==================== sync_fifo_param
===== src/rtl/sync_fifo_param.sv =====
// rtl/sync_fifo_param.sv - parameterised single-clock FIFO with registered or first-word-fall-through read
module sync_fifo_param #(
    parameter int DATA_W = 8,
    parameter int ADDR_W = 4,
    parameter int AF_TH  = (2**ADDR_W) - 2,
    parameter int AE_TH  = 2,
    parameter int FWFT   = 0
) (
    input  logic              clk,
    input  logic              rst,
    input  logic              wr_en,
    input  logic [DATA_W-1:0] wr_data,
    input  logic              rd_en,
    input  logic              flush,
    output logic [DATA_W-1:0] rd_data,
    output logic              full,
    output logic              empty,
    output logic              almost_full,
    output logic              almost_empty,
    output logic [ADDR_W:0]   count,
    output logic              overflow,
    output logic              underflow
);

    localparam int DEPTH = 2**ADDR_W;
    localparam int CNT_W = ADDR_W + 1;
    localparam logic [CNT_W-1:0] DEPTH_C = CNT_W'(DEPTH);
    localparam logic [CNT_W-1:0] AF_C    = CNT_W'(AF_TH);
    localparam logic [CNT_W-1:0] AE_C    = CNT_W'(AE_TH);

    logic [DATA_W-1:0] mem_q [DEPTH];

    logic [ADDR_W-1:0] wr_ptr_q, wr_ptr_d;
    logic [ADDR_W-1:0] rd_ptr_q, rd_ptr_d;
    logic [CNT_W-1:0]  count_q, count_d;
    logic              overflow_q, overflow_d;
    logic              underflow_q, underflow_d;
    logic              rd_acc, wr_acc;

    // Status is decoded straight from the count register so it tracks count on the same edge.
    assign full         = (count_q == DEPTH_C);
    assign empty        = (count_q == '0);
    assign almost_full  = (count_q >= AF_C);
    assign almost_empty = (count_q <= AE_C);
    assign count        = count_q;
    assign overflow     = overflow_q;
    assign underflow    = underflow_q;

    // A full FIFO may still take a write when a read frees the head slot at the same edge.
    assign rd_acc = rd_en & ~empty;
    assign wr_acc = wr_en & (~full | rd_acc);

    always_comb begin
        wr_ptr_d    = wr_ptr_q;
        rd_ptr_d    = rd_ptr_q;
        count_d     = count_q;
        overflow_d  = overflow_q;
        underflow_d = underflow_q;
        if (flush) begin
            wr_ptr_d    = '0;
            rd_ptr_d    = '0;
            count_d     = '0;
            overflow_d  = 1'b0;
            underflow_d = 1'b0;
        end else begin
            if (wr_acc) wr_ptr_d = wr_ptr_q + 1'b1;
            if (rd_acc) rd_ptr_d = rd_ptr_q + 1'b1;
            case ({wr_acc, rd_acc})
                2'b10:   count_d = count_q + 1'b1;
                2'b01:   count_d = count_q - 1'b1;
                default: count_d = count_q;
            endcase
            if (wr_en && !wr_acc) overflow_d  = 1'b1;
            if (rd_en && !rd_acc) underflow_d = 1'b1;
        end
    end

    always_ff @(posedge clk or posedge rst) begin
        if (rst) begin
            wr_ptr_q    <= '0;
            rd_ptr_q    <= '0;
            count_q     <= '0;
            overflow_q  <= 1'b0;
            underflow_q <= 1'b0;
        end else begin
            wr_ptr_q    <= wr_ptr_d;
            rd_ptr_q    <= rd_ptr_d;
            count_q     <= count_d;
            overflow_q  <= overflow_d;
            underflow_q <= underflow_d;
        end
    end

    always_ff @(posedge clk) begin
        if (wr_acc && !flush) mem_q[wr_ptr_q] <= wr_data;
    end

    generate
        if (FWFT != 0) begin : g_fwft
            assign rd_data = mem_q[rd_ptr_q];
        end else begin : g_reg
            logic [DATA_W-1:0] rd_data_q;
            always_ff @(posedge clk or posedge rst) begin
                if (rst)                  rd_data_q <= '0;
                else if (rd_acc && !flush) rd_data_q <= mem_q[rd_ptr_q];
            end
            assign rd_data = rd_data_q;
        end
    endgenerate

endmodule


===== config.mk =====
export PLATFORM = sky130hd
export DESIGN_NAME = sync_fifo_param
export DESIGN_NICKNAME = d
export VERILOG_FILES = /design/src/rtl/sync_fifo_param.sv
export SDC_FILE = /design/constraint.sdc
export NUM_CORES = 1
export LEC_CHECK = 0
export ABC_CLOCK_PERIOD_IN_PS = 3020
export CAP_MARGIN = 10
export CORE_ASPECT_RATIO = 1.5
export CORE_MARGIN = 3
export CORE_UTILIZATION = 55
export CTS_CLUSTER_DIAMETER = 40
export CTS_CLUSTER_SIZE = 12
export DETAILED_ROUTE_END_ITERATION = 10
export PLACE_DENSITY = 0.71
export SYNTH_ARGS = -nofsm -noshare
export SYNTH_HDL_FRONTEND = slang
export SYNTH_SLANG_ARGS = --single-unit

===== constraint.sdc =====
create_clock -name clk -period 3.02 [get_ports clk]
set_input_delay 0.302 -clock clk [delete_from_list [all_inputs] [get_ports clk]]
set_output_delay 0.302 -clock clk [all_outputs]
set_load 0.02 [all_outputs]

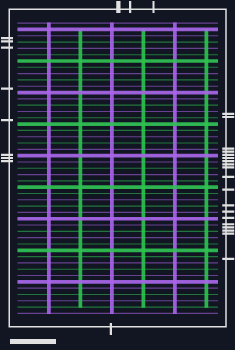
(sync_fifo_param/floorplan.png)
Scale bar: 20 um. Pins as bars on the die edge.
- VDD: green
- VSS: purple
- signal pins: 32
- met5 straps: 9
- met4 straps: 6
- rows: 46
- met1 rails: 47
chip width: 92.8 um
Die Y: 136 um
core area: 10800 sq um

==> job_summary.md <==
### Metrics collected by this job

| Metric | Value |
|---|---|
| Clk buf depth | 2 |
| Synth area leader | edfxtp_1 |
| R2R Path End | count[4] |
| Biggest Area Class | sequential cells |
| Syn Area/Cell | ~18 sq um |
| Post-route minimum period | between 2 and 3 ns |
| Post-DP HPWL | around 8500 um |
| Area added between synthesis and finish | 21.0% |
| Top routing layer in use | met4 |
| Largest register by flop count | mem_q |
| Clk slew on worst S/H paths | 0.06 ns |
| Post-route antenna net violation count | 0 |
| GRT met1 Usage | 28.5% |
| RSZ-0062 raised after global routing | false |
| Slew headroom | 33.4% |
| Flops | around 150 |
| Post-Place Worst Slack | about 0.24 ns |
| Worst-margin pin slew | about 1.0 ns |
| Crit path DAT | 3.15 ns |
| Global-route wire length before repair | between 20000 and 25000 um |
| 1st-pass router iterations | 4 |
| Commonest flop | edfxtp_1 |
| GR Overflow Total | 0 |
| Synth Seq Share | approximately 71% |
| Synth top area share | 61.8% |
| WL met3 | around 750 um |
| Run status | completed |
| Clock latency (worst-skew pair) | roughly 0.42 ns |
| CLK BUF | 18 |
| Dpl cells | approximately 530 |
| Yosys synthesis chip area | ~6200 sq um |
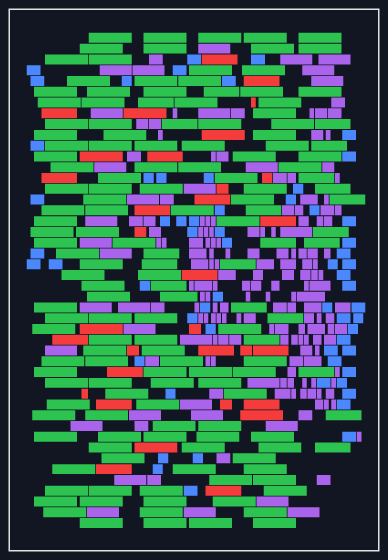
(sync_fifo_param/class_map.png)
- remaining logic cells: purple (cells 179; share of their area 23%)
- remaining buffers and delay cells: blue (cells 60; share of their area 7.2%)
- sequential cells: green (cells 151; share of their area 60%)
- clock drivers and dummy loads: red (cells 32; share of their area 9.2%)
Finished Cell Area: 7520 sq um
standard-cell row count: 46

==> synth_stat cells, types with 2 or more instances <==
library cell  instances
a21oi_1               3
a31oi_1               3
buf_1                 2
buf_2                 5
clkbuf_1              9
dfrtp_1              23
edfxtp_1            128
ha_1                  8
inv_1                 9
mux2i_1              21
mux4_2               32
nand2_1              16
nand2b_1              2
nand3_1               3
nor2_1               35
nor2b_1               2
nor4_1                3
o211ai_1              3
o21ai_0               4
o21ai_2               2
o221ai_1              8
or2_2                 2
or3_1                 2
xor2_1                6
==> kinds of logic (layout without fill, tap and decap cells) <==
family                     after synthesis  count (layout)  synth area share [%]
muxes                                   56              56                  15.8
AOI/OAI and AO/OA                       29              29                  3.52
and+or+nand+nor                         69              69                  4.95
buffers and inverters                   26             101                  1.79
DFF                                    151             151                  71.1
adders and majority gates                9               9                  1.93
xor gates and xnor gates                 7               7                 0.986
==> where the power goes <==
part | internal, mW | leakage [nW] | total [mW] | switching (mW)
logic | 0.531 | 0.807 | 1.15 | 0.622
registers | 2.38 | 1.45 | 2.51 | 0.130
clock network | 1.56 | 0.326 | 2.39 | 0.833
total | 4.47 | 2.59 | 6.06 | 1.59

==================== demux2_tuple_bit_bits2_stream_flat
--- src/rtl/demux2_tuple_bit_bits2_stream_if.sv ---
// Stream bundle for the buffered 1:2 tuple demux: one producer-side input
// stream with lane select, and two consumer-side output lanes with occupancy.
interface demux2_tuple_bit_bits2_stream_if #(
    parameter int unsigned DEPTH = 2,
    parameter int unsigned W1    = 2
);
    localparam int unsigned CW = $clog2(DEPTH + 1);

    // producer side
    logic          I__0;
    logic [W1-1:0] I__1;
    logic          S;
    logic          I_valid;
    logic          I_ready;

    // lane 0
    logic          O0__0;
    logic [W1-1:0] O0__1;
    logic          O0_valid;
    logic          O0_ready;
    logic [CW-1:0] O0_count;

    // lane 1
    logic          O1__0;
    logic [W1-1:0] O1__1;
    logic          O1_valid;
    logic          O1_ready;
    logic [CW-1:0] O1_count;

    // demux side
    modport slave (
        input  I__0, I__1, S, I_valid, O0_ready, O1_ready,
        output I_ready,
        output O0__0, O0__1, O0_valid, O0_count,
        output O1__0, O1__1, O1_valid, O1_count
    );

    // producer/consumer side
    modport master (
        output I__0, I__1, S, I_valid, O0_ready, O1_ready,
        input  I_ready,
        input  O0__0, O0__1, O0_valid, O0_count,
        input  O1__0, O1__1, O1_valid, O1_count
    );
endinterface

--- src/rtl/demux2_tuple_bit_bits2_stream.sv ---
// Buffered 1:2 demultiplexer for a Tuple(Bit, Bits(W1)) stream. The input beat
// is steered by S into one of two lane FIFOs of DEPTH entries each, so a stalled
// lane never blocks or corrupts the other. Input ready depends only on the
// selected lane's registered occupancy (no pass-through when full).
module demux2_tuple_bit_bits2_stream #(
    parameter int unsigned DEPTH = 2,
    parameter int unsigned W1    = 2
) (
    input  logic                              CLK,
    input  logic                              ASYNCRESET,
    demux2_tuple_bit_bits2_stream_if.slave    bus
);
    localparam int unsigned PW = (DEPTH > 1) ? $clog2(DEPTH) : 1;
    localparam int unsigned CW = $clog2(DEPTH + 1);
    localparam int unsigned DW = W1 + 1;

    // storage: entry = {field1, field0}
    logic [DW-1:0] mem_q  [2][DEPTH];
    logic [PW-1:0] rptr_q [2];
    logic [PW-1:0] rptr_d [2];
    logic [PW-1:0] wptr_q [2];
    logic [PW-1:0] wptr_d [2];
    logic [CW-1:0] cnt_q  [2];
    logic [CW-1:0] cnt_d  [2];
    logic [DW-1:0] last_q [2];
    logic [DW-1:0] last_d [2];

    logic [DW-1:0] head   [2];
    logic [DW-1:0] data_o [2];
    logic [1:0]    full;
    logic [1:0]    vld;
    logic [1:0]    push;
    logic [1:0]    pop;
    logic [1:0]    rdy;
    logic          accept;
    logic [DW-1:0] wdata;

    // handshake decode: ready from registered fullness of the selected lane
    always_comb begin
        rdy    = {bus.O1_ready, bus.O0_ready};
        wdata  = {bus.I__1, bus.I__0};
        full   = '0;
        vld    = '0;
        for (int unsigned k = 0; k < 2; k++) begin
            full[k] = (cnt_q[k] == CW'(DEPTH));
            vld[k]  = (cnt_q[k] != '0);
            head[k] = mem_q[k][rptr_q[k]];
        end
        accept  = bus.I_valid & ~full[bus.S];
        push[0] = accept & ~bus.S;
        push[1] = accept &  bus.S;
        pop     = vld & rdy;
    end

    // next-state for pointers, occupancy and the last-read holding register
    always_comb begin
        for (int unsigned k = 0; k < 2; k++) begin
            rptr_d[k] = rptr_q[k];
            wptr_d[k] = wptr_q[k];
            cnt_d[k]  = cnt_q[k];
            last_d[k] = last_q[k];
            if (pop[k]) begin
                rptr_d[k] = rptr_q[k] + PW'(1);
                last_d[k] = head[k];
            end
            if (push[k]) begin
                wptr_d[k] = wptr_q[k] + PW'(1);
            end
            unique case ({push[k], pop[k]})
                2'b10:   cnt_d[k] = cnt_q[k] + CW'(1);
                2'b01:   cnt_d[k] = cnt_q[k] - CW'(1);
                default: cnt_d[k] = cnt_q[k];
            endcase
        end
    end

    // register pointers, counts and last-read value
    always_ff @(posedge CLK or posedge ASYNCRESET) begin
        if (ASYNCRESET) begin
            for (int unsigned k = 0; k < 2; k++) begin
                rptr_q[k] <= '0;
                wptr_q[k] <= '0;
                cnt_q[k]  <= '0;
                last_q[k] <= '0;
            end
        end else begin
            for (int unsigned k = 0; k < 2; k++) begin
                rptr_q[k] <= rptr_d[k];
                wptr_q[k] <= wptr_d[k];
                cnt_q[k]  <= cnt_d[k];
                last_q[k] <= last_d[k];
            end
        end
    end

    // lane storage write; reset clears all entries
    always_ff @(posedge CLK or posedge ASYNCRESET) begin
        if (ASYNCRESET) begin
            for (int unsigned k = 0; k < 2; k++) begin
                for (int unsigned e = 0; e < DEPTH; e++) begin
                    mem_q[k][e] <= '0;
                end
            end
        end else begin
            for (int unsigned k = 0; k < 2; k++) begin
                if (push[k]) begin
                    mem_q[k][wptr_q[k]] <= wdata;
                end
            end
        end
    end

    // Head slot is not rewritten after a pop until it has been refilled, but
    // the empty-lane outputs must show the entry actually read last, so an
    // empty lane presents the holding register instead of the stale slot.
    always_comb begin
        for (int unsigned k = 0; k < 2; k++) begin
            data_o[k] = vld[k] ? head[k] : last_q[k];
        end
    end

    assign bus.I_ready  = ~full[bus.S];

    assign bus.O0__0    = data_o[0][0];
    assign bus.O0__1    = data_o[0][DW-1:1];
    assign bus.O0_valid = vld[0];
    assign bus.O0_count = cnt_q[0];

    assign bus.O1__0    = data_o[1][0];
    assign bus.O1__1    = data_o[1][DW-1:1];
    assign bus.O1_valid = vld[1];
    assign bus.O1_count = cnt_q[1];
endmodule

--- src/flat_wrapper.sv ---
// flat-port wrapper written by rule: the top's interface ports become plain ports
module demux2_tuple_bit_bits2_stream_flat 
#(
    parameter int unsigned DEPTH = 2,
    parameter int unsigned W1    = 2
)
  (CLK, ASYNCRESET, bus_I__0, bus_I__1, bus_S, bus_I_valid, bus_O0_ready, bus_O1_ready, bus_I_ready, bus_O0__0, bus_O0__1, bus_O0_valid, bus_O0_count, bus_O1__0, bus_O1__1, bus_O1_valid, bus_O1_count);
  demux2_tuple_bit_bits2_stream_if #(.DEPTH(DEPTH), .W1(W1)) bus_i ();
  input  logic CLK;
  input  logic ASYNCRESET;
  input wire logic [$bits(bus_i.I__0)-1:0] bus_I__0;
  input wire logic [$bits(bus_i.I__1)-1:0] bus_I__1;
  input wire logic [$bits(bus_i.S)-1:0] bus_S;
  input wire logic [$bits(bus_i.I_valid)-1:0] bus_I_valid;
  input wire logic [$bits(bus_i.O0_ready)-1:0] bus_O0_ready;
  input wire logic [$bits(bus_i.O1_ready)-1:0] bus_O1_ready;
  output wire logic [$bits(bus_i.I_ready)-1:0] bus_I_ready;
  output wire logic [$bits(bus_i.O0__0)-1:0] bus_O0__0;
  output wire logic [$bits(bus_i.O0__1)-1:0] bus_O0__1;
  output wire logic [$bits(bus_i.O0_valid)-1:0] bus_O0_valid;
  output wire logic [$bits(bus_i.O0_count)-1:0] bus_O0_count;
  output wire logic [$bits(bus_i.O1__0)-1:0] bus_O1__0;
  output wire logic [$bits(bus_i.O1__1)-1:0] bus_O1__1;
  output wire logic [$bits(bus_i.O1_valid)-1:0] bus_O1_valid;
  output wire logic [$bits(bus_i.O1_count)-1:0] bus_O1_count;
  assign bus_i.I__0 = bus_I__0;
  assign bus_i.I__1 = bus_I__1;
  assign bus_i.S = bus_S;
  assign bus_i.I_valid = bus_I_valid;
  assign bus_i.O0_ready = bus_O0_ready;
  assign bus_i.O1_ready = bus_O1_ready;
  assign bus_I_ready = bus_i.I_ready;
  assign bus_O0__0 = bus_i.O0__0;
  assign bus_O0__1 = bus_i.O0__1;
  assign bus_O0_valid = bus_i.O0_valid;
  assign bus_O0_count = bus_i.O0_count;
  assign bus_O1__0 = bus_i.O1__0;
  assign bus_O1__1 = bus_i.O1__1;
  assign bus_O1_valid = bus_i.O1_valid;
  assign bus_O1_count = bus_i.O1_count;
  demux2_tuple_bit_bits2_stream #(.DEPTH(DEPTH), .W1(W1)) u_core (.CLK(CLK), .ASYNCRESET(ASYNCRESET), .bus(bus_i));
endmodule
--- config.mk ---
export PLATFORM = sky130hd
export DESIGN_NAME = demux2_tuple_bit_bits2_stream_flat
export DESIGN_NICKNAME = d
export VERILOG_FILES = /design/src/rtl/demux2_tuple_bit_bits2_stream_if.sv /design/src/rtl/demux2_tuple_bit_bits2_stream.sv /design/src/flat_wrapper.sv
export SDC_FILE = /design/constraint.sdc
export NUM_CORES = 1
export LEC_CHECK = 0
export CORE_MARGIN = 4
export CORE_UTILIZATION = 51
export CTS_BUF_LIST = sky130_fd_sc_hd__clkbuf_16
export DETAILED_ROUTE_END_ITERATION = 10
export PLACE_DENSITY = 0.78
export SLEW_MARGIN = 20
export SYNTH_ARGS = -nofsm -noshare
export SYNTH_HDL_FRONTEND = slang
export SYNTH_SLANG_ARGS = --single-unit
--- constraint.sdc ---
create_clock -name CLK -period 2.2 [get_ports CLK]
set_clock_uncertainty 0.1 [all_clocks]
set_input_delay 0.44 -clock CLK [delete_from_list [all_inputs] [get_ports CLK]]
set_output_delay 0.44 -clock CLK [all_outputs]
set_load 0.01 [all_outputs]
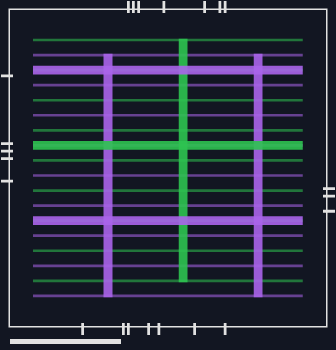
(demux2_tuple_bit_bits2_stream_flat/floorplan.png)
Scale bar: 20 um. Pins as bars on the die edge.
- VSS: purple
- VDD: green
- met1 rails: 18
- met4 straps: 3
- signal pins: 22
- rows: 17
- met5 straps: 3
Die Y: 57.1 um
chip width: 57.1 um
Peak VDD IR: 0.00112 V
core area: 2250 sq um

==> job_summary.md <==
### Metrics collected by this job

| Metric | Value |
|---|---|
| Power in sequential cells | ~910 uW |
| Adder-cell share of the synthesized area | under 10% |
| Simple Share, Synth | 12.9% |
| Worst setup EP type | primary output |
| Flops | 26 |
| CLK BUF | 3 |
| Startpoint Class | flop |
| Biggest Area Class | sequential cells |
| Largest net degree at the start of global routing | 27 |
| Vias/cell | roughly 5 |
| Boundary Pins | 22 |
| Power after layout | 2.57 mW |
| Synth Seq Share | a little over half |
| Post-DP HPWL | ~1700 um |
| Syn Area/Cell | around 12 sq um |
| Commonest flop | dfrtp_1 |
| Number of buffers and inverters on the critical path | 1 |
| Post-Place Worst Slack | -0.00157 ns |
| Top cells by area | dfrtp_1 53%, mux2_1 11%, xnor2_1 5.7% |
| GRT met3 Usage | under 10% |
| Max-cap violations | 0 |
| Logic share of the area | between 30% and 40% |
| Chip footprint | 3260 sq um |
| GR Overflow Total | 0 |
| RSZ-0062 raised after global routing | false |
| Layout Nets | ~140 |
| WL met3 | 87 um |
| FF-to-FF setup slack | 0.44 ns |
| Run status | completed |
| Synth warn | 0 |
| GRT Total Usage | between 10% and 20% |
| Clk cell area share | 6.59% |
| Fraction of registers with async set or reset after synthesis | 100% |
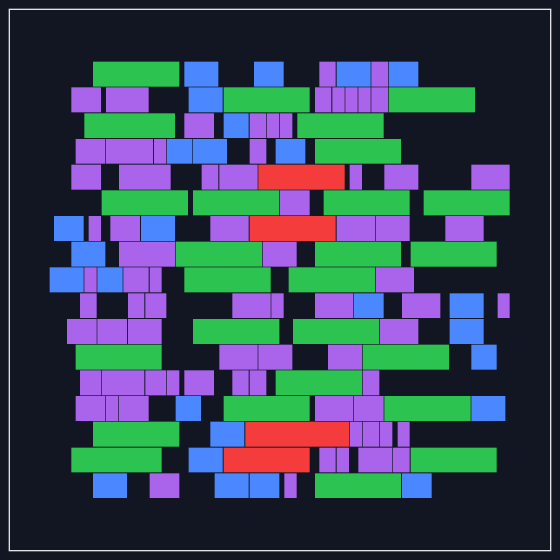
(demux2_tuple_bit_bits2_stream_flat/class_map.png)
- remaining logic cells: purple (cells 75; share of their area 36%)
- clock drivers and dummy loads: red (cells 4; share of their area 6.7%)
- remaining buffers and delay cells: blue (cells 26; share of their area 15%)
- sequential cells: green (cells 26; share of their area 42%)
fin util: 70.7%
Finished Cell Area: 1590 sq um
standard-cell row count: 17
Seq/total area: 41.0%

==> cell usage in the layout (no fill, tap or decap) <==
master,instances
dfrtp_1,24
clkdlybuf4s50_1,14
mux2_1,12
nor2_1,9
xnor2_1,8
nand2_1,7
a21oi_1,7
dlygate4sd2_1,7
mux2i_1,6
buf_4,5
o21ai_1,4
inv_1,3
o21ai_0,3
clkbuf_16,3
or2_4,2
xor2_1,2
ha_1,2
dfrtp_2,2
nand2b_4,1
nand4b_2,1
and4bb_4,1
nand2b_1,1
nand4_1,1
o21ai_2,1
nand3b_1,1
nor2b_1,1
nand3_1,1
nor3_2,1
bufinv_16,1
==> stage by stage <==
stage | hold WS, ns | utilization (%)
after floorplan | 0.351 | -
after global placement | 0.365 | 66.1
after detailed placement | 0.375 | 66.1
after CTS | 0.391 | 70.7
after global routing | 0.414 | 70.7
final | 0.389 | 70.7
==> registers in the layout (all words and copies together) (netlist names) <==
register / count
u_core.bus.O0_count: 2
u_core.bus.O1_count: 2
u_core.last_q: 6
u_core.mem_q: 12
u_core.rptr_q: 2
u_core.wptr_q: 2
==> repair_timing <==
action / in CTS / in global routing
hold buffers: 0 / 0
gates resized: 11 / 0
setup endpoints to repair: 7 / 0

==================== cpu_sequencer
==> cpu_sequencer/clock_wires.png <==
Scale bar: 20 um.
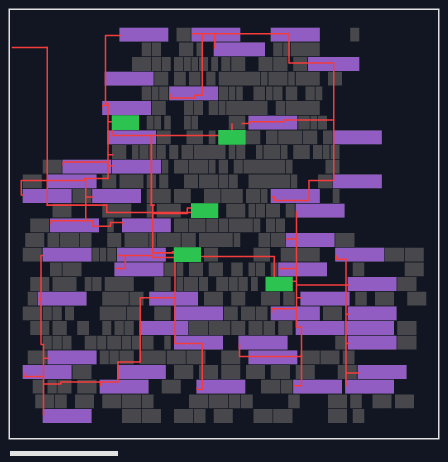
==> cpu_sequencer/floorplan.png <==
Scale bar: 20 um. Pins as bars on the die edge.
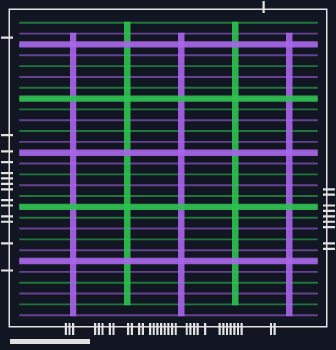
`src/rtl/cpu_sequencer.sv`:
```
// Program sequencer for the cpu datapath: fetches 20-bit words from a synchronous ROM,
// issues datapath opcodes for one clock and executes jumps/halt internally with a step watchdog.
module cpu_sequencer #(
    parameter int PC_W      = 6,
    parameter int MAX_STEPS = 255
) (
    input  logic            clk,
    input  logic            rst_n,
    input  logic            start,
    output logic [PC_W-1:0] prog_addr,
    input  logic [19:0]     prog_data,
    output logic [19:0]     instr,
    input  logic            zf,
    input  logic            sf,
    output logic            flag_z,
    output logic            flag_s,
    output logic            busy,
    output logic            done,
    output logic            timeout,
    output logic [1:0]      fsm_state
);

    typedef enum logic [1:0] {
        IDLE   = 2'd0,
        FETCH  = 2'd1,
        DECODE = 2'd2,
        ISSUE  = 2'd3
    } state_t;

    localparam logic [16:0] STEP_LIMIT = 17'(MAX_STEPS);

    state_t          state;
    state_t          state_nxt;
    logic [PC_W-1:0] pc;
    logic [PC_W-1:0] pc_nxt;
    logic [PC_W-1:0] pc_plus1;
    logic [PC_W-1:0] target;
    logic [15:0]     steps;
    logic [16:0]     steps_inc;
    logic [3:0]      opcode;
    logic            is_datapath;
    logic            is_halt;
    logic            wd_trip;
    logic            after_issue;
    logic [19:0]     instr_nxt;
    logic            busy_nxt;
    logic            done_nxt;
    logic            timeout_nxt;

    assign prog_addr = pc;
    assign fsm_state = state;

    assign opcode      = prog_data[19:16];
    assign target      = prog_data[PC_W-1:0];
    assign pc_plus1    = pc + {{(PC_W-1){1'b0}}, 1'b1};
    assign steps_inc   = {1'b0, steps} + 17'd1;
    assign is_halt     = (opcode == 4'hF);
    assign is_datapath = (opcode inside {[4'h1:4'h8], 4'hB, 4'hC, 4'hD});
    // HALT always wins over the watchdog, even on the step that would trip it.
    assign wd_trip     = (steps_inc > STEP_LIMIT) && !is_halt;

    always_ff @(posedge clk or negedge rst_n) begin
        if (!rst_n) begin
            state <= IDLE;
        end else begin
            state <= state_nxt;
        end
    end

    always_comb begin
        state_nxt = state;
        unique case (state)
            IDLE:    if (start) state_nxt = FETCH;
            FETCH:   state_nxt = DECODE;
            DECODE: begin
                if (wd_trip || is_halt) state_nxt = IDLE;
                else if (is_datapath)   state_nxt = ISSUE;
                else                    state_nxt = FETCH;
            end
            ISSUE:   state_nxt = FETCH;
            default: state_nxt = IDLE;
        endcase
    end

    always_comb begin
        pc_nxt      = pc;
        instr_nxt   = 20'h00000;
        done_nxt    = 1'b0;
        timeout_nxt = 1'b0;
        busy_nxt    = (state_nxt != IDLE);
        unique case (state)
            IDLE: if (start) pc_nxt = '0;
            DECODE: begin
                if (wd_trip) begin
                    timeout_nxt = 1'b1;
                end else if (is_halt) begin
                    done_nxt = 1'b1;
                end else if (is_datapath) begin
                    instr_nxt = prog_data;
                end else begin
                    case (opcode)
                        4'h9:    pc_nxt = target;
                        4'hA:    pc_nxt = flag_z ? target : pc_plus1;
                        4'hE:    pc_nxt = flag_s ? target : pc_plus1;
                        default: pc_nxt = pc_plus1;
                    endcase
                end
            end
            ISSUE:   pc_nxt = pc_plus1;
            default: pc_nxt = pc;
        endcase
    end

    always_ff @(posedge clk or negedge rst_n) begin
        if (!rst_n) begin
            pc          <= '0;
            steps       <= '0;
            instr       <= 20'h00000;
            flag_z      <= 1'b0;
            flag_s      <= 1'b0;
            busy        <= 1'b0;
            done        <= 1'b0;
            timeout     <= 1'b0;
            after_issue <= 1'b0;
        end else begin
            pc          <= pc_nxt;
            instr       <= instr_nxt;
            busy        <= busy_nxt;
            done        <= done_nxt;
            timeout     <= timeout_nxt;
            after_issue <= (state == ISSUE);
            if (state == IDLE && start) begin
                steps  <= '0;
                flag_z <= 1'b0;
                flag_s <= 1'b0;
            end
            if (state == DECODE) steps <= steps_inc[15:0];
            // The cpu flags are only valid in the FETCH cycle right after an issue.
            if (state == FETCH && after_issue) begin
                flag_z <= zf;
                flag_s <= sf;
            end
        end
    end

endmodule

```
`config.mk`:
```
export PLATFORM = sky130hd
export DESIGN_NAME = cpu_sequencer
export DESIGN_NICKNAME = d
export VERILOG_FILES = /design/src/rtl/cpu_sequencer.sv
export SDC_FILE = /design/constraint.sdc
export NUM_CORES = 1
export LEC_CHECK = 0
export CORE_MARGIN = 2
export CORE_UTILIZATION = 45
export CTS_CLUSTER_SIZE = 30
export DETAILED_ROUTE_END_ITERATION = 16
export GPL_TIMING_DRIVEN = 1
export PLACE_DENSITY = 0.79
export SYNTH_ARGS = -nofsm -noshare
export SYNTH_HDL_FRONTEND = slang
export SYNTH_SLANG_ARGS = --single-unit
```
`constraint.sdc`:
```
create_clock -name clk -period 2.37 [get_ports clk]
set_input_delay 0.474 -clock clk [delete_from_list [all_inputs] [get_ports clk]]
set_output_delay 0.474 -clock clk [all_outputs]
set_load 0.01 [all_outputs]
```
==> job_summary.md <==
### Metrics collected by this job

| Metric | Value |
|---|---|
| Yosys synthesis chip area | between 2000 and 3000 sq um |
| Largest net degree at the start of global routing | 33 |
| Share of cells above drive strength 1 | between 15 and 20% |
| GRT met1 Usage | between 20% and 30% |
| Adder-cell share of the synthesized area | ~3.9% |
| Comb area leader | simple AND/OR/NAND/NOR gates |
| Fin util | a little under two thirds |
| Crit Path Category | flop to flop |
| Core area | ~5500 sq um |
| Finished Cell Area | roughly 3500 sq um |
| Clk slew on worst S/H paths | 0.10 ns |
| CTS root buffer | clkbuf_8 |
| Run status | completed |
| Top cells by area | dfrtp_1 49%, o21ai_0 7.0%, and2_1 4.9% |
| Area added between synthesis and finish | 37.1% |
| Reg2Reg Depth | 7 |
| Most common logic cells in the final layout | 56 x clkdlybuf4s50_1, 48 x dfrtp_1, 36 x o21ai_0, 22 x nand2_1, 22 x buf_4 |
| Xor/xnor share | around 1% |
| Worst setup EP type | flop |
| IO Port Bufs | between 50 and 60 |
| Signal buffers | approximately 80 |
| Layout Nets | between 300 and 400 |
| GRT met3 Usage | under 10% |
| Ant. Diodes | 0 |
| Initial DRC count | 128 |
## Picture notes: cpu_sequencer/clock_wires.png
- clock-net drivers: green (count 5)
- clock wires: red (length 582 um)
- flip-flops: purple (count 50)
- routed clock nets: 6
clock power share: 17.4%
Clock Skews: 0.0113 ns
clk pwr: 528 uW

## Picture notes: cpu_sequencer/floorplan.png
- VDD: green
- VSS: purple
- met1 rails: 28
- met5 straps: 5
- signal pins: 58
- met4 straps: 5
- rows: 27
Die Y: 79.4 um
chip width: 79.4 um
Peak VDD IR: 0.000501 V

## worst max path at each step
| stage | startpoint | to | slack (ns) |
|---|---|---|---|
| global route | steps[5] | prog_addr[0] | -0.01 |
| finish | steps[10] | prog_addr[0] | 0.13 |
| floorplan | steps[1] | prog_addr[0] | 0.04 |
| detailed placement | prog_data[18] | prog_addr[0] | -0.22 |
| global placement | prog_data[18] | prog_addr[1] | -0.13 |
| CTS | steps[3] | prog_addr[0] | 0.02 |
## worst register-to-register path, delay by kind of cell, from the launching register on
kind             cells  cell delay, ns
AND/OR/NAND/NOR      4            0.91
flip-flops           1            0.48
multiplexers         1            0.30
AND-OR/OR-AND        2            0.47
## timing repair
action,in CTS,in global routing
gates resized,0,7
setup endpoints to repair,0,35
buffers inserted,0,2
## report_power, final
part	total [mW]	leakage (nW)	internal (mW)	switching, mW
logic	1.36	0.823	0.660	0.704
clock network	0.528	0.0478	0.241	0.288
registers	1.14	0.675	1.01	0.126
## cells by family (layout without fill, tap and decap cells)
group	count (synthesis)	after routing
mux	7	7
flops	50	50
compound gates	71	71
buf+inv	14	96
fa+ha+maj	8	8
xor+xnor	3	3
simple gates	100	100

==================== axil_master
==> axil_master/clock_nets.png <==
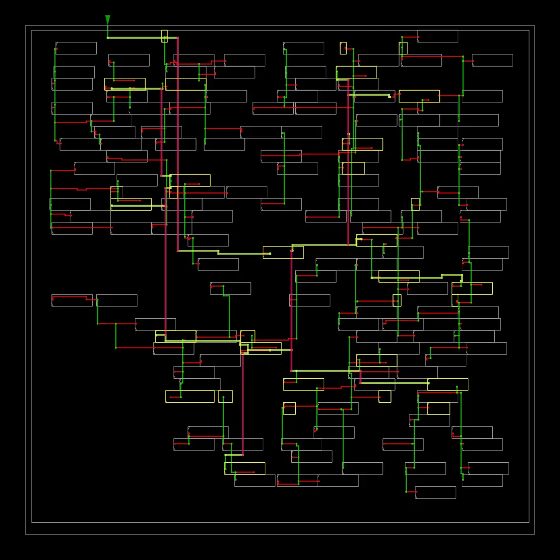
==> axil_master/layers.png <==
Scale bar: 20 um.
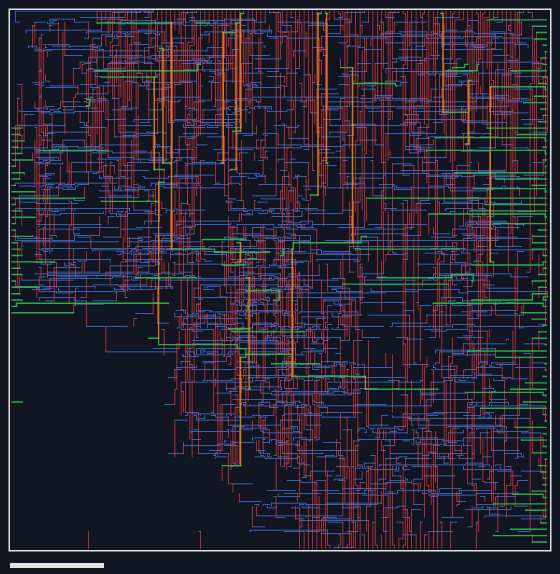
==> axil_master/floorplan.png <==
Scale bar: 20 um. Pins as bars on the die edge.
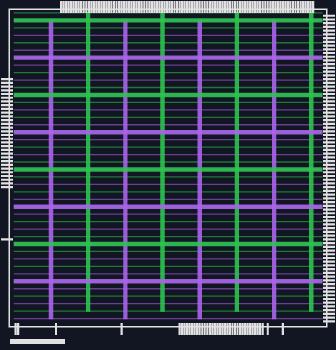
File: src/rtl/axil_master.sv
// AXI4-Lite master with one transaction outstanding: 3-cycle minimum cmd-to-rsp latency.
// cmd_ready only while idle; rsp is held until rsp_ready; optional timeout answers SLVERR.
module axil_master #(
  parameter int unsigned TIMEOUT = 255
) (
  input  logic        clk,
  input  logic        rst,
  input  logic        cmd_valid,
  output logic        cmd_ready,
  input  logic        cmd_write,
  input  logic [31:0] cmd_addr,
  input  logic [31:0] cmd_wdata,
  input  logic [3:0]  cmd_wstrb,
  output logic        rsp_valid,
  input  logic        rsp_ready,
  output logic [31:0] rsp_rdata,
  output logic [1:0]  rsp_resp,
  output logic [31:0] M_AXI_AWADDR,
  output logic        M_AXI_AWVALID,
  input  logic        M_AXI_AWREADY,
  output logic [31:0] M_AXI_WDATA,
  output logic [3:0]  M_AXI_WSTRB,
  output logic        M_AXI_WVALID,
  input  logic        M_AXI_WREADY,
  input  logic [1:0]  M_AXI_BRESP,
  input  logic        M_AXI_BVALID,
  output logic        M_AXI_BREADY,
  output logic [31:0] M_AXI_ARADDR,
  output logic        M_AXI_ARVALID,
  input  logic        M_AXI_ARREADY,
  input  logic [31:0] M_AXI_RDATA,
  input  logic [1:0]  M_AXI_RRESP,
  input  logic        M_AXI_RVALID,
  output logic        M_AXI_RREADY
);
  localparam logic [15:0] TO_LIMIT = 16'(TIMEOUT);

  typedef enum logic [2:0] {IDLE, WR_AW, WR_B, RD_A, RD_R, RSP} state_t;

  state_t      state_q, state_d;
  logic [31:0] addr_q, addr_d;
  logic [31:0] wdata_q, wdata_d;
  logic [3:0]  wstrb_q, wstrb_d;
  logic [31:0] rdata_q, rdata_d;
  logic [1:0]  resp_q, resp_d;
  logic        awvalid_q, awvalid_d;
  logic        wvalid_q, wvalid_d;
  logic        bready_q, bready_d;
  logic        arvalid_q, arvalid_d;
  logic        rready_q, rready_d;
  logic        rsp_valid_q, rsp_valid_d;
  logic [15:0] cnt_q, cnt_d;
  logic        busy;
  logic        timeout;

  always_ff @(posedge clk or posedge rst) begin
    if (rst) begin
      state_q     <= IDLE;
      addr_q      <= '0;
      wdata_q     <= '0;
      wstrb_q     <= '0;
      rdata_q     <= '0;
      resp_q      <= '0;
      awvalid_q   <= 1'b0;
      wvalid_q    <= 1'b0;
      bready_q    <= 1'b0;
      arvalid_q   <= 1'b0;
      rready_q    <= 1'b0;
      rsp_valid_q <= 1'b0;
      cnt_q       <= '0;
    end else begin
      state_q     <= state_d;
      addr_q      <= addr_d;
      wdata_q     <= wdata_d;
      wstrb_q     <= wstrb_d;
      rdata_q     <= rdata_d;
      resp_q      <= resp_d;
      awvalid_q   <= awvalid_d;
      wvalid_q    <= wvalid_d;
      bready_q    <= bready_d;
      arvalid_q   <= arvalid_d;
      rready_q    <= rready_d;
      rsp_valid_q <= rsp_valid_d;
      cnt_q       <= cnt_d;
    end
  end

  always_comb begin
    state_d     = state_q;
    addr_d      = addr_q;
    wdata_d     = wdata_q;
    wstrb_d     = wstrb_q;
    rdata_d     = rdata_q;
    resp_d      = resp_q;
    awvalid_d   = awvalid_q;
    wvalid_d    = wvalid_q;
    bready_d    = bready_q;
    arvalid_d   = arvalid_q;
    rready_d    = rready_q;
    rsp_valid_d = rsp_valid_q;

    busy    = (state_q == WR_AW) || (state_q == WR_B) || (state_q == RD_A) || (state_q == RD_R);
    cnt_d   = busy ? cnt_q + 16'd1 : cnt_q;
    timeout = busy && (TO_LIMIT != 16'd0) && (cnt_d == TO_LIMIT);

    case (state_q)
      IDLE: begin
        if (cmd_valid) begin
          cnt_d  = '0;
          addr_d = cmd_addr & 32'hFFFF_FFFC;
          if (cmd_write) begin
            wdata_d   = cmd_wdata;
            wstrb_d   = cmd_wstrb;
            awvalid_d = 1'b1;
            wvalid_d  = 1'b1;
            state_d   = WR_AW;
          end else begin
            arvalid_d = 1'b1;
            state_d   = RD_A;
          end
        end
      end
      WR_AW: begin
        awvalid_d = awvalid_q & ~M_AXI_AWREADY;
        wvalid_d  = wvalid_q & ~M_AXI_WREADY;
        if (!awvalid_d && !wvalid_d) begin
          bready_d = 1'b1;
          state_d  = WR_B;
        end
      end
      WR_B: begin
        if (M_AXI_BVALID) begin
          bready_d    = 1'b0;
          rdata_d     = '0;
          resp_d      = M_AXI_BRESP;
          rsp_valid_d = 1'b1;
          state_d     = RSP;
        end
      end
      RD_A: begin
        arvalid_d = arvalid_q & ~M_AXI_ARREADY;
        if (!arvalid_d) begin
          rready_d = 1'b1;
          state_d  = RD_R;
        end
      end
      RD_R: begin
        if (M_AXI_RVALID) begin
          rready_d    = 1'b0;
          rdata_d     = M_AXI_RDATA;
          resp_d      = M_AXI_RRESP;
          rsp_valid_d = 1'b1;
          state_d     = RSP;
        end
      end
      RSP: begin
        if (rsp_ready) begin
          rsp_valid_d = 1'b0;
          state_d     = IDLE;
        end
      end
      default: state_d = IDLE;
    endcase

    // A response captured in the expiry cycle already steered us to RSP and wins.
    if (timeout && (state_d != RSP)) begin
      awvalid_d   = 1'b0;
      wvalid_d    = 1'b0;
      bready_d    = 1'b0;
      arvalid_d   = 1'b0;
      rready_d    = 1'b0;
      rdata_d     = '0;
      resp_d      = 2'b10;
      rsp_valid_d = 1'b1;
      state_d     = RSP;
    end
  end

  assign cmd_ready     = (state_q == IDLE);
  assign rsp_valid     = rsp_valid_q;
  assign rsp_rdata     = rdata_q;
  assign rsp_resp      = resp_q;
  assign M_AXI_AWADDR  = addr_q;
  assign M_AXI_AWVALID = awvalid_q;
  assign M_AXI_WDATA   = wdata_q;
  assign M_AXI_WSTRB   = wstrb_q;
  assign M_AXI_WVALID  = wvalid_q;
  assign M_AXI_BREADY  = bready_q;
  assign M_AXI_ARADDR  = addr_q;
  assign M_AXI_ARVALID = arvalid_q;
  assign M_AXI_RREADY  = rready_q;

endmodule

File: config.mk
export PLATFORM = sky130hd
export DESIGN_NAME = axil_master
export DESIGN_NICKNAME = d
export VERILOG_FILES = /design/src/rtl/axil_master.sv
export SDC_FILE = /design/constraint.sdc
export NUM_CORES = 1
export LEC_CHECK = 0
export ABC_AREA = 1
export CAP_MARGIN = 20
export CORE_UTILIZATION = 46
export DETAILED_ROUTE_END_ITERATION = 7
export MAX_ROUTING_LAYER = met4
export PLACE_DENSITY = 0.86
export SETUP_SLACK_MARGIN = 0.4
export SLEW_MARGIN = 20
export SYNTH_ARGS = -nofsm -noshare
export SYNTH_HDL_FRONTEND = slang
export SYNTH_SLANG_ARGS = --single-unit
File: constraint.sdc
create_clock -name clk -period 12.1 [get_ports clk]
set_input_delay 2.42 -clock clk [delete_from_list [all_inputs] [get_ports clk]]
set_output_delay 2.42 -clock clk [all_outputs]
set_load 0.02 [all_outputs]
==> job_summary.md <==
### Metrics collected by this job

| Metric | Value |
|---|---|
| Peak Freq | roughly 160 MHz |
| Vias in the first global route | just under 5000 |
| Standard-cell row count | slightly above 40 |
| Post-route DRC | 0 |
| Run status | completed |
| CTS H-tree lvls | 4 |
| WL met3 | between 1000 and 1500 um |
| Synth area leader | dfrtp_1 |
| GRT met1 Usage | 30.4% |
| Number of buffers and inverters on the critical path | 3 |
| Hold Path Class | flop to flop |
| Compound Share, Synth | under 10% |
| Met2 wire len | 8540 um |
| WP depth | 12 |
| CTS tree | yes |
| Worst path max stage delay | 0.83 ns |
| Layout Nets | between 900 and 1000 |
| Fraction of registers with async set or reset after synthesis | 100% |
| Most instantiated logic cell after routing | clkdlybuf4s50_1 |
| Required time worst endpoint | 12.43 ns |
| Post-route antenna net violation count | 0 |
| Startpoint Class | primary input |
| FP Core Util | between 40% and 50% |
| Filler instances | approximately 930 |
| Top cells by area | dfrtp_1 53%, nand2_1 13%, mux2_2 6.9% |
| Number of cells in Yosys stat | ~660 |
| Final hold violations | 0 |
Notes on axil_master/clock_nets.png above:
Clock Skews: 0.00595 ns
CLK BUF: 22
total CTS buffers: 17
clk pwr: 476 uW
clock latency (worst-skew pair): 0.42 ns

Notes on axil_master/layers.png above:
- M2: red (wire length 8540 um)
- M3: green (wire length 1040 um)
- M1: blue (wire length 6610 um)
- M4: orange (wire length 471 um)
Via Count: 5226
DRT Wirelength: 16700 um
GRT Total Usage: 26.2%
routed len/inst: 15.8 um

Notes on axil_master/floorplan.png above:
- VSS: purple
- VDD: green
- met1 rails: 42
- met5 straps: 8
- met4 straps: 8
- signal pins: 255
- rows: 41
Die Y: 115 um
Peak VDD IR: 0.000247 V

==> final cells by class <==
class | instances | area [sq um] | area share, %
diodes | 1 | 2.50 | 0.0284
clock inverters | 10 | 90.1 | 1.02
multi-input cells | 432 | 2240 | 25.5
inverters | 45 | 171 | 1.95
clock buffers | 22 | 464 | 5.27
repair buffers | 249 | 2490 | 28.3
well taps | 172 | 215 | 2.44
flip-flops and latches | 125 | 3130 | 35.5
==> path summary, 6_finish.rpt <==
check                                  end  slack, ns
setup / recovery             rsp_rdata[14]       5.92
hold / removal                   rsp_valid       0.48
setup reg to reg             rsp_rdata[14]       7.80
hold reg to reg                  rsp_valid       0.48
max in group asynchronous        cnt_q[13]       8.24
min in group asynchronous  M_AXI_WDATA[12]       2.41
==> sequential cells by signal, indices dropped and copies added (netlist names) <==
| name | flops |
|---|---|
| M_AXI_WDATA | 32 |
| M_AXI_AWVALID | 1 |
| M_AXI_ARVALID | 1 |
| rsp_valid | 1 |
| M_AXI_WVALID | 1 |
| rsp_resp | 2 |
| M_AXI_ARADDR | 30 |
| M_AXI_WSTRB | 4 |
| state_q | 3 |
| M_AXI_BREADY | 1 |
| M_AXI_RREADY | 1 |
| rsp_rdata | 32 |
| cnt_q | 16 |

==================== bit_serial_adder
==> bit_serial_adder/floorplan.png <==
Scale bar: 20 um. Pins as bars on the die edge.
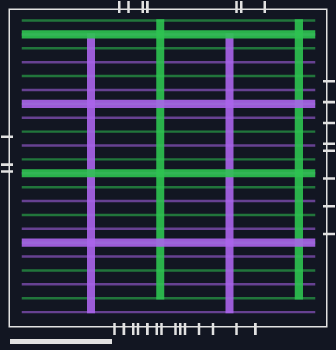
==> bit_serial_adder/class_map.png <==
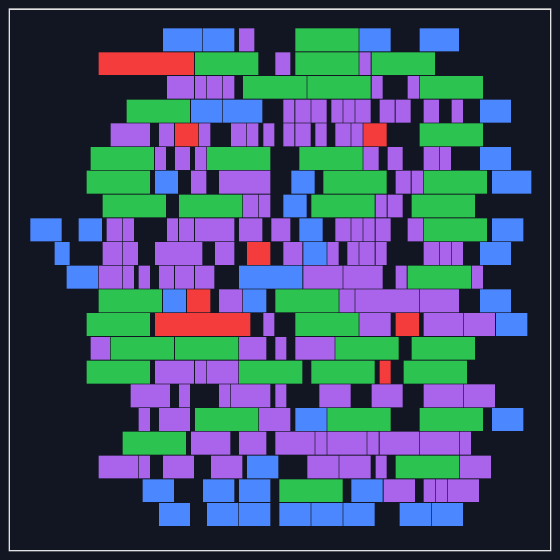
**src/rtl/bit_serial_adder_pkg.sv**
```systemverilog
// Package: bit_serial_adder_pkg
// Shared definitions for the bit-serial adder.
//  - state_e   : FSM state encoding (idle / run / done)
//  - cnt_width : width of the bit counter for a given operand width
package bit_serial_adder_pkg;

    typedef enum logic [1:0] {
        StIdle = 2'd0,
        StRun  = 2'd1,
        StDone = 2'd2
    } state_e;

    // Counter must hold 0..width-1. Widths below 2 still get one bit so the
    // counter never collapses to a zero-width vector.
    function automatic int unsigned cnt_width(input int unsigned width);
        return (width > 1) ? $clog2(width) : 1;
    endfunction

endpackage

```
**src/rtl/bit_serial_adder_fa_cell.sv**
```systemverilog
// Module: fa_cell
// Purely combinational 1-bit full adder; the only arithmetic in the block.
// Ports:
//  a, b  in   1  addend bits
//  ci    in   1  carry in
//  s     out  1  sum bit
//  c     out  1  carry out
module fa_cell (
    input  logic a,
    input  logic b,
    input  logic ci,
    output logic s,
    output logic c
);

    assign s = a ^ b ^ ci;
    assign c = (a & b) | (a & ci) | (b & ci);

endmodule

```
**src/rtl/bit_serial_adder.sv**
```systemverilog
// Module: bit_serial_adder
// WIDTH-bit adder that streams its operands LSB-first through one full-adder
// cell, one bit per clock, then presents the parallel sum and carry-out with
// a valid/ready handshake on both sides.
// Ports:
//  clk        in   1      clock, all state on rising edge
//  rst        in   1      synchronous active-high reset
//  in_valid   in   1      a, b, ci valid
//  in_ready   out  1      block idle and able to take operands
//  a, b       in   WIDTH  operands
//  ci         in   1      carry-in
//  out_valid  out  1      sum/co valid
//  out_ready  in   1      consumer takes sum/co
//  sum        out  WIDTH  registered sum, a+b+ci mod 2^WIDTH
//  co         out  1      registered carry-out
module bit_serial_adder
    import bit_serial_adder_pkg::*;
#(
    parameter int unsigned WIDTH = 8
) (
    input  logic             clk,
    input  logic             rst,
    input  logic             in_valid,
    output logic             in_ready,
    input  logic [WIDTH-1:0] a,
    input  logic [WIDTH-1:0] b,
    input  logic             ci,
    output logic             out_valid,
    input  logic             out_ready,
    output logic [WIDTH-1:0] sum,
    output logic             co
);

    localparam int unsigned CntW = cnt_width(WIDTH);
    localparam logic [CntW-1:0] CntLast = CntW'(WIDTH - 1);

    state_e          state_q;
    logic [WIDTH-1:0] a_sr_q;
    logic [WIDTH-1:0] b_sr_q;
    logic [WIDTH-1:0] sum_sr_q;
    logic             cy_q;
    logic [CntW-1:0]  cnt_q;

    logic             cell_s;
    logic             cell_c;
    logic [WIDTH-1:0] sum_sr_next;

    fa_cell u_fa_cell (
        .a  (a_sr_q[0]),
        .b  (b_sr_q[0]),
        .ci (cy_q),
        .s  (cell_s),
        .c  (cell_c)
    );

    // New sum bit enters at the MSB so that after WIDTH shifts the LSB of the
    // result has walked down to bit 0.
    assign sum_sr_next = {cell_s, sum_sr_q[WIDTH-1:1]};

    // Gated by rst so the source never sees a handshake during reset.
    assign in_ready = (state_q == StIdle) && !rst;

    always_ff @(posedge clk) begin
        if (rst) begin
            state_q   <= StIdle;
            a_sr_q    <= '0;
            b_sr_q    <= '0;
            sum_sr_q  <= '0;
            cy_q      <= 1'b0;
            cnt_q     <= '0;
            sum       <= '0;
            co        <= 1'b0;
            out_valid <= 1'b0;
        end else begin
            unique case (state_q)
                StIdle: begin
                    if (in_valid) begin
                        a_sr_q  <= a;
                        b_sr_q  <= b;
                        cy_q    <= ci;
                        cnt_q   <= '0;
                        state_q <= StRun;
                    end
                end
                StRun: begin
                    sum_sr_q <= sum_sr_next;
                    cy_q     <= cell_c;
                    a_sr_q   <= {1'b0, a_sr_q[WIDTH-1:1]};
                    b_sr_q   <= {1'b0, b_sr_q[WIDTH-1:1]};
                    if (cnt_q == CntLast) begin
                        // Capture the finished result straight into the output
                        // registers so sum/co only change on completion.
                        sum       <= sum_sr_next;
                        co        <= cell_c;
                        out_valid <= 1'b1;
                        state_q   <= StDone;
                    end else begin
                        cnt_q <= cnt_q + CntW'(1);
                    end
                end
                StDone: begin
                    if (out_ready) begin
                        out_valid <= 1'b0;
                        state_q   <= StIdle;
                    end
                end
                default: begin
                    out_valid <= 1'b0;
                    state_q   <= StIdle;
                end
            endcase
        end
    end

endmodule

```
**config.mk**
```make
export PLATFORM = sky130hd
export DESIGN_NAME = bit_serial_adder
export DESIGN_NICKNAME = d
export VERILOG_FILES = /design/src/rtl/bit_serial_adder_pkg.sv /design/src/rtl/bit_serial_adder_fa_cell.sv /design/src/rtl/bit_serial_adder.sv
export SDC_FILE = /design/constraint.sdc
export NUM_CORES = 1
export LEC_CHECK = 0
export CAP_MARGIN = 20
export CORE_MARGIN = 2
export CORE_UTILIZATION = 51
export DETAILED_ROUTE_END_ITERATION = 16
export PLACE_DENSITY = 0.9
export SYNTH_ARGS = -nofsm -noshare
export SYNTH_HDL_FRONTEND = slang
export SYNTH_SLANG_ARGS = --single-unit
```
**constraint.sdc**
```tcl
create_clock -name clk -period 1.85 [get_ports clk]
set_clock_uncertainty 0.2 [all_clocks]
set_input_delay 0.37 -clock clk [delete_from_list [all_inputs] [get_ports clk]]
set_output_delay 0.37 -clock clk [all_outputs]
set_load 0.01 [all_outputs]
```
==> job_summary.md <==
### Metrics collected by this job

| Metric | Value |
|---|---|
| Run status | completed |
| Finished Cell Area | 2180 sq um |
| CTS root buffer | clkbuf_4 |
| Tool Warnings | 26 |
| Signal buffers | approximately 40 |
| Resized cells post-CTS | 1 |
| Crit Path Category | flop to primary output |
| Comb gates | roughly 130 |
| Filler instances | roughly 260 |
| Most instantiated logic cell after routing | dfxtp_1 |
| Crit path DAT | ~1.2 ns |
| Share of cells above drive strength 1 | between 15 and 20% |
| Unique masters post-synth | 26 |
| Post-route DRC | 0 |
| Post-route minimum period | 1.79 ns |
| Adder-cell share of the synthesized area | under 10% |
| Standard-cell row count | 21 |
| Syn Inst Count | 180 |
| Largest net degree at the start of global routing | ~40 |
| Hold_sp | sum[5] |
| Xor/xnor share | 0% |
| Hold_ws | about 0.26 ns |
| Hold Path Class | flop to flop |
| Compound Share, Synth | between 20% and 30% |
| Comb area leader | AND-OR/OR-AND gates |
| Peak Freq | about 560 MHz |
| Ant. Diodes | 0 |
| Clk buf depth | 2 |
| Final tally of max-slew violations | 0 |
| Via Count | roughly 1400 |
| GRT Total Usage | approximately 17% |
| DRT Wirelength | 3160 um |
| FP Core Util | about 52% |
| Clk slew on worst S/H paths | around 0.11 ns |
| Flops | 39 |
| Hold path cells | 2 |
| Final hold violations | 0 |
| CTS sink cnt | 39 |
| Number of buffers and inverters on the critical path | 1 |
| Post-CTS setup buffers | 0 |
| Area added between synthesis and finish | 27.3% |
About bit_serial_adder/floorplan.png:
- VSS: purple
- VDD: green
- signal pins: 32
- met4 straps: 4
- met1 rails: 22
Die Y: 61.9 um
chip width: 61.9 um
core area: 3280 sq um
Peak VDD IR: 0.000685 V

About bit_serial_adder/class_map.png:
- sequential cells: green (cells 39; share of their area 37%)
- remaining logic cells: purple (cells 127; share of their area 40%)
- clock drivers and dummy loads: red (cells 8; share of their area 4.8%)
- remaining buffers and delay cells: blue (cells 40; share of their area 19%)
fin util: 66.3%
Seq/total area: 35.9%

-- where the power goes --
part	switching (mW)	internal, mW
Combinational	0.126	0.127
Clock	0.269	0.422
Sequential	0.0235	0.881
-- final timing paths --
path              slack (ns)         end
setup / recovery        0.06      sum[0]
hold / removal          0.26      sum[5]
hold reg to reg         0.26      sum[5]
setup reg to reg        0.13  state_q[0]
-- layer usage --
metal / track usage (%) / wire, um
met3: 4.97 / 135
met4: 5.47 / 46
met5: 0 / 0
met1: 21.1 / 1400
met2: 29.9 / 1580
-- cells in the mapped netlist (all sizes together), types with 2 or more instances --
library cell,instances
mux2i,15
nor2,20
a21oi,19
buf,11
a211oi,15
dfxtp,39
nor2b,2
a32oi,2
clkbuf,3
ha,2
o21ai,2
nand2,27
nand3,9
nand2b,5
-- metrics by stage --
stage               instances  power [mW]
detailed placement        251        1.18
global placement          251        1.17
global route              260        1.92
CTS                       259        1.85
finish                    260        1.85
floorplan                 180        1.10
-- cell families after synthesis --
kind of cell | after synthesis
buffers and inverters | 15
muxes | 15
AOI/OAI and AO/OA | 42
adders and majority gates | 3
DFF | 39
and+or+nand+nor | 66

==================== data_bus_ctrl
--- src/rtl/data_bus_ctrl.sv ---
// ---------------------------------------------------------------------------
// data_bus_ctrl
//   Routes kronos core data-port accesses to the synchronous data RAM or to a
//   small MMIO register block (hex display, LEDs, switches, mtime/mtimecmp
//   timer), generates the registered one-cycle data_ack and the level timer
//   interrupt. Unmapped accesses are acked (reads return 0) so the bus never
//   stalls.
//
// Ports
//   clk, rst          single clock, synchronous active-high reset
//   data_addr         core byte address
//   data_wr_data      core write data
//   data_mask         byte enables (bit i = byte i)
//   data_wr_en        1 = write, 0 = read
//   data_req          request, held by the core until data_ack
//   data_ack          one-cycle acknowledge
//   data_rd_data      read data, valid while data_ack = 1
//   ram_addr          RAM word address (data_addr[RAM_AW+1:2])
//   ram_wr_data       RAM write data (data_wr_data)
//   ram_mask          RAM byte enables (data_mask)
//   ram_wren          RAM write strobe
//   ram_q             RAM read data, one cycle after address capture
//   hex_val           hex-display register
//   led               LED register
//   sw                asynchronous switch inputs
//   timer_interrupt   mtime >= mtimecmp, registered
//
// MMIO map (byte offsets from MMIO_BASE, 32-byte window)
//   0x00 HEX  RW | 0x04 LED RW [7:0] | 0x08 SW RO | 0x0C MTIMECMP RW
//   0x10 MTIME RW | 0x14..0x1C read 0, writes ignored
// ---------------------------------------------------------------------------
module data_bus_ctrl #(
  parameter int unsigned RAM_AW    = 10,
  parameter logic [31:0] MMIO_BASE = 32'h8000_0000
) (
  input  logic              clk,
  input  logic              rst,
  input  logic [31:0]       data_addr,
  input  logic [31:0]       data_wr_data,
  input  logic [3:0]        data_mask,
  input  logic              data_wr_en,
  input  logic              data_req,
  output logic              data_ack,
  output logic [31:0]       data_rd_data,
  output logic [RAM_AW-1:0] ram_addr,
  output logic [31:0]       ram_wr_data,
  output logic [3:0]        ram_mask,
  output logic              ram_wren,
  input  logic [31:0]       ram_q,
  output logic [31:0]       hex_val,
  output logic [7:0]        led,
  input  logic [9:0]        sw,
  output logic              timer_interrupt
);

  // 33 bits so the limit stays representable for any RAM_AW up to 30.
  localparam logic [32:0] RAM_LIMIT = 33'd4 << RAM_AW;

  localparam logic [2:0] OFF_HEX   = 3'd0;
  localparam logic [2:0] OFF_LED   = 3'd1;
  localparam logic [2:0] OFF_SW    = 3'd2;
  localparam logic [2:0] OFF_MTCMP = 3'd3;
  localparam logic [2:0] OFF_MTIME = 3'd4;

  typedef enum logic [1:0] {
    S_IDLE     = 2'd0,
    S_RAM_WAIT = 2'd1,
    S_RESP     = 2'd2
  } state_t;

  state_t state_q, state_d;

  logic [31:0] rd_q;
  logic [31:0] hex_q, hex_d;
  logic [7:0]  led_q, led_d;
  logic [31:0] mtime_q, mtime_d;
  logic [31:0] mtcmp_q, mtcmp_d;
  logic        irq_q;
  logic [9:0]  sw_meta_q, sw_sync_q;

  logic        ram_hit, mmio_hit;
  logic [2:0]  mmio_off;
  logic [31:0] mmio_rdata;
  logic        acc_fire;
  logic        mmio_wr;
  logic        rd_from_mmio;
  logic        rd_from_ram;

  // Byte offset within a word is irrelevant for word-wide registers.
  logic unused_addr_bits;
  assign unused_addr_bits = ^data_addr[1:0];

  function automatic logic [31:0] byte_merge(input logic [31:0] old_v,
                                             input logic [31:0] new_v,
                                             input logic [3:0]  be);
    logic [31:0] r;
    r = old_v;
    for (int i = 0; i < 4; i++) begin
      if (be[i]) r[8*i +: 8] = new_v[8*i +: 8];
    end
    return r;
  endfunction

  // ---- address decode and pass-through to the RAM ----
  assign ram_hit     = ({1'b0, data_addr} < RAM_LIMIT);
  assign mmio_hit    = (data_addr[31:5] == MMIO_BASE[31:5]);
  assign mmio_off    = data_addr[4:2];
  assign ram_addr    = data_addr[RAM_AW+1:2];
  assign ram_wr_data = data_wr_data;
  assign ram_mask    = data_mask;

  // Unmapped addresses fall through to 0, which is also the unmapped read value.
  always_comb begin
    mmio_rdata = '0;
    if (mmio_hit) begin
      case (mmio_off)
        OFF_HEX:   mmio_rdata = hex_q;
        OFF_LED:   mmio_rdata = {24'b0, led_q};
        OFF_SW:    mmio_rdata = {22'b0, sw_sync_q};
        OFF_MTCMP: mmio_rdata = mtcmp_q;
        OFF_MTIME: mmio_rdata = mtime_q;
        default:   mmio_rdata = '0;
      endcase
    end
  end

  // ---- FSM: state register ----
  always_ff @(posedge clk) begin
    if (rst) state_q <= S_IDLE;
    else     state_q <= state_d;
  end

  // ---- FSM: next state ----
  always_comb begin
    state_d = state_q;
    case (state_q)
      S_IDLE: begin
        if (data_req) begin
          if (ram_hit && !data_wr_en) state_d = S_RAM_WAIT;
          else                        state_d = S_RESP;
        end
      end
      S_RAM_WAIT: state_d = S_RESP;
      S_RESP:     state_d = S_IDLE;
      default:    state_d = S_IDLE;
    endcase
  end

  // ---- FSM: outputs and strobes ----
  always_comb begin
    acc_fire     = (state_q == S_IDLE) && data_req;
    ram_wren     = acc_fire && data_wr_en && ram_hit;
    mmio_wr      = acc_fire && data_wr_en && mmio_hit;
    rd_from_mmio = acc_fire && !data_wr_en && !ram_hit;
    rd_from_ram  = (state_q == S_RAM_WAIT);
    data_ack     = (state_q == S_RESP);
  end

  // ---- read data register (holds across writes) ----
  always_ff @(posedge clk) begin
    if (rst)               rd_q <= '0;
    else if (rd_from_ram)  rd_q <= ram_q;
    else if (rd_from_mmio) rd_q <= mmio_rdata;
  end

  // ---- MMIO register next state ----
  always_comb begin
    hex_d   = hex_q;
    led_d   = led_q;
    mtcmp_d = mtcmp_q;
    // A bus write to MTIME replaces this cycle's increment.
    mtime_d = mtime_q + 32'd1;
    if (mmio_wr) begin
      case (mmio_off)
        OFF_HEX:   hex_d   = byte_merge(hex_q, data_wr_data, data_mask);
        OFF_LED:   if (data_mask[0]) led_d = data_wr_data[7:0];
        OFF_MTCMP: mtcmp_d = byte_merge(mtcmp_q, data_wr_data, data_mask);
        OFF_MTIME: mtime_d = byte_merge(mtime_q, data_wr_data, data_mask);
        default:   ;
      endcase
    end
  end

  // ---- MMIO registers, timer compare, switch synchronizer ----
  always_ff @(posedge clk) begin
    if (rst) begin
      hex_q     <= '0;
      led_q     <= '0;
      mtime_q   <= '0;
      mtcmp_q   <= 32'hFFFF_FFFF;
      irq_q     <= 1'b0;
      sw_meta_q <= '0;
      sw_sync_q <= '0;
    end else begin
      hex_q     <= hex_d;
      led_q     <= led_d;
      mtime_q   <= mtime_d;
      mtcmp_q   <= mtcmp_d;
      // Compares current register values, so a write shows up one cycle later.
      irq_q     <= (mtime_q >= mtcmp_q);
      sw_meta_q <= sw;
      sw_sync_q <= sw_meta_q;
    end
  end

  assign data_rd_data    = rd_q;
  assign hex_val         = hex_q;
  assign led             = led_q;
  assign timer_interrupt = irq_q;

endmodule
--- config.mk ---
export PLATFORM = sky130hd
export DESIGN_NAME = data_bus_ctrl
export DESIGN_NICKNAME = d
export VERILOG_FILES = /design/src/rtl/data_bus_ctrl.sv
export SDC_FILE = /design/constraint.sdc
export NUM_CORES = 1
export LEC_CHECK = 0
export CAP_MARGIN = 20
export CORE_MARGIN = 2
export CORE_UTILIZATION = 53
export CTS_CLUSTER_SIZE = 24
export DETAILED_ROUTE_END_ITERATION = 10
export PLACE_DENSITY = 0.95
export SLEW_MARGIN = 10
export SYNTH_ARGS = -nofsm -noshare
export SYNTH_HDL_FRONTEND = slang
export SYNTH_SLANG_ARGS = --single-unit
--- constraint.sdc ---
create_clock -name clk -period 5.4 [get_ports clk]
set_input_delay 0.81 -clock clk [delete_from_list [all_inputs] [get_ports clk]]
set_output_delay 0.81 -clock clk [all_outputs]
set_load 0.03 [all_outputs]
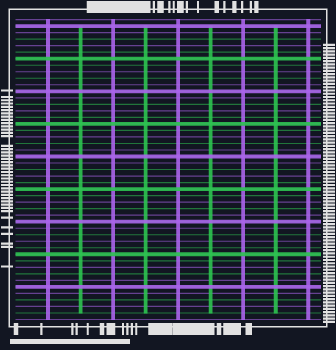
(data_bus_ctrl/floorplan.png)
Scale bar: 50 um. Pins as bars on the die edge.
- VDD: green
- VSS: purple
- met5 straps: 9
- met4 straps: 9
- met1 rails: 47
- signal pins: 235
Die Y: 132 um
Peak VDD IR: 0.000250 V
core area: 15900 sq um
chip width: 132 um

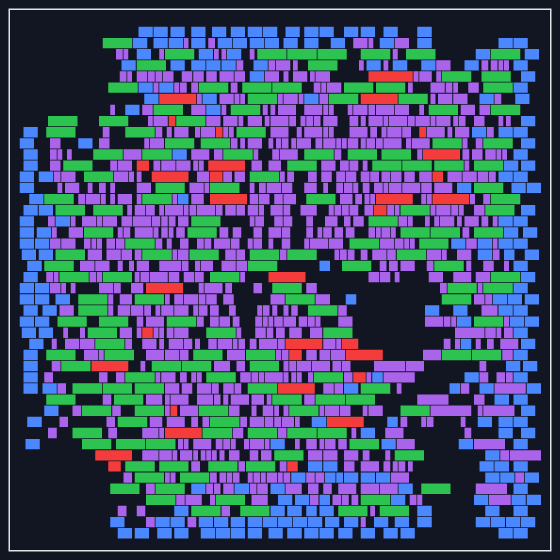
(data_bus_ctrl/class_map.png)
- remaining logic cells: purple (cells 730; share of their area 44%)
- clock drivers and dummy loads: red (cells 32; share of their area 5.1%)
- sequential cells: green (cells 159; share of their area 29%)
- remaining buffers and delay cells: blue (cells 242; share of their area 22%)
fin util: 70.7%
Seq/total area: 28.2%

==> job_summary.md <==
### Metrics collected by this job

| Metric | Value |
|---|---|
| Reg2Reg Depth | 7 |
| Worst setup slack after layout | ~1.4 ns |
| Most used cell, CP | clkdlybuf4s50_1 |
| Hold Path Class | flop to flop |
| Number of enable flip-flop cells | 0 |
| Ant. Diodes | 0 |
| CTS sink cnt | around 160 |
| Fin cells | 1379 |
| Reg power frac | 44.9% |
| Crit Path Category | primary input to primary output |
| Syn Area/Cell | roughly 8.7 sq um |
| Required time worst endpoint | approximately 4.6 ns |
| Max-cap violations | 0 |
| Clk buf depth | 2 |
| CTS H-tree lvls | 4 |
| Internal power | 1.96 mW |
| Slew headroom | between 30% and 40% |
| Run status | completed |
| Worst path max stage delay | about 0.74 ns |
| Yosys synthesis chip area | a little under 9000 sq um |
| 1st-pass router iterations | 6 |
| Chip footprint | roughly 17000 sq um |
| Top pwr grp | sequential cells |
| Syn Nets | between 1000 and 1500 |
| Worst-margin pin slew | slightly below 1 ns |
| Routability cong. | just under 0.9 |
| Adder-cell share of the synthesized area | around 4.8% |
| Boundary Pins | between 200 and 250 |
| Initial DRC count | 851 |
| Dpl cells | ~1300 |
| Number of buffers and inverters on the critical path | 2 |
| Post-route DRC | 0 |
| Met2 wire len | 12900 um |
| Final period util | 74.0% |
| Crit path DAT | around 3.2 ns |
| Xor/xnor share | 0% |
| Logic pwr share | a little over a tenth |
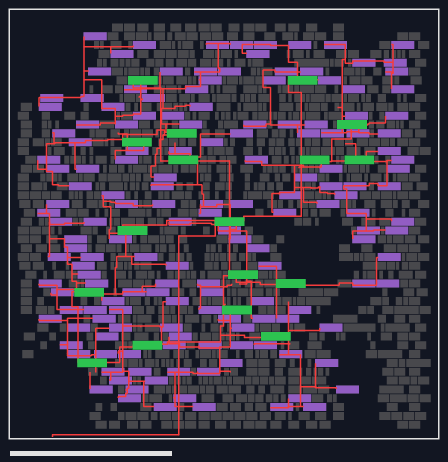
(data_bus_ctrl/clock_wires.png)
Scale bar: 50 um.
- clock-net drivers: green (count 17)
- flip-flops: purple (count 159)
- clock wires: red (length 1970 um)
- flops lie: spread over the die
- routed clock nets: 18
clock latency (worst-skew pair): 0.44 ns
Clock Skews: 0.0103 ns
clk pwr: 1.17 mW
clock power share: 44.1%

[Yosys cell counts, drive strengths merged (2+ instances only)]
library cell and instances:
or3 15, nor2 54, a2111oi 2, dfxtp 159, nor3 12, mux2i 89, nand2b 4, o211ai 7
nand3 28, nand4b 2, o311ai 2, a31oi 14, a2bb2oi 3, nand4 8, a221oi 4, o22ai 10
and2 8, ha 33, or4 3, or2 3, a311oi 2, a211o 7, a211oi 12, inv 44
clkbuf 35, and4 3, buf 71, nor4 15, o21bai 2, a32oi 2, a21o 2, nand2 131
and3 6, nor4b 3, a41oi 2, nor2b 27, nand3b 4, o21ai 68, mux2 8, a21oi 32
nor3b 6, a22oi 48
[worst paths after layout]
kind,from,to,slack [ns]
max,data_addr[27],ram_wren,1.40
min,sw_meta_q[7],sw_sync_q[7],0.43
min reg2reg,sw_meta_q[7],sw_sync_q[7],0.43
max reg2reg,state_q[1],mtime_q[22],2.61
[cell type report]
| type | count | share of cell area (%) |
|---|---|---|
| timing repair buffer | 242 | 21.2 |
| clock buffer | 17 | 3.77 |
| inverter | 44 | 1.47 |
| multi-input combinational | 686 | 41.7 |
| tap | 216 | 2.40 |
| clock inverter | 15 | 1.21 |
| sequential | 159 | 28.2 |

==================== conware_frame_sequencer
===== config.mk =====
export PLATFORM = sky130hd
export DESIGN_NAME = conware_frame_sequencer
export DESIGN_NICKNAME = d
export VERILOG_FILES = /design/src/rtl/conware_pkg.sv /design/src/rtl/conware_frame_sequencer.sv
export SDC_FILE = /design/constraint.sdc
export NUM_CORES = 1
export LEC_CHECK = 0
export CAP_MARGIN = 20
export CORE_ASPECT_RATIO = 1.75
export CORE_MARGIN = 3
export CORE_UTILIZATION = 46
export CTS_CLUSTER_SIZE = 25
export DETAILED_ROUTE_END_ITERATION = 12
export GPL_TIMING_DRIVEN = 1
export PLACE_DENSITY = 0.79
export SYNTH_ARGS = -nofsm -noshare
export SYNTH_HDL_FRONTEND = slang
export SYNTH_SLANG_ARGS = --single-unit

===== constraint.sdc =====
create_clock -name clk -period 2.2 [get_ports clk]
set_input_delay 0.22 -clock clk [delete_from_list [all_inputs] [get_ports clk]]
set_output_delay 0.22 -clock clk [all_outputs]
set_load 0.02 [all_outputs]

===== src/rtl/conware_pkg.sv =====
// Shared definitions for the Game-of-Life frame path: board geometry defaults
// and the frame sequencer state encoding.
package conware_pkg;

  localparam int unsigned DEFAULT_WIDTH  = 8;
  localparam int unsigned DEFAULT_HEIGHT = 8;
  localparam int unsigned ROW_LAST       = DEFAULT_HEIGHT - 1;

  typedef enum logic [2:0] {
    IDLE  = 3'd0,
    READ  = 3'd1,
    LOAD  = 3'd2,
    OFFER = 3'd3,
    GEN   = 3'd4
  } seq_state_t;

  // Index of the final row for a board of the given height.
  function automatic int unsigned last_row(input int unsigned height);
    return height - 1;
  endfunction

endpackage


===== src/rtl/conware_frame_sequencer.sv =====
// Frame sequencer: reads the board row by row from memory, offers each row to
// the serializer over valid/ready, optionally requests a generation step after
// the last row, and repeats in continuous mode until stopped.
module conware_frame_sequencer
  import conware_pkg::*;
#(
  parameter int unsigned WIDTH  = DEFAULT_WIDTH,
  parameter int unsigned HEIGHT = DEFAULT_HEIGHT,
  parameter int unsigned AWIDTH = 3,
  parameter int unsigned CWIDTH = 16
) (
  input  logic              clk,
  input  logic              rst,
  input  logic              start,
  input  logic              continuous,
  input  logic              stop,
  input  logic              gen_en,
  output logic              busy,
  output logic              rd_en,
  output logic [AWIDTH-1:0] rd_addr,
  input  logic [WIDTH-1:0]  rd_data,
  output logic [WIDTH-1:0]  out_data,
  output logic              out_valid,
  input  logic              out_ready,
  output logic              out_sof,
  output logic              out_eof,
  output logic              gen_req,
  input  logic              gen_ack,
  output logic              frame_done,
  output logic [CWIDTH-1:0] frame_count
);

  localparam logic [AWIDTH-1:0] ROW_END = AWIDTH'(last_row(HEIGHT));

  seq_state_t        state_q, state_d;
  logic [AWIDTH-1:0] row_q, row_d;
  logic [WIDTH-1:0]  data_q, data_d;
  logic              loop_q, loop_d;
  logic              stop_pend_q, stop_pend_d;
  logic [CWIDTH-1:0] count_q, count_d;
  logic              frame_end;

  // State and datapath registers with synchronous reset.
  always_ff @(posedge clk) begin
    if (rst) begin
      state_q     <= IDLE;
      row_q       <= '0;
      data_q      <= '0;
      loop_q      <= 1'b0;
      stop_pend_q <= 1'b0;
      count_q     <= '0;
    end else begin
      state_q     <= state_d;
      row_q       <= row_d;
      data_q      <= data_d;
      loop_q      <= loop_d;
      stop_pend_q <= stop_pend_d;
      count_q     <= count_d;
    end
  end

  // Next-state, row/frame bookkeeping and handshake outputs.
  always_comb begin
    state_d     = state_q;
    row_d       = row_q;
    data_d      = data_q;
    loop_d      = loop_q;
    stop_pend_d = stop_pend_q;
    count_d     = count_q;
    frame_end   = 1'b0;
    rd_en       = 1'b0;
    out_valid   = 1'b0;
    gen_req     = 1'b0;

    case (state_q)
      IDLE: begin
        stop_pend_d = 1'b0;
        if (start && !stop) begin
          state_d = READ;
          row_d   = '0;
          loop_d  = continuous;
        end
      end
      READ: begin
        rd_en   = 1'b1;
        state_d = LOAD;
      end
      LOAD: begin
        data_d  = rd_data;
        state_d = OFFER;
      end
      OFFER: begin
        out_valid = 1'b1;
        if (out_ready) begin
          if (row_q == ROW_END) begin
            if (gen_en) state_d = GEN;
            else        frame_end = 1'b1;
          end else begin
            row_d   = row_q + 1'b1;
            state_d = READ;
          end
        end
      end
      GEN: begin
        gen_req = 1'b1;
        if (gen_ack) frame_end = 1'b1;
      end
      default: state_d = IDLE;
    endcase

    if (state_q != IDLE && stop) stop_pend_d = 1'b1;

    // Frame end is folded into the OFFER/GEN exit cycle rather than a state of
    // its own; a stop arriving in that same cycle also ends the loop.
    if (frame_end) begin
      count_d = count_q + 1'b1;
      if (loop_q && !stop_pend_q && !stop) begin
        state_d = READ;
        row_d   = '0;
      end else begin
        state_d     = IDLE;
        row_d       = '0;
        loop_d      = 1'b0;
        stop_pend_d = 1'b0;
      end
    end
  end

  assign busy        = (state_q != IDLE);
  assign rd_addr     = row_q;
  assign out_data    = data_q;
  assign out_sof     = out_valid && (row_q == '0);
  assign out_eof     = out_valid && (row_q == ROW_END);
  assign frame_done  = frame_end;
  assign frame_count = count_q;

endmodule


==> job_summary.md <==
### Metrics collected by this job

| Metric | Value |
|---|---|
| FP Core Util | between 40 and 50% |
| Initial antenna violation count | 0 |
| Non-clk buf share | 24.4% |
| Hold Buf Count CTS | 0 |
| Final tally of max-slew violations | 0 |
| CP top delay family | buffers and inverters |
| Via Count | between 1500 and 2000 |
| Standard-cell row count | 27 |
| Run status | completed |
| Compound Share, Synth | 15.2% |
| Ant. Diodes | 0 |
| Unique masters post-synth | 39 |
| Critical path cell sequence | ha_1 -> ha_1 -> nand4b_1 -> inv_1 -> clkdlybuf4s50_1 |
| Clock Skews | approximately 0.0065 ns |
| Crit-path max FO | 4 |
-- final timing paths --
check | to | start | slack [ns]
max | out_eof | rd_addr[1] | 0.08
min | frame_count[15] | frame_count[15] | 0.48
max reg2reg | frame_count[7] | rd_addr[1] | 0.10
min reg2reg | frame_count[15] | frame_count[15] | 0.48
-- layer usage --
layer,global-route usage (%),part of all wire [%],vias to the layer above
met1,21.4,37,741
met2,38.9,58,31
met5,0,0,-
met4,7.84,1.3,0
li1,-,-,779
met3,4.11,3.9,4
-- cells in the final DEF (no fill, tap or decap), types with 2 or more instances in the layout --
cell / count
and4_1: 3
nand4_1: 3
nor3_1: 4
a31oi_1: 2
clkdlybuf4s50_1: 48
clkbuf_8: 5
a21oi_1: 17
nand2_1: 11
o31ai_1: 9
and2_1: 5
or4_1: 9
nor4_1: 2
ha_1: 4
mux2_2: 2
o21ai_0: 4
dfxtp_1: 31
nor2b_1: 2
nor2_1: 14
buf_4: 8
nor3b_1: 4
nand3_1: 10
inv_1: 9
or3_1: 4
mux2i_1: 9
-- flip-flops by register name, summed over array words and instances, names as in the netlist --
register     cells
stop_pend_q      1
rd_addr          3
state_q          3
out_data         8
loop_q           1
frame_count     16
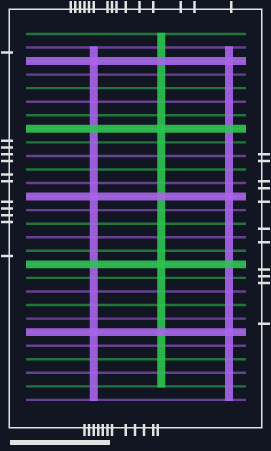
(conware_frame_sequencer/floorplan.png)
Scale bar: 20 um. Pins as bars on the die edge.
- VSS: purple
- VDD: green
- met5 straps: 5
- met1 rails: 28
- signal pins: 50
- met4 straps: 3
- rows: 27
Peak VDD IR: 0.000688 V
core area: 3240 sq um
Die Y: 83.7 um
chip width: 50.4 um


==================== pmod_spi_lcd_target
==> pmod_spi_lcd_target/floorplan.png <==
Scale bar: 50 um. Pins as bars on the die edge.
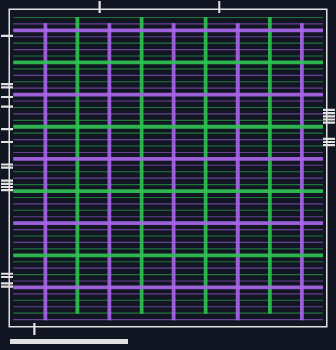
==> pmod_spi_lcd_target/class_map.png <==
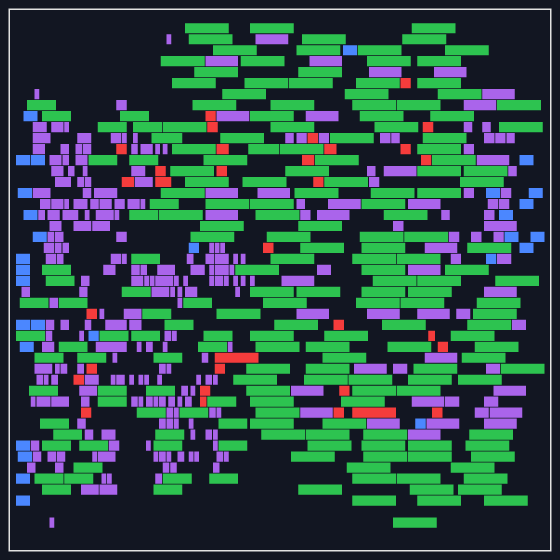
$ cat src/rtl/pmod_spi_pkg.sv
// Shared constants for the PMOD SPI LCD target: byte width, FIFO entry packing,
// receiver state encodings and synchroniser pin ordering.
package pmod_spi_pkg;

   localparam int SPI_BYTE_W = 8;

   typedef struct packed {
      logic                  dc;
      logic [SPI_BYTE_W-1:0] data;
   } rx_entry_t;

   localparam int RX_ENTRY_W = $bits(rx_entry_t);

   localparam logic [0:0] IDLE  = 1'b0;
   localparam logic [0:0] SHIFT = 1'b1;

   // Bit positions of the pins inside the synchroniser vector
   localparam int PIN_SCLK = 0;
   localparam int PIN_MOSI = 1;
   localparam int PIN_CSL  = 2;
   localparam int PIN_DC   = 3;
   localparam int PIN_RSTL = 4;
   localparam int PIN_W    = 5;
   localparam logic [PIN_W-1:0] PIN_IDLE = 5'b10100;

   function automatic rx_entry_t pack_entry(input logic dc, input logic [SPI_BYTE_W-1:0] data);
      rx_entry_t e;
      e.dc   = dc;
      e.data = data;
      return e;
   endfunction

endpackage

$ cat src/rtl/pmod_spi_tgt_fifo.sv
// Synchronous first-word-fall-through FIFO; a push into a full FIFO only succeeds
// when a pop happens in the same cycle, otherwise o_drop flags the lost word.
module pmod_spi_tgt_fifo #(
   parameter int WIDTH = 9,
   parameter int DEPTH = 16
) (
   input  logic                     clk,
   input  logic                     srst,
   input  logic                     i_push,
   input  logic [WIDTH-1:0]         i_wdata,
   input  logic                     i_pop,
   output logic [WIDTH-1:0]         o_rdata,
   output logic                     o_full,
   output logic                     o_empty,
   output logic [$clog2(DEPTH):0]   o_level,
   output logic                     o_drop
);

   localparam int AW = $clog2(DEPTH);

   logic [WIDTH-1:0] r_mem [DEPTH];
   logic [AW-1:0]    r_wr_ptr;
   logic [AW-1:0]    r_rd_ptr;
   logic [AW:0]      r_level;
   logic             w_pop;
   logic             w_push;

   assign o_empty = (r_level == '0);
   assign o_full  = (r_level == (AW+1)'(DEPTH));
   assign o_level = r_level;
   assign w_pop   = i_pop & ~o_empty;
   assign w_push  = i_push & (~o_full | w_pop);
   assign o_drop  = i_push & o_full & ~w_pop;

   // Head is shown as zero while empty so the stream output has a defined idle value
   assign o_rdata = o_empty ? '0 : r_mem[r_rd_ptr];

   always_ff @(posedge clk) begin
      if (w_push) begin
         r_mem[r_wr_ptr] <= i_wdata;
      end
   end

   always_ff @(posedge clk) begin
      if (srst) begin
         r_wr_ptr <= '0;
         r_rd_ptr <= '0;
         r_level  <= '0;
      end else begin
         if (w_push) begin
            r_wr_ptr <= r_wr_ptr + 1'b1;
         end
         if (w_pop) begin
            r_rd_ptr <= r_rd_ptr + 1'b1;
         end
         case ({w_push, w_pop})
            2'b10:   r_level <= r_level + 1'b1;
            2'b01:   r_level <= r_level - 1'b1;
            default: r_level <= r_level;
         endcase
      end
   end

endmodule

$ cat src/rtl/pmod_spi_lcd_target.sv
// LCD-side SPI target: oversamples the PMOD pins, deserialises mode-0 MSB-first bytes
// tagged with D1C0 into a FWFT FIFO. Define PMOD_SPI_TGT_MISO_EN to build the MISO echo.
module pmod_spi_lcd_target
   import pmod_spi_pkg::*;
#(
   parameter int FIFO_DEPTH  = 16,
   parameter int SYNC_STAGES = 2
) (
   input  logic                          CLK,
   input  logic                          RST,
   input  logic                          PMOD_SCLK,
   input  logic                          PMOD_MOSI,
   input  logic                          PMOD_CSL,
   input  logic                          PMOD_D1C0,
   input  logic                          PMOD_RSTL,
   output logic                          PMOD_MISO,
   output logic                          PMOD_MISO_T,
   output logic [SPI_BYTE_W-1:0]         RX_DATA,
   output logic                          RX_DC,
   output logic                          RX_VALID,
   input  logic                          RX_READY,
   output logic [$clog2(FIFO_DEPTH):0]   RX_LEVEL,
   output logic                          OVERFLOW,
   output logic                          PARTIAL,
   input  logic                          STAT_CLR
);

   logic [PIN_W-1:0] r_sync [SYNC_STAGES];
   logic             r_sclk_d;
   logic [0:0]       r_state;
   logic [2:0]       r_bit_cnt;
   logic [6:0]       r_shift;
   logic             r_push;
   rx_entry_t        r_push_entry;
   logic             r_overflow;
   logic             r_partial;

   logic w_sclk_s, w_mosi_s, w_csl_s, w_dc_s, w_rstl_s;
   logic w_tgt_rst, w_sclk_rise, w_csl_rise, w_csl_fall;
   logic w_shift_en, w_byte_done, w_partial_set;
   logic w_drop, w_empty, w_full;
   logic [RX_ENTRY_W-1:0] w_head;

   always_ff @(posedge CLK) begin
      if (RST) begin
         for (int i = 0; i < SYNC_STAGES; i++) r_sync[i] <= PIN_IDLE;
      end else begin
         r_sync[0] <= {PMOD_RSTL, PMOD_D1C0, PMOD_CSL, PMOD_MOSI, PMOD_SCLK};
         for (int i = 1; i < SYNC_STAGES; i++) r_sync[i] <= r_sync[i-1];
      end
   end

   assign w_sclk_s = r_sync[SYNC_STAGES-1][PIN_SCLK];
   assign w_mosi_s = r_sync[SYNC_STAGES-1][PIN_MOSI];
   assign w_csl_s  = r_sync[SYNC_STAGES-1][PIN_CSL];
   assign w_dc_s   = r_sync[SYNC_STAGES-1][PIN_DC];
   assign w_rstl_s = r_sync[SYNC_STAGES-1][PIN_RSTL];

   assign w_tgt_rst     = RST | ~w_rstl_s;
   assign w_sclk_rise   = w_sclk_s & ~r_sclk_d;
   assign w_csl_fall    = (r_state == IDLE) & ~w_csl_s;
   assign w_csl_rise    = (r_state == SHIFT) & w_csl_s;
   // An SCLK rise coinciding with the CSL rise is dropped because w_csl_s is already high
   assign w_shift_en    = (r_state == SHIFT) & ~w_csl_s & w_sclk_rise;
   assign w_byte_done   = w_shift_en & (r_bit_cnt == 3'd7);
   assign w_partial_set = w_csl_rise & (r_bit_cnt != 3'd0);

   // Edge history keeps tracking during LCD reset so no false edge appears on release
   always_ff @(posedge CLK) begin
      if (RST) r_sclk_d <= 1'b0;
      else     r_sclk_d <= w_sclk_s;
   end

   always_ff @(posedge CLK) begin
      if (w_tgt_rst) begin
         r_state      <= IDLE;
         r_bit_cnt    <= 3'd0;
         r_shift      <= 7'd0;
         r_push       <= 1'b0;
         r_push_entry <= '0;
      end else begin
         r_push <= w_byte_done;
         if (w_byte_done) begin
            r_push_entry <= pack_entry(w_dc_s, {r_shift, w_mosi_s});
         end
         if (w_csl_fall)      r_state <= SHIFT;
         else if (w_csl_rise) r_state <= IDLE;
         if (w_csl_rise) begin
            r_bit_cnt <= 3'd0;
         end else if (w_shift_en) begin
            r_shift   <= {r_shift[5:0], w_mosi_s};
            r_bit_cnt <= r_bit_cnt + 3'd1;
         end
      end
   end

   // Set events take priority over STAT_CLR
   always_ff @(posedge CLK) begin
      if (w_tgt_rst) begin
         r_overflow <= 1'b0;
         r_partial  <= 1'b0;
      end else begin
         if (w_drop)             r_overflow <= 1'b1;
         else if (STAT_CLR)      r_overflow <= 1'b0;
         if (w_partial_set)      r_partial  <= 1'b1;
         else if (STAT_CLR)      r_partial  <= 1'b0;
      end
   end

   pmod_spi_tgt_fifo #(
      .WIDTH (RX_ENTRY_W),
      .DEPTH (FIFO_DEPTH)
   ) u_fifo (
      .clk     (CLK),
      .srst    (w_tgt_rst),
      .i_push  (r_push),
      .i_wdata (r_push_entry),
      .i_pop   (RX_READY),
      .o_rdata (w_head),
      .o_full  (w_full),
      .o_empty (w_empty),
      .o_level (RX_LEVEL),
      .o_drop  (w_drop)
   );

   assign RX_DC    = w_head[RX_ENTRY_W-1];
   assign RX_DATA  = w_head[SPI_BYTE_W-1:0];
   assign RX_VALID = ~w_empty;
   assign OVERFLOW = r_overflow;
   assign PARTIAL  = r_partial;

`ifdef PMOD_SPI_TGT_MISO_EN
   logic [SPI_BYTE_W-1:0] r_echo;
   logic [SPI_BYTE_W-1:0] r_miso_sh;
   logic                  w_sclk_fall;

   assign w_sclk_fall = ~w_sclk_s & r_sclk_d;

   // The fall after a byte boundary (bit_cnt back at 0) reloads the echo for the next byte
   always_ff @(posedge CLK) begin
      if (w_tgt_rst) begin
         r_echo    <= '0;
         r_miso_sh <= '0;
      end else begin
         if (w_byte_done) begin
            r_echo <= {r_shift, w_mosi_s};
         end
         if (w_csl_fall) begin
            r_miso_sh <= r_echo;
         end else if ((r_state == SHIFT) && !w_csl_s && w_sclk_fall) begin
            r_miso_sh <= (r_bit_cnt == 3'd0) ? r_echo : {r_miso_sh[6:0], 1'b0};
         end
      end
   end

   assign PMOD_MISO   = r_miso_sh[SPI_BYTE_W-1];
   assign PMOD_MISO_T = w_csl_s;
`else
   assign PMOD_MISO   = 1'b0;
   assign PMOD_MISO_T = 1'b1;
`endif

endmodule
$ cat config.mk
export PLATFORM = sky130hd
export DESIGN_NAME = pmod_spi_lcd_target
export DESIGN_NICKNAME = d
export VERILOG_FILES = /design/src/rtl/pmod_spi_pkg.sv /design/src/rtl/pmod_spi_tgt_fifo.sv /design/src/rtl/pmod_spi_lcd_target.sv
export SDC_FILE = /design/constraint.sdc
export NUM_CORES = 1
export LEC_CHECK = 0
export CAP_MARGIN = 20
export CORE_UTILIZATION = 45
export CTS_BUF_LIST = sky130_fd_sc_hd__clkbuf_4
export CTS_CLUSTER_SIZE = 10
export DETAILED_ROUTE_END_ITERATION = 12
export PLACE_DENSITY = 0.58
export SYNTH_ARGS = -nofsm -noshare
export SYNTH_HDL_FRONTEND = slang
export SYNTH_SLANG_ARGS = --single-unit
export TNS_END_PERCENT = 5
$ cat constraint.sdc
create_clock -name CLK -period 5.06 [get_ports CLK]
set_input_delay 0.506 -clock CLK [delete_from_list [all_inputs] [get_ports CLK]]
set_output_delay 0.506 -clock CLK [all_outputs]
set_load 0.05 [all_outputs]
==> job_summary.md <==
### Metrics collected by this job

| Metric | Value |
|---|---|
| Run status | completed |
| Initial DRC count | 292 |
| Most used cell, CP | a211oi_1 |
| Non-clk buf share | 3.30% |
| Syn Nets | a little over 500 |
| NetSw | around 540 uW |
| Synth area leader | edfxtp_1 |
| Yosys synthesis chip area | ~7800 sq um |
| Final hold violations | 0 |
| Area added between synthesis and finish | 8.85% |
| Total CTS buffers | 17 |
| Clock Skews | about 0.032 ns |
| Tool Warnings | 33 |
| Mapped cell area | 7810 sq um |
| Vias/cell | approximately 5.5 |
| Commonest cells in the netlist | 144 x edfxtp_1, 51 x dfxtp_1, 36 x mux4_2 |
| Clock power share | 32.6% |
| Slew headroom | 26.4% |
| Slowest CP cell | dfxtp_2 |
| Logic cell area | around 2300 sq um |
| Vias in the first global route | 4185 |
| Switching fraction of total power | 21.3% |
| Comb gates | between 200 and 300 |
About pmod_spi_lcd_target/floorplan.png:
- VDD: green
- VSS: purple
- met1 rails: 48
- signal pins: 28
core area: 16800 sq um
Die Y: 134 um

About pmod_spi_lcd_target/class_map.png:
- clock drivers and dummy loads: red (cells 32; share of their area 3.5%)
- remaining logic cells: purple (cells 266; share of their area 28%)
- remaining buffers and delay cells: blue (cells 29; share of their area 3.4%)
- sequential cells: green (cells 195; share of their area 65%)
standard-cell row count: 47
fin util: 50.7%
Seq/total area: 62.9%

==> state kept, by name (all words and copies together) (netlist names), 3 cells and up, named ones only <==
name,count
u_fifo.r_mem,144
r_sync,10
r_push_entry,9
r_shift,7
u_fifo.o_level,5
u_fifo.r_rd_ptr,4
u_fifo.r_wr_ptr,4
r_bit_cnt,3
==> kinds of logic (layout without fill, tap and decap cells) <==
logic type / count (synthesis) / after routing / share of synthesized area [%]
AND-OR/OR-AND: 64 / 64 / 5.69
XOR/XNOR: 8 / 8 / 0.897
adder cells (fa/ha/maj): 15 / 15 / 2.40
multiplexers: 50 / 50 / 12.2
buffers and inverters: 43 / 74 / 2.88
flip-flops: 195 / 195 / 68.5
AND/OR/NAND/NOR: 114 / 114 / 7.39
other: 2 / 2 / 0.0962
==> through the flow <==
stage          hold WS (ns)  cell area [sq um]  setup slack, ns  instances
5_1_grt               0.407               8500            0.814        742
4_1_cts               0.427               8500            0.934        742
3_5_place_dp          0.392               8210             1.59        710
3_3_place_gp          0.392               8210             1.61        710
2_1_floorplan         0.389               7810             1.96        491
6_report              0.424               8500             1.04        742

==================== debug_cmd_engine
==> debug_cmd_engine/clock_nets.png <==
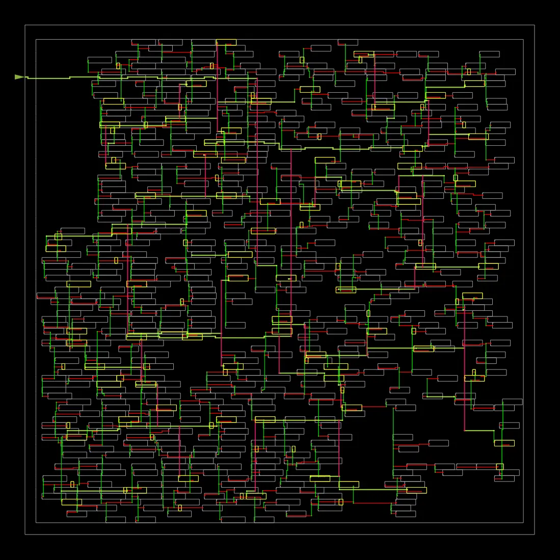
==> debug_cmd_engine/layers.png <==
Scale bar: 50 um.
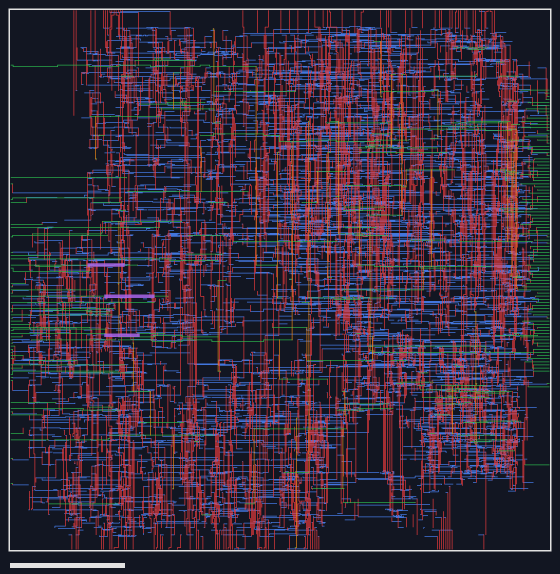
<file path="src/rtl/debug_pkg.sv">
// Shared opcode, error-code and FSM-state definitions for the debug command engine.
// Latency: none (types, constants and pure decode functions only).
// Backpressure: not applicable.
package debug_pkg;

    typedef enum logic [3:0] {
        OP_NOP     = 4'd0,
        OP_PAUSE   = 4'd1,
        OP_RESUME  = 4'd2,
        OP_RESET   = 4'd3,
        OP_REG_RD  = 4'd4,
        OP_REG_WR  = 4'd5,
        OP_MEM_RD  = 4'd6,
        OP_MEM_WR  = 4'd7,
        OP_STATUS  = 4'd8,
        OP_BP_SET  = 4'd9,
        OP_BP_CLR  = 4'd10
    } op_e;

    localparam logic [1:0] ERR_NONE    = 2'd0;
    localparam logic [1:0] ERR_MCU     = 2'd1;
    localparam logic [1:0] ERR_TIMEOUT = 2'd2;
    localparam logic [1:0] ERR_ILLEGAL = 2'd3;

    typedef enum logic [1:0] {
        ST_IDLE,
        ST_ISSUE,
        ST_WAIT,
        ST_RESP
    } state_e;

    // Register and memory accesses are only meaningful while the MCU is halted.
    function automatic logic op_needs_pause(logic [3:0] op);
        return op inside {OP_REG_RD, OP_REG_WR, OP_MEM_RD, OP_MEM_WR};
    endfunction

    // Opcodes that strobe the MCU and then wait for it to go idle.
    function automatic logic op_is_mcu(logic [3:0] op);
        return (op inside {OP_PAUSE, OP_RESUME, OP_RESET}) || op_needs_pause(op);
    endfunction

    function automatic logic op_is_defined(logic [3:0] op);
        return op <= OP_BP_CLR;
    endfunction

endpackage

</file>
<file path="src/rtl/debug_cmd_fifo.sv">
// Synchronous first-word-fall-through command FIFO with full/empty flags.
// Latency: a pushed word is visible at pop_dat the cycle after the push.
// Backpressure: push ignored while full, pop ignored while empty; nothing is dropped.
module debug_cmd_fifo #(
    parameter int W     = 8,
    parameter int DEPTH = 4
) (
    input  logic         clk,
    input  logic         reset_n,
    input  logic         push,
    input  logic [W-1:0] push_dat,
    output logic         full,
    input  logic         pop,
    output logic [W-1:0] pop_dat,
    output logic         empty
);
    localparam int AW = $clog2(DEPTH);

    logic [W-1:0] mem [DEPTH];
    logic [AW:0]  wr_ptr;
    logic [AW:0]  rd_ptr;

    assign empty   = (wr_ptr == rd_ptr);
    assign full    = (wr_ptr[AW] != rd_ptr[AW]) && (wr_ptr[AW-1:0] == rd_ptr[AW-1:0]);
    assign pop_dat = mem[rd_ptr[AW-1:0]];

    // Storage needs no reset: only entries between the pointers are ever read.
    always_ff @(posedge clk) begin
        if (push && !full) mem[wr_ptr[AW-1:0]] <= push_dat;
    end

    // Pointer advance; the extra MSB distinguishes full from empty.
    always_ff @(posedge clk or negedge reset_n) begin
        if (!reset_n) begin
            wr_ptr <= '0;
            rd_ptr <= '0;
        end else begin
            if (push && !full) wr_ptr <= wr_ptr + 1'b1;
            if (pop && !empty) rd_ptr <= rd_ptr + 1'b1;
        end
    end

endmodule

</file>
<file path="src/rtl/debug_cmd_engine.sv">
// Debug command engine: queues host commands, strobes the MCU, manages breakpoints and returns responses.
// Latency: local op on an empty queue gives rsp_valid 3 cycles after accept; MCU ops add the WAIT time.
// Backpressure: cmd_ready drops when the queue is full; the response is held until rsp_ready.
module debug_cmd_engine
    import debug_pkg::*;
#(
    parameter int DATA_W      = 32,
    parameter int ADDR_W      = 32,
    parameter int NUM_BP      = 4,
    parameter int QDEPTH      = 4,
    parameter int TIMEOUT_CYC = 10_000_000
) (
    input  logic              clk,
    input  logic              reset_n,
    input  logic              cmd_valid,
    output logic              cmd_ready,
    input  logic [3:0]        cmd_op,
    input  logic [ADDR_W-1:0] cmd_addr,
    input  logic [DATA_W-1:0] cmd_data,
    input  logic [1:0]        cmd_size,
    output logic              rsp_valid,
    input  logic              rsp_ready,
    output logic [DATA_W-1:0] rsp_data,
    output logic [1:0]        rsp_err,
    input  logic [ADDR_W-1:0] pc,
    input  logic [DATA_W-1:0] d_rd,
    input  logic              mcu_busy,
    input  logic              mcu_error,
    output logic              pause,
    output logic              resume,
    output logic              mcu_reset,
    output logic              reg_rd,
    output logic              reg_wr,
    output logic              mem_rd,
    output logic              mem_wr,
    output logic [ADDR_W-1:0] addr,
    output logic [DATA_W-1:0] d_in,
    output logic [1:0]        mem_size,
    output logic              bp_hit
);
    localparam int FW = 4 + ADDR_W + DATA_W + 2;
    localparam int CW = $clog2(TIMEOUT_CYC + 1);

    state_e            state;
    logic [3:0]        cur_op;
    logic              illegal;
    logic [CW-1:0]     wait_cnt;
    logic              err_mcu;
    logic              paused;
    logic [ADDR_W-1:0] bp_addr [NUM_BP];
    logic [NUM_BP-1:0] bp_en;
    logic              bp_sticky;
    logic              bp_pend;
    logic              suppress;
    logic [ADDR_W-1:0] resume_pc;

    logic              fifo_full, fifo_empty, fifo_pop;
    logic [FW-1:0]     head;
    logic [3:0]        hd_op;
    logic [ADDR_W-1:0] hd_addr;
    logic [DATA_W-1:0] hd_data;
    logic [1:0]        hd_size;
    logic              hd_illegal;
    logic              bp_match, bp_detect, bp_defer, bp_fire;
    logic              idx_ok;
    logic [DATA_W-1:0] status_word;

    assign cmd_ready = !fifo_full;
    assign fifo_pop  = (state == ST_IDLE) && !fifo_empty;
    assign {hd_op, hd_addr, hd_data, hd_size} = head;

    debug_cmd_fifo #(.W(FW), .DEPTH(QDEPTH)) u_fifo (
        .clk      (clk),
        .reset_n  (reset_n),
        .push     (cmd_valid && cmd_ready),
        .push_dat ({cmd_op, cmd_addr, cmd_data, cmd_size}),
        .full     (fifo_full),
        .pop      (fifo_pop),
        .pop_dat  (head),
        .empty    (fifo_empty)
    );

    // Command legality and status word are decided from current state, combinationally.
    always_comb begin
        hd_illegal  = !op_is_defined(hd_op) || (op_needs_pause(hd_op) && !paused);
        idx_ok      = int'(addr[3:0]) < NUM_BP;
        status_word = DATA_W'(pc);
        status_word[1:0] = {bp_sticky, paused};
    end

    // Breakpoint compare; after a resume the resume PC itself is ignored until pc moves off it.
    // A hit detected on an edge that launches ISSUE is deferred so the pause never overlaps a command strobe.
    always_comb begin
        bp_match = 1'b0;
        for (int i = 0; i < NUM_BP; i++) begin
            if (bp_en[i] && (bp_addr[i] == pc)) bp_match = 1'b1;
        end
        bp_detect = bp_match && !paused && !bp_pend && !(suppress && (pc == resume_pc));
        bp_defer  = (state == ST_IDLE) && !fifo_empty;
        bp_fire   = bp_pend || (bp_detect && !bp_defer);
    end

    // Main sequencer: command FSM, registered strobes/operands/response, paused and breakpoint state.
    always_ff @(posedge clk or negedge reset_n) begin
        if (!reset_n) begin
            state     <= ST_IDLE;
            cur_op    <= '0;
            illegal   <= 1'b0;
            wait_cnt  <= '0;
            err_mcu   <= 1'b0;
            paused    <= 1'b0;
            bp_en     <= '0;
            for (int i = 0; i < NUM_BP; i++) bp_addr[i] <= '0;
            bp_sticky <= 1'b0;
            bp_pend   <= 1'b0;
            suppress  <= 1'b0;
            resume_pc <= '0;
            pause     <= 1'b0;
            resume    <= 1'b0;
            mcu_reset <= 1'b0;
            reg_rd    <= 1'b0;
            reg_wr    <= 1'b0;
            mem_rd    <= 1'b0;
            mem_wr    <= 1'b0;
            bp_hit    <= 1'b0;
            addr      <= '0;
            d_in      <= '0;
            mem_size  <= '0;
            rsp_valid <= 1'b0;
            rsp_data  <= '0;
            rsp_err   <= ERR_NONE;
        end else begin
            pause     <= 1'b0;
            resume    <= 1'b0;
            mcu_reset <= 1'b0;
            reg_rd    <= 1'b0;
            reg_wr    <= 1'b0;
            mem_rd    <= 1'b0;
            mem_wr    <= 1'b0;
            bp_hit    <= 1'b0;
            if (suppress && (pc != resume_pc)) suppress <= 1'b0;

            case (state)
                ST_IDLE: begin
                    if (!fifo_empty) begin
                        cur_op   <= hd_op;
                        addr     <= hd_addr;
                        d_in     <= hd_data;
                        mem_size <= hd_size;
                        illegal  <= hd_illegal;
                        if (!hd_illegal) begin
                            case (hd_op)
                                OP_PAUSE:  pause     <= 1'b1;
                                OP_RESUME: resume    <= 1'b1;
                                OP_RESET:  mcu_reset <= 1'b1;
                                OP_REG_RD: reg_rd    <= 1'b1;
                                OP_REG_WR: reg_wr    <= 1'b1;
                                OP_MEM_RD: mem_rd    <= 1'b1;
                                OP_MEM_WR: mem_wr    <= 1'b1;
                                default:   ;
                            endcase
                        end
                        state <= ST_ISSUE;
                    end
                end
                ST_ISSUE: begin
                    wait_cnt <= '0;
                    err_mcu  <= 1'b0;
                    rsp_data <= '0;
                    rsp_err  <= ERR_NONE;
                    if (illegal) begin
                        rsp_err   <= ERR_ILLEGAL;
                        rsp_valid <= 1'b1;
                        state     <= ST_RESP;
                    end else if (op_is_mcu(cur_op)) begin
                        err_mcu <= mcu_error;
                        case (cur_op)
                            OP_PAUSE:  paused <= 1'b1;
                            OP_RESUME: begin
                                paused    <= 1'b0;
                                suppress  <= 1'b1;
                                resume_pc <= pc;
                            end
                            OP_RESET:  paused <= 1'b0;
                            default:   ;
                        endcase
                        state <= ST_WAIT;
                    end else begin
                        case (cur_op)
                            OP_STATUS: begin
                                rsp_data  <= status_word;
                                bp_sticky <= 1'b0;
                            end
                            OP_BP_SET, OP_BP_CLR: begin
                                if (!idx_ok) begin
                                    rsp_err <= ERR_ILLEGAL;
                                end else begin
                                    for (int i = 0; i < NUM_BP; i++) begin
                                        if (addr[3:0] == 4'(i)) begin
                                            bp_en[i] <= (cur_op == OP_BP_SET);
                                            if (cur_op == OP_BP_SET) bp_addr[i] <= ADDR_W'(d_in);
                                        end
                                    end
                                end
                            end
                            default: ;
                        endcase
                        rsp_valid <= 1'b1;
                        state     <= ST_RESP;
                    end
                end
                ST_WAIT: begin
                    if (mcu_error) err_mcu <= 1'b1;
                    if ((wait_cnt != '0) && !mcu_busy) begin
                        rsp_err <= (err_mcu || mcu_error) ? ERR_MCU : ERR_NONE;
                        if ((cur_op == OP_REG_RD) || (cur_op == OP_MEM_RD)) rsp_data <= d_rd;
                        rsp_valid <= 1'b1;
                        state     <= ST_RESP;
                    end else if (wait_cnt == CW'(TIMEOUT_CYC - 1)) begin
                        rsp_err   <= (err_mcu || mcu_error) ? ERR_MCU : ERR_TIMEOUT;
                        rsp_valid <= 1'b1;
                        state     <= ST_RESP;
                    end else begin
                        wait_cnt <= wait_cnt + 1'b1;
                    end
                end
                ST_RESP: begin
                    if (rsp_ready) begin
                        rsp_valid <= 1'b0;
                        state     <= ST_IDLE;
                    end
                end
                default: state <= ST_IDLE;
            endcase

            if (bp_fire) begin
                pause     <= 1'b1;
                bp_hit    <= 1'b1;
                paused    <= 1'b1;
                bp_sticky <= 1'b1;
                bp_pend   <= 1'b0;
            end else if (bp_detect && bp_defer) begin
                bp_pend <= 1'b1;
            end
        end
    end

endmodule

</file>
<file path="config.mk">
export PLATFORM = sky130hd
export DESIGN_NAME = debug_cmd_engine
export DESIGN_NICKNAME = d
export VERILOG_FILES = /design/src/rtl/debug_pkg.sv /design/src/rtl/debug_cmd_fifo.sv /design/src/rtl/debug_cmd_engine.sv
export SDC_FILE = /design/constraint.sdc
export NUM_CORES = 1
export LEC_CHECK = 0
export CORE_MARGIN = 5
export CORE_UTILIZATION = 49
export CTS_BUF_LIST = sky130_fd_sc_hd__clkbuf_16
export DETAILED_ROUTE_END_ITERATION = 8
export GPL_TIMING_DRIVEN = 0
export HOLD_SLACK_MARGIN = 0.08
export PLACE_DENSITY = 0.7
export SYNTH_ARGS = -nofsm -noshare
export SYNTH_HDL_FRONTEND = slang
export SYNTH_SLANG_ARGS = --single-unit
</file>
<file path="constraint.sdc">
create_clock -name clk -period 5 [get_ports clk]
set_input_delay 1 -clock clk [delete_from_list [all_inputs] [get_ports clk]]
set_output_delay 1 -clock clk [all_outputs]
set_load 0.005 [all_outputs]
</file>
==> job_summary.md <==
### Metrics collected by this job

| Metric | Value |
|---|---|
| Die Y | about 240 um |
| Worst setup slack after layout | about 1.4 ns |
| Critical Path Source | u_fifo.rd_ptr[1] |
| Comb area leader | multiplexers |
| Post-CTS setup buffers | 0 |
| Compound Share, Synth | 3.77% |
| Hold Buf Count CTS | 0 |
| CTS root buffer | clkbuf_16 |
| Chip footprint | roughly 55000 sq um |
| Routability cong. | 0.907 |
| Reg2Reg Depth | 8 |
| Worst setup path endpoint | cmd_ready |
| 1st-pass router iterations | 5 |
| Final period util | 72.7% |
| Worst-margin pin slew | approximately 1.4 ns |
| Placed instance area | around 28000 sq um |
| Post-route antenna net violation count | 0 |
| Post-Place Worst Slack | between 1 and 1.5 ns |
| Final Setup Violations | 0 |
| Slowest CP cell | clkdlybuf4s50_1 |
| Run status | completed |
| Tool Warnings | 39 |
| Critical path cell sequence | clkbuf_1 -> xnor2_1 -> nand3b_1 -> clkdlybuf4s50_1 |
| Multiplexer share | roughly 14% |
| Synth top area share | about a third |
| Fin cells | approximately 2700 |
| R2R Path End | rsp_data[25] |
| Vias in the first global route | 15700 |
| Resized cells post-CTS | 0 |
| Leakage | 12.1 nW |
| Peak VDD IR | approximately 0.00036 V |
| Hold_ws | approximately 0.37 ns |
| Commonest flop | dfrtp_1 |
| Chip width | about 240 um |
| CTS H-tree lvls | 2 |
## Picture notes: debug_cmd_engine/clock_nets.png
CLK BUF: 62
Flops: 595
Clock Skews: 0.0472 ns
clk pwr: 4.50 mW

## Picture notes: debug_cmd_engine/layers.png
- M2: red (wire length 29.6 mm)
- M3: green (wire length 4120 um)
- M1: blue (wire length 26.1 mm)
- M5: purple (wire length 48.8 um)
- M4: orange (wire length 1480 um)
GRT Total Usage: 21.9%
routed len/inst: 22.4 um
Via Count: 15200
DRT Wirelength: 61400 um

==> critical path, delay by kind of cell, from the launching register on <==
kind          cells  cell delay (ns)
buf+inv           2             1.15
simple gates      1             0.26
flops             1             0.35
xor+xnor          1             0.22
==> cells in the mapped netlist (5+ instances only) <==
library cell  count
inv_1            18
a21oi_1          49
o21ai_0          24
and3_1           14
nor3_1           15
dfrtp_1         315
nand4_1          25
xor2_1          100
clkbuf_1         78
a22oi_1          32
nor2_1           58
mux2_2          161
nand3_1          28
nand2_1         234
nor4_1           29
ha_1             11
buf_1            13
edfxtp_1        280
or3_1            13
o31ai_1          12
or4_1             6
buf_2            15
mux2i_1           6
xnor2_1          65
nand2b_1          8
a31oi_1           5
mux4_2           70
==> power by group <==
part           total (mW)  switching, mW  internal, mW
clock network        4.50           1.93          2.57
registers            7.31          0.841          6.47
logic                5.21           2.78          2.42
==> cell type report <==
type	instances	area, sq um
inverters	18	67.6
clock inverters	54	470
multi-input cells	1009	8070
flip-flops and latches	595	16300
plain buffers	108	435
clock buffers	62	1550
repair buffers	223	2340
fillers	3917	20100
diodes	3	7.51
well taps	672	841

==================== aes_encrypt_iter
<file path="config.mk">
export PLATFORM = sky130hd
export DESIGN_NAME = aes_encrypt_iter
export DESIGN_NICKNAME = d
export VERILOG_FILES = /design/src/rtl/aes_pkg.sv /design/src/rtl/add_round_key.sv /design/src/rtl/aes_final_round.sv /design/src/rtl/aes_key_step.sv /design/src/rtl/mix_columns.sv /design/src/rtl/shift_rows.sv /design/src/rtl/sub_bytes.sv /design/src/rtl/aes_encrypt_iter.sv
export SDC_FILE = /design/constraint.sdc
export NUM_CORES = 2
export LEC_CHECK = 0
export CAP_MARGIN = 20
export CELL_PAD_IN_SITES_DETAIL_PLACEMENT = 1
export CELL_PAD_IN_SITES_GLOBAL_PLACEMENT = 1
export CORE_ASPECT_RATIO = 0.5
export CORE_MARGIN = 8
export CORE_UTILIZATION = 28
export DETAILED_ROUTE_END_ITERATION = 16
export PLACE_DENSITY_LB_ADDON = 0.15
export RECOVER_POWER = 25
export SYNTH_ARGS = -nofsm -noshare
export SYNTH_HDL_FRONTEND = slang
export SYNTH_SLANG_ARGS = --single-unit
</file>
<file path="constraint.sdc">
create_clock -name clk -period 9.2 [get_ports clk]
set_input_delay 2.3 -clock clk [delete_from_list [all_inputs] [get_ports clk]]
set_output_delay 2.3 -clock clk [all_outputs]
set_load 0.1 [all_outputs]
</file>
<file path="src/rtl/aes_pkg.sv">
// Shared types and constants for the iterative AES-128 encryption engine.
//   aes_state_e : control FSM encoding (idle, full round, final round, output hold)
//   RCON        : round constants indexed directly by the 4-bit round counter
//   SBOX        : forward S-box used by sub_bytes and the key schedule
//   BLOCK_W/KEY_W : data-path widths
package aes_pkg;

    localparam int unsigned BLOCK_W = 128;
    localparam int unsigned KEY_W   = 128;

    typedef enum logic [1:0] {
        StIdle,
        StRound,
        StFinal,
        StDone
    } aes_state_e;

    // Entry 0 and 11..15 are never selected while a round key is being produced.
    localparam logic [7:0] RCON [16] = '{
        8'h00, 8'h01, 8'h02, 8'h04, 8'h08, 8'h10, 8'h20, 8'h40,
        8'h80, 8'h1b, 8'h36, 8'h00, 8'h00, 8'h00, 8'h00, 8'h00
    };

    localparam logic [7:0] SBOX [256] = '{
        8'h63, 8'h7c, 8'h77, 8'h7b, 8'hf2, 8'h6b, 8'h6f, 8'hc5,
        8'h30, 8'h01, 8'h67, 8'h2b, 8'hfe, 8'hd7, 8'hab, 8'h76,
        8'hca, 8'h82, 8'hc9, 8'h7d, 8'hfa, 8'h59, 8'h47, 8'hf0,
        8'had, 8'hd4, 8'ha2, 8'haf, 8'h9c, 8'ha4, 8'h72, 8'hc0,
        8'hb7, 8'hfd, 8'h93, 8'h26, 8'h36, 8'h3f, 8'hf7, 8'hcc,
        8'h34, 8'ha5, 8'he5, 8'hf1, 8'h71, 8'hd8, 8'h31, 8'h15,
        8'h04, 8'hc7, 8'h23, 8'hc3, 8'h18, 8'h96, 8'h05, 8'h9a,
        8'h07, 8'h12, 8'h80, 8'he2, 8'heb, 8'h27, 8'hb2, 8'h75,
        8'h09, 8'h83, 8'h2c, 8'h1a, 8'h1b, 8'h6e, 8'h5a, 8'ha0,
        8'h52, 8'h3b, 8'hd6, 8'hb3, 8'h29, 8'he3, 8'h2f, 8'h84,
        8'h53, 8'hd1, 8'h00, 8'hed, 8'h20, 8'hfc, 8'hb1, 8'h5b,
        8'h6a, 8'hcb, 8'hbe, 8'h39, 8'h4a, 8'h4c, 8'h58, 8'hcf,
        8'hd0, 8'hef, 8'haa, 8'hfb, 8'h43, 8'h4d, 8'h33, 8'h85,
        8'h45, 8'hf9, 8'h02, 8'h7f, 8'h50, 8'h3c, 8'h9f, 8'ha8,
        8'h51, 8'ha3, 8'h40, 8'h8f, 8'h92, 8'h9d, 8'h38, 8'hf5,
        8'hbc, 8'hb6, 8'hda, 8'h21, 8'h10, 8'hff, 8'hf3, 8'hd2,
        8'hcd, 8'h0c, 8'h13, 8'hec, 8'h5f, 8'h97, 8'h44, 8'h17,
        8'hc4, 8'ha7, 8'h7e, 8'h3d, 8'h64, 8'h5d, 8'h19, 8'h73,
        8'h60, 8'h81, 8'h4f, 8'hdc, 8'h22, 8'h2a, 8'h90, 8'h88,
        8'h46, 8'hee, 8'hb8, 8'h14, 8'hde, 8'h5e, 8'h0b, 8'hdb,
        8'he0, 8'h32, 8'h3a, 8'h0a, 8'h49, 8'h06, 8'h24, 8'h5c,
        8'hc2, 8'hd3, 8'hac, 8'h62, 8'h91, 8'h95, 8'he4, 8'h79,
        8'he7, 8'hc8, 8'h37, 8'h6d, 8'h8d, 8'hd5, 8'h4e, 8'ha9,
        8'h6c, 8'h56, 8'hf4, 8'hea, 8'h65, 8'h7a, 8'hae, 8'h08,
        8'hba, 8'h78, 8'h25, 8'h2e, 8'h1c, 8'ha6, 8'hb4, 8'hc6,
        8'he8, 8'hdd, 8'h74, 8'h1f, 8'h4b, 8'hbd, 8'h8b, 8'h8a,
        8'h70, 8'h3e, 8'hb5, 8'h66, 8'h48, 8'h03, 8'hf6, 8'h0e,
        8'h61, 8'h35, 8'h57, 8'hb9, 8'h86, 8'hc1, 8'h1d, 8'h9e,
        8'he1, 8'hf8, 8'h98, 8'h11, 8'h69, 8'hd9, 8'h8e, 8'h94,
        8'h9b, 8'h1e, 8'h87, 8'he9, 8'hce, 8'h55, 8'h28, 8'hdf,
        8'h8c, 8'ha1, 8'h89, 8'h0d, 8'hbf, 8'he6, 8'h42, 8'h68,
        8'h41, 8'h99, 8'h2d, 8'h0f, 8'hb0, 8'h54, 8'hbb, 8'h16
    };

endpackage

</file>
<file path="src/rtl/add_round_key.sv">
// AddRoundKey: XORs the round key into the state.
//   state_in  : 128-bit state
//   round_key : 128-bit round key
//   state_out : keyed state
module add_round_key
    import aes_pkg::*;
(
    input  logic [BLOCK_W-1:0] state_in,
    input  logic [KEY_W-1:0]   round_key,
    output logic [BLOCK_W-1:0] state_out
);

    assign state_out = state_in ^ round_key;

endmodule

</file>
<file path="src/rtl/aes_final_round.sv">
// Final AES round: SubBytes, ShiftRows, AddRoundKey (no MixColumns).
//   state_in  : state entering the last round
//   round_key : last round key
//   state_out : ciphertext
module aes_final_round
    import aes_pkg::*;
(
    input  logic [BLOCK_W-1:0] state_in,
    input  logic [KEY_W-1:0]   round_key,
    output logic [BLOCK_W-1:0] state_out
);

    logic [BLOCK_W-1:0] sb_out;
    logic [BLOCK_W-1:0] sr_out;

    sub_bytes u_sub_bytes (
        .state_in  (state_in),
        .state_out (sb_out)
    );

    shift_rows u_shift_rows (
        .state_in  (sb_out),
        .state_out (sr_out)
    );

    add_round_key u_add_round_key (
        .state_in  (sr_out),
        .round_key (round_key),
        .state_out (state_out)
    );

endmodule

</file>
<file path="src/rtl/aes_key_step.sv">
// One step of the AES-128 key schedule: derives the next round key from the
// current one (RotWord, SubWord, Rcon XOR, then word chaining).
//   key_in  : current round key, word 0 in bits [127:96]
//   rcon    : round constant for the key being produced
//   key_out : next round key
module aes_key_step
    import aes_pkg::*;
(
    input  logic [KEY_W-1:0] key_in,
    input  logic [7:0]       rcon,
    output logic [KEY_W-1:0] key_out
);

    logic [31:0] w0, w1, w2, w3;
    logic [31:0] t;
    logic [31:0] n0, n1, n2, n3;

    assign w0 = key_in[127:96];
    assign w1 = key_in[95:64];
    assign w2 = key_in[63:32];
    assign w3 = key_in[31:0];

    // SubWord(RotWord(w3)) with the round constant folded into the top byte.
    assign t = {SBOX[w3[23:16]] ^ rcon, SBOX[w3[15:8]], SBOX[w3[7:0]], SBOX[w3[31:24]]};

    assign n0 = w0 ^ t;
    assign n1 = w1 ^ n0;
    assign n2 = w2 ^ n1;
    assign n3 = w3 ^ n2;

    assign key_out = {n0, n1, n2, n3};

endmodule

</file>
<file path="src/rtl/mix_columns.sv">
// MixColumns: multiplies each state column by the fixed GF(2^8) matrix
// [2 3 1 1; 1 2 3 1; 1 1 2 3; 3 1 1 2].
//   state_in  : 128-bit state
//   state_out : mixed state
module mix_columns
    import aes_pkg::*;
(
    input  logic [BLOCK_W-1:0] state_in,
    output logic [BLOCK_W-1:0] state_out
);

    function automatic logic [7:0] xtime(input logic [7:0] b);
        return {b[6:0], 1'b0} ^ (b[7] ? 8'h1b : 8'h00);
    endfunction

    for (genvar c = 0; c < 4; c++) begin : g_col
        logic [7:0] a0, a1, a2, a3;
        assign a0 = state_in[127-32*c -: 8];
        assign a1 = state_in[119-32*c -: 8];
        assign a2 = state_in[111-32*c -: 8];
        assign a3 = state_in[103-32*c -: 8];
        assign state_out[127-32*c -: 8] = xtime(a0) ^ xtime(a1) ^ a1 ^ a2 ^ a3;
        assign state_out[119-32*c -: 8] = a0 ^ xtime(a1) ^ xtime(a2) ^ a2 ^ a3;
        assign state_out[111-32*c -: 8] = a0 ^ a1 ^ xtime(a2) ^ xtime(a3) ^ a3;
        assign state_out[103-32*c -: 8] = xtime(a0) ^ a0 ^ a1 ^ a2 ^ xtime(a3);
    end

endmodule

</file>
<file path="src/rtl/shift_rows.sv">
// ShiftRows: row r of the column-major state is rotated left by r bytes.
// Byte 0 sits in bits [127:120]; byte index = row + 4*column.
//   state_in  : 128-bit state
//   state_out : shifted state
module shift_rows
    import aes_pkg::*;
(
    input  logic [BLOCK_W-1:0] state_in,
    output logic [BLOCK_W-1:0] state_out
);

    for (genvar c = 0; c < 4; c++) begin : g_col
        for (genvar r = 0; r < 4; r++) begin : g_row
            assign state_out[127-8*(r+4*c) -: 8] =
                state_in[127-8*(r+4*((c+r)%4)) -: 8];
        end
    end

endmodule

</file>
<file path="src/rtl/sub_bytes.sv">
// SubBytes: applies the AES S-box to every byte of the state.
//   state_in  : 128-bit state
//   state_out : substituted state
module sub_bytes
    import aes_pkg::*;
(
    input  logic [BLOCK_W-1:0] state_in,
    output logic [BLOCK_W-1:0] state_out
);

    for (genvar i = 0; i < 16; i++) begin : g_byte
        assign state_out[8*i +: 8] = SBOX[state_in[8*i +: 8]];
    end

endmodule

</file>
<file path="src/rtl/aes_encrypt_iter.sv">
// Iterative AES-128 encryption engine, one round per clock.
//   clk, rst_n          : clock, asynchronous active-low reset
//   in_valid/in_ready   : plaintext/key handshake (in_ready only while idle)
//   in_pt, in_key       : plaintext and cipher key, byte 0 in bits [127:120]
//   out_valid/out_ready : ciphertext handshake; out_ct held until accepted
//   out_ct              : ciphertext
// Optional build macro AES_DBG_EN adds dbg_round (current round, 0 when idle
// or holding output) and dbg_rk (round key applied this cycle, 0 otherwise).
module aes_encrypt_iter
    import aes_pkg::*;
#(
    parameter int unsigned NR = 10
) (
    input  logic               clk,
    input  logic               rst_n,
    input  logic               in_valid,
    output logic               in_ready,
    input  logic [BLOCK_W-1:0] in_pt,
    input  logic [KEY_W-1:0]   in_key,
    output logic               out_valid,
    input  logic               out_ready,
    output logic [BLOCK_W-1:0] out_ct
`ifdef AES_DBG_EN
    ,
    output logic [3:0]         dbg_round,
    output logic [KEY_W-1:0]   dbg_rk
`endif
);

    if (NR != 10) begin : g_nr_check
        $error("aes_encrypt_iter supports only NR = 10 (AES-128)");
    end

    aes_state_e         fsm_q, fsm_d;
    logic [BLOCK_W-1:0] state_q, state_d;
    logic [KEY_W-1:0]   key_q, key_d;
    logic [3:0]         rnd_q, rnd_d;
    logic               out_valid_q, out_valid_d;
    logic [BLOCK_W-1:0] out_ct_q, out_ct_d;

    logic [KEY_W-1:0]   rk;
    logic [BLOCK_W-1:0] sb_out, sr_out, mc_out, round_out, final_out;

    // Round key for the round currently in flight, produced from the previous one.
    aes_key_step u_key_step (
        .key_in  (key_q),
        .rcon    (RCON[rnd_q]),
        .key_out (rk)
    );

    sub_bytes u_sub_bytes (
        .state_in  (state_q),
        .state_out (sb_out)
    );

    shift_rows u_shift_rows (
        .state_in  (sb_out),
        .state_out (sr_out)
    );

    mix_columns u_mix_columns (
        .state_in  (sr_out),
        .state_out (mc_out)
    );

    add_round_key u_add_round_key (
        .state_in  (mc_out),
        .round_key (rk),
        .state_out (round_out)
    );

    aes_final_round u_final_round (
        .state_in  (state_q),
        .round_key (rk),
        .state_out (final_out)
    );

    always_ff @(posedge clk or negedge rst_n) begin
        if (!rst_n) begin
            fsm_q       <= StIdle;
            state_q     <= '0;
            key_q       <= '0;
            rnd_q       <= '0;
            out_valid_q <= 1'b0;
            out_ct_q    <= '0;
        end else begin
            fsm_q       <= fsm_d;
            state_q     <= state_d;
            key_q       <= key_d;
            rnd_q       <= rnd_d;
            out_valid_q <= out_valid_d;
            out_ct_q    <= out_ct_d;
        end
    end

    always_comb begin
        fsm_d       = fsm_q;
        state_d     = state_q;
        key_d       = key_q;
        rnd_d       = rnd_q;
        out_valid_d = out_valid_q;
        out_ct_d    = out_ct_q;
        case (fsm_q)
            StIdle: begin
                if (in_valid) begin
                    state_d = in_pt ^ in_key;
                    key_d   = in_key;
                    rnd_d   = 4'd1;
                    fsm_d   = StRound;
                end
            end
            StRound: begin
                state_d = round_out;
                key_d   = rk;
                rnd_d   = rnd_q + 4'd1;
                if (rnd_q == 4'(NR - 1)) begin
                    fsm_d = StFinal;
                end
            end
            StFinal: begin
                out_ct_d    = final_out;
                out_valid_d = 1'b1;
                rnd_d       = '0;
                fsm_d       = StDone;
            end
            StDone: begin
                if (out_ready) begin
                    out_valid_d = 1'b0;
                    fsm_d       = StIdle;
                end
            end
            default: begin
                fsm_d = StIdle;
            end
        endcase
    end

    assign in_ready  = (fsm_q == StIdle);
    assign out_valid = out_valid_q;
    assign out_ct    = out_ct_q;

`ifdef AES_DBG_EN
    logic key_active;
    assign key_active = (fsm_q == StRound) || (fsm_q == StFinal);
    assign dbg_round  = key_active ? rnd_q : '0;
    assign dbg_rk     = key_active ? rk : '0;
`endif

endmodule

</file>
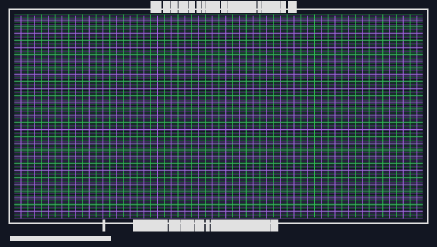
(aes_encrypt_iter/floorplan.png)
Scale bar: 200 um. Pins as bars on the die edge.
- VSS: purple
- VDD: green
- rows: 149
- met1 rails: 150
- signal pins: 390
- met4 straps: 59
chip width: 829 um

[worst max-delay path, delay by kind of cell (launching register included)]
| kind | cells | cell delay, ns |
|---|---|---|
| XOR/XNOR | 4 | 2.00 |
| AND-OR/OR-AND | 4 | 1.33 |
| adder cells (fa/ha/maj) | 1 | 0.68 |
| buffers and inverters | 1 | 0.46 |
| AND/OR/NAND/NOR | 3 | 1.18 |
| flip-flops | 1 | 1.04 |
[cells in the mapped netlist (47+ instances only)]
cell          n
o2111ai_1    62
nor3_1      578
a32oi_1      60
nor2b_1     330
a211o_1      71
mux4_2      137
xnor2_1     586
o211ai_1    202
buf_2       475
a2111oi_0    82
buf_4        98
a211oi_1    267
nor4_1       55
ha_1        295
buf_6        54
nand2b_1    389
mux2i_1      82
a311o_1      47
and3_1       84
a221oi_1    169
o31ai_1     117
xor2_1      307
or3_1        82
nand3_1     407
inv_1       158
buf_1       107
o21ai_0    1047
nor2_1     1068
o311ai_0    190
clkbuf_1    765
o22ai_1     189
a311oi_1    211
or2_2       101
a31oi_1     323
nor3b_1      56
o311a_1      56
dfrtp_1     391
nand2_1    1075
mux2_2      100
a21oi_1    1223
and2_1       98
a22oi_1      56
o221ai_1     80
o21a_1       56
==> job_summary.md <==
### Metrics collected by this job

| Metric | Value |
|---|---|
| Most common logic cells in the final layout | 1223 x a21oi_1, 1075 x nand2_1, 1066 x nor2_1, 1047 x o21ai_0, 583 x xnor2_1 |
| Signal buffers | 759 |
| Hold EP | out_ct[83] |
| Core area | between 300000 and 400000 sq um |
| Final tally of max-slew violations | about 110 |
| Global-route wire length before repair | slightly below 900000 um |
| Inverters | just over 200 |
| Clk buf depth | 3 |
| Post-route minimum period | ~7 ns |
| Compound Share, Synth | between 30% and 40% |
| Run status | complete, but fails checks |
| CTS root buffer | clkbuf_16 |
| Total CTS buffers | 55 |
| CTS H-tree lvls | 2 |
| Clk slew on worst S/H paths | 0.08 ns |
| Biggest Area Class | logic gates |
| Area added between synthesis and finish | 8.11% |
| WL met1 | 264000 um |
| Crit Path Category | flop to flop |
| FF-to-FF setup slack | roughly 2.2 ns |
| Hold_ws | 0.506 ns |
| Syn Nets | 13800 |
| Comb area leader | AND-OR/OR-AND gates |
| Most used cell, CP | xnor2_1 |
| Hold Buf Count CTS | 0 |
| GR Util met2 | 50.4% |
| Max-cap violations | 2 |
| Clock latency (worst-skew pair) | around 0.74 ns |
| Top cells by area | dfrtp_1 11%, a21oi_1 6.6%, o21ai_0 5.7% |
| Failing checks | max-capacitance violations, max-slew violations |
| GRT met3 Usage | a little over 7% |

==================== r4w_lora_frame_seq
==> r4w_lora_frame_seq/floorplan.png <==
Scale bar: 20 um. Pins as bars on the die edge.
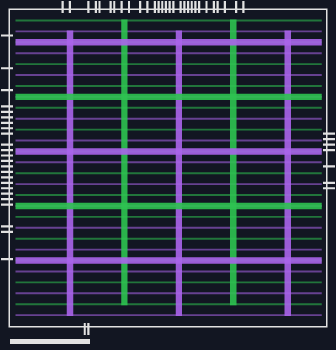
--- src/rtl/r4w_lora_frame_seq.sv ---
// r4w_lora_frame_seq
//   Upstream sequencer for the LoRa chirp generator. A start pulse emits one
//   frame as chirp commands: preamble upchirps, two sync-word upchirps, two
//   full downchirps plus one quarter downchirp (SFD), then one modulated
//   upchirp per payload symbol pulled from an AXI-Stream. Each command is
//   issued only after the generator reports completion of the previous one.
//
//   Ports
//     clk, rst                 clock, synchronous active-high reset
//     cfg_sf/pre_len/sync_word frame configuration, latched on start
//     start, abort             frame start / abort pulses
//     s_axis_*                 payload symbol stream (tready only while a
//                              payload command is pending)
//     chirp_start/up/quarter/symbol/sf
//                              command to generator; fields hold between strobes
//     chirp_done               generator completion pulse
//     busy, frame_done         frame status
//     underflow                sticky payload-starvation flag, cleared on start
`timescale 1ns/1ps
module r4w_lora_frame_seq #(
  parameter int SYM_WIDTH = 12,
  parameter int PRE_WIDTH = 8
) (
  input  logic                 clk,
  input  logic                 rst,
  input  logic [3:0]           cfg_sf,
  input  logic [PRE_WIDTH-1:0] cfg_pre_len,
  input  logic [7:0]           cfg_sync_word,
  input  logic                 start,
  input  logic                 abort,
  input  logic [SYM_WIDTH-1:0] s_axis_tdata,
  input  logic                 s_axis_tvalid,
  output logic                 s_axis_tready,
  input  logic                 s_axis_tlast,
  output logic                 chirp_start,
  output logic                 chirp_up,
  output logic                 chirp_quarter,
  output logic [SYM_WIDTH-1:0] chirp_symbol,
  output logic [3:0]           chirp_sf,
  input  logic                 chirp_done,
  output logic                 busy,
  output logic                 frame_done,
  output logic                 underflow
);

  typedef enum logic [3:0] {
    ST_IDLE, ST_LOAD,
    ST_PRE_I, ST_PRE_W,
    ST_SYNC1_I, ST_SYNC1_W,
    ST_SYNC2_I, ST_SYNC2_W,
    ST_SFD1_I, ST_SFD1_W,
    ST_SFD2_I, ST_SFD2_W,
    ST_SFDQ_I, ST_SFDQ_W,
    ST_PAY_I, ST_PAY_W
  } state_t;

  state_t state, state_nxt;

  logic [3:0]           sf_q;
  logic [PRE_WIDTH-1:0] pre_q;
  logic [7:0]           sync_q;
  logic [PRE_WIDTH-1:0] pre_cnt;
  logic [PRE_WIDTH-1:0] pre_last_idx;
  logic                 pre_last;
  logic                 last_q;
  logic                 up_q;
  logic                 quarter_q;
  logic [SYM_WIDTH-1:0] sym_q;
  logic [SYM_WIDTH-1:0] sync1_sym;
  logic [SYM_WIDTH-1:0] sync2_sym;

  logic                 strobe;
  logic                 cur_up;
  logic                 cur_quarter;
  logic [SYM_WIDTH-1:0] cur_sym;
  logic                 tready;

  // Keep only the low sf bits of a symbol.
  function automatic logic [SYM_WIDTH-1:0] sf_mask(input logic [SYM_WIDTH-1:0] v,
                                                   input logic [3:0] sf);
    logic [SYM_WIDTH-1:0] m;
    m = '0;
    for (int i = 0; i < SYM_WIDTH; i++) begin
      if (i < int'(sf)) m[i] = 1'b1;
    end
    return v & m;
  endfunction

  // A preamble length of 0 behaves as 1, so the last index is 0 in both cases.
  assign pre_last_idx = (pre_q == '0) ? '0 : pre_q - 1'b1;
  assign pre_last     = (pre_cnt == pre_last_idx);
  assign sync1_sym    = sf_mask(SYM_WIDTH'({sync_q[7:4], 3'b000}), sf_q);
  assign sync2_sym    = sf_mask(SYM_WIDTH'({sync_q[3:0], 3'b000}), sf_q);

  // Stage 0: next-state and command decode
  always_comb begin
    state_nxt   = state;
    strobe      = 1'b0;
    cur_up      = 1'b1;
    cur_quarter = 1'b0;
    cur_sym     = '0;
    tready      = 1'b0;
    case (state)
      ST_IDLE:    if (start) state_nxt = ST_LOAD;
      ST_LOAD:    state_nxt = ST_PRE_I;
      ST_PRE_I:   begin strobe = 1'b1; state_nxt = ST_PRE_W; end
      ST_PRE_W:   if (chirp_done) state_nxt = pre_last ? ST_SYNC1_I : ST_PRE_I;
      ST_SYNC1_I: begin strobe = 1'b1; cur_sym = sync1_sym; state_nxt = ST_SYNC1_W; end
      ST_SYNC1_W: if (chirp_done) state_nxt = ST_SYNC2_I;
      ST_SYNC2_I: begin strobe = 1'b1; cur_sym = sync2_sym; state_nxt = ST_SYNC2_W; end
      ST_SYNC2_W: if (chirp_done) state_nxt = ST_SFD1_I;
      ST_SFD1_I:  begin strobe = 1'b1; cur_up = 1'b0; state_nxt = ST_SFD1_W; end
      ST_SFD1_W:  if (chirp_done) state_nxt = ST_SFD2_I;
      ST_SFD2_I:  begin strobe = 1'b1; cur_up = 1'b0; state_nxt = ST_SFD2_W; end
      ST_SFD2_W:  if (chirp_done) state_nxt = ST_SFDQ_I;
      ST_SFDQ_I:  begin
        strobe      = 1'b1;
        cur_up      = 1'b0;
        cur_quarter = 1'b1;
        state_nxt   = ST_SFDQ_W;
      end
      ST_SFDQ_W:  if (chirp_done) state_nxt = ST_PAY_I;
      ST_PAY_I:   begin
        tready  = 1'b1;
        cur_sym = sf_mask(s_axis_tdata, sf_q);
        if (s_axis_tvalid) begin
          strobe    = 1'b1;
          state_nxt = ST_PAY_W;
        end
      end
      ST_PAY_W:   if (chirp_done) state_nxt = last_q ? ST_IDLE : ST_PAY_I;
      default:    state_nxt = ST_IDLE;
    endcase
    // Abort wins over everything, including a handshake in the same cycle.
    if (abort) begin
      state_nxt = ST_IDLE;
      strobe    = 1'b0;
      tready    = 1'b0;
    end
  end

  // Stage 1: state, latched configuration and held command fields
  always_ff @(posedge clk) begin
    if (rst) begin
      state      <= ST_IDLE;
      sf_q       <= '0;
      pre_q      <= '0;
      sync_q     <= '0;
      pre_cnt    <= '0;
      last_q     <= 1'b0;
      up_q       <= 1'b0;
      quarter_q  <= 1'b0;
      sym_q      <= '0;
      frame_done <= 1'b0;
      underflow  <= 1'b0;
    end else begin
      state      <= state_nxt;
      frame_done <= (state == ST_PAY_W) && chirp_done && last_q && !abort;
      if ((state == ST_IDLE) && start && !abort) begin
        sf_q      <= cfg_sf;
        pre_q     <= cfg_pre_len;
        sync_q    <= cfg_sync_word;
        pre_cnt   <= '0;
        underflow <= 1'b0;
      end
      if ((state == ST_PAY_I) && !s_axis_tvalid && !abort) underflow <= 1'b1;
      if ((state == ST_PRE_W) && chirp_done && !abort)
        pre_cnt <= pre_last ? '0 : pre_cnt + 1'b1;
      if (strobe) begin
        up_q      <= cur_up;
        quarter_q <= cur_quarter;
        sym_q     <= cur_sym;
      end
      if (strobe && (state == ST_PAY_I)) last_q <= s_axis_tlast;
    end
  end

  assign s_axis_tready = tready;
  assign chirp_start   = strobe;
  assign chirp_up      = strobe ? cur_up      : up_q;
  assign chirp_quarter = strobe ? cur_quarter : quarter_q;
  assign chirp_symbol  = strobe ? cur_sym     : sym_q;
  assign chirp_sf      = sf_q;
  assign busy          = (state != ST_IDLE);

endmodule

--- config.mk ---
export PLATFORM = sky130hd
export DESIGN_NAME = r4w_lora_frame_seq
export DESIGN_NICKNAME = d
export VERILOG_FILES = /design/src/rtl/r4w_lora_frame_seq.sv
export SDC_FILE = /design/constraint.sdc
export NUM_CORES = 1
export LEC_CHECK = 0
export ABC_CLOCK_PERIOD_IN_PS = 2800
export CAP_MARGIN = 20
export CORE_UTILIZATION = 45
export CTS_CLUSTER_DIAMETER = 60
export DETAILED_ROUTE_END_ITERATION = 10
export PLACE_DENSITY = 0.73
export RECOVER_POWER = 25
export SYNTH_ARGS = -nofsm -noshare
export SYNTH_HDL_FRONTEND = slang
export SYNTH_SLANG_ARGS = --single-unit
--- constraint.sdc ---
create_clock -name clk -period 2.8 [get_ports clk]
set_input_delay 0.84 -clock clk [delete_from_list [all_inputs] [get_ports clk]]
set_output_delay 0.84 -clock clk [all_outputs]
set_load 0.02 [all_outputs]
==> job_summary.md <==
### Metrics collected by this job

| Metric | Value |
|---|---|
| RSZ-0062 raised after global routing | true |
| Run status | complete, but fails checks |
| Logic pwr share | ~20% |
| Failing checks | negative setup slack |
| Initial DRC count | approximately 100 |
| Logic share of the area | approximately 45% |
| Count leader, synth | nand2_1 |
| Resized cells post-CTS | around 93 |
| Clock power share | between 30 and 40% |
| Layout Nets | between 400 and 500 |
| Routed len/inst | roughly 15 um |
| Hold_ws | 0.461 ns |
| Commonest flop | dfxtp_1 |
| NetSw | ~400 uW |
| Post-route DRC | 0 |
| Number of buffers and inverters on the critical path | 4 |
| Most instantiated logic cell after routing | nand2_1 |
| Tool Warnings | 29 |
| Peak Freq | around 350 MHz |
| Power Density | between 300 and 400 nW/um^2 |
| Clk buf depth | 2 |
| GR Util met2 | 41.0% |
| Fin cells | just under 500 |
| Initial antenna violation count | 0 |
| Worst setup slack after layout | -0.0414 ns |
| Syn Area/Cell | slightly above 8 sq um |
| Worst setup EP type | primary output |
| Critical path cell sequence | buf_6 -> o311ai_4 -> buf_4 -> buf_6 -> a31oi_1 -> a21o_1 -> buf_6 |
| Ant. Diodes | 0 |
| 1st-pass router iterations | 4 |
| GRT met3 Usage | under 10% |
| Fraction of registers with async set or reset after synthesis | 0% |
| Final tally of max-slew violations | 0 |
| Final Setup Violations | 1 |
| Number of enable flip-flop cells | 0 |
| Vias/cell | 5.53 |
| IO Port Bufs | about 61 |
| Post-Place Worst Slack | -1.03 ns |
| WL met1 | between 3000 and 4000 um |
| Crit-path max FO | 5 |
| Post-DP HPWL | approximately 5000 um |
| Dpl cells | roughly 480 |
| Routability cong. | ~0.86 |
## Picture notes: r4w_lora_frame_seq/floorplan.png
- VSS: purple
- VDD: green
- met5 straps: 5
- rows: 27
- signal pins: 62
- met1 rails: 28
- met4 straps: 5
Die Y: 78.8 um
chip width: 78.8 um
Peak VDD IR: 0.000256 V
core area: 5610 sq um

## state kept, by name (all words and copies together) (netlist names)
name        count
sym_q          12
pre_cnt         8
pre_q           8
sync_q          8
chirp_sf        4
state           4
frame_done      1
last_q          1
quarter_q       1
underflow       1
up_q            1
## worst max-delay path by stage
| stage | start | to | slack [ns] | cells after the start |
|---|---|---|---|---|
| after floorplan | abort | chirp_quarter | -0.006 | 5 |
| after CTS | abort | chirp_symbol[5] | -0.06 | 7 |
| after detailed placement | s_axis_tvalid | chirp_symbol[7] | -1.03 | 5 |
| after global routing | s_axis_tvalid | chirp_up | -0.09 | 7 |
| final | s_axis_tvalid | chirp_up | -0.04 | 7 |
| after global placement | s_axis_tvalid | chirp_symbol[7] | -1.01 | 5 |
## power groups by stage
| stage | combinational, mW | clock, mW | sequential, mW |
|---|---|---|---|
| after global placement | 0.286 | 0 | 0.740 |
| after CTS | 0.300 | 0.470 | 0.725 |
| after detailed placement | 0.290 | 0 | 0.741 |
| after global routing | 0.334 | 0.491 | 0.729 |
| after floorplan | 0.163 | 0 | 0.742 |
| final | 0.308 | 0.458 | 0.726 |

==================== game_ctrl_flat
$ cat src/rtl/game_ctrl_if.sv
// Signal bundle between the game controller and its surroundings (buttons,
// collision detector, score counter, display).
interface game_ctrl_if #(
    parameter int SCORE_W = 32
);
    logic               start;
    logic               pause;
    logic               hit;
    logic [SCORE_W-1:0] score_in;
    logic [1:0]         state;
    logic               running;
    logic               score_clr;
    logic               score_tick;
    logic [SCORE_W-1:0] high_score;
    logic               new_record;

    modport master (
        input  start, pause, hit, score_in,
        output state, running, score_clr, score_tick, high_score, new_record
    );

    modport slave (
        output start, pause, hit, score_in,
        input  state, running, score_clr, score_tick, high_score, new_record
    );
endinterface

$ cat src/rtl/game_ctrl.sv
// Goose-run game sequencer: idle/run/pause/over FSM, score clear/tick pulses,
// and the session high score with its new-record flag.
module game_ctrl #(
    parameter int TICK_DIV = 1_000_000,
    parameter int HOLD_CYC = 25_000_000,
    parameter int SCORE_W  = 32
) (
    input  logic        clk,
    input  logic        reset_n,
    game_ctrl_if.master bus
);
    localparam int TICK_W = $clog2(TICK_DIV);
    localparam int HOLD_W = $clog2(HOLD_CYC + 1);
    localparam logic [TICK_W-1:0] TICK_LAST = TICK_W'(TICK_DIV - 1);
    localparam logic [HOLD_W-1:0] HOLD_MAX  = HOLD_W'(HOLD_CYC);

    typedef enum logic [1:0] {
        IDLE  = 2'd0,
        RUN   = 2'd1,
        PAUSE = 2'd2,
        OVER  = 2'd3
    } state_t;

    state_t             state_q, state_d;
    logic [TICK_W-1:0]  tick_cnt, tick_cnt_d;
    logic [HOLD_W-1:0]  hold_cnt, hold_cnt_d;
    logic               running_q;
    logic               score_clr_q, score_clr_d;
    logic               score_tick_q, score_tick_d;
    logic [SCORE_W-1:0] high_score_q, high_score_d;
    logic               new_record_q, new_record_d;
    logic               restart_ok;

    assign restart_ok = (hold_cnt == HOLD_MAX);

    always_ff @(posedge clk or negedge reset_n) begin
        if (!reset_n) begin
            state_q      <= IDLE;
            tick_cnt     <= '0;
            hold_cnt     <= '0;
            running_q    <= 1'b0;
            score_clr_q  <= 1'b0;
            score_tick_q <= 1'b0;
            high_score_q <= '0;
            new_record_q <= 1'b0;
        end else begin
            state_q      <= state_d;
            tick_cnt     <= tick_cnt_d;
            hold_cnt     <= hold_cnt_d;
            running_q    <= (state_d == RUN);
            score_clr_q  <= score_clr_d;
            score_tick_q <= score_tick_d;
            high_score_q <= high_score_d;
            new_record_q <= new_record_d;
        end
    end

    // A hit outranks a simultaneous pause; start outranks pause in IDLE/OVER.
    always_comb begin
        state_d = state_q;
        case (state_q)
            IDLE:    if (bus.start) state_d = RUN;
            RUN: begin
                if (bus.hit)        state_d = OVER;
                else if (bus.pause) state_d = PAUSE;
            end
            PAUSE:   if (bus.pause) state_d = RUN;
            OVER:    if (bus.start && restart_ok) state_d = RUN;
            default: state_d = IDLE;
        endcase
    end

    always_comb begin
        tick_cnt_d   = tick_cnt;
        hold_cnt_d   = hold_cnt;
        score_clr_d  = 1'b0;
        score_tick_d = 1'b0;
        high_score_d = high_score_q;
        new_record_d = new_record_q;
        case (state_q)
            IDLE: begin
                if (bus.start) begin
                    score_clr_d = 1'b1;
                    tick_cnt_d  = '0;
                end
            end
            RUN: begin
                // The score sampled on the hit cycle is final; a terminal-count tick is suppressed.
                if (bus.hit) begin
                    hold_cnt_d   = '0;
                    new_record_d = (bus.score_in > high_score_q);
                    if (bus.score_in > high_score_q) high_score_d = bus.score_in;
                end else if (!bus.pause) begin
                    if (tick_cnt == TICK_LAST) begin
                        tick_cnt_d   = '0;
                        score_tick_d = 1'b1;
                    end else begin
                        tick_cnt_d = tick_cnt + 1'b1;
                    end
                end
            end
            OVER: begin
                if (!restart_ok) hold_cnt_d = hold_cnt + 1'b1;
                if (bus.start && restart_ok) begin
                    score_clr_d  = 1'b1;
                    tick_cnt_d   = '0;
                    new_record_d = 1'b0;
                end
            end
            default: ;
        endcase
    end

    assign bus.state      = state_q;
    assign bus.running    = running_q;
    assign bus.score_clr  = score_clr_q;
    assign bus.score_tick = score_tick_q;
    assign bus.high_score = high_score_q;
    assign bus.new_record = new_record_q;
endmodule

$ cat src/flat_wrapper.sv
// flat-port wrapper written by rule: the top's interface ports become plain ports
module game_ctrl_flat 
#(
    parameter int TICK_DIV = 1_000_000,
    parameter int HOLD_CYC = 25_000_000,
    parameter int SCORE_W  = 32
)
  (clk, reset_n, bus_start, bus_pause, bus_hit, bus_score_in, bus_state, bus_running, bus_score_clr, bus_score_tick, bus_high_score, bus_new_record);
  game_ctrl_if #(.SCORE_W(SCORE_W)) bus_i ();
  input  logic clk;
  input  logic reset_n;
  input wire logic [$bits(bus_i.start)-1:0] bus_start;
  input wire logic [$bits(bus_i.pause)-1:0] bus_pause;
  input wire logic [$bits(bus_i.hit)-1:0] bus_hit;
  input wire logic [$bits(bus_i.score_in)-1:0] bus_score_in;
  output wire logic [$bits(bus_i.state)-1:0] bus_state;
  output wire logic [$bits(bus_i.running)-1:0] bus_running;
  output wire logic [$bits(bus_i.score_clr)-1:0] bus_score_clr;
  output wire logic [$bits(bus_i.score_tick)-1:0] bus_score_tick;
  output wire logic [$bits(bus_i.high_score)-1:0] bus_high_score;
  output wire logic [$bits(bus_i.new_record)-1:0] bus_new_record;
  assign bus_i.start = bus_start;
  assign bus_i.pause = bus_pause;
  assign bus_i.hit = bus_hit;
  assign bus_i.score_in = bus_score_in;
  assign bus_state = bus_i.state;
  assign bus_running = bus_i.running;
  assign bus_score_clr = bus_i.score_clr;
  assign bus_score_tick = bus_i.score_tick;
  assign bus_high_score = bus_i.high_score;
  assign bus_new_record = bus_i.new_record;
  game_ctrl #(.TICK_DIV(TICK_DIV), .HOLD_CYC(HOLD_CYC), .SCORE_W(SCORE_W)) u_core (.clk(clk), .reset_n(reset_n), .bus(bus_i));
endmodule
$ cat config.mk
export PLATFORM = sky130hd
export DESIGN_NAME = game_ctrl_flat
export DESIGN_NICKNAME = d
export VERILOG_FILES = /design/src/rtl/game_ctrl_if.sv /design/src/rtl/game_ctrl.sv /design/src/flat_wrapper.sv
export SDC_FILE = /design/constraint.sdc
export NUM_CORES = 1
export LEC_CHECK = 0
export ABC_CLOCK_PERIOD_IN_PS = 7750
export CAP_MARGIN = 20
export CORE_ASPECT_RATIO = 1.1
export CORE_MARGIN = 2
export CORE_UTILIZATION = 50
export CTS_BUF_LIST = sky130_fd_sc_hd__clkbuf_4
export CTS_CLUSTER_DIAMETER = 80
export DETAILED_ROUTE_END_ITERATION = 12
export DONT_BUFFER_PORTS = 1
export MAX_ROUTING_LAYER = met4
export PLACE_DENSITY = 0.74
export SLEW_MARGIN = 40
export SYNTH_ARGS = -nofsm -noshare
export SYNTH_HDL_FRONTEND = slang
export SYNTH_SLANG_ARGS = --single-unit
$ cat constraint.sdc
create_clock -name clk -period 7.75 [get_ports clk]
set_clock_uncertainty 0.2 [all_clocks]
set_input_delay 1.55 -clock clk [delete_from_list [all_inputs] [get_ports clk]]
set_output_delay 1.55 -clock clk [all_outputs]
set_load 0.005 [all_outputs]
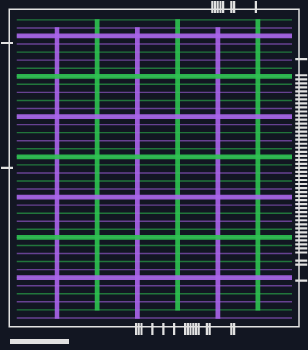
(game_ctrl_flat/floorplan.png)
Scale bar: 20 um. Pins as bars on the die edge.
- VSS: purple
- VDD: green
- met5 straps: 7
- met4 straps: 6
- rows: 37
- signal pins: 75
- met1 rails: 38
Peak VDD IR: 0.000109 V
core area: 9350 sq um

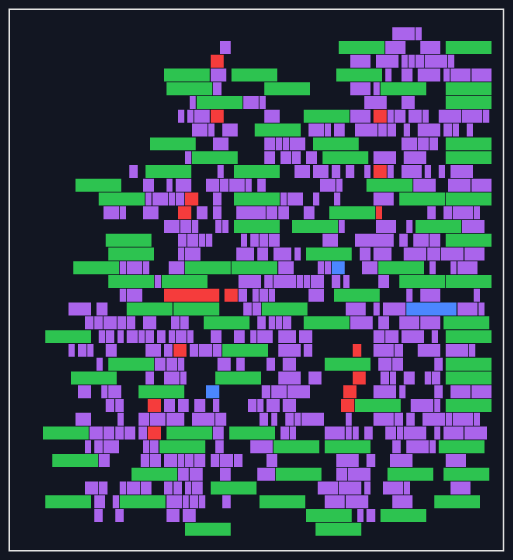
(game_ctrl_flat/class_map.png)
- sequential cells: green (cells 83; share of their area 42%)
- remaining buffers and delay cells: blue (cells 3; share of their area 0.87%)
- clock drivers and dummy loads: red (cells 16; share of their area 2.8%)
- remaining logic cells: purple (cells 386; share of their area 54%)
standard-cell row count: 37
fin util: 53.9%
Seq/total area: 41.2%

==> job_summary.md <==
### Metrics collected by this job

| Metric | Value |
|---|---|
| Run status | completed |
| Comb gates | roughly 340 |
| RSZ-0062 raised after global routing | false |
| Finished Cell Area | slightly above 5000 sq um |
| Max-cap violations | 0 |
| Mapped cell area | about 4800 sq um |
| Fraction of registers with async set or reset after synthesis | 100% |
| Crit Path Category | primary input to flop |
| Biggest Area Class | logic gates |
| Syn Inst Count | 483 |
| Initial antenna violation count | 0 |
| CTS H-tree lvls | 3 |
| Synth area leader | dfrtp_1 |
| Post-route minimum period | roughly 3.9 ns |
| Hold Path Class | flop to flop |
| CTS root buffer | clkbuf_4 |
| GR Overflow Total | 0 |
| Inverters | 44 |
| Vias/cell | 5.84 |
| Layout Nets | about 560 |
| Dpl cells | between 500 and 600 |
| Peak Freq | about 260 MHz |
| Crit-path max FO | 18 |
| Flops | 83 |
| Routed len/inst | between 15 and 20 um |
| CLK BUF | 11 |
| Initial DRC count | about 160 |
| Commonest cells in the netlist | 83 x dfrtp_1, 44 x inv_1, 40 x ha_1, 40 x nor2_1, 35 x o21ai_0 |
| Clk buf depth | 2 |
| Final period util | roughly half |
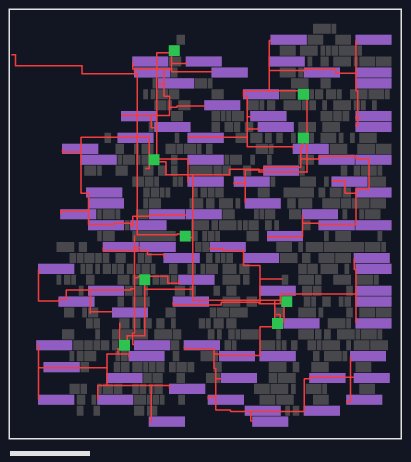
(game_ctrl_flat/clock_wires.png)
Scale bar: 20 um.
- clock-net drivers: green (count 9)
- flip-flops: purple (count 83)
- clock wires: red (length 1100 um)
- routed clock nets: 10
- flops lie: spread over the die
clock power share: 17.1%
clock latency (worst-skew pair): 0.44 ns
clk pwr: 256 uW

[worst min-delay path by stage]
stage | to | cells after the start
after floorplan | u_core.tick_cnt[19] | 1
after global placement | u_core.tick_cnt[18] | 1
after detailed placement | u_core.tick_cnt[18] | 1
after CTS | u_core.tick_cnt[18] | 1
after global routing | u_core.tick_cnt[18] | 1
final | u_core.tick_cnt[18] | 1
[power by group]
group / switching [mW] / internal, mW
registers: 0.115 / 0.543
clock network: 0.152 / 0.104
logic: 0.322 / 0.266
[worst max-delay path, stage by stage]
cell	delay [ns]
ha_1	0.29
nand4_1	0.14
nor4_1	0.42
nand3_1	0.19
o21ba_2	0.26
a22oi_4	0.55
buf_16	0.23
mux2_2	0.35
[kinds of logic (layout without fill, tap and decap cells)]
family                     count (synthesis)  count (layout)  share of synthesized area, %
and+or+nand+nor                          151             151                          16.6
AOI/OAI and AO/OA                         97              97                          12.9
DFF                                       83              83                          43.3
buffers and inverters                     58              63                          5.12
adders and majority gates                 40              40                          10.4
muxes                                     33              33                          7.73
xor gates and xnor gates                  21              21                          3.84
[layer usage]
metal / GRT usage, % / part of all wire, %
met5: - / 0
met4: 6.45 / 1.3
met3: 5.08 / 5.6
met2: 34.1 / 50
met1: 24.3 / 43

==================== fp_iter_div
## src/rtl/fp_iter_div.sv

```systemverilog
// Iterative floating-point divider: radix-2 restoring, one quotient bit per cycle, flush-to-zero.
// Latency NM+6 cycles from acceptance; single op in flight, result held until out_ready.
// Define FP_ITER_DIV_RNE_EN for round-to-nearest-even; otherwise the quotient is truncated.
module fp_iter_div #(
    parameter int NX = 8,
    parameter int NM = 23,
    parameter int TW = 4,
    localparam int NB = 1 + NX + NM
) (
    input  logic          clk,
    input  logic          rst_n,
    input  logic          in_valid,
    output logic          in_ready,
    input  logic [NB-1:0] in_a,
    input  logic [NB-1:0] in_b,
    input  logic [TW-1:0] in_tag,
    output logic          out_valid,
    input  logic          out_ready,
    output logic [NB-1:0] out_q,
    output logic [TW-1:0] out_tag,
    output logic [3:0]    out_flags
);

    localparam int EW     = NX + 2;
    localparam int CW     = $clog2(NM + 3);
    localparam int BIAS_I = (1 << (NX - 1)) - 1;
    localparam int EMAX_I = (1 << NX) - 1;

    localparam logic signed [EW-1:0] BIAS      = EW'(BIAS_I);
    localparam logic signed [EW-1:0] EMAX      = EW'(EMAX_I);
    localparam logic [CW-1:0]        ITER_LAST = CW'(NM + 2);
    localparam logic [NB-1:0]        QNAN      = {1'b0, {NX{1'b1}}, 1'b1, {(NM-1){1'b0}}};
    localparam logic [NB-2:0]        INF_MAG   = {{NX{1'b1}}, {NM{1'b0}}};

    typedef enum logic [2:0] {
        S_IDLE,
        S_PREP,
        S_ITER,
        S_NORM,
        S_DONE
    } state_t;

    state_t r_state;
    state_t w_next;

    logic [NB-1:0]        r_a;
    logic [NB-1:0]        r_b;
    logic [TW-1:0]        r_tag;
    logic                 r_sign;
    logic signed [EW-1:0] r_exp;
    logic [NM+1:0]        r_rem;
    logic [NM:0]          r_div;
    logic [NM+2:0]        r_quo;
    logic [CW-1:0]        r_cnt;
    logic                 r_spec;
    logic [NB-1:0]        r_spec_q;
    logic [3:0]           r_spec_flags;
    logic [NB-1:0]        r_out_q;
    logic [TW-1:0]        r_out_tag;
    logic [3:0]           r_out_flags;

    // ---------------- control ----------------
    always_ff @(posedge clk) begin
        if (!rst_n) begin
            r_state <= S_IDLE;
        end else begin
            r_state <= w_next;
        end
    end

    always_comb begin
        w_next = r_state;
        case (r_state)
            S_IDLE: if (in_valid) w_next = S_PREP;
            S_PREP: w_next = S_ITER;
            S_ITER: if (r_cnt == ITER_LAST) w_next = S_NORM;
            S_NORM: w_next = S_DONE;
            S_DONE: if (out_ready) w_next = S_IDLE;
            default: w_next = S_IDLE;
        endcase
    end

    assign in_ready  = (r_state == S_IDLE);
    assign out_valid = (r_state == S_DONE);
    assign out_q     = r_out_q;
    assign out_tag   = r_out_tag;
    assign out_flags = r_out_flags;

    // ---------------- unpack / classify ----------------
    logic          w_sa, w_sb, w_sgn;
    logic [NX-1:0] w_ea, w_eb;
    logic [NM-1:0] w_fa, w_fb;
    logic          w_a_zero, w_b_zero, w_a_inf, w_b_inf, w_a_nan, w_b_nan;
    logic [NM:0]   w_ma, w_mb;
    logic          w_ma_lt;

    assign w_sa  = r_a[NB-1];
    assign w_sb  = r_b[NB-1];
    assign w_sgn = w_sa ^ w_sb;
    assign w_ea  = r_a[NB-2:NM];
    assign w_eb  = r_b[NB-2:NM];
    assign w_fa  = r_a[NM-1:0];
    assign w_fb  = r_b[NM-1:0];

    // A zero exponent means zero: subnormals are flushed regardless of mantissa.
    assign w_a_zero = (w_ea == '0);
    assign w_b_zero = (w_eb == '0);
    assign w_a_inf  = (&w_ea) && (w_fa == '0);
    assign w_b_inf  = (&w_eb) && (w_fb == '0);
    assign w_a_nan  = (&w_ea) && (w_fa != '0);
    assign w_b_nan  = (&w_eb) && (w_fb != '0);

    assign w_ma    = {1'b1, w_fa};
    assign w_mb    = {1'b1, w_fb};
    assign w_ma_lt = (w_ma < w_mb);

    // Pre-shifting the dividend keeps the quotient in [1,2), so the first bit is always the hidden one.
    logic signed [EW-1:0] w_exp_pre;
    logic [NM+1:0]        w_rem0;

    assign w_exp_pre = $signed({2'b00, w_ea}) - $signed({2'b00, w_eb}) + BIAS
                     - $signed({{(EW-1){1'b0}}, w_ma_lt});
    assign w_rem0    = w_ma_lt ? {w_ma, 1'b0} : {1'b0, w_ma};

    logic          w_spec;
    logic [NB-1:0] w_spec_q;
    logic [3:0]    w_spec_flags;

    always_comb begin
        w_spec       = 1'b1;
        w_spec_q     = '0;
        w_spec_flags = 4'b0000;
        if (w_a_nan || w_b_nan || (w_a_zero && w_b_zero) || (w_a_inf && w_b_inf)) begin
            w_spec_q     = QNAN;
            w_spec_flags = 4'b0001;
        end else if (w_a_inf) begin
            w_spec_q = {w_sgn, INF_MAG};
        end else if (w_b_zero) begin
            w_spec_q     = {w_sgn, INF_MAG};
            w_spec_flags = 4'b0010;
        end else if (w_a_zero || w_b_inf) begin
            w_spec_q = {w_sgn, {(NB-1){1'b0}}};
        end else begin
            w_spec = 1'b0;
        end
    end

    // ---------------- restoring step ----------------
    logic          w_ge;
    logic [NM+1:0] w_sub;
    logic [NM+1:0] w_keep;
    logic [NM+1:0] w_rem_nxt;

    assign w_ge      = (r_rem >= {1'b0, r_div});
    assign w_sub     = r_rem - {1'b0, r_div};
    assign w_keep    = w_ge ? w_sub : r_rem;
    // Remainder stays below twice the divisor, so the bit shifted out is always zero.
    assign w_rem_nxt = w_keep << 1;

    // ---------------- round / normalise ----------------
    logic                 w_rup;
    logic [NM:0]          w_mant;
    logic [NM+1:0]        w_mant_r;
    logic                 w_carry;
    logic [NM-1:0]        w_frac;
    logic signed [EW-1:0] w_exp_r;
    logic                 w_ovf;
    logic                 w_unf;

    assign w_mant = r_quo[NM+2:2];

`ifdef FP_ITER_DIV_RNE_EN
    logic w_sticky;
    assign w_sticky = (r_rem != '0);
    assign w_rup    = r_quo[1] & (r_quo[0] | w_sticky | r_quo[2]);
`else
    assign w_rup = 1'b0;
`endif

    assign w_mant_r = {1'b0, w_mant} + {{(NM+1){1'b0}}, w_rup};
    assign w_carry  = w_mant_r[NM+1];
    assign w_frac   = w_carry ? w_mant_r[NM:1] : w_mant_r[NM-1:0];
    assign w_exp_r  = r_exp + $signed({{(EW-1){1'b0}}, w_carry});
    assign w_ovf    = (w_exp_r >= EMAX);
    assign w_unf    = w_exp_r[EW-1] || (w_exp_r == '0);

    logic [NB-1:0] w_res_q;
    logic [3:0]    w_res_flags;

    always_comb begin
        w_res_q     = {r_sign, w_exp_r[NX-1:0], w_frac};
        w_res_flags = 4'b0000;
        if (r_spec) begin
            w_res_q     = r_spec_q;
            w_res_flags = r_spec_flags;
        end else if (w_ovf) begin
            w_res_q     = {r_sign, INF_MAG};
            w_res_flags = 4'b0100;
        end else if (w_unf) begin
            w_res_q     = {r_sign, {(NB-1){1'b0}}};
            w_res_flags = 4'b1000;
        end
    end

    // ---------------- datapath registers ----------------
    always_ff @(posedge clk) begin
        if (!rst_n) begin
            r_a          <= '0;
            r_b          <= '0;
            r_tag        <= '0;
            r_sign       <= 1'b0;
            r_exp        <= '0;
            r_rem        <= '0;
            r_div        <= '0;
            r_quo        <= '0;
            r_cnt        <= '0;
            r_spec       <= 1'b0;
            r_spec_q     <= '0;
            r_spec_flags <= '0;
            r_out_q      <= '0;
            r_out_tag    <= '0;
            r_out_flags  <= '0;
        end else begin
            case (r_state)
                S_IDLE: begin
                    if (in_valid) begin
                        r_a   <= in_a;
                        r_b   <= in_b;
                        r_tag <= in_tag;
                    end
                end
                S_PREP: begin
                    r_sign       <= w_sgn;
                    r_exp        <= w_exp_pre;
                    r_rem        <= w_rem0;
                    r_div        <= w_mb;
                    r_quo        <= '0;
                    r_cnt        <= '0;
                    r_spec       <= w_spec;
                    r_spec_q     <= w_spec_q;
                    r_spec_flags <= w_spec_flags;
                end
                S_ITER: begin
                    r_rem <= w_rem_nxt;
                    r_quo <= {r_quo[NM+1:0], w_ge};
                    r_cnt <= r_cnt + CW'(1);
                end
                S_NORM: begin
                    r_out_q     <= w_res_q;
                    r_out_flags <= w_res_flags;
                    r_out_tag   <= r_tag;
                end
                default: begin
                end
            endcase
        end
    end

endmodule

```

## config.mk

```make
export PLATFORM = sky130hd
export DESIGN_NAME = fp_iter_div
export DESIGN_NICKNAME = d
export VERILOG_FILES = /design/src/rtl/fp_iter_div.sv
export SDC_FILE = /design/constraint.sdc
export NUM_CORES = 1
export LEC_CHECK = 0
export ABC_AREA = 1
export CAP_MARGIN = 20
export CORE_MARGIN = 2
export CORE_UTILIZATION = 30
export DETAILED_ROUTE_END_ITERATION = 7
export PLACE_DENSITY_LB_ADDON = 0.25
export SYNTH_ARGS = -nofsm -noshare
export SYNTH_HDL_FRONTEND = slang
export SYNTH_SLANG_ARGS = --single-unit
```

## constraint.sdc

```tcl
create_clock -name clk -period 4 [get_ports clk]
set_input_delay 0.8 -clock clk [delete_from_list [all_inputs] [get_ports clk]]
set_output_delay 0.8 -clock clk [all_outputs]
set_load 0.005 [all_outputs]
```

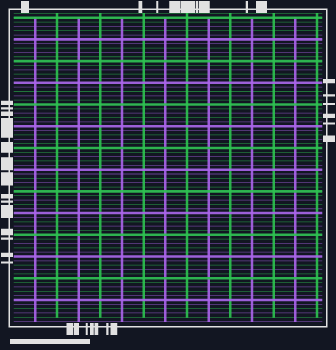
(fp_iter_div/floorplan.png)
Scale bar: 50 um. Pins as bars on the die edge.
- VSS: purple
- VDD: green
- met1 rails: 72
- met4 straps: 14
- signal pins: 114
core area: 37300 sq um
Peak VDD IR: 0.000326 V

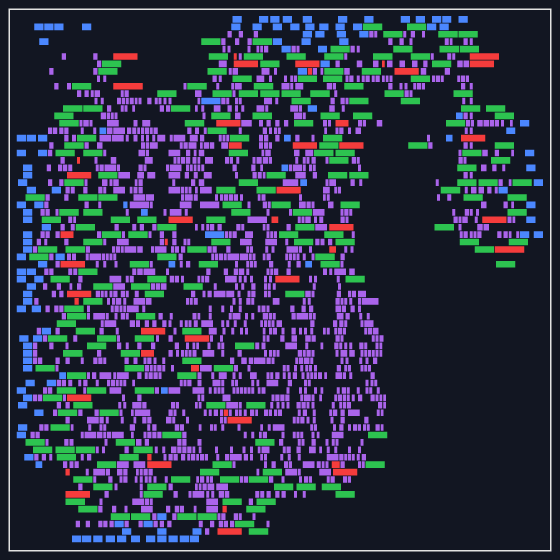
(fp_iter_div/class_map.png)
- sequential cells: green (cells 206; share of their area 32%)
- clock drivers and dummy loads: red (cells 46; share of their area 6.5%)
- remaining buffers and delay cells: blue (cells 127; share of their area 9.6%)
- remaining logic cells: purple (cells 1367; share of their area 52%)
Finished Cell Area: 13600 sq um
Seq/total area: 30.2%

==> job_summary.md <==
### Metrics collected by this job

| Metric | Value |
|---|---|
| Clock power share | a little under a quarter |
| WP depth | 18 |
| Run status | completed |
| CP top delay family | adder cells |
| CTS tree | yes |
| Grt peak-use layer | met2 |
| Slew headroom | ~35% |
| Leakage | 5.89 nW |
| Reg2Reg Depth | 18 |
| Chip footprint | around 39000 sq um |
| Worst-margin pin slew | approximately 0.97 ns |
| Hold Buf Count CTS | 0 |
| Hold EP | out_tag[1] |
| Final Setup Violations | 0 |
| GR Util met2 | between 20 and 30% |
| Resized cells post-CTS | 0 |
cell families after synthesis:
family,synth area share (%)
buffers and inverters,10.6
AND/OR/NAND/NOR,25.2
flip-flops,36.6
XOR/XNOR,1.63
adder cells (fa/ha/maj),7.63
AND-OR/OR-AND,18.3
metrics by stage:
step | cells | setup slack [ns] | hold WS (ns) | util [%]
2_1_floorplan | 1653 | 0.837 | 0.430 | -
3_3_place_gp | 2172 | 0.802 | 0.443 | 34.2
5_1_grt | 2220 | 0.447 | 0.475 | 36.6
6_report | 2220 | 0.749 | 0.456 | 36.6
3_5_place_dp | 2173 | 0.740 | 0.451 | 34.2
4_1_cts | 2219 | 0.755 | 0.459 | 36.5
state kept, by name, summed over array words and instances, names as in the netlist, 2 cells and up:
name and count:
out_q 32, r_a 32, r_b 32, r_quo 25, r_rem 25, r_div 24, r_exp 10, r_cnt 5
out_flags 4, out_tag 4, r_tag 4, r_state 3, r_spec_flags 2, r_spec_q 2
area by class of cell:
type,count,area [sq um]
fillers,4047,23700
multi-input cells,1141,5980
flip-flops and latches,206,4120
repair buffers,127,1260
inverters,226,848
clock buffers,33,696
well taps,474,593
clock inverters,13,153

==================== and_result_tx_flat
<file path="src/rtl/and_tx_pkg.sv">
// rtl/and_tx_pkg.sv - shared types and helpers for the AND-result serial transmitter
package and_tx_pkg;

  // Frame sequencer states
  typedef enum logic [2:0] {
    ST_IDLE   = 3'd0,
    ST_START  = 3'd1,
    ST_DATA   = 3'd2,
    ST_PARITY = 3'd3,
    ST_STOP   = 3'd4
  } tx_state_e;

  // Width of the baud counter that counts 0..clks-1
  function automatic int baud_w(input int clks);
    return (clks < 2) ? 1 : $clog2(clks);
  endfunction

endpackage

</file>
<file path="src/rtl/and_result_tx_if.sv">
// rtl/and_result_tx_if.sv - operand/request inputs and serial/status outputs of the transmitter
interface and_result_tx_if;

  logic [7:0] a;
  logic [7:0] b;
  logic       start;
  logic       tx;
  logic       busy;
  logic       done;

  // Requester side: drives operands and start, observes the line
  modport master (output a, b, start, input tx, busy, done);

  // Transmitter side
  modport slave (input a, b, start, output tx, busy, done);

endinterface

</file>
<file path="src/rtl/and_tx_baud.sv">
// rtl/and_tx_baud.sv - per-bit baud counter with last-cycle tick
module and_tx_baud
  import and_tx_pkg::*;
#(
  parameter int CLKS_PER_BIT = 16
) (
  input  logic clk,
  input  logic reset,
  input  logic reload,
  output logic tick
);

  localparam int            W    = baud_w(CLKS_PER_BIT);
  localparam logic [W-1:0]  LAST = W'(CLKS_PER_BIT - 1);

  logic [W-1:0] cnt_q;
  logic [W-1:0] cnt_d;

  assign tick = (cnt_q == LAST);

  // Count up within a bit; wrap on the last cycle so the next bit starts at 0
  always_comb begin
    cnt_d = cnt_q + W'(1);
    if (reload || tick) begin
      cnt_d = '0;
    end
  end

  // Counter register
  always_ff @(posedge clk or posedge reset) begin
    if (reset) begin
      cnt_q <= '0;
    end else begin
      cnt_q <= cnt_d;
    end
  end

endmodule

</file>
<file path="src/rtl/and_result_tx.sv">
// rtl/and_result_tx.sv - serialises a&b as a UART-style frame with optional even parity
module and_result_tx
  import and_tx_pkg::*;
#(
  parameter int CLKS_PER_BIT = 16,
  parameter int PARITY_EN    = 0
) (
  input  logic            clk,
  input  logic            reset,
  and_result_tx_if.slave  bus
);

  tx_state_e  state_q;
  tx_state_e  state_d;
  logic [7:0] data_q;
  logic [7:0] data_d;
  logic [2:0] idx_q;
  logic [2:0] idx_d;
  logic       tx_q;
  logic       tx_d;
  logic       busy_q;
  logic       busy_d;
  logic       done_q;
  logic       done_d;
  logic       tick;
  logic       reload;

  // Counter is held at zero while idle so the START bit gets a full period
  assign reload = (state_q == ST_IDLE);

  and_tx_baud #(
    .CLKS_PER_BIT (CLKS_PER_BIT)
  ) u_baud (
    .clk    (clk),
    .reset  (reset),
    .reload (reload),
    .tick   (tick)
  );

  // State, data and bit-index registers
  always_ff @(posedge clk or posedge reset) begin
    if (reset) begin
      state_q <= ST_IDLE;
      data_q  <= '0;
      idx_q   <= '0;
    end else begin
      state_q <= state_d;
      data_q  <= data_d;
      idx_q   <= idx_d;
    end
  end

  // Next-state logic; operands are captured only on acceptance in IDLE
  always_comb begin
    state_d = state_q;
    data_d  = data_q;
    idx_d   = idx_q;
    done_d  = 1'b0;
    unique case (state_q)
      ST_IDLE: begin
        if (bus.start) begin
          state_d = ST_START;
          data_d  = bus.a & bus.b;
        end
      end
      ST_START: begin
        if (tick) begin
          state_d = ST_DATA;
          idx_d   = '0;
        end
      end
      ST_DATA: begin
        if (tick) begin
          if (idx_q == 3'd7) begin
            idx_d   = '0;
            state_d = (PARITY_EN != 0) ? ST_PARITY : ST_STOP;
          end else begin
            idx_d = idx_q + 3'd1;
          end
        end
      end
      ST_PARITY: begin
        if (tick) begin
          state_d = ST_STOP;
        end
      end
      ST_STOP: begin
        if (tick) begin
          state_d = ST_IDLE;
          done_d  = 1'b1;
        end
      end
      default: begin
        state_d = ST_IDLE;
      end
    endcase
  end

  // Output decode from the next state so registered outputs line up with state_q
  always_comb begin
    tx_d   = 1'b1;
    busy_d = (state_d != ST_IDLE);
    unique case (state_d)
      ST_IDLE:   tx_d = 1'b1;
      ST_START:  tx_d = 1'b0;
      ST_DATA:   tx_d = data_d[idx_d];
      ST_PARITY: tx_d = ^data_d;
      ST_STOP:   tx_d = 1'b1;
      default:   tx_d = 1'b1;
    endcase
  end

  // Registered outputs keep the line glitch-free and isolated from inputs
  always_ff @(posedge clk or posedge reset) begin
    if (reset) begin
      tx_q   <= 1'b1;
      busy_q <= 1'b0;
      done_q <= 1'b0;
    end else begin
      tx_q   <= tx_d;
      busy_q <= busy_d;
      done_q <= done_d;
    end
  end

  assign bus.tx   = tx_q;
  assign bus.busy = busy_q;
  assign bus.done = done_q;

endmodule

</file>
<file path="src/flat_wrapper.sv">
// flat-port wrapper written by rule: the top's interface ports become plain ports
module and_result_tx_flat import and_tx_pkg::*;
#(
  parameter int CLKS_PER_BIT = 16,
  parameter int PARITY_EN    = 0
)
  (clk, reset, bus_a, bus_b, bus_start, bus_tx, bus_busy, bus_done);
  and_result_tx_if bus_i ();
  input  logic clk;
  input  logic reset;
  input wire logic [$bits(bus_i.a)-1:0] bus_a;
  input wire logic [$bits(bus_i.b)-1:0] bus_b;
  input wire logic [$bits(bus_i.start)-1:0] bus_start;
  output wire logic [$bits(bus_i.tx)-1:0] bus_tx;
  output wire logic [$bits(bus_i.busy)-1:0] bus_busy;
  output wire logic [$bits(bus_i.done)-1:0] bus_done;
  assign bus_i.a = bus_a;
  assign bus_i.b = bus_b;
  assign bus_i.start = bus_start;
  assign bus_tx = bus_i.tx;
  assign bus_busy = bus_i.busy;
  assign bus_done = bus_i.done;
  and_result_tx #(.CLKS_PER_BIT(CLKS_PER_BIT), .PARITY_EN(PARITY_EN)) u_core (.clk(clk), .reset(reset), .bus(bus_i));
endmodule
</file>
<file path="config.mk">
export PLATFORM = sky130hd
export DESIGN_NAME = and_result_tx_flat
export DESIGN_NICKNAME = d
export VERILOG_FILES = /design/src/rtl/and_tx_pkg.sv /design/src/rtl/and_result_tx_if.sv /design/src/rtl/and_tx_baud.sv /design/src/rtl/and_result_tx.sv /design/src/flat_wrapper.sv
export SDC_FILE = /design/constraint.sdc
export NUM_CORES = 1
export LEC_CHECK = 0
export CAP_MARGIN = 20
export CORE_MARGIN = 4
export CORE_UTILIZATION = 25
export CTS_CLUSTER_SIZE = 28
export DETAILED_ROUTE_END_ITERATION = 10
export SLEW_MARGIN = 10
export SYNTH_ARGS = -nofsm -noshare
export SYNTH_HDL_FRONTEND = slang
export SYNTH_SLANG_ARGS = --single-unit
</file>
<file path="constraint.sdc">
create_clock -name clk -period 4.3 [get_ports clk]
set_input_delay 0.86 -clock clk [delete_from_list [all_inputs] [get_ports clk]]
set_output_delay 0.86 -clock clk [all_outputs]
set_load 0.02 [all_outputs]
</file>
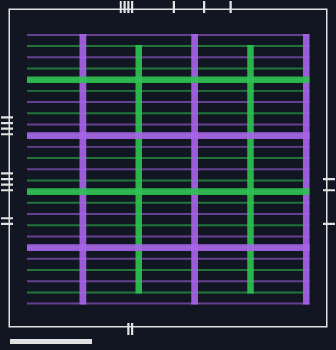
(and_result_tx_flat/floorplan.png)
Scale bar: 20 um. Pins as bars on the die edge.
- VDD: green
- VSS: purple
- met5 straps: 4
- signal pins: 22
- met1 rails: 25
- met4 straps: 5
chip width: 76.8 um
core area: 4470 sq um

==> job_summary.md <==
### Metrics collected by this job

| Metric | Value |
|---|---|
| Synth top area share | a little over two fifths |
| Post-route minimum period | 2.59 ns |
| Vias/cell | 4.63 |
| Power of the combinational group | around 37 uW |
| CTS sink cnt | 21 |
| NetSw | between 80 and 90 uW |
| Tool Warnings | 26 |
| WP depth | 7 |
| Internal power | 289 uW |
| Signal buffers | 21 |
| Worst setup slack after layout | between 1.5 and 2 ns |
| Tap Count | ~52 |
| Clock power share | between 30% and 40% |
| DRT Wirelength | between 2000 and 2500 um |
| Final period util | 60.3% |
| Run status | completed |
| Most common logic cells in the final layout | 21 x clkdlybuf4s50_1, 20 x dfrtp_1, 17 x nand2_1, 8 x xnor2_1 |
| Clk pwr | about 130 uW |
| Power Density | around 260 nW/um^2 |
| Crit Path Category | primary input to flop |
| Crit-path max FO | 18 |
| Initial antenna violation count | 0 |
| Ant. Diodes | 0 |
| Boundary Pins | 22 |
| Number of enable flip-flop cells | 0 |
-- metrics by stage --
stage          hold WS, ns  cell area (sq um)  std cells  utilization (%)  total power, mW
3_3_place_gp         0.446               1400        185             31.3            0.244
5_1_grt              0.499               1450        189             32.4            0.389
4_1_cts              0.475               1450        189             32.4            0.378
6_report             0.470               1450        189             32.4            0.371
3_5_place_dp         0.466               1400        185             31.3            0.245
2_1_floorplan        0.429               1180        118                -            0.224
-- cells in the mapped netlist, types with 2 or more instances --
master	count
nand2_1	17
inv_1	6
mux2i_1	4
o21ai_1	5
nand2b_1	2
xnor2_1	8
and3_1	2
buf_6	3
nand3_1	5
o21ai_0	7
or2_2	3
ha_1	3
a21oi_1	3
nor3_1	2
dfrtp_1	20
nor2_1	7
-- metal layers --
| layer | track usage (%) | part of all wire [%] | vias to the layer above |
|---|---|---|---|
| li1 | - | - | 443 |
| met1 | 9.53 | 45 | 410 |
| met2 | 14.1 | 50 | 21 |
| met3 | 2.81 | 4.9 | 2 |
| met4 | 2.17 | 0.51 | 0 |
| met5 | 0 | 0 | - |

==================== core_irq_ctrl
==> core_irq_ctrl/floorplan.png <==
Scale bar: 20 um. Pins as bars on the die edge.
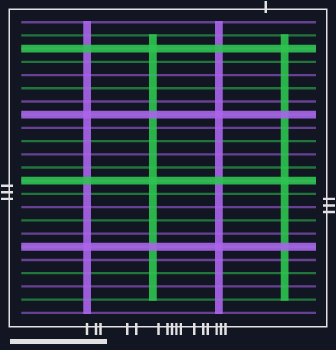
==> core_irq_ctrl/class_map.png <==
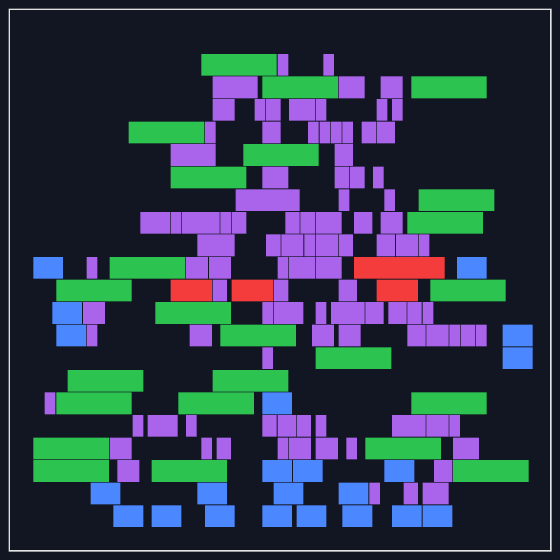
==> core_irq_ctrl/clock_wires.png <==
Scale bar: 20 um.
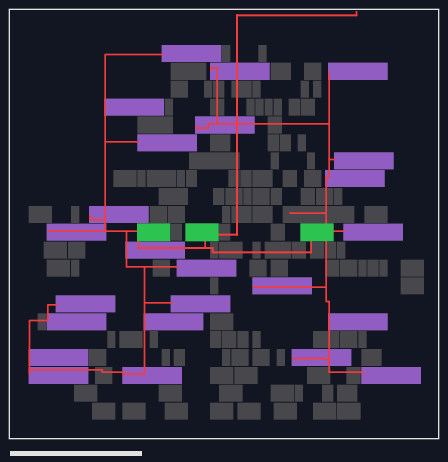
<file path="src/rtl/core_pkg.sv">
// -----------------------------------------------------------------------------
// core_pkg
// Shared definitions for the core front-end blocks.
//   CORE_NUM_IRQ : default number of external interrupt request lines
//   IRQ_IDLE / IRQ_PULSE / IRQ_WAIT : 2-bit state encoding of the
//                                      interrupt dispatch FSM
// -----------------------------------------------------------------------------
package core_pkg;

  localparam int CORE_NUM_IRQ = 4;

  localparam logic [1:0] IRQ_IDLE  = 2'd0;
  localparam logic [1:0] IRQ_PULSE = 2'd1;
  localparam logic [1:0] IRQ_WAIT  = 2'd2;

endpackage

</file>
<file path="src/rtl/irq_prio_enc.sv">
// -----------------------------------------------------------------------------
// irq_prio_enc
// Combinational fixed-priority encoder: the lowest set bit wins.
//   i_vec : request vector (NUM_IRQ bits)
//   o_id  : index of the lowest set bit (0 when nothing is set)
//   o_vld : 1 when any bit of i_vec is set
// -----------------------------------------------------------------------------
module irq_prio_enc #(
  parameter int NUM_IRQ  = 4,
  parameter int ID_WIDTH = 2
) (
  input  logic [NUM_IRQ-1:0]  i_vec,
  output logic [ID_WIDTH-1:0] o_id,
  output logic                o_vld
);

  // Scan from the top down so the lowest index is the last one written.
  always_comb begin
    o_id  = '0;
    o_vld = |i_vec;
    for (int i = NUM_IRQ - 1; i >= 0; i--) begin
      if (i_vec[i]) begin
        o_id = ID_WIDTH'(i);
      end
    end
  end

endmodule

</file>
<file path="src/rtl/core_irq_ctrl.sv">
// -----------------------------------------------------------------------------
// core_irq_ctrl
// Interrupt front-end for core_top. Captures rising edges on the request
// lines into pending bits, picks the lowest-index enabled pending line and
// hands it to the core as a one-cycle pulse while the sequencer is idle and
// the core is running, then waits for the core's acknowledge.
//   clk, reset   : core clock, asynchronous active-high reset
//   irq_req      : level request lines
//   irq_mask     : 1 = line may be dispatched (capture is never masked)
//   ps_idle      : program sequencer idle
//   stallb_en    : 1 = core running, 0 = stalled
//   ps_irq_ack   : acknowledge of the dispatched interrupt
//   irq_err_clr  : clears the sticky ack-timeout flag
//   interrupt    : one-cycle pulse into core_top
//   irq_id       : dispatched line index, held from pulse to ack
//   irq_pending  : pending bits
//   irq_busy     : handshake in progress
//   irq_err      : sticky ack-timeout flag
// -----------------------------------------------------------------------------
module core_irq_ctrl
  import core_pkg::*;
#(
  parameter int NUM_IRQ       = CORE_NUM_IRQ,
  parameter int ID_WIDTH      = 2,
  parameter int TIMEOUT_WIDTH = 10
) (
  input  logic                clk,
  input  logic                reset,
  input  logic [NUM_IRQ-1:0]  irq_req,
  input  logic [NUM_IRQ-1:0]  irq_mask,
  input  logic                ps_idle,
  input  logic                stallb_en,
  input  logic                ps_irq_ack,
  input  logic                irq_err_clr,
  output logic                interrupt,
  output logic [ID_WIDTH-1:0] irq_id,
  output logic [NUM_IRQ-1:0]  irq_pending,
  output logic                irq_busy,
  output logic                irq_err
);

  localparam logic [TIMEOUT_WIDTH-1:0] TO_MAX = '1;

  logic [NUM_IRQ-1:0]       r_req_q;
  logic                     r_armed;
  logic [NUM_IRQ-1:0]       r_pending;
  logic [1:0]               r_state;
  logic [ID_WIDTH-1:0]      r_id;
  logic [TIMEOUT_WIDTH-1:0] r_cnt;
  logic                     r_err;

  logic [NUM_IRQ-1:0]       w_rise;
  logic [NUM_IRQ-1:0]       w_ack_clr;
  logic [ID_WIDTH-1:0]      w_disp_id;
  logic                     w_disp_vld;
  logic                     w_ack;
  logic                     w_timeout;
  logic [TIMEOUT_WIDTH-1:0] w_cnt_inc;

  // Edge detect. r_armed stays low for the first clock after reset so that
  // lines already high when reset releases are absorbed into r_req_q rather
  // than seen as fresh edges; they must fall and rise again to be captured.
  always_ff @(posedge clk or posedge reset) begin
    if (reset) begin
      r_req_q <= '0;
      r_armed <= 1'b0;
    end else begin
      r_req_q <= irq_req;
      r_armed <= 1'b1;
    end
  end

  assign w_rise = irq_req & ~r_req_q & {NUM_IRQ{r_armed}};

  irq_prio_enc #(
    .NUM_IRQ  (NUM_IRQ),
    .ID_WIDTH (ID_WIDTH)
  ) u_prio (
    .i_vec (r_pending & irq_mask),
    .o_id  (w_disp_id),
    .o_vld (w_disp_vld)
  );

  assign w_ack     = (r_state == IRQ_WAIT) && ps_irq_ack;
  assign w_cnt_inc = r_cnt + 1'b1;
  // Only running cycles advance toward a timeout; an ack in the same cycle wins.
  assign w_timeout = (r_state == IRQ_WAIT) && !ps_irq_ack && stallb_en &&
                     (w_cnt_inc == TO_MAX);

  always_comb begin
    w_ack_clr = '0;
    for (int i = 0; i < NUM_IRQ; i++) begin
      w_ack_clr[i] = w_ack && (r_id == ID_WIDTH'(i));
    end
  end

  // A new edge in the same cycle as the ack re-arms the line (set wins).
  always_ff @(posedge clk or posedge reset) begin
    if (reset) begin
      r_pending <= '0;
    end else begin
      r_pending <= (r_pending & ~w_ack_clr) | w_rise;
    end
  end

  // PULSE waits for a running core, so the pulse itself is never issued while
  // stalled and the core sees exactly one cycle of interrupt.
  always_ff @(posedge clk or posedge reset) begin
    if (reset) begin
      r_state <= IRQ_IDLE;
      r_id    <= '0;
      r_cnt   <= '0;
    end else begin
      case (r_state)
        IRQ_IDLE: begin
          if (w_disp_vld && ps_idle && stallb_en) begin
            r_state <= IRQ_PULSE;
            r_id    <= w_disp_id;
          end
        end
        IRQ_PULSE: begin
          if (stallb_en) begin
            r_state <= IRQ_WAIT;
            r_cnt   <= '0;
          end
        end
        IRQ_WAIT: begin
          if (w_ack || w_timeout) begin
            r_state <= IRQ_IDLE;
          end else if (stallb_en) begin
            r_cnt <= w_cnt_inc;
          end
        end
        default: r_state <= IRQ_IDLE;
      endcase
    end
  end

  always_ff @(posedge clk or posedge reset) begin
    if (reset) begin
      r_err <= 1'b0;
    end else if (w_timeout) begin
      r_err <= 1'b1;
    end else if (irq_err_clr) begin
      r_err <= 1'b0;
    end
  end

  assign interrupt   = (r_state == IRQ_PULSE) && stallb_en;
  assign irq_id      = r_id;
  assign irq_pending = r_pending;
  assign irq_busy    = (r_state != IRQ_IDLE);
  assign irq_err     = r_err;

endmodule

</file>
<file path="config.mk">
export PLATFORM = sky130hd
export DESIGN_NAME = core_irq_ctrl
export DESIGN_NICKNAME = d
export VERILOG_FILES = /design/src/rtl/core_pkg.sv /design/src/rtl/irq_prio_enc.sv /design/src/rtl/core_irq_ctrl.sv
export SDC_FILE = /design/constraint.sdc
export NUM_CORES = 1
export LEC_CHECK = 0
export CORE_MARGIN = 2
export CORE_UTILIZATION = 33
export DETAILED_ROUTE_END_ITERATION = 12
export PLACE_DENSITY = 0.55
export SYNTH_ARGS = -nofsm -noshare
export SYNTH_HDL_FRONTEND = slang
export SYNTH_SLANG_ARGS = --single-unit
</file>
<file path="constraint.sdc">
create_clock -name clk -period 6.1 [get_ports clk]
set_input_delay 1.525 -clock clk [delete_from_list [all_inputs] [get_ports clk]]
set_output_delay 1.525 -clock clk [all_outputs]
set_load 0.02 [all_outputs]
</file>
==> job_summary.md <==
### Metrics collected by this job

| Metric | Value |
|---|---|
| Dpl cells | 194 |
| Hold Buf Count CTS | 0 |
| RSZ-0062 raised after global routing | false |
| Final hold violations | 0 |
| CLK BUF | 3 |
| Startpoint Class | primary input |
| Multiplexer share | 4.98% |
| Die Y | 65.1 um |
| Comb area leader | simple AND/OR/NAND/NOR gates |
| Slew headroom | around two fifths |
| Synth Register Bits | 24 |
| 1st-pass router iterations | 4 |
| Number of cells in Yosys stat | about 130 |
| Routability cong. | roughly 0.77 |
| CTS tree | yes |
| Run status | completed |
| Flops | 24 |
| FP Core Util | ~34% |
| Filler instances | around 370 |
| Number of enable flip-flop cells | 0 |
| Synth Seq Share | between 40% and 50% |
| Largest net degree at the start of global routing | 25 |
| Compound Share, Synth | ~17% |
| Post-route antenna net violation count | 0 |
| Placed instance area | between 1500 and 2000 sq um |
| Critical path cell sequence | clkdlybuf4s50_1 -> nand3b_1 -> inv_1 -> clkdlybuf4s50_1 |
| Power of the combinational group | ~150 uW |
| Crit path DAT | between 2 and 3 ns |
| Worst setup EP type | primary output |
| Comb gates | approximately 90 |
| Switching fraction of total power | 32.1% |
| Synth warn | 0 |
| Logic share of the area | between 30% and 40% |
| Layout Nets | between 150 and 200 |
| Adder-cell share of the synthesized area | 2.03% |
| CTS root buffer | clkbuf_8 |
| Syn Area/Cell | roughly 9.8 sq um |
| DRT Wirelength | ~2700 um |
| Total CTS buffers | 3 |
| Chip width | around 65 um |
| Clk buf depth | 2 |
Notes on core_irq_ctrl/floorplan.png above:
- VSS: purple
- VDD: green
- met5 straps: 4
- met1 rails: 23
- rows: 22
- signal pins: 23
core area: 3630 sq um
Peak VDD IR: 0.000203 V

Notes on core_irq_ctrl/class_map.png above:
- remaining buffers and delay cells: blue (cells 22; share of their area 15%)
- remaining logic cells: purple (cells 100; share of their area 41%)
- sequential cells: green (cells 24; share of their area 40%)
- clock drivers and dummy loads: red (cells 4; share of their area 4.7%)
fin util: 43.4%
Finished Cell Area: 1580 sq um
standard-cell row count: 22
Seq/total area: 38.1%

Notes on core_irq_ctrl/clock_wires.png above:
- flip-flops: purple (count 24)
- clock-net drivers: green (count 3)
- clock wires: red (length 332 um)
- flops lie: spread over the die
- routed clock nets: 4
Clock Skews: 0.00327 ns
clk pwr: 139 uW
clock power share: 27.3%
clock latency (worst-skew pair): 0.27 ns

worst paths after layout:
kind / startpoint / endpoint / slack [ns] / depth (start not counted)
max: stallb_en / interrupt / 1.61 / 4
min: r_req_q[2] / irq_pending[2] / 0.44 / 1
max reg2reg: r_cnt[1] / r_cnt[6] / 3.56 / 6
min reg2reg: r_req_q[2] / irq_pending[2] / 0.44 / 1
max in group asynchronous: reset / r_state[0] / 3.79 / 2
min in group asynchronous: reset / r_req_q[3] / 1.75 / 2
synth_stat cells, types with 2 or more instances:
cell,instances,area (sq um)
nand3_1,6,30.0
mux2_4,2,30.0
ha_1,2,25.0
nor3_1,2,10.0
nor2_1,5,18.8
nand2b_1,2,12.5
or3_1,3,18.8
nand3b_1,4,30.0
clkbuf_1,2,7.51
o21ai_0,8,40.0
inv_1,8,30.0
o31ai_1,8,60.1
nand4_1,2,12.5
nand2_1,22,82.6
mux2i_1,2,20.0
a21o_1,2,15.0
nor2b_1,2,12.5
xnor2_1,3,26.3
dfrtp_1,24,601
per-layer routing:
layer	wire, um	GRT usage, %
met5	0	0
met4	33	3.39
met3	100	4.17
met2	1290	23.3
met1	1320	20.3

==================== sram_frame_reader
==> sram_frame_reader/floorplan.png <==
Scale bar: 50 um. Pins as bars on the die edge.
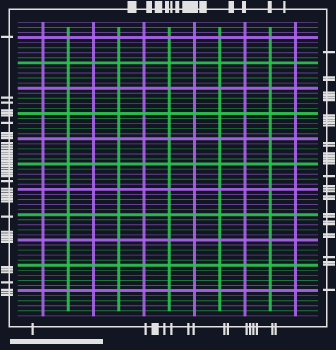
==> sram_frame_reader/class_map.png <==
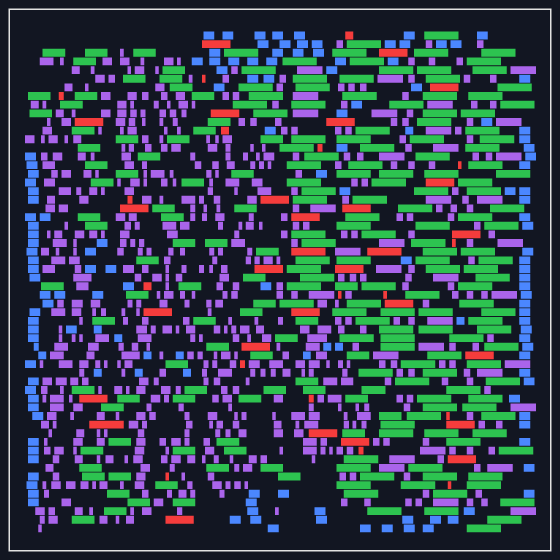
## config.mk

```make
export PLATFORM = sky130hd
export DESIGN_NAME = sram_frame_reader
export DESIGN_NICKNAME = d
export VERILOG_FILES = /design/src/rtl/sram_reader_pkg.sv /design/src/rtl/sram_reader_fifo.sv /design/src/rtl/sram_frame_reader.sv
export SDC_FILE = /design/constraint.sdc
export NUM_CORES = 1
export LEC_CHECK = 0
export CELL_PAD_IN_SITES_DETAIL_PLACEMENT = 1
export CELL_PAD_IN_SITES_GLOBAL_PLACEMENT = 2
export CORE_MARGIN = 4
export CORE_UTILIZATION = 40
export DETAILED_ROUTE_END_ITERATION = 6
export PLACE_DENSITY_LB_ADDON = 0.1
export SETUP_SLACK_MARGIN = 0.5
export SKIP_LAST_GASP = 1
export SLEW_MARGIN = 30
export SYNTH_ARGS = -nofsm -noshare
export SYNTH_HDL_FRONTEND = slang
export SYNTH_SLANG_ARGS = --single-unit
```

## constraint.sdc

```tcl
create_clock -name clk -period 5.69 [get_ports clk]
set_input_delay 1.4225 -clock clk [delete_from_list [all_inputs] [get_ports clk]]
set_output_delay 1.4225 -clock clk [all_outputs]
set_load 0.01 [all_outputs]
```

## src/rtl/sram_reader_pkg.sv

```systemverilog
// Shared types for the pixel SRAM frame reader: FSM state encoding, FIFO word, border address.
package sram_reader_pkg;

    typedef enum logic [1:0] {IDLE, READ, DRAIN, DONE} rd_state_t;

    localparam int unsigned PX_DATA_WIDTH = 32;

    // Sliced down to the address width by users; the SRAM returns 0 at this address.
    localparam logic [63:0] ALL_ONES_ADDR = '1;

    typedef struct packed {
        logic [PX_DATA_WIDTH-1:0] data;
        logic                     eol;
        logic                     last;
    } px_word_t;

endpackage

```

## src/rtl/sram_reader_fifo.sv

```systemverilog
// Synchronous output FIFO of tagged pixel words; simultaneous push and pop are allowed.
module sram_reader_fifo
    import sram_reader_pkg::*;
#(
    parameter  int unsigned DEPTH = 4,
    localparam int unsigned CW    = $clog2(DEPTH + 1),
    localparam int unsigned PW    = (DEPTH > 1) ? $clog2(DEPTH) : 1
) (
    input  logic          clk,
    input  logic          rst,
    input  logic          i_push,
    input  px_word_t      i_wdata,
    input  logic          i_pop,
    output px_word_t      o_rdata,
    output logic [CW-1:0] o_count,
    output logic          o_empty
);

    px_word_t      r_mem [DEPTH];
    logic [PW-1:0] r_wptr;
    logic [PW-1:0] r_rptr;
    logic [CW-1:0] r_count;

    function automatic logic [PW-1:0] next_ptr(input logic [PW-1:0] p);
        return (p == PW'(DEPTH - 1)) ? '0 : p + PW'(1);
    endfunction

    always_ff @(posedge clk) begin
        if (rst) begin
            r_wptr  <= '0;
            r_rptr  <= '0;
            r_count <= '0;
            for (int unsigned i = 0; i < DEPTH; i++) r_mem[i] <= '0;
        end else begin
            if (i_push) begin
                r_mem[r_wptr] <= i_wdata;
                r_wptr        <= next_ptr(r_wptr);
            end
            if (i_pop) r_rptr <= next_ptr(r_rptr);
            case ({i_push, i_pop})
                2'b10:   r_count <= r_count + CW'(1);
                2'b01:   r_count <= r_count - CW'(1);
                default: r_count <= r_count;
            endcase
        end
    end

    assign o_rdata = r_mem[r_rptr];
    assign o_count = r_count;
    assign o_empty = (r_count == '0);

endmodule

```

## src/rtl/sram_frame_reader.sv

```systemverilog
// Raster-order frame fetch from a 1-cycle-latency SRAM onto a valid/ready pixel stream.
// Optional PAD_BORDER_EN wraps the frame in a 1-pixel zero border read from the all-ones address.
module sram_frame_reader
    import sram_reader_pkg::*;
#(
    parameter int unsigned ADDR_WIDTH = 18,
    parameter int unsigned DATA_WIDTH = 32,
    parameter int unsigned DIM_WIDTH  = 12,
    parameter int unsigned FIFO_DEPTH = 4
) (
    input  logic                  clk,
    input  logic                  rst,
    input  logic                  start,
    input  logic [ADDR_WIDTH-1:0] base_addr,
    input  logic [DIM_WIDTH-1:0]  img_w,
    input  logic [DIM_WIDTH-1:0]  img_h,
    output logic                  busy,
    output logic                  done,
    output logic [ADDR_WIDTH-1:0] sram_addr,
    output logic                  sram_ren,
    output logic                  sram_wen,
    input  logic [DATA_WIDTH-1:0] sram_rdat,
    output logic [DATA_WIDTH-1:0] px_data,
    output logic                  px_valid,
    input  logic                  px_ready,
    output logic                  px_eol,
    output logic                  px_last
);

    localparam int unsigned CW = $clog2(FIFO_DEPTH + 1);
    localparam logic [ADDR_WIDTH-1:0] ADDR_ONES = ALL_ONES_ADDR[ADDR_WIDTH-1:0];

    rd_state_t             r_state;
    logic [ADDR_WIDTH-1:0] r_addr;
    logic [DIM_WIDTH-1:0]  r_col;
    logic [DIM_WIDTH-1:0]  r_row;
    logic [DIM_WIDTH-1:0]  r_col_last;
    logic [DIM_WIDTH-1:0]  r_row_last;
    logic                  r_inflight;
    logic                  r_if_eol;
    logic                  r_if_last;

    logic [CW-1:0] w_fifo_count;
    logic          w_fifo_empty;
    px_word_t      w_head;
    px_word_t      w_push_word;
    logic          w_ren;
    logic          w_pop;
    logic          w_eol;
    logic          w_last;
    logic          w_border;

`ifdef PAD_BORDER_EN
    assign w_border = (r_col == '0) || (r_col == r_col_last) ||
                      (r_row == '0) || (r_row == r_row_last);
`else
    assign w_border = 1'b0;
`endif

    // Counting the in-flight read keeps the FIFO from ever being pushed while full.
    assign w_ren  = (r_state == READ) &&
                    (({1'b0, w_fifo_count} + (CW+1)'(r_inflight)) < (CW+1)'(FIFO_DEPTH));
    assign w_eol  = (r_col == r_col_last);
    assign w_last = w_eol && (r_row == r_row_last);
    assign w_pop  = px_valid && px_ready;

    always_ff @(posedge clk) begin
        if (rst) begin
            r_state    <= IDLE;
            r_addr     <= '0;
            r_col      <= '0;
            r_row      <= '0;
            r_col_last <= '0;
            r_row_last <= '0;
            r_inflight <= 1'b0;
            r_if_eol   <= 1'b0;
            r_if_last  <= 1'b0;
        end else begin
            r_inflight <= w_ren;
            r_if_eol   <= w_eol;
            r_if_last  <= w_last;
            case (r_state)
                IDLE: begin
                    if (start) begin
                        if (img_w != '0 && img_h != '0) begin
                            r_state <= READ;
                            r_addr  <= base_addr;
                            r_col   <= '0;
                            r_row   <= '0;
`ifdef PAD_BORDER_EN
                            r_col_last <= img_w + DIM_WIDTH'(1);
                            r_row_last <= img_h + DIM_WIDTH'(1);
`else
                            r_col_last <= img_w - DIM_WIDTH'(1);
                            r_row_last <= img_h - DIM_WIDTH'(1);
`endif
                        end else begin
                            r_state <= DONE;
                        end
                    end
                end
                READ: begin
                    if (w_ren) begin
                        if (w_eol) begin
                            r_col <= '0;
                            r_row <= r_row + DIM_WIDTH'(1);
                        end else begin
                            r_col <= r_col + DIM_WIDTH'(1);
                        end
                        if (!w_border) r_addr <= r_addr + ADDR_WIDTH'(1);
                        if (w_last) r_state <= DRAIN;
                    end
                end
                DRAIN: begin
                    if (!r_inflight &&
                        (w_fifo_count == '0 || (w_fifo_count == CW'(1) && w_pop)))
                        r_state <= DONE;
                end
                DONE:    r_state <= IDLE;
                default: r_state <= IDLE;
            endcase
        end
    end

    assign w_push_word = '{data: sram_rdat, eol: r_if_eol, last: r_if_last};

    sram_reader_fifo #(
        .DEPTH (FIFO_DEPTH)
    ) u_fifo (
        .clk     (clk),
        .rst     (rst),
        .i_push  (r_inflight),
        .i_wdata (w_push_word),
        .i_pop   (w_pop),
        .o_rdata (w_head),
        .o_count (w_fifo_count),
        .o_empty (w_fifo_empty)
    );

    assign busy      = (r_state == READ) || (r_state == DRAIN);
    assign done      = (r_state == DONE);
    assign sram_ren  = w_ren;
    assign sram_wen  = 1'b0;
    assign sram_addr = ((r_state == READ) && w_border) ? ADDR_ONES : r_addr;
    assign px_valid  = !w_fifo_empty;
    assign px_data   = w_head.data;
    assign px_eol    = w_head.eol;
    assign px_last   = w_head.last;

endmodule

```

==> job_summary.md <==
### Metrics collected by this job

| Metric | Value |
|---|---|
| CTS tree | yes |
| Post-DP HPWL | about 19000 um |
| Worst setup path endpoint | px_data[12] |
| GR Overflow Total | 0 |
| Clk buf depth | 3 |
| Synth area leader | edfxtp_1 |
| Reg2Reg Depth | 9 |
| Top cells by area | edfxtp_1 39%, dfxtp_1 15%, and2_1 8.2% |
| FF-to-FF setup slack | around 3.0 ns |
| Routability cong. | 0.762 |
| Slew headroom | 44.7% |
| Required time worst endpoint | around 4.3 ns |
| Area added between synthesis and finish | 23.3% |
| Post-Place Worst Slack | around 1.3 ns |
| Run status | completed |
Notes on sram_frame_reader/floorplan.png above:
- VSS: purple
- VDD: green
- met4 straps: 11
- met5 straps: 11
- met1 rails: 59
- rows: 58
- signal pins: 135
chip width: 170 um
Die Y: 170 um
core area: 25500 sq um
Peak VDD IR: 0.000192 V

Notes on sram_frame_reader/class_map.png above:
- clock drivers and dummy loads: red (cells 45; share of their area 6.4%)
- remaining buffers and delay cells: blue (cells 146; share of their area 11%)
- remaining logic cells: purple (cells 629; share of their area 37%)
- sequential cells: green (cells 216; share of their area 45%)
Finished Cell Area: 12900 sq um
fin util: 50.7%

-- area by class of cell --
class	instances	area, sq um
multi-input combinational	611	4540
sequential	216	5690
timing repair buffer	146	1420
clock inverter	18	165
fill	2664	12500
tap	330	413
clock buffer	27	633
inverter	18	67.6
-- sequential cells by signal (all words and copies together) (netlist names), named ones only --
| register | cells |
|---|---|
| u_fifo.r_mem | 136 |
| sram_addr | 18 |
| r_col | 12 |
| r_col_last | 12 |
| r_row | 12 |
| r_row_last | 12 |
| u_fifo.o_count | 3 |
| r_state | 2 |
| u_fifo.r_rptr | 2 |
| u_fifo.r_wptr | 2 |
| r_if_eol | 1 |
| r_if_last | 1 |
| r_inflight | 1 |
-- critical path, cell delays in order (launching register included) --
cell             delay, ns
dfxtp_2               0.82
buf_4                 0.46
mux4_2                0.60
clkdlybuf4s50_1       0.52
-- logic make-up after synthesis --
logic type      count (synthesis)  synth area share, %
flops                         216                 54.3
other cells                     1               0.0358
compound gates                138                 9.04
fa+ha+maj                      19                 2.27
simple gates                  359                 19.1
buf+inv                        69                 2.94
mux                            40                 7.88
xor+xnor                       54                 4.51

==================== alu_op_sequencer
## src/rtl/alu_pkg.sv

```systemverilog
// Shared definitions for the ALU command sequencer: opcode values,
// sequencer state encoding and the default datapath width.
package alu_pkg;

    localparam int ALU_WIDTH = 32;

    localparam logic [3:0] OP_NOOP    = 4'd0;
    localparam logic [3:0] OP_RESET   = 4'd1;
    localparam logic [3:0] OP_OR      = 4'd3;
    localparam logic [3:0] OP_AND     = 4'd5;
    localparam logic [3:0] OP_ADD     = 4'd6;
    localparam logic [3:0] OP_SUB     = 4'd8;
    localparam logic [3:0] OP_EQUAL   = 4'd12;
    localparam logic [3:0] OP_GREATER = 4'd13;
    localparam logic [3:0] OP_LESS    = 4'd14;
    localparam logic [3:0] OP_ERROR   = 4'd15;

    typedef enum logic [1:0] {
        ST_IDLE  = 2'd0,
        ST_ISSUE = 2'd1,
        ST_WAIT  = 2'd2,
        ST_RESP  = 2'd3
    } seq_state_e;

endpackage

```

## src/rtl/alu_op_decode.sv

```systemverilog
// Classifies a 4-bit ALU opcode into the handling classes used by the
// sequencer. Exactly one flag is high for every opcode value.
module alu_op_decode
    import alu_pkg::*;
(
    input  logic [3:0] opcode,
    output logic       is_logic_arith,
    output logic       is_compare,
    output logic       is_reset,
    output logic       is_noop,
    output logic       is_illegal
);

    // Opcode class lookup; anything not listed is treated as illegal.
    always_comb begin
        is_logic_arith = 1'b0;
        is_compare     = 1'b0;
        is_reset       = 1'b0;
        is_noop        = 1'b0;
        is_illegal     = 1'b0;
        case (opcode)
            OP_NOOP:                        is_noop        = 1'b1;
            OP_RESET:                       is_reset       = 1'b1;
            OP_OR, OP_AND, OP_ADD, OP_SUB:  is_logic_arith = 1'b1;
            OP_EQUAL, OP_GREATER, OP_LESS:  is_compare     = 1'b1;
            default:                        is_illegal     = 1'b1;
        endcase
    end

endmodule

```

## src/rtl/alu_op_sequencer.sv

```systemverilog
// Command-side controller for the 32-bit ALU. Accepts one command at a
// time, issues it with the accumulator as operand A, waits a fixed number
// of edges for the ALU, writes back and returns a response.
module alu_op_sequencer
    import alu_pkg::*;
#(
    parameter int WIDTH       = ALU_WIDTH,
    parameter int ALU_LATENCY = 1
) (
    input  logic             clk,
    input  logic             reset,
    input  logic             cmd_valid,
    output logic             cmd_ready,
    input  logic [3:0]       cmd_opcode,
    input  logic [WIDTH-1:0] cmd_operand,
    output logic [WIDTH-1:0] alu_a,
    output logic [WIDTH-1:0] alu_b,
    output logic [3:0]       alu_opcode,
    input  logic [WIDTH-1:0] alu_result,
    input  logic             alu_error,
    output logic             rsp_valid,
    input  logic             rsp_ready,
    output logic [WIDTH-1:0] rsp_result,
    output logic             rsp_error,
    output logic [WIDTH-1:0] acc
);

    localparam logic [3:0] LAT_INIT = 4'(ALU_LATENCY);

    seq_state_e       state_r;
    seq_state_e       state_next_s;
    logic [WIDTH-1:0] acc_r;
    logic [WIDTH-1:0] alu_a_r;
    logic [WIDTH-1:0] alu_b_r;
    logic [3:0]       alu_opcode_r;
    logic [WIDTH-1:0] rsp_result_r;
    logic             rsp_error_r;
    logic [3:0]       op_r;
    logic [WIDTH-1:0] operand_r;
    logic             wb_acc_r;
    logic [3:0]       cnt_r;
    logic             cmd_ready_s;
    logic             accept_s;
    logic             is_logic_arith_s;
    logic             is_compare_s;
    logic             is_reset_s;
    logic             is_noop_s;
    logic             is_illegal_s;

    alu_op_decode u_decode (
        .opcode         (cmd_opcode),
        .is_logic_arith (is_logic_arith_s),
        .is_compare     (is_compare_s),
        .is_reset       (is_reset_s),
        .is_noop        (is_noop_s),
        .is_illegal     (is_illegal_s)
    );

    // Ready only in IDLE, and forced low while reset is asserted.
    assign cmd_ready_s = (state_r == ST_IDLE) && reset;
    assign accept_s    = cmd_valid && cmd_ready_s;

    assign cmd_ready  = cmd_ready_s;
    assign rsp_valid  = (state_r == ST_RESP);
    assign alu_a      = alu_a_r;
    assign alu_b      = alu_b_r;
    assign alu_opcode = alu_opcode_r;
    assign rsp_result = rsp_result_r;
    assign rsp_error  = rsp_error_r;
    assign acc        = acc_r;

    // State register with synchronous active-low reset.
    always_ff @(posedge clk) begin
        if (!reset) begin
            state_r <= ST_IDLE;
        end else begin
            state_r <= state_next_s;
        end
    end

    // Next-state logic: ALU ops go through ISSUE/WAIT, the rest answer at once.
    always_comb begin
        state_next_s = state_r;
        case (state_r)
            ST_IDLE: begin
                if (accept_s) begin
                    if (is_logic_arith_s || is_compare_s) begin
                        state_next_s = ST_ISSUE;
                    end else begin
                        state_next_s = ST_RESP;
                    end
                end else begin
                    state_next_s = ST_IDLE;
                end
            end
            ST_ISSUE: state_next_s = ST_WAIT;
            ST_WAIT: begin
                if (cnt_r == 4'd1) begin
                    state_next_s = ST_RESP;
                end else begin
                    state_next_s = ST_WAIT;
                end
            end
            ST_RESP: begin
                if (rsp_ready) begin
                    state_next_s = ST_IDLE;
                end else begin
                    state_next_s = ST_RESP;
                end
            end
            default: state_next_s = ST_IDLE;
        endcase
    end

    // Datapath: command capture, ALU drive, latency count and writeback.
    always_ff @(posedge clk) begin
        if (!reset) begin
            acc_r        <= '0;
            alu_a_r      <= '0;
            alu_b_r      <= '0;
            alu_opcode_r <= OP_NOOP;
            rsp_result_r <= '0;
            rsp_error_r  <= 1'b0;
            op_r         <= OP_NOOP;
            operand_r    <= '0;
            wb_acc_r     <= 1'b0;
            cnt_r        <= 4'd0;
        end else begin
            case (state_r)
                ST_IDLE: begin
                    if (accept_s) begin
                        op_r      <= cmd_opcode;
                        operand_r <= cmd_operand;
                        wb_acc_r  <= is_logic_arith_s;
                        if (is_reset_s) begin
                            acc_r        <= '0;
                            rsp_result_r <= '0;
                            rsp_error_r  <= 1'b0;
                        end else if (is_noop_s) begin
                            rsp_result_r <= acc_r;
                            rsp_error_r  <= 1'b0;
                        end else if (is_illegal_s) begin
                            rsp_result_r <= acc_r;
                            rsp_error_r  <= 1'b1;
                        end
                    end
                end
                ST_ISSUE: begin
                    alu_a_r      <= acc_r;
                    alu_b_r      <= operand_r;
                    alu_opcode_r <= op_r;
                    cnt_r        <= LAT_INIT;
                end
                ST_WAIT: begin
                    if (cnt_r == 4'd1) begin
                        cnt_r <= 4'd0;
                        // Compares return only bit 0 and leave the accumulator alone.
                        if (wb_acc_r) begin
                            acc_r        <= alu_result;
                            rsp_result_r <= alu_result;
                        end else begin
                            rsp_result_r <= {{(WIDTH-1){1'b0}}, alu_result[0]};
                        end
                        rsp_error_r <= alu_error;
                    end else begin
                        cnt_r <= cnt_r - 4'd1;
                    end
                end
                ST_RESP: begin
                    if (rsp_ready) begin
                        alu_opcode_r <= OP_NOOP;
                    end
                end
                default: begin
                    alu_opcode_r <= OP_NOOP;
                end
            endcase
        end
    end

endmodule

```

## config.mk

```make
export PLATFORM = sky130hd
export DESIGN_NAME = alu_op_sequencer
export DESIGN_NICKNAME = d
export VERILOG_FILES = /design/src/rtl/alu_pkg.sv /design/src/rtl/alu_op_decode.sv /design/src/rtl/alu_op_sequencer.sv
export SDC_FILE = /design/constraint.sdc
export NUM_CORES = 1
export LEC_CHECK = 0
export ABC_CLOCK_PERIOD_IN_PS = 2000
export CORE_MARGIN = 2
export CORE_UTILIZATION = 25
export CTS_CLUSTER_SIZE = 30
export DETAILED_ROUTE_END_ITERATION = 10
export SETUP_SLACK_MARGIN = 0.05
export SLEW_MARGIN = 40
export SYNTH_ARGS = -nofsm -noshare
export SYNTH_HDL_FRONTEND = slang
export SYNTH_SLANG_ARGS = --single-unit
```

## constraint.sdc

```tcl
create_clock -name clk -period 2 [get_ports clk]
set_input_delay 0.4 -clock clk [delete_from_list [all_inputs] [get_ports clk]]
set_output_delay 0.4 -clock clk [all_outputs]
set_load 0.01 [all_outputs]
```

==> job_summary.md <==
### Metrics collected by this job

| Metric | Value |
|---|---|
| Most instantiated logic cell after routing | clkdlybuf4s50_1 |
| Signal buffers | about 250 |
| Layout Nets | roughly 1000 |
| Fin cells | between 1000 and 1500 |
| DRT Wirelength | roughly 21000 um |
| Chip footprint | slightly below 30000 sq um |
| Switching fraction of total power | 31.0% |
| Placed instance area | slightly below 10000 sq um |
| Startpoint Class | flop |
| Inverters | 4 |
| Vias in the first global route | 5911 |
| Syn Inst Count | between 700 and 800 |
| GRT met1 Usage | between 10% and 20% |
| Comb area leader | simple AND/OR/NAND/NOR gates |
| Clk slew on worst S/H paths | ~0.07 ns |
| Final hold violations | 0 |
| Non-clk buf share | about a quarter |
| Power after layout | around 9.6 mW |
| CLK BUF | 18 |
| Hold_ws | between 0.2 and 0.3 ns |
| Number of buffers and inverters on the critical path | 1 |
| Synth warn | 0 |
| Worst setup EP type | flop |
| Run status | completed |
| Worst path max stage delay | between 0.3 and 0.4 ns |
| Register area | 3530 sq um |
| CTS tree | yes |
| Number of cells in Yosys stat | roughly 720 |
| IO Port Bufs | approximately 210 |
| Flops | 176 |
| Logic pwr share | around a quarter |
| Critical path cell sequence | ha_4 -> or3b_4 -> nand2_4 -> o211ai_4 -> bufbuf_16 -> or3_1 -> a21boi_1 |
| Logic cell area | roughly 3200 sq um |
| CTS H-tree lvls | 4 |
| Initial antenna violation count | 3 |
| Via Count | just over 6000 |
| Fin util | 37.9% |
| Adder-cell share of the synthesized area | under 10% |
| Share of cells above drive strength 1 | 10.4% |
| Hold Buf Count CTS | 0 |
| Synth area leader | dfxtp_1 |
| Final period util | approximately 100% |
==> cell usage after synthesis (2+ instances only) <==
library cell / instances
o21ai_0: 36
dfxtp_1: 176
a32o_1: 31
buf_6: 5
a21boi_0: 7
nand2_1: 85
or3_1: 32
a21oi_1: 5
nor4b_1: 2
nor2b_1: 72
a22oi_1: 36
a21boi_1: 26
inv_1: 4
clkbuf_1: 43
nand3_1: 38
nor2_1: 6
buf_2: 5
and2_1: 3
mux2i_1: 64
buf_1: 9
nand2b_1: 2
nor3_1: 2
ha_1: 7
o211ai_1: 2
==> power groups by stage <==
| stage | logic, mW | registers, mW | clock network, mW |
|---|---|---|---|
| after detailed placement | 2.11 | 3.97 | 0 |
| after CTS | 2.37 | 3.90 | 3.44 |
| final | 2.35 | 3.90 | 3.32 |
| after floorplan | 1.19 | 3.97 | 0 |
| after global placement | 2.08 | 3.96 | 0 |
| after global routing | 2.56 | 3.93 | 3.58 |
==> cells by family after synthesis <==
kind of cell / count (synthesis)
flops: 176
xor+xnor: 2
mux: 64
buf+inv: 68
simple gates: 248
fa+ha+maj: 7
compound gates: 154
==> worst min-delay path, cell delays in order <==
cell and delay (ns):
buf_4 0.15, nand2_1 0.06, nor2_1 0.03
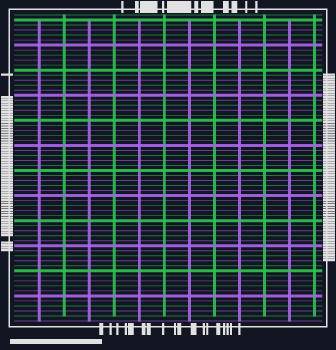
(alu_op_sequencer/floorplan.png)
Scale bar: 50 um. Pins as bars on the die edge.
- VSS: purple
- VDD: green
- met5 straps: 12
- rows: 61
Peak VDD IR: 0.000400 V
core area: 27700 sq um
Die Y: 171 um
chip width: 171 um

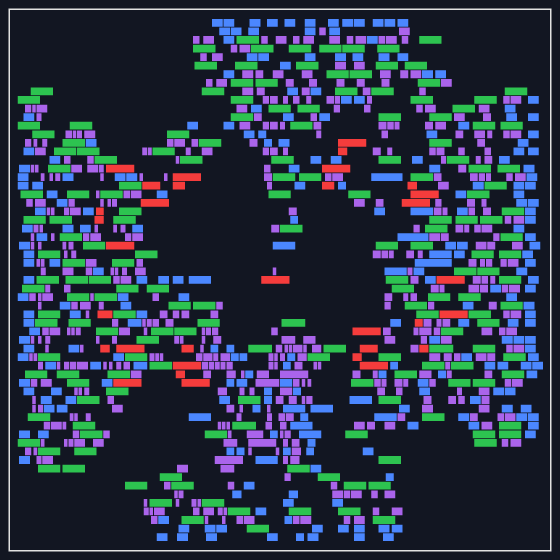
(alu_op_sequencer/class_map.png)
- remaining logic cells: purple (cells 479; share of their area 33%)
- sequential cells: green (cells 176; share of their area 35%)
- remaining buffers and delay cells: blue (cells 252; share of their area 26%)
- clock drivers and dummy loads: red (cells 32; share of their area 5.8%)
Finished Cell Area: 10500 sq um
Seq/total area: 33.6%
standard-cell row count: 61


==================== byte_word_packer_flat
## config.mk

```make
export PLATFORM = sky130hd
export DESIGN_NAME = byte_word_packer_flat
export DESIGN_NICKNAME = d
export VERILOG_FILES = /design/src/rtl/stream_pkg.sv /design/src/rtl/byte_word_packer_if.sv /design/src/rtl/pack_accum.sv /design/src/rtl/byte_word_packer.sv /design/src/flat_wrapper.sv
export SDC_FILE = /design/constraint.sdc
export NUM_CORES = 1
export LEC_CHECK = 0
export CORE_MARGIN = 2
export CORE_UTILIZATION = 59
export DETAILED_ROUTE_END_ITERATION = 6
export PLACE_DENSITY = 0.82
export SKIP_CTS_REPAIR_TIMING = 1
export SLEW_MARGIN = 10
export SYNTH_ARGS = -nofsm -noshare
export SYNTH_HDL_FRONTEND = slang
export SYNTH_HIERARCHICAL = 1
export SYNTH_SLANG_ARGS = --single-unit
```

## constraint.sdc

```tcl
create_clock -name clk -period 3.6 [get_ports clk]
set_clock_uncertainty 0.15 [all_clocks]
set_input_delay 0.54 -clock clk [delete_from_list [all_inputs] [get_ports clk]]
set_output_delay 0.54 -clock clk [all_outputs]
set_load 0.01 [all_outputs]
```

## src/rtl/stream_pkg.sv

```systemverilog
// Shared widths for the byte-stream pipeline: lane width, lanes per word and derived sizes.
package stream_pkg;
    localparam int unsigned BYTE_W = 8;
    localparam int unsigned RATIO  = 4;
    localparam int unsigned OUT_W  = BYTE_W * RATIO;
    localparam int unsigned CNT_W  = $clog2(RATIO);
endpackage

```

## src/rtl/byte_word_packer_if.sv

```systemverilog
// Handshake bundle of the packer: byte stream in, packed word stream out.
interface byte_word_packer_if #(
    parameter int unsigned BYTE_W = stream_pkg::BYTE_W,
    parameter int unsigned RATIO  = stream_pkg::RATIO
);
    localparam int unsigned OUT_W = BYTE_W * RATIO;

    logic              in_valid;
    logic              in_ready;
    logic [BYTE_W-1:0] in_data;
    logic              in_last;
    logic              out_valid;
    logic              out_ready;
    logic [OUT_W-1:0]  out_data;
    logic [RATIO-1:0]  out_keep;
    logic              out_last;

    modport master (
        output in_valid, in_data, in_last, out_ready,
        input  in_ready, out_valid, out_data, out_keep, out_last
    );

    modport slave (
        input  in_valid, in_data, in_last, out_ready,
        output in_ready, out_valid, out_data, out_keep, out_last
    );
endinterface

```

## src/rtl/pack_accum.sv

```systemverilog
// Lane accumulator: gathers accepted bytes into a word and flags the byte that completes it.
module pack_accum #(
    parameter int unsigned BYTE_W = stream_pkg::BYTE_W,
    parameter int unsigned RATIO  = stream_pkg::RATIO
) (
    input  logic                      clk,
    input  logic                      rst_n,
    input  logic                      accept,
    input  logic [BYTE_W-1:0]         data,
    input  logic                      last,
    output logic                      done_c,
    output logic [BYTE_W*RATIO-1:0]   word_c,
    output logic [RATIO-1:0]          keep_c
);
    localparam int unsigned OUT_W = BYTE_W * RATIO;
    localparam int unsigned CNT_W = $clog2(RATIO);

    logic [OUT_W-1:0] acc;
    logic [RATIO-1:0] keep_acc;
    logic [CNT_W-1:0] cnt;

    // Word as it would look with the current byte merged into lane cnt.
    always_comb begin
        word_c = acc;
        keep_c = keep_acc;
        for (int unsigned i = 0; i < RATIO; i++) begin
            if (CNT_W'(i) == cnt) begin
                word_c[i*BYTE_W +: BYTE_W] = data;
                keep_c[i]                  = 1'b1;
            end
        end
    end

    assign done_c = accept && ((cnt == CNT_W'(RATIO - 1)) || last);

    always_ff @(posedge clk or negedge rst_n) begin
        if (!rst_n) begin
            acc      <= '0;
            keep_acc <= '0;
            cnt      <= '0;
        end else if (done_c) begin
            acc      <= '0;
            keep_acc <= '0;
            cnt      <= '0;
        end else if (accept) begin
            acc      <= word_c;
            keep_acc <= keep_c;
            cnt      <= cnt + CNT_W'(1);
        end
    end
endmodule

```

## src/rtl/byte_word_packer.sv

```systemverilog
// Packs RATIO consecutive bytes (or fewer, closed by in_last) into one word behind a single output slot.
module byte_word_packer #(
    parameter int unsigned BYTE_W = stream_pkg::BYTE_W,
    parameter int unsigned RATIO  = stream_pkg::RATIO
) (
    input  logic               clk,
    input  logic               rst_n,
    byte_word_packer_if.slave  bus
);
    localparam int unsigned OUT_W = BYTE_W * RATIO;

    logic             accept;
    logic             done_c;
    logic [OUT_W-1:0] word_c;
    logic [RATIO-1:0] keep_c;

    logic             slot_valid;
    logic [OUT_W-1:0] slot_data;
    logic [RATIO-1:0] slot_keep;
    logic             slot_last;
    logic             in_ready;

    // Slot can take a new word when empty or being drained this cycle.
    assign in_ready = !slot_valid || bus.out_ready;
    assign accept   = bus.in_valid && in_ready;

    pack_accum #(
        .BYTE_W (BYTE_W),
        .RATIO  (RATIO)
    ) u_pack_accum (
        .clk    (clk),
        .rst_n  (rst_n),
        .accept (accept),
        .data   (bus.in_data),
        .last   (bus.in_last),
        .done_c (done_c),
        .word_c (word_c),
        .keep_c (keep_c)
    );

    // Reload on completion wins over drain, so back-to-back words leave no bubble.
    always_ff @(posedge clk or negedge rst_n) begin
        if (!rst_n) begin
            slot_valid <= 1'b0;
            slot_data  <= '0;
            slot_keep  <= '0;
            slot_last  <= 1'b0;
        end else if (done_c) begin
            slot_valid <= 1'b1;
            slot_data  <= word_c;
            slot_keep  <= keep_c;
            slot_last  <= bus.in_last;
        end else if (bus.out_ready) begin
            slot_valid <= 1'b0;
        end
    end

    assign bus.in_ready  = in_ready;
    assign bus.out_valid = slot_valid;
    assign bus.out_data  = slot_data;
    assign bus.out_keep  = slot_keep;
    assign bus.out_last  = slot_last;
endmodule

```

## src/flat_wrapper.sv

```systemverilog
// flat-port wrapper written by rule: the top's interface ports become plain ports
module byte_word_packer_flat 
#(
    parameter int unsigned BYTE_W = stream_pkg::BYTE_W,
    parameter int unsigned RATIO  = stream_pkg::RATIO
)
  (clk, rst_n, bus_in_valid, bus_in_data, bus_in_last, bus_out_ready, bus_in_ready, bus_out_valid, bus_out_data, bus_out_keep, bus_out_last);
  byte_word_packer_if #(.BYTE_W(BYTE_W), .RATIO(RATIO)) bus_i ();
  input  logic clk;
  input  logic rst_n;
  input wire logic [$bits(bus_i.in_valid)-1:0] bus_in_valid;
  input wire logic [$bits(bus_i.in_data)-1:0] bus_in_data;
  input wire logic [$bits(bus_i.in_last)-1:0] bus_in_last;
  input wire logic [$bits(bus_i.out_ready)-1:0] bus_out_ready;
  output wire logic [$bits(bus_i.in_ready)-1:0] bus_in_ready;
  output wire logic [$bits(bus_i.out_valid)-1:0] bus_out_valid;
  output wire logic [$bits(bus_i.out_data)-1:0] bus_out_data;
  output wire logic [$bits(bus_i.out_keep)-1:0] bus_out_keep;
  output wire logic [$bits(bus_i.out_last)-1:0] bus_out_last;
  assign bus_i.in_valid = bus_in_valid;
  assign bus_i.in_data = bus_in_data;
  assign bus_i.in_last = bus_in_last;
  assign bus_i.out_ready = bus_out_ready;
  assign bus_in_ready = bus_i.in_ready;
  assign bus_out_valid = bus_i.out_valid;
  assign bus_out_data = bus_i.out_data;
  assign bus_out_keep = bus_i.out_keep;
  assign bus_out_last = bus_i.out_last;
  byte_word_packer #(.BYTE_W(BYTE_W), .RATIO(RATIO)) u_core (.clk(clk), .rst_n(rst_n), .bus(bus_i));
endmodule
```

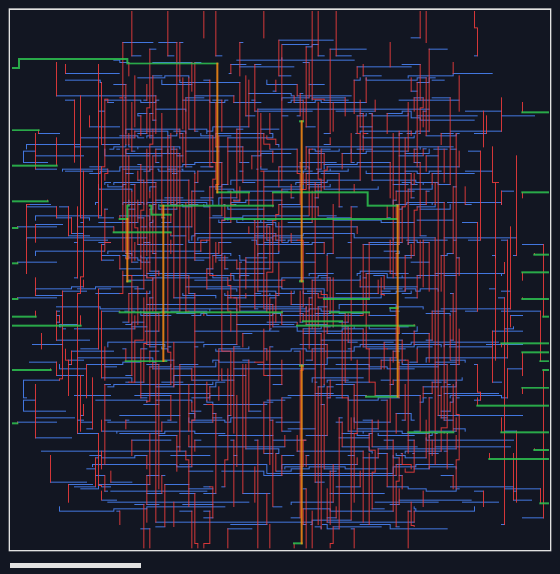
(byte_word_packer_flat/layers.png)
Scale bar: 20 um.
- M3: green (wire length 305 um)
- M2: red (wire length 3430 um)
- M4: orange (wire length 134 um)
- M1: blue (wire length 3410 um)
DRT Wirelength: 7280 um
Via Count: 2347

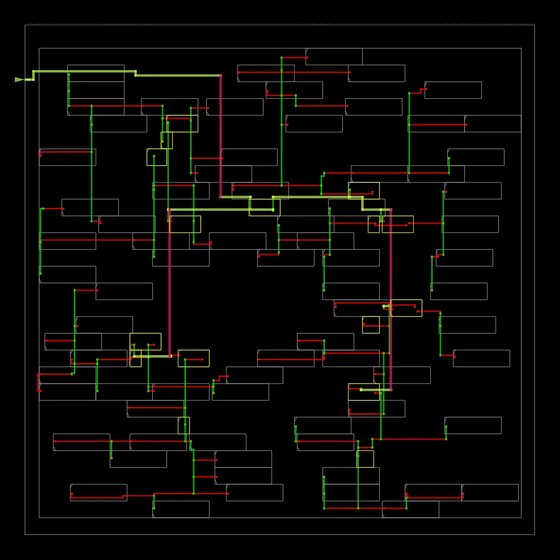
(byte_word_packer_flat/clock_nets.png)
CLK BUF: 9
total CTS buffers: 9
clock latency (worst-skew pair): 0.34 ns
clk pwr: 562 uW
CTS sink cnt: 76

[registers in the layout, summed over array words and instances, names as in the netlist]
| signal | cells |
|---|---|
| u_core/bus.out_data | 32 |
| u_core/bus.out_keep | 4 |
| u_core/bus.out_last | 1 |
| u_core/bus.out_valid | 1 |
| u_core/u_pack_accum/acc | 32 |
| u_core/u_pack_accum/cnt | 2 |
| u_core/u_pack_accum/keep_acc | 4 |
[metal layers]
metal  vias to the layer above  GRT usage [%]  routed length, um
li1                       1098              -                  -
met1                      1171           33.0               3410
met2                        65           37.0               3430
met3                        13           4.46                305
met4                         0           7.87                133
met5                         -              0                  0
[per-stage QoR]
| stage | util, % | hold slack, ns |
|---|---|---|
| 2_1_floorplan | - | 0.0944 |
| 3_3_place_gp | 69.4 | 0.314 |
| 3_5_place_dp | 69.4 | 0.321 |
| 4_1_cts | 72.2 | 0.220 |
| 5_1_grt | 72.2 | 0.270 |
| 6_report | 72.2 | 0.173 |
[final cells by class]
type | instances | area (sq um)
multi-input combinational | 184 | 1580
timing repair buffer | 54 | 531
tap | 75 | 93.8
fill | 434 | 1660
clock buffer | 9 | 124
inverter | 6 | 22.5
clock inverter | 7 | 43.8
sequential | 76 | 1900
==> job_summary.md <==
### Metrics collected by this job

| Metric | Value |
|---|---|
| Run status | completed |
| Initial DRC count | 173 |
| Syn Area/Cell | approximately 13 sq um |
| Compound Share, Synth | between 10% and 20% |
| Synth Seq Share | between 50% and 60% |
| Global-route wire length before repair | approximately 12000 um |
| Count leader, synth | dfrtp_1 |
| IO Port Bufs | between 50 and 60 |
| Final tally of max-slew violations | 0 |
| Core area | ~6000 sq um |
| Top pwr grp | sequential cells |
| Internal power | roughly 2.1 mW |
| Power of the combinational group | ~1.2 mW |
| Worst path max stage delay | 0.59 ns |
| Power after layout | between 3 and 4 mW |
| Required time worst endpoint | between 3 and 4 ns |
| Commonest flop | dfrtp_1 |
| Reg2Reg Depth | 5 |
| Post-route DRC | 0 |
| Multiplexer share | 15.8% |
| Synth area leader | dfrtp_1 |
| Max-cap violations | 0 |
| Number of cells in Yosys stat | around 290 |
| Power Density | roughly 710 nW/um^2 |
| Slowest CP cell | ha_1 |
| Fin cells | 411 |
| Worst setup path endpoint | u_core/bus.out_data[7] |
| Critical Path Source | u_core/u_pack_accum/cnt[0] |
| Startpoint Class | flop |
| Routability cong. | 0.805 |
| Die Y | approximately 83 um |
| Mapped cell area | around 3600 sq um |
| Leakage | around 2.1 nW |
| Boundary Pins | 52 |

==================== pixel_stream_sequencer
<file path="config.mk">
export PLATFORM = sky130hd
export DESIGN_NAME = pixel_stream_sequencer
export DESIGN_NICKNAME = d
export VERILOG_FILES = /design/src/rtl/pixel_stream_sequencer_pkg.sv /design/src/rtl/pixel_stream_sequencer_cycle_timer.sv /design/src/rtl/pixel_stream_sequencer.sv
export SDC_FILE = /design/constraint.sdc
export NUM_CORES = 1
export LEC_CHECK = 0
export ABC_CLOCK_PERIOD_IN_PS = 5360
export CORE_ASPECT_RATIO = 1.25
export CORE_MARGIN = 2
export CORE_UTILIZATION = 40
export DETAILED_ROUTE_END_ITERATION = 8
export PLACE_DENSITY = 0.7
export SLEW_MARGIN = 30
export SYNTH_ARGS = -nofsm -noshare
export SYNTH_HDL_FRONTEND = slang
export SYNTH_SLANG_ARGS = --single-unit
export TNS_END_PERCENT = 30
</file>
<file path="constraint.sdc">
create_clock -name clk -period 5.36 [get_ports clk]
set_clock_uncertainty 0.05 [all_clocks]
set_input_delay 1.608 -clock clk [delete_from_list [all_inputs] [get_ports clk]]
set_output_delay 1.608 -clock clk [all_outputs]
set_load 0.02 [all_outputs]
</file>
<file path="src/rtl/pixel_stream_sequencer_pkg.sv">
`default_nettype none
// +----------------------------------------------------------------------------+
// | Module      : pixel_stream_sequencer_pkg                                   |
// | Description : Shared types and constants for the pixel stream sequencer:   |
// |               RGB888 pixel type, sequencer state encoding, default error   |
// |               pixel and a saturating 8-bit increment helper.               |
// | Revision    : 1.0 - initial release                                        |
// +----------------------------------------------------------------------------+
package pixel_stream_sequencer_pkg;

  // One packed 8:8:8 pixel, red in the top byte.
  typedef logic [23:0] rgb888_t;

  // Sequencer states, one pass through FETCH..GAP per pixel.
  typedef enum logic [2:0] {
    ST_IDLE     = 3'd0,
    ST_FETCH    = 3'd1,
    ST_WAIT_RDY = 3'd2,
    ST_SEND     = 3'd3,
    ST_WAIT_OUT = 3'd4,
    ST_GAP      = 3'd5,
    ST_DONE     = 3'd6
  } state_e;

  // Pure red marks a pixel the processor never returned.
  localparam rgb888_t C_ERR_PIXEL_DEFAULT = 24'hFF0000;

  // Event counters stick at 255 instead of wrapping back to a small number.
  function automatic logic [7:0] sat_inc8(input logic [7:0] value);
    return (value == 8'hFF) ? value : value + 8'd1;
  endfunction

endpackage
`default_nettype wire

</file>
<file path="src/rtl/pixel_stream_sequencer_cycle_timer.sv">
`default_nettype none
// +----------------------------------------------------------------------------+
// | Module      : pixel_stream_sequencer_cycle_timer                           |
// | Description : Clearable up-counter with a registered terminal-count flag.  |
// |               Counts enabled cycles; reached goes high in the cycle after  |
// |               the count becomes TERMINAL and stays high until clear.       |
// | Ports       : clk, rst_n   - clock, asynchronous active-low reset          |
// |               clear        - synchronous restart (count 0)                 |
// |               enable       - count this cycle                              |
// |               reached      - count has reached TERMINAL (registered)       |
// | Revision    : 1.0 - initial release                                        |
// +----------------------------------------------------------------------------+
module pixel_stream_sequencer_cycle_timer #(
  parameter int TERMINAL = 1000,
  parameter int CNT_W    = (TERMINAL < 1) ? 1 : $clog2(TERMINAL + 1)
) (
  input  logic clk,
  input  logic rst_n,
  input  logic clear,
  input  logic enable,
  output logic reached
);

  localparam logic [CNT_W-1:0] C_TERMINAL = CNT_W'(TERMINAL);
  localparam logic [CNT_W-1:0] C_ONE      = CNT_W'(1);

  logic [CNT_W-1:0] count_q, count_d;
  logic             reached_q, reached_d;

  always_comb begin
    count_d   = count_q;
    reached_d = reached_q;
    if (clear) begin
      count_d   = '0;
      // A zero terminal count is satisfied immediately after a clear.
      reached_d = (C_TERMINAL == '0);
    end else if (enable && !reached_q) begin
      // Counting stops at the terminal value so the flag is sticky.
      count_d   = count_q + C_ONE;
      reached_d = (count_d == C_TERMINAL);
    end
  end

  always_ff @(posedge clk or negedge rst_n) begin
    if (!rst_n) begin
      count_q   <= '0;
      reached_q <= 1'b0;
    end else begin
      count_q   <= count_d;
      reached_q <= reached_d;
    end
  end

  assign reached = reached_q;

endmodule
`default_nettype wire

</file>
<file path="src/rtl/pixel_stream_sequencer.sv">
`default_nettype none
// +----------------------------------------------------------------------------+
// | Module      : pixel_stream_sequencer                                       |
// | Description : Streams a stored frame into the image processor one pixel at |
// |               a time and writes each adapted pixel into the result RAM,    |
// |               with independent timeouts on input_ready and output_valid.   |
// | Ports       : clk, rst_n          - clock, asynchronous active-low reset   |
// |               start, matrix_valid - frame request, accepted in IDLE only   |
// |                                     while the matrix is valid              |
// |               src_addr, src_rgb   - source RAM read port                   |
// |               input_rgb/valid     - pixel to processor, input_ready back   |
// |               output_rgb/valid    - adapted pixel from processor           |
// |               res_we/addr/data    - result RAM write port (1-cycle pulse)  |
// |               busy, done          - frame in progress / end-of-frame pulse |
// |               rdy_timeouts        - saturating input_ready timeout count   |
// |               out_timeouts        - saturating output_valid timeout count  |
// | Revision    : 1.0 - initial release                                        |
// +----------------------------------------------------------------------------+
module pixel_stream_sequencer
  import pixel_stream_sequencer_pkg::*;
#(
  parameter int      NUM_PIXELS = 24,
  parameter int      ADDR_W     = 5,
  parameter int      TIMEOUT    = 1000,
  parameter int      GAP_CYCLES = 5,
  parameter rgb888_t ERR_PIXEL  = C_ERR_PIXEL_DEFAULT
) (
  input  logic              clk,
  input  logic              rst_n,
  input  logic              start,
  input  logic              matrix_valid,
  output logic [ADDR_W-1:0] src_addr,
  input  rgb888_t           src_rgb,
  output rgb888_t           input_rgb,
  output logic              input_valid,
  input  logic              input_ready,
  input  rgb888_t           output_rgb,
  input  logic              output_valid,
  output logic              res_we,
  output logic [ADDR_W-1:0] res_addr,
  output rgb888_t           res_data,
  output logic              busy,
  output logic              done,
  output logic [7:0]        rdy_timeouts,
  output logic [7:0]        out_timeouts
);

  localparam logic [ADDR_W-1:0] C_LAST_INDEX = ADDR_W'(NUM_PIXELS - 1);
  localparam logic [ADDR_W-1:0] C_INDEX_ONE  = ADDR_W'(1);
  // The gap timer's flag is examined in the GAP cycle itself, so it must
  // fire one count early for the state to last exactly GAP_CYCLES cycles.
  localparam int                C_GAP_TERM   = (GAP_CYCLES > 1) ? GAP_CYCLES - 1 : 0;

  state_e            state_q, state_d;
  logic [ADDR_W-1:0] index_q, index_d;
  rgb888_t           input_rgb_q, input_rgb_d;
  logic              input_valid_q, input_valid_d;
  logic              res_we_q, res_we_d;
  logic [ADDR_W-1:0] res_addr_q, res_addr_d;
  rgb888_t           res_data_q, res_data_d;
  logic              busy_q, busy_d;
  logic              done_q, done_d;
  logic [7:0]        rdy_to_q, rdy_to_d;
  logic [7:0]        out_to_q, out_to_d;

  logic              to_clear, to_enable, to_reached;
  logic              gap_clear, gap_enable, gap_reached;

  // ---------------------------------------------------------------------------
  // Timers. One timeout timer serves both WAIT_RDY and WAIT_OUT; it is
  // restarted in the single-cycle states just before each of them. While
  // waiting for ready only the stalled cycles count.
  // ---------------------------------------------------------------------------
  assign to_clear   = (state_q != ST_WAIT_RDY) && (state_q != ST_WAIT_OUT);
  assign to_enable  = ((state_q == ST_WAIT_RDY) && !input_ready) ||
                      (state_q == ST_WAIT_OUT);
  assign gap_clear  = (state_q != ST_GAP);
  assign gap_enable = (state_q == ST_GAP);

  pixel_stream_sequencer_cycle_timer #(
    .TERMINAL (TIMEOUT)
  ) u_timeout_timer (
    .clk     (clk),
    .rst_n   (rst_n),
    .clear   (to_clear),
    .enable  (to_enable),
    .reached (to_reached)
  );

  pixel_stream_sequencer_cycle_timer #(
    .TERMINAL (C_GAP_TERM)
  ) u_gap_timer (
    .clk     (clk),
    .rst_n   (rst_n),
    .clear   (gap_clear),
    .enable  (gap_enable),
    .reached (gap_reached)
  );

  // ---------------------------------------------------------------------------
  // Next-state and registered-output logic. Pulsed outputs default low and
  // are raised on the transition into the cycle in which they are visible.
  // ---------------------------------------------------------------------------
  always_comb begin
    state_d       = state_q;
    index_d       = index_q;
    input_rgb_d   = input_rgb_q;
    input_valid_d = 1'b0;
    res_we_d      = 1'b0;
    res_addr_d    = res_addr_q;
    res_data_d    = res_data_q;
    busy_d        = busy_q;
    done_d        = 1'b0;
    rdy_to_d      = rdy_to_q;
    out_to_d      = out_to_q;

    case (state_q)
      ST_IDLE: begin
        if (start && matrix_valid) begin
          state_d  = ST_FETCH;
          index_d  = '0;
          rdy_to_d = 8'd0;
          out_to_d = 8'd0;
          busy_d   = 1'b1;
        end
      end

      ST_FETCH: begin
        // src_addr has shown the current index throughout this cycle.
        input_rgb_d = src_rgb;
        state_d     = ST_WAIT_RDY;
      end

      ST_WAIT_RDY: begin
        if (input_ready) begin
          state_d       = ST_SEND;
          input_valid_d = 1'b1;
        end else if (to_reached) begin
          // A stalled processor still gets the pixel; the event is counted.
          rdy_to_d      = sat_inc8(rdy_to_q);
          state_d       = ST_SEND;
          input_valid_d = 1'b1;
        end
      end

      ST_SEND: begin
        state_d = ST_WAIT_OUT;
      end

      ST_WAIT_OUT: begin
        // A real result arriving on the terminal cycle beats the timeout.
        if (output_valid) begin
          res_we_d   = 1'b1;
          res_addr_d = index_q;
          res_data_d = output_rgb;
          state_d    = ST_GAP;
        end else if (to_reached) begin
          res_we_d   = 1'b1;
          res_addr_d = index_q;
          res_data_d = ERR_PIXEL;
          out_to_d   = sat_inc8(out_to_q);
          state_d    = ST_GAP;
        end
      end

      ST_GAP: begin
        if (gap_reached) begin
          if (index_q == C_LAST_INDEX) begin
            state_d = ST_DONE;
            done_d  = 1'b1;
          end else begin
            index_d = index_q + C_INDEX_ONE;
            state_d = ST_FETCH;
          end
        end
      end

      ST_DONE: begin
        state_d = ST_IDLE;
        busy_d  = 1'b0;
      end

      default: begin
        state_d = ST_IDLE;
        busy_d  = 1'b0;
      end
    endcase
  end

  always_ff @(posedge clk or negedge rst_n) begin
    if (!rst_n) begin
      state_q       <= ST_IDLE;
      index_q       <= '0;
      input_rgb_q   <= '0;
      input_valid_q <= 1'b0;
      res_we_q      <= 1'b0;
      res_addr_q    <= '0;
      res_data_q    <= '0;
      busy_q        <= 1'b0;
      done_q        <= 1'b0;
      rdy_to_q      <= 8'd0;
      out_to_q      <= 8'd0;
    end else begin
      state_q       <= state_d;
      index_q       <= index_d;
      input_rgb_q   <= input_rgb_d;
      input_valid_q <= input_valid_d;
      res_we_q      <= res_we_d;
      res_addr_q    <= res_addr_d;
      res_data_q    <= res_data_d;
      busy_q        <= busy_d;
      done_q        <= done_d;
      rdy_to_q      <= rdy_to_d;
      out_to_q      <= out_to_d;
    end
  end

  assign src_addr     = index_q;
  assign input_rgb    = input_rgb_q;
  assign input_valid  = input_valid_q;
  assign res_we       = res_we_q;
  assign res_addr     = res_addr_q;
  assign res_data     = res_data_q;
  assign busy         = busy_q;
  assign done         = done_q;
  assign rdy_timeouts = rdy_to_q;
  assign out_timeouts = out_to_q;

endmodule
`default_nettype wire

</file>
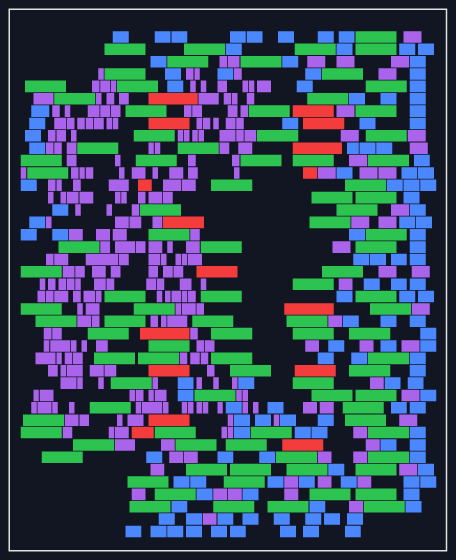
(pixel_stream_sequencer/class_map.png)
- clock drivers and dummy loads: red (cells 16; share of their area 6.4%)
- sequential cells: green (cells 96; share of their area 41%)
- remaining buffers and delay cells: blue (cells 132; share of their area 23%)
- remaining logic cells: purple (cells 267; share of their area 30%)
Finished Cell Area: 6010 sq um
core area: 10200 sq um
standard-cell row count: 41
Seq/total area: 39.9%
fin util: 58.9%

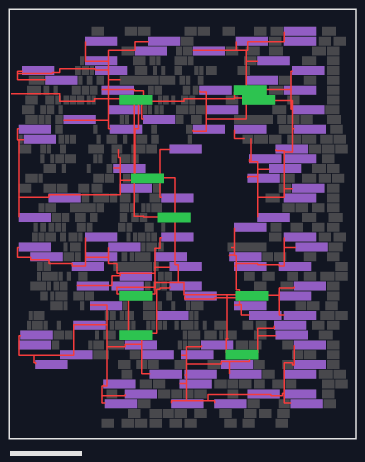
(pixel_stream_sequencer/clock_wires.png)
Scale bar: 20 um.
- flip-flops: purple (count 96)
- clock wires: red (length 1100 um)
- clock-net drivers: green (count 9)
- routed clock nets: 10
- flops lie: spread over the die
clk pwr: 786 uW
clock latency (worst-skew pair): 0.33 ns
clock power share: 24.4%

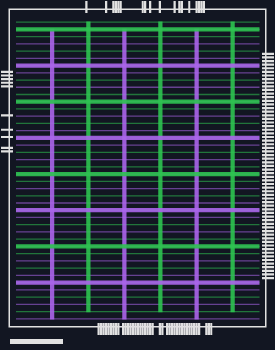
(pixel_stream_sequencer/floorplan.png)
Scale bar: 20 um. Pins as bars on the die edge.
- VDD: green
- VSS: purple
- met5 straps: 8
- met1 rails: 42
- signal pins: 132
- rows: 41
chip width: 95.8 um
Die Y: 119 um

==> job_summary.md <==
### Metrics collected by this job

| Metric | Value |
|---|---|
| Run status | completed |
| 1st-pass router iterations | 4 |
| Yosys synthesis chip area | 4220 sq um |
| Number of buffers and inverters on the critical path | 2 |
| Synth top area share | about 57% |
| RSZ-0062 raised after global routing | false |
| IO Port Bufs | between 100 and 150 |
| Required time worst endpoint | around 5.5 ns |
| Final Setup Violations | 0 |
| Adder-cell share of the synthesized area | 2.08% |
| Post-CTS setup buffers | 0 |
| Post-route antenna net violation count | 0 |
| Fin cells | around 640 |
| CTS tree | yes |
| Peak Freq | slightly above 300 MHz |
| Most common logic cells in the final layout | 130 x clkdlybuf4s50_1, 96 x dfrtp_1, 46 x nand2_1, 29 x nor2_1, 24 x mux2_2 |
| Tool Warnings | 27 |
| Logic share of the area | between 20 and 30% |
| Crit path DAT | between 3 and 4 ns |
| Worst setup EP type | flop |
| WP depth | 4 |
| Tap Count | 129 |
| Top cells by area | dfrtp_1 57%, mux2_2 6.4%, nand2_1 4.1% |
| R2R Path End | out_timeouts[4] |
| Hold path cells | 2 |
| Fraction of registers with async set or reset after synthesis | 100% |
| CTS sink cnt | 96 |
| Hold_ws | approximately 0.43 ns |
| Total CTS buffers | 9 |
| Syn Nets | about 440 |
| FP Core Util | about two fifths |
| Compound Share, Synth | ~15% |
| Biggest Area Class | sequential cells |
| Clk slew on worst S/H paths | about 0.07 ns |
| Most instantiated logic cell after routing | clkdlybuf4s50_1 |
| Worst setup slack after layout | approximately 2.1 ns |
| Final hold violations | 0 |
| GR Overflow Total | 0 |
routing by layer:
layer	GRT usage [%]	share of wire (%)	up-vias
met5	0	0	-
met4	4.64	0.71	0
met3	4.27	6.1	6
met2	32.5	52	110
met1	22.1	41	1652
li1	-	-	1630
state kept, by name, summed over array words and instances (netlist names):
signal	count
res_addr	5
input_valid	1
state_q	3
done	1
u_gap_timer.reached	1
res_we	1
rdy_timeouts	8
u_gap_timer.count_q	3
out_timeouts	8
u_timeout_timer.count_q	10
busy	1
src_addr	5
input_rgb	24
res_data	24
u_timeout_timer.reached	1
power groups by stage:
| stage | Sequential (mW) | Clock [mW] | Combinational, mW |
|---|---|---|---|
| floorplan | 1.35 | 0 | 0.506 |
| global placement | 1.13 | 0 | 1.29 |
| detailed placement | 1.15 | 0 | 1.32 |
| CTS | 1.13 | 0.807 | 1.32 |
| global route | 1.17 | 0.839 | 1.40 |
| finish | 1.13 | 0.786 | 1.31 |
worst reg2reg max path, stage by stage, from the launching register on:
cell	delay, ns
dfrtp_1	0.61
or3b_1	0.56
a311o_1	0.47
and2_4	0.24
o21ai_1	0.13
o31ai_1	0.08

==================== text_console_writer
==> text_console_writer/floorplan.png <==
Scale bar: 20 um. Pins as bars on the die edge.
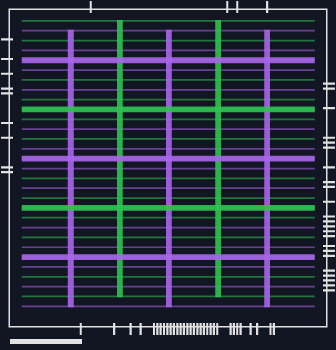
==> text_console_writer/class_map.png <==
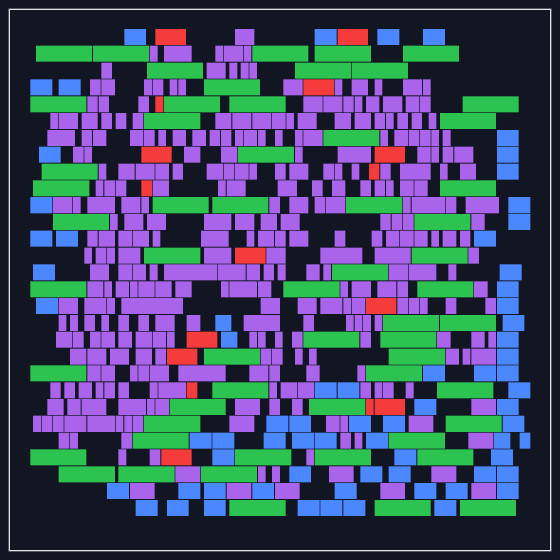
==> text_console_writer/clock_wires.png <==
Scale bar: 20 um.
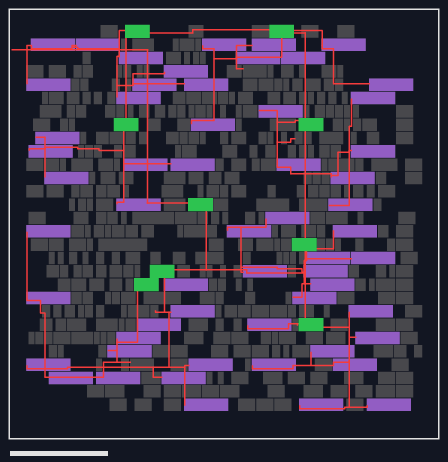
`src/rtl/text_console_pkg.sv`:
```
// Shared definitions for the text console writer.
// Holds the default geometry, the control-code constants, the writer state
// encoding, the cursor operation codes and the 18-bit cell-word layout.
package text_console_pkg;

  localparam int unsigned COLS_DEF = 120;
  localparam int unsigned ROWS_DEF = 61;

  localparam logic [7:0] CH_BS    = 8'h08;
  localparam logic [7:0] CH_LF    = 8'h0A;
  localparam logic [7:0] CH_FF    = 8'h0C;
  localparam logic [7:0] CH_CR    = 8'h0D;
  localparam logic [7:0] CH_SPACE = 8'h20;

  typedef enum logic [1:0] {
    ST_IDLE  = 2'd0,
    ST_PUT   = 2'd1,
    ST_CLEAR = 2'd2
  } state_t;

  typedef enum logic [2:0] {
    CUR_NONE      = 3'd0,
    CUR_ADVANCE   = 3'd1,
    CUR_NEWLINE   = 3'd2,
    CUR_RETURN    = 3'd3,
    CUR_BACKSPACE = 3'd4,
    CUR_HOME      = 3'd5
  } cursor_op_t;

  // Cell word: {BL[1:0], BG[3:0], FG[3:0], Char[7:0]}
  typedef struct packed {
    logic [1:0] bl;
    logic [3:0] bg;
    logic [3:0] fg;
    logic [7:0] ch;
  } cell_t;

  function automatic cell_t make_cell(input logic [1:0] bl,
                                      input logic [3:0] bg,
                                      input logic [3:0] fg,
                                      input logic [7:0] ch);
    cell_t c;
    c.bl = bl;
    c.bg = bg;
    c.fg = fg;
    c.ch = ch;
    return c;
  endfunction

endpackage

```
`src/rtl/text_cursor.sv`:
```
// Cursor counters for the text console writer.
// Ports:
//   clk50, rst_n : clock, asynchronous active-low reset
//   op           : cursor operation applied at the next rising edge
//   col, row     : current cursor position
//   addr         : linear cell address row*COLS+col
module text_cursor
  import text_console_pkg::*;
#(
  parameter int unsigned COLS = COLS_DEF,
  parameter int unsigned ROWS = ROWS_DEF
) (
  input  logic        clk50,
  input  logic        rst_n,
  input  cursor_op_t  op,
  output logic [6:0]  col,
  output logic [5:0]  row,
  output logic [12:0] addr
);

  localparam logic [6:0]  LAST_COL = 7'(COLS - 1);
  localparam logic [5:0]  LAST_ROW = 6'(ROWS - 1);
  localparam logic [12:0] ROW_STEP = 13'(COLS);

  // row_base tracks row*COLS incrementally so no multiplier is needed
  logic [12:0] row_base;
  logic [5:0]  row_nxt;
  logic [12:0] base_nxt;

  always_comb begin
    row_nxt  = row + 6'd1;
    base_nxt = row_base + ROW_STEP;
    if (row == LAST_ROW) begin
      row_nxt  = '0;
      base_nxt = '0;
    end
  end

  always_ff @(posedge clk50 or negedge rst_n) begin
    if (!rst_n) begin
      col      <= '0;
      row      <= '0;
      row_base <= '0;
    end else begin
      case (op)
        CUR_ADVANCE: begin
          if (col == LAST_COL) begin
            col      <= '0;
            row      <= row_nxt;
            row_base <= base_nxt;
          end else begin
            col <= col + 7'd1;
          end
        end
        CUR_NEWLINE: begin
          col      <= '0;
          row      <= row_nxt;
          row_base <= base_nxt;
        end
        CUR_RETURN: col <= '0;
        CUR_BACKSPACE: begin
          if (col != '0) col <= col - 7'd1;
        end
        CUR_HOME: begin
          col      <= '0;
          row      <= '0;
          row_base <= '0;
        end
        default: ;
      endcase
    end
  end

  assign addr = row_base + {6'd0, col};

endmodule

```
`src/rtl/text_console_writer.sv`:
```
// Text console writer: turns a byte stream into text-buffer cell writes.
// Ports:
//   clk50, rst_n          : clock, asynchronous active-low reset
//   in_valid/in_ready     : byte handshake; in_data is the byte
//   attr_bl/attr_bg/attr_fg : attributes sampled with the byte
//   WAddr, WData, Write   : registered text-buffer write port
//   cursor_col/cursor_row : current cursor position
//   busy                  : high while a PUT or CLEAR is in progress
module text_console_writer
  import text_console_pkg::*;
#(
  parameter int unsigned COLS = COLS_DEF,
  parameter int unsigned ROWS = ROWS_DEF
) (
  input  logic        clk50,
  input  logic        rst_n,
  input  logic        in_valid,
  output logic        in_ready,
  input  logic [7:0]  in_data,
  input  logic [1:0]  attr_bl,
  input  logic [3:0]  attr_bg,
  input  logic [3:0]  attr_fg,
  output logic [12:0] WAddr,
  output logic [17:0] WData,
  output logic        Write,
  output logic [6:0]  cursor_col,
  output logic [5:0]  cursor_row,
  output logic        busy
);

  localparam logic [12:0] LAST_CELL = 13'(COLS * ROWS - 1);

  state_t      state;
  cursor_op_t  cur_op;
  logic [12:0] cur_addr;
  logic        accept;
  logic        clear_last;

  assign in_ready   = (state == ST_IDLE);
  assign busy       = (state != ST_IDLE);
  assign accept     = in_valid && in_ready;
  assign clear_last = (state == ST_CLEAR) && (WAddr == LAST_CELL);

  // The cursor advances on the accept edge; the cell address was already
  // captured into WAddr on that same edge, so the PUT cycle writes the old
  // position while the cursor outputs already show the new one.
  always_comb begin
    cur_op = CUR_NONE;
    if (accept) begin
      case (in_data)
        CH_CR:   cur_op = CUR_RETURN;
        CH_LF:   cur_op = CUR_NEWLINE;
        CH_BS:   cur_op = CUR_BACKSPACE;
        CH_FF:   cur_op = CUR_NONE;
        default: cur_op = CUR_ADVANCE;
      endcase
    end else if (clear_last) begin
      cur_op = CUR_HOME;
    end
  end

  text_cursor #(
    .COLS (COLS),
    .ROWS (ROWS)
  ) u_cursor (
    .clk50 (clk50),
    .rst_n (rst_n),
    .op    (cur_op),
    .col   (cursor_col),
    .row   (cursor_row),
    .addr  (cur_addr)
  );

  // WAddr doubles as the CLEAR sweep counter; WData keeps the latched
  // clear attributes for the whole sweep.
  always_ff @(posedge clk50 or negedge rst_n) begin
    if (!rst_n) begin
      state <= ST_IDLE;
      Write <= 1'b0;
      WAddr <= '0;
      WData <= '0;
    end else begin
      case (state)
        ST_IDLE: begin
          Write <= 1'b0;
          if (accept) begin
            case (in_data)
              CH_CR, CH_LF, CH_BS: ;
              CH_FF: begin
                state <= ST_CLEAR;
                Write <= 1'b1;
                WAddr <= '0;
                WData <= make_cell(attr_bl, attr_bg, attr_fg, CH_SPACE);
              end
              default: begin
                state <= ST_PUT;
                Write <= 1'b1;
                WAddr <= cur_addr;
                WData <= make_cell(attr_bl, attr_bg, attr_fg, in_data);
              end
            endcase
          end
        end
        ST_PUT: begin
          state <= ST_IDLE;
          Write <= 1'b0;
        end
        ST_CLEAR: begin
          if (clear_last) begin
            state <= ST_IDLE;
            Write <= 1'b0;
          end else begin
            WAddr <= WAddr + 13'd1;
          end
        end
        default: begin
          state <= ST_IDLE;
          Write <= 1'b0;
        end
      endcase
    end
  end

endmodule
```
`config.mk`:
```
export PLATFORM = sky130hd
export DESIGN_NAME = text_console_writer
export DESIGN_NICKNAME = d
export VERILOG_FILES = /design/src/rtl/text_console_pkg.sv /design/src/rtl/text_cursor.sv /design/src/rtl/text_console_writer.sv
export SDC_FILE = /design/constraint.sdc
export NUM_CORES = 1
export LEC_CHECK = 0
export CAP_MARGIN = 20
export CORE_MARGIN = 3
export CORE_UTILIZATION = 55
export DETAILED_ROUTE_END_ITERATION = 10
export PLACE_DENSITY_LB_ADDON = 0.15
export SETUP_SLACK_MARGIN = 0.5
export SYNTH_ARGS = -nofsm -noshare
export SYNTH_HDL_FRONTEND = slang
export SYNTH_HIERARCHICAL = 1
export SYNTH_SLANG_ARGS = --single-unit
export TNS_END_PERCENT = 5
```
`constraint.sdc`:
```
create_clock -name clk50 -period 7.7 [get_ports clk50]
set_clock_uncertainty 0.1 [all_clocks]
set_input_delay 1.54 -clock clk50 [delete_from_list [all_inputs] [get_ports clk50]]
set_output_delay 1.54 -clock clk50 [all_outputs]
set_load 0.01 [all_outputs]
```
==> job_summary.md <==
### Metrics collected by this job

| Metric | Value |
|---|---|
| Clk cell area share | under 10% |
| R2R Path End | u_cursor/row[4] |
| Required time worst endpoint | a little under 8 ns |
| Compound Share, Synth | around a fifth |
| Adder-cell share of the synthesized area | roughly 4.1% |
| CTS root buffer | clkbuf_8 |
| Run status | completed |
| Global-route wire length before repair | about 14000 um |
| Worst setup EP type | flop |
| Power of the combinational group | 19.8 uW |
| Number of buffers and inverters on the critical path | 2 |
| Final tally of max-slew violations | 0 |
| Via Count | between 3000 and 4000 |
| CLK BUF | 13 |
| Xor/xnor share | under 10% |
| Slew headroom | just under 40% |
| Vias/cell | 5.95 |
| Total CTS buffers | 9 |
| Peak Freq | between 200 and 250 MHz |
| GRT met1 Usage | a little under a third |
| Grt peak-use layer | met2 |
| Power in sequential cells | between 200 and 300 uW |
| 1st-pass router iterations | 5 |
| Tool Warnings | 29 |
| Fin cells | between 500 and 600 |
| Critical Path Source | in_data[5] |
| WL met1 | 3810 um |
| Flops | between 50 and 60 |
| Hold Path Class | flop to flop |
| Routability cong. | 0.883 |
| Area added between synthesis and finish | 23.1% |
| Register area | between 1000 and 1500 sq um |
| Biggest Area Class | logic gates |
| Post-route antenna net violation count | 0 |
| Final setup TNS | 0 ns |
| Syn Nets | between 400 and 500 |
Notes on text_console_writer/floorplan.png above:
- VSS: purple
- VDD: green
- signal pins: 68
- met4 straps: 5
- met1 rails: 30
Peak VDD IR: 0.0000837 V
core area: 6390 sq um
chip width: 87.3 um
Die Y: 87.3 um

Notes on text_console_writer/class_map.png above:
- sequential cells: green (cells 57; share of their area 33%)
- remaining logic cells: purple (cells 319; share of their area 48%)
- remaining buffers and delay cells: blue (cells 70; share of their area 16%)
- clock drivers and dummy loads: red (cells 16; share of their area 4.0%)
Finished Cell Area: 4480 sq um
Seq/total area: 31.9%
fin util: 70.1%

Notes on text_console_writer/clock_wires.png above:
- clock-net drivers: green (count 9)
- flip-flops: purple (count 57)
- clock wires: red (length 832 um)
- routed clock nets: 10
- flops lie: spread over the die
clk pwr: 252 uW
clock power share: 44.1%
clock latency (worst-skew pair): 0.34 ns

## sequential cells by signal (all words and copies together), names as in the netlist
register,flops
WData,18
WAddr,13
u_cursor/row_base,10
u_cursor/col,7
u_cursor/row,6
state,2
Write,1
## layout by cell type, fill, tap and decap left out, drive strengths merged, types with 5 or more instances in the layout
cell           synthesis  final
a21oi                 31     31
a2bb2oi                5      5
a31oi                  5      5
and3                   6      6
clkbuf                10     13
clkdlybuf4s50          0     66
dfrtp                 57     57
ha                    12     12
inv                   15     15
mux2                  14     14
nand2                 38     38
nand2b                 5      5
nand3                 10     10
nand4                  8      8
nor2                  36     36
nor2b                  7      7
nor3                   9      9
o21ai                 30     30
o31ai                  6      6
xnor2                 10     10
xor2                  11     11
## stage by stage
step / instance area, sq um / power (mW) / setup WS [ns] / hold slack [ns]
final: 4480 / 0.571 / 3.17 / 0.379
after CTS: 4480 / 0.578 / 3.24 / 0.378
after global placement: 4300 / 0.325 / 2.89 / 0.358
after floorplan: 3640 / 0.307 / 3.89 / 0.410
after detailed placement: 4300 / 0.325 / 2.92 / 0.362
after global routing: 4480 / 0.593 / 2.78 / 0.418

==================== serial_subtractor
==> serial_subtractor/floorplan.png <==
Scale bar: 20 um. Pins as bars on the die edge.
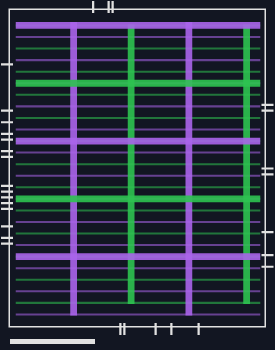
==> serial_subtractor/class_map.png <==
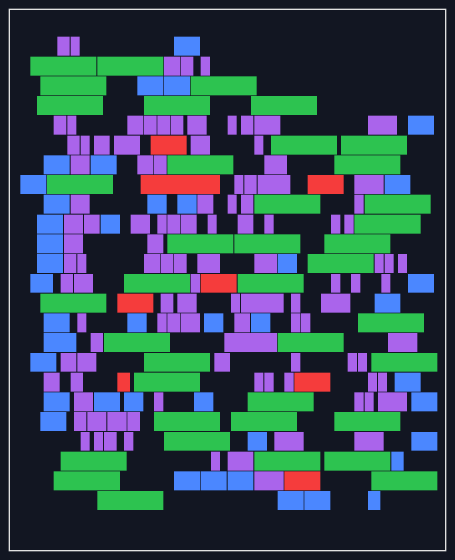
## src/rtl/serial_subtractor.sv

```systemverilog
// Bit-serial a - b, LSB first, one bit per clock. A borrow-in register extends the
// half-subtractor cell. Result and final borrow are registered and qualified by a done pulse.
module serial_subtractor #(
    parameter int WIDTH = 8
) (
    input  logic             clk,
    input  logic             rst_n,
    input  logic             start,
    input  logic [WIDTH-1:0] a,
    input  logic [WIDTH-1:0] b,
    output logic             busy,
    output logic             done,
    output logic [WIDTH-1:0] diff,
    output logic             borrow
);

    localparam int CW = $clog2(WIDTH + 1);
    localparam logic [CW-1:0] LAST_COUNT = CW'(WIDTH - 1);

    typedef enum logic [1:0] {
        IDLE  = 2'd0,
        SHIFT = 2'd1,
        DONE  = 2'd2
    } state_t;

    state_t           state_q, state_d;
    logic [WIDTH-1:0] sa_q, sa_d;
    logic [WIDTH-1:0] sb_q, sb_d;
    logic [WIDTH-1:0] sd_q, sd_d;
    logic [WIDTH-1:0] diff_q, diff_d;
    logic [CW-1:0]    count_q, count_d;
    logic             borrow_reg_q, borrow_reg_d;
    logic             borrow_q, borrow_d;

    logic bit_x, bit_y, bit_c;
    logic bit_d, bit_bout;
    logic last_bit;

    // One full-subtractor step on the current LSBs and the stored borrow.
    always_comb begin
        bit_x    = sa_q[0];
        bit_y    = sb_q[0];
        bit_c    = borrow_reg_q;
        bit_d    = bit_x ^ bit_y ^ bit_c;
        bit_bout = (~bit_x & bit_y) | (~(bit_x ^ bit_y) & bit_c);
        last_bit = (count_q == LAST_COUNT);
    end

    always_comb begin
        state_d      = state_q;
        sa_d         = sa_q;
        sb_d         = sb_q;
        sd_d         = sd_q;
        diff_d       = diff_q;
        count_d      = count_q;
        borrow_reg_d = borrow_reg_q;
        borrow_d     = borrow_q;

        case (state_q)
            IDLE: begin
                if (start) begin
                    sa_d         = a;
                    sb_d         = b;
                    borrow_reg_d = 1'b0;
                    count_d      = '0;
                    state_d      = SHIFT;
                end
            end
            SHIFT: begin
                sa_d              = sa_q >> 1;
                sb_d              = sb_q >> 1;
                sd_d              = sd_q >> 1;
                sd_d[WIDTH-1]     = bit_d;
                borrow_reg_d      = bit_bout;
                count_d           = count_q + CW'(1);
                // Result registers move only on the edge that enters DONE.
                if (last_bit) begin
                    diff_d   = sd_d;
                    borrow_d = bit_bout;
                    state_d  = DONE;
                end
            end
            DONE: begin
                state_d = IDLE;
            end
            default: begin
                state_d = IDLE;
            end
        endcase
    end

    always_ff @(posedge clk or negedge rst_n) begin
        if (!rst_n) begin
            state_q      <= IDLE;
            sa_q         <= '0;
            sb_q         <= '0;
            sd_q         <= '0;
            diff_q       <= '0;
            count_q      <= '0;
            borrow_reg_q <= 1'b0;
            borrow_q     <= 1'b0;
        end else begin
            state_q      <= state_d;
            sa_q         <= sa_d;
            sb_q         <= sb_d;
            sd_q         <= sd_d;
            diff_q       <= diff_d;
            count_q      <= count_d;
            borrow_reg_q <= borrow_reg_d;
            borrow_q     <= borrow_d;
        end
    end

    assign busy   = (state_q != IDLE);
    assign done   = (state_q == DONE);
    assign diff   = diff_q;
    assign borrow = borrow_q;

endmodule

```

## config.mk

```make
export PLATFORM = sky130hd
export DESIGN_NAME = serial_subtractor
export DESIGN_NICKNAME = d
export VERILOG_FILES = /design/src/rtl/serial_subtractor.sv
export SDC_FILE = /design/constraint.sdc
export NUM_CORES = 1
export LEC_CHECK = 0
export CAP_MARGIN = 30
export CORE_ASPECT_RATIO = 1.25
export CORE_UTILIZATION = 40
export DETAILED_ROUTE_END_ITERATION = 10
export PLACE_DENSITY = 0.63
export RECOVER_POWER = 25
export SLEW_MARGIN = 15
export SYNTH_ARGS = -nofsm -noshare
export SYNTH_HDL_FRONTEND = slang
export SYNTH_SLANG_ARGS = --single-unit
```

## constraint.sdc

```tcl
create_clock -name clk -period 1.9 [get_ports clk]
set_clock_uncertainty 0.05 [all_clocks]
set_input_delay 0.285 -clock clk [delete_from_list [all_inputs] [get_ports clk]]
set_output_delay 0.285 -clock clk [all_outputs]
set_load 0.02 [all_outputs]
```

==> job_summary.md <==
### Metrics collected by this job

| Metric | Value |
|---|---|
| Clock power share | roughly a fifth |
| Run status | completed |
| Clk buf depth | 2 |
| Syn Inst Count | around 160 |
| Post-route minimum period | between 1.5 and 2 ns |
| Post-CTS setup buffers | 0 |
| Critical path cell sequence | or2_2 -> dlygate4sd2_1 |
| Xor/xnor share | 0% |
| Clk pwr | 706 uW |
| Synth area leader | dfrtp_1 |
| Largest net degree at the start of global routing | about 40 |
| Power after layout | 3.54 mW |
| CTS H-tree lvls | 2 |
| Final Setup Violations | 0 |
| Final period util | a little over 90% |
| Vias in the first global route | about 1300 |
| Syn Area/Cell | 10.5 sq um |
| Placed instance area | 2090 sq um |
| Final hold violations | 0 |
| CTS root buffer | clkbuf_8 |
| Most instantiated logic cell after routing | dfrtp_1 |
| Final tally of max-slew violations | 0 |
| Number of enable flip-flop cells | 0 |
| Top pwr grp | sequential cells |
| Comb area leader | AND-OR/OR-AND gates |
| Adder-cell share of the synthesized area | 1.94% |
| Global-route wire length before repair | a little under 6000 um |
| Critical Path Source | state_q[0] |
| Worst path max stage delay | 0.48 ns |
| Routed len/inst | about 14 um |
| Power Density | between 1500 and 2000 nW/um^2 |
| Unique masters post-synth | 26 |
| Synth Register Bits | 39 |
| Share of cells above drive strength 1 | between 15 and 20% |
| 1st-pass router iterations | 4 |
| Most common logic cells in the final layout | 39 x dfrtp_1, 36 x nand2_1, 26 x clkdlybuf4s50_1, 17 x o21ai_0, 13 x a22oi_1 |
| Clock latency (worst-skew pair) | between 0.2 and 0.3 ns |
Notes on serial_subtractor/floorplan.png above:
- VSS: purple
- VDD: green
- rows: 25
- met4 straps: 4
- met5 straps: 5
- met1 rails: 26
Die Y: 74.4 um
Peak VDD IR: 0.000678 V
core area: 3910 sq um
chip width: 59.9 um

Notes on serial_subtractor/class_map.png above:
- remaining buffers and delay cells: blue (cells 41; share of their area 18%)
- remaining logic cells: purple (cells 111; share of their area 31%)
- clock drivers and dummy loads: red (cells 8; share of their area 5.5%)
- sequential cells: green (cells 39; share of their area 46%)
fin util: 56.3%
Finished Cell Area: 2200 sq um
standard-cell row count: 25
Seq/total area: 44.3%

==> cells in the mapped netlist (all sizes together), types with 2 or more instances <==
master  count
nor2b       8
nand2      36
a21oi       5
clkbuf      8
a22oi      13
dfrtp      39
inv         5
mux2        8
nor2        2
o21ai      17
a31oi       2
mux2i       2
==> timing repair <==
item / in CTS / in global routing
setup endpoints to repair: 1 / 1
gates cloned: 0 / 0
gates resized: 1 / 1
hold endpoints to repair: 39 / 0
hold buffers: 1 / 0
==> registers in the layout, indices dropped and copies added, names as in the netlist <==
signal / count
bit_c: 1
borrow: 1
count_q: 4
diff: 8
sa_q: 8
sb_q: 8
sd_q: 7
state_q: 2
==> area by class of cell <==
cell class / instances / area, sq um / share of cell area [%]
flip-flops and latches: 39 / 976 / 44.3
clock buffers: 6 / 82.6 / 3.75
repair buffers: 41 / 377 / 17.1
inverters: 5 / 18.8 / 0.852
well taps: 54 / 67.6 / 3.07
clock inverters: 2 / 35.0 / 1.59
multi-input cells: 106 / 646 / 29.3
==> per-layer routing <==
layer  GRT usage, %  share of wire (%)
met1           20.5                 40
met2           32.8                 54
met3           5.39                4.4
met4           6.20                1.5
met5              0                  0


==> notes/layouts.md <==
Pictures saved along the way, in no particular order.

Clock wires, drivers and flops.
image #1
Scale bar: 50 um.
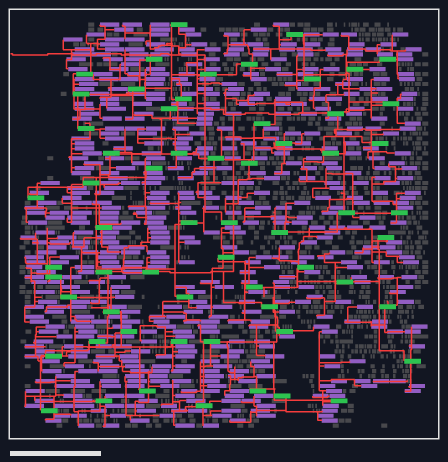
image #2
Scale bar: 20 um.
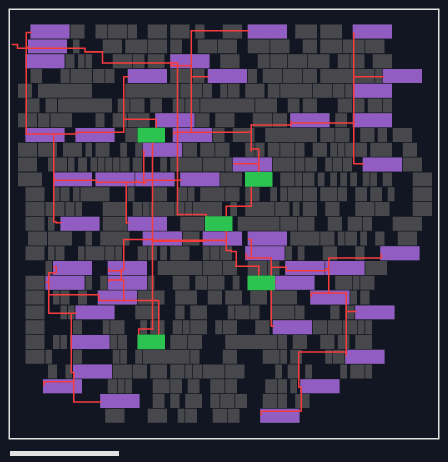
image #3
Scale bar: 50 um.
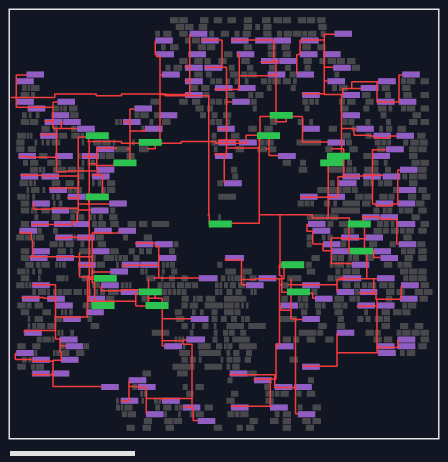
image #4
Scale bar: 20 um.
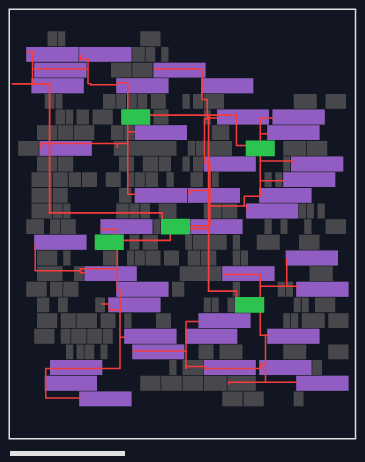
image #5
Scale bar: 50 um.
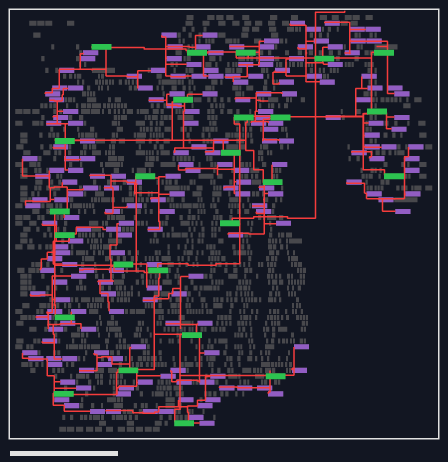
image #6
Scale bar: 50 um.
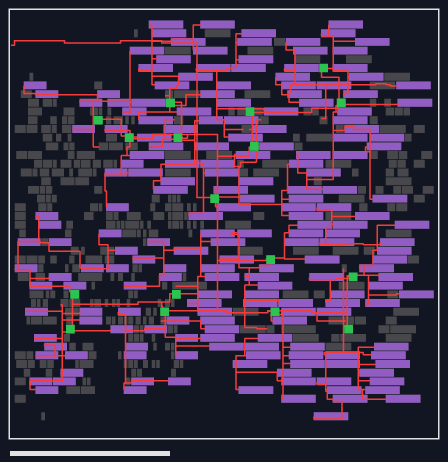
Of these, fewest sequential cells: image #4
Of these, most sequential cells: image #1
pmod_spi_lcd_target: image #6
debug_cmd_engine: image #1
serial_subtractor: image #4
r4w_lora_frame_seq: image #2
fp_iter_div: image #5
alu_op_sequencer: image #3


==> gallery <==
Clock wires, drivers and flops.
shot_01.png
Scale bar: 20 um.
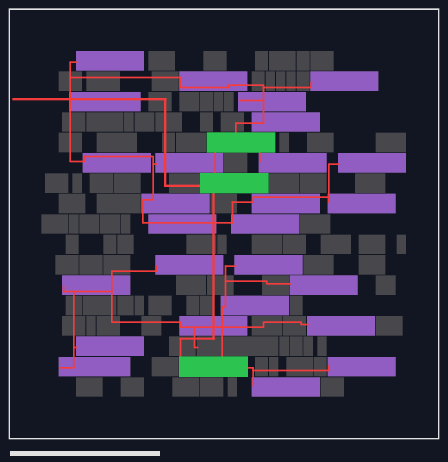
shot_02.png
Scale bar: 20 um.
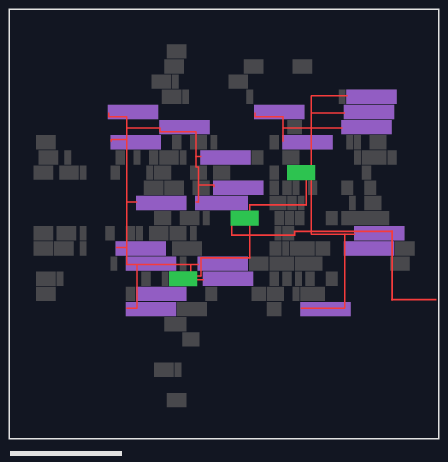
shot_03.png
Scale bar: 50 um.
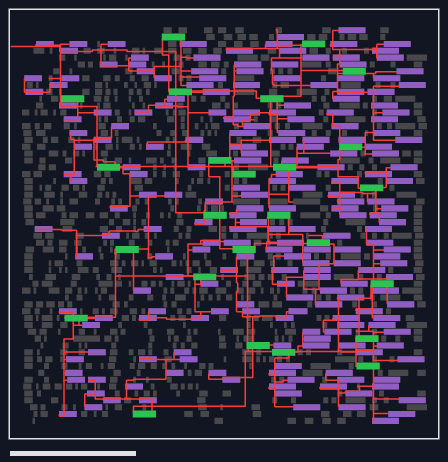
shot_04.png
Scale bar: 200 um.
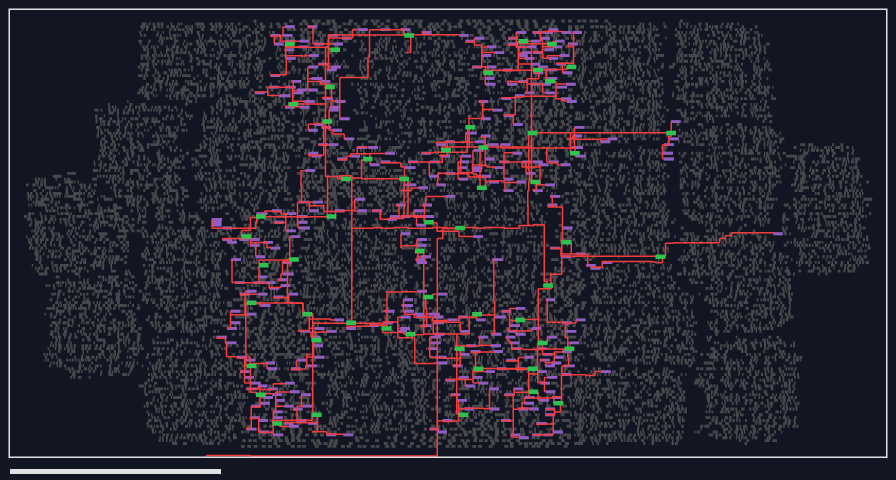
shot_05.png
Scale bar: 20 um.
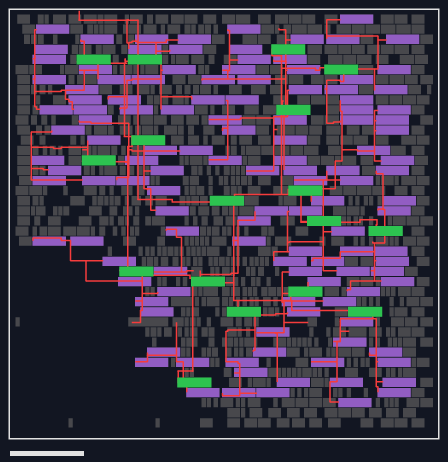
shot_06.png
Scale bar: 20 um.
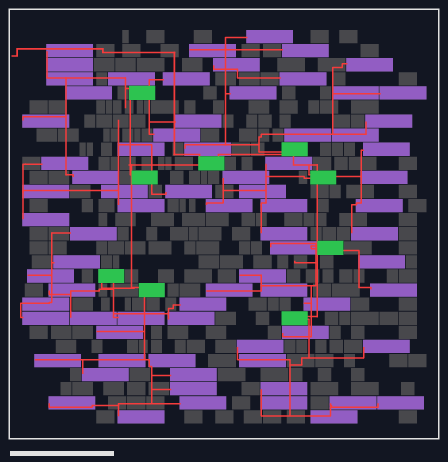
The one with the largest die is shot_04.png.
The one with the smallest die is shot_01.png.
| picture | from |
|---|---|
| shot_02.png | and_result_tx_flat |
| shot_06.png | byte_word_packer_flat |
| shot_03.png | sram_frame_reader |
| shot_05.png | axil_master |
| shot_04.png | aes_encrypt_iter |
| shot_01.png | demux2_tuple_bit_bits2_stream_flat |

Power and IR drop assume default switching activity.
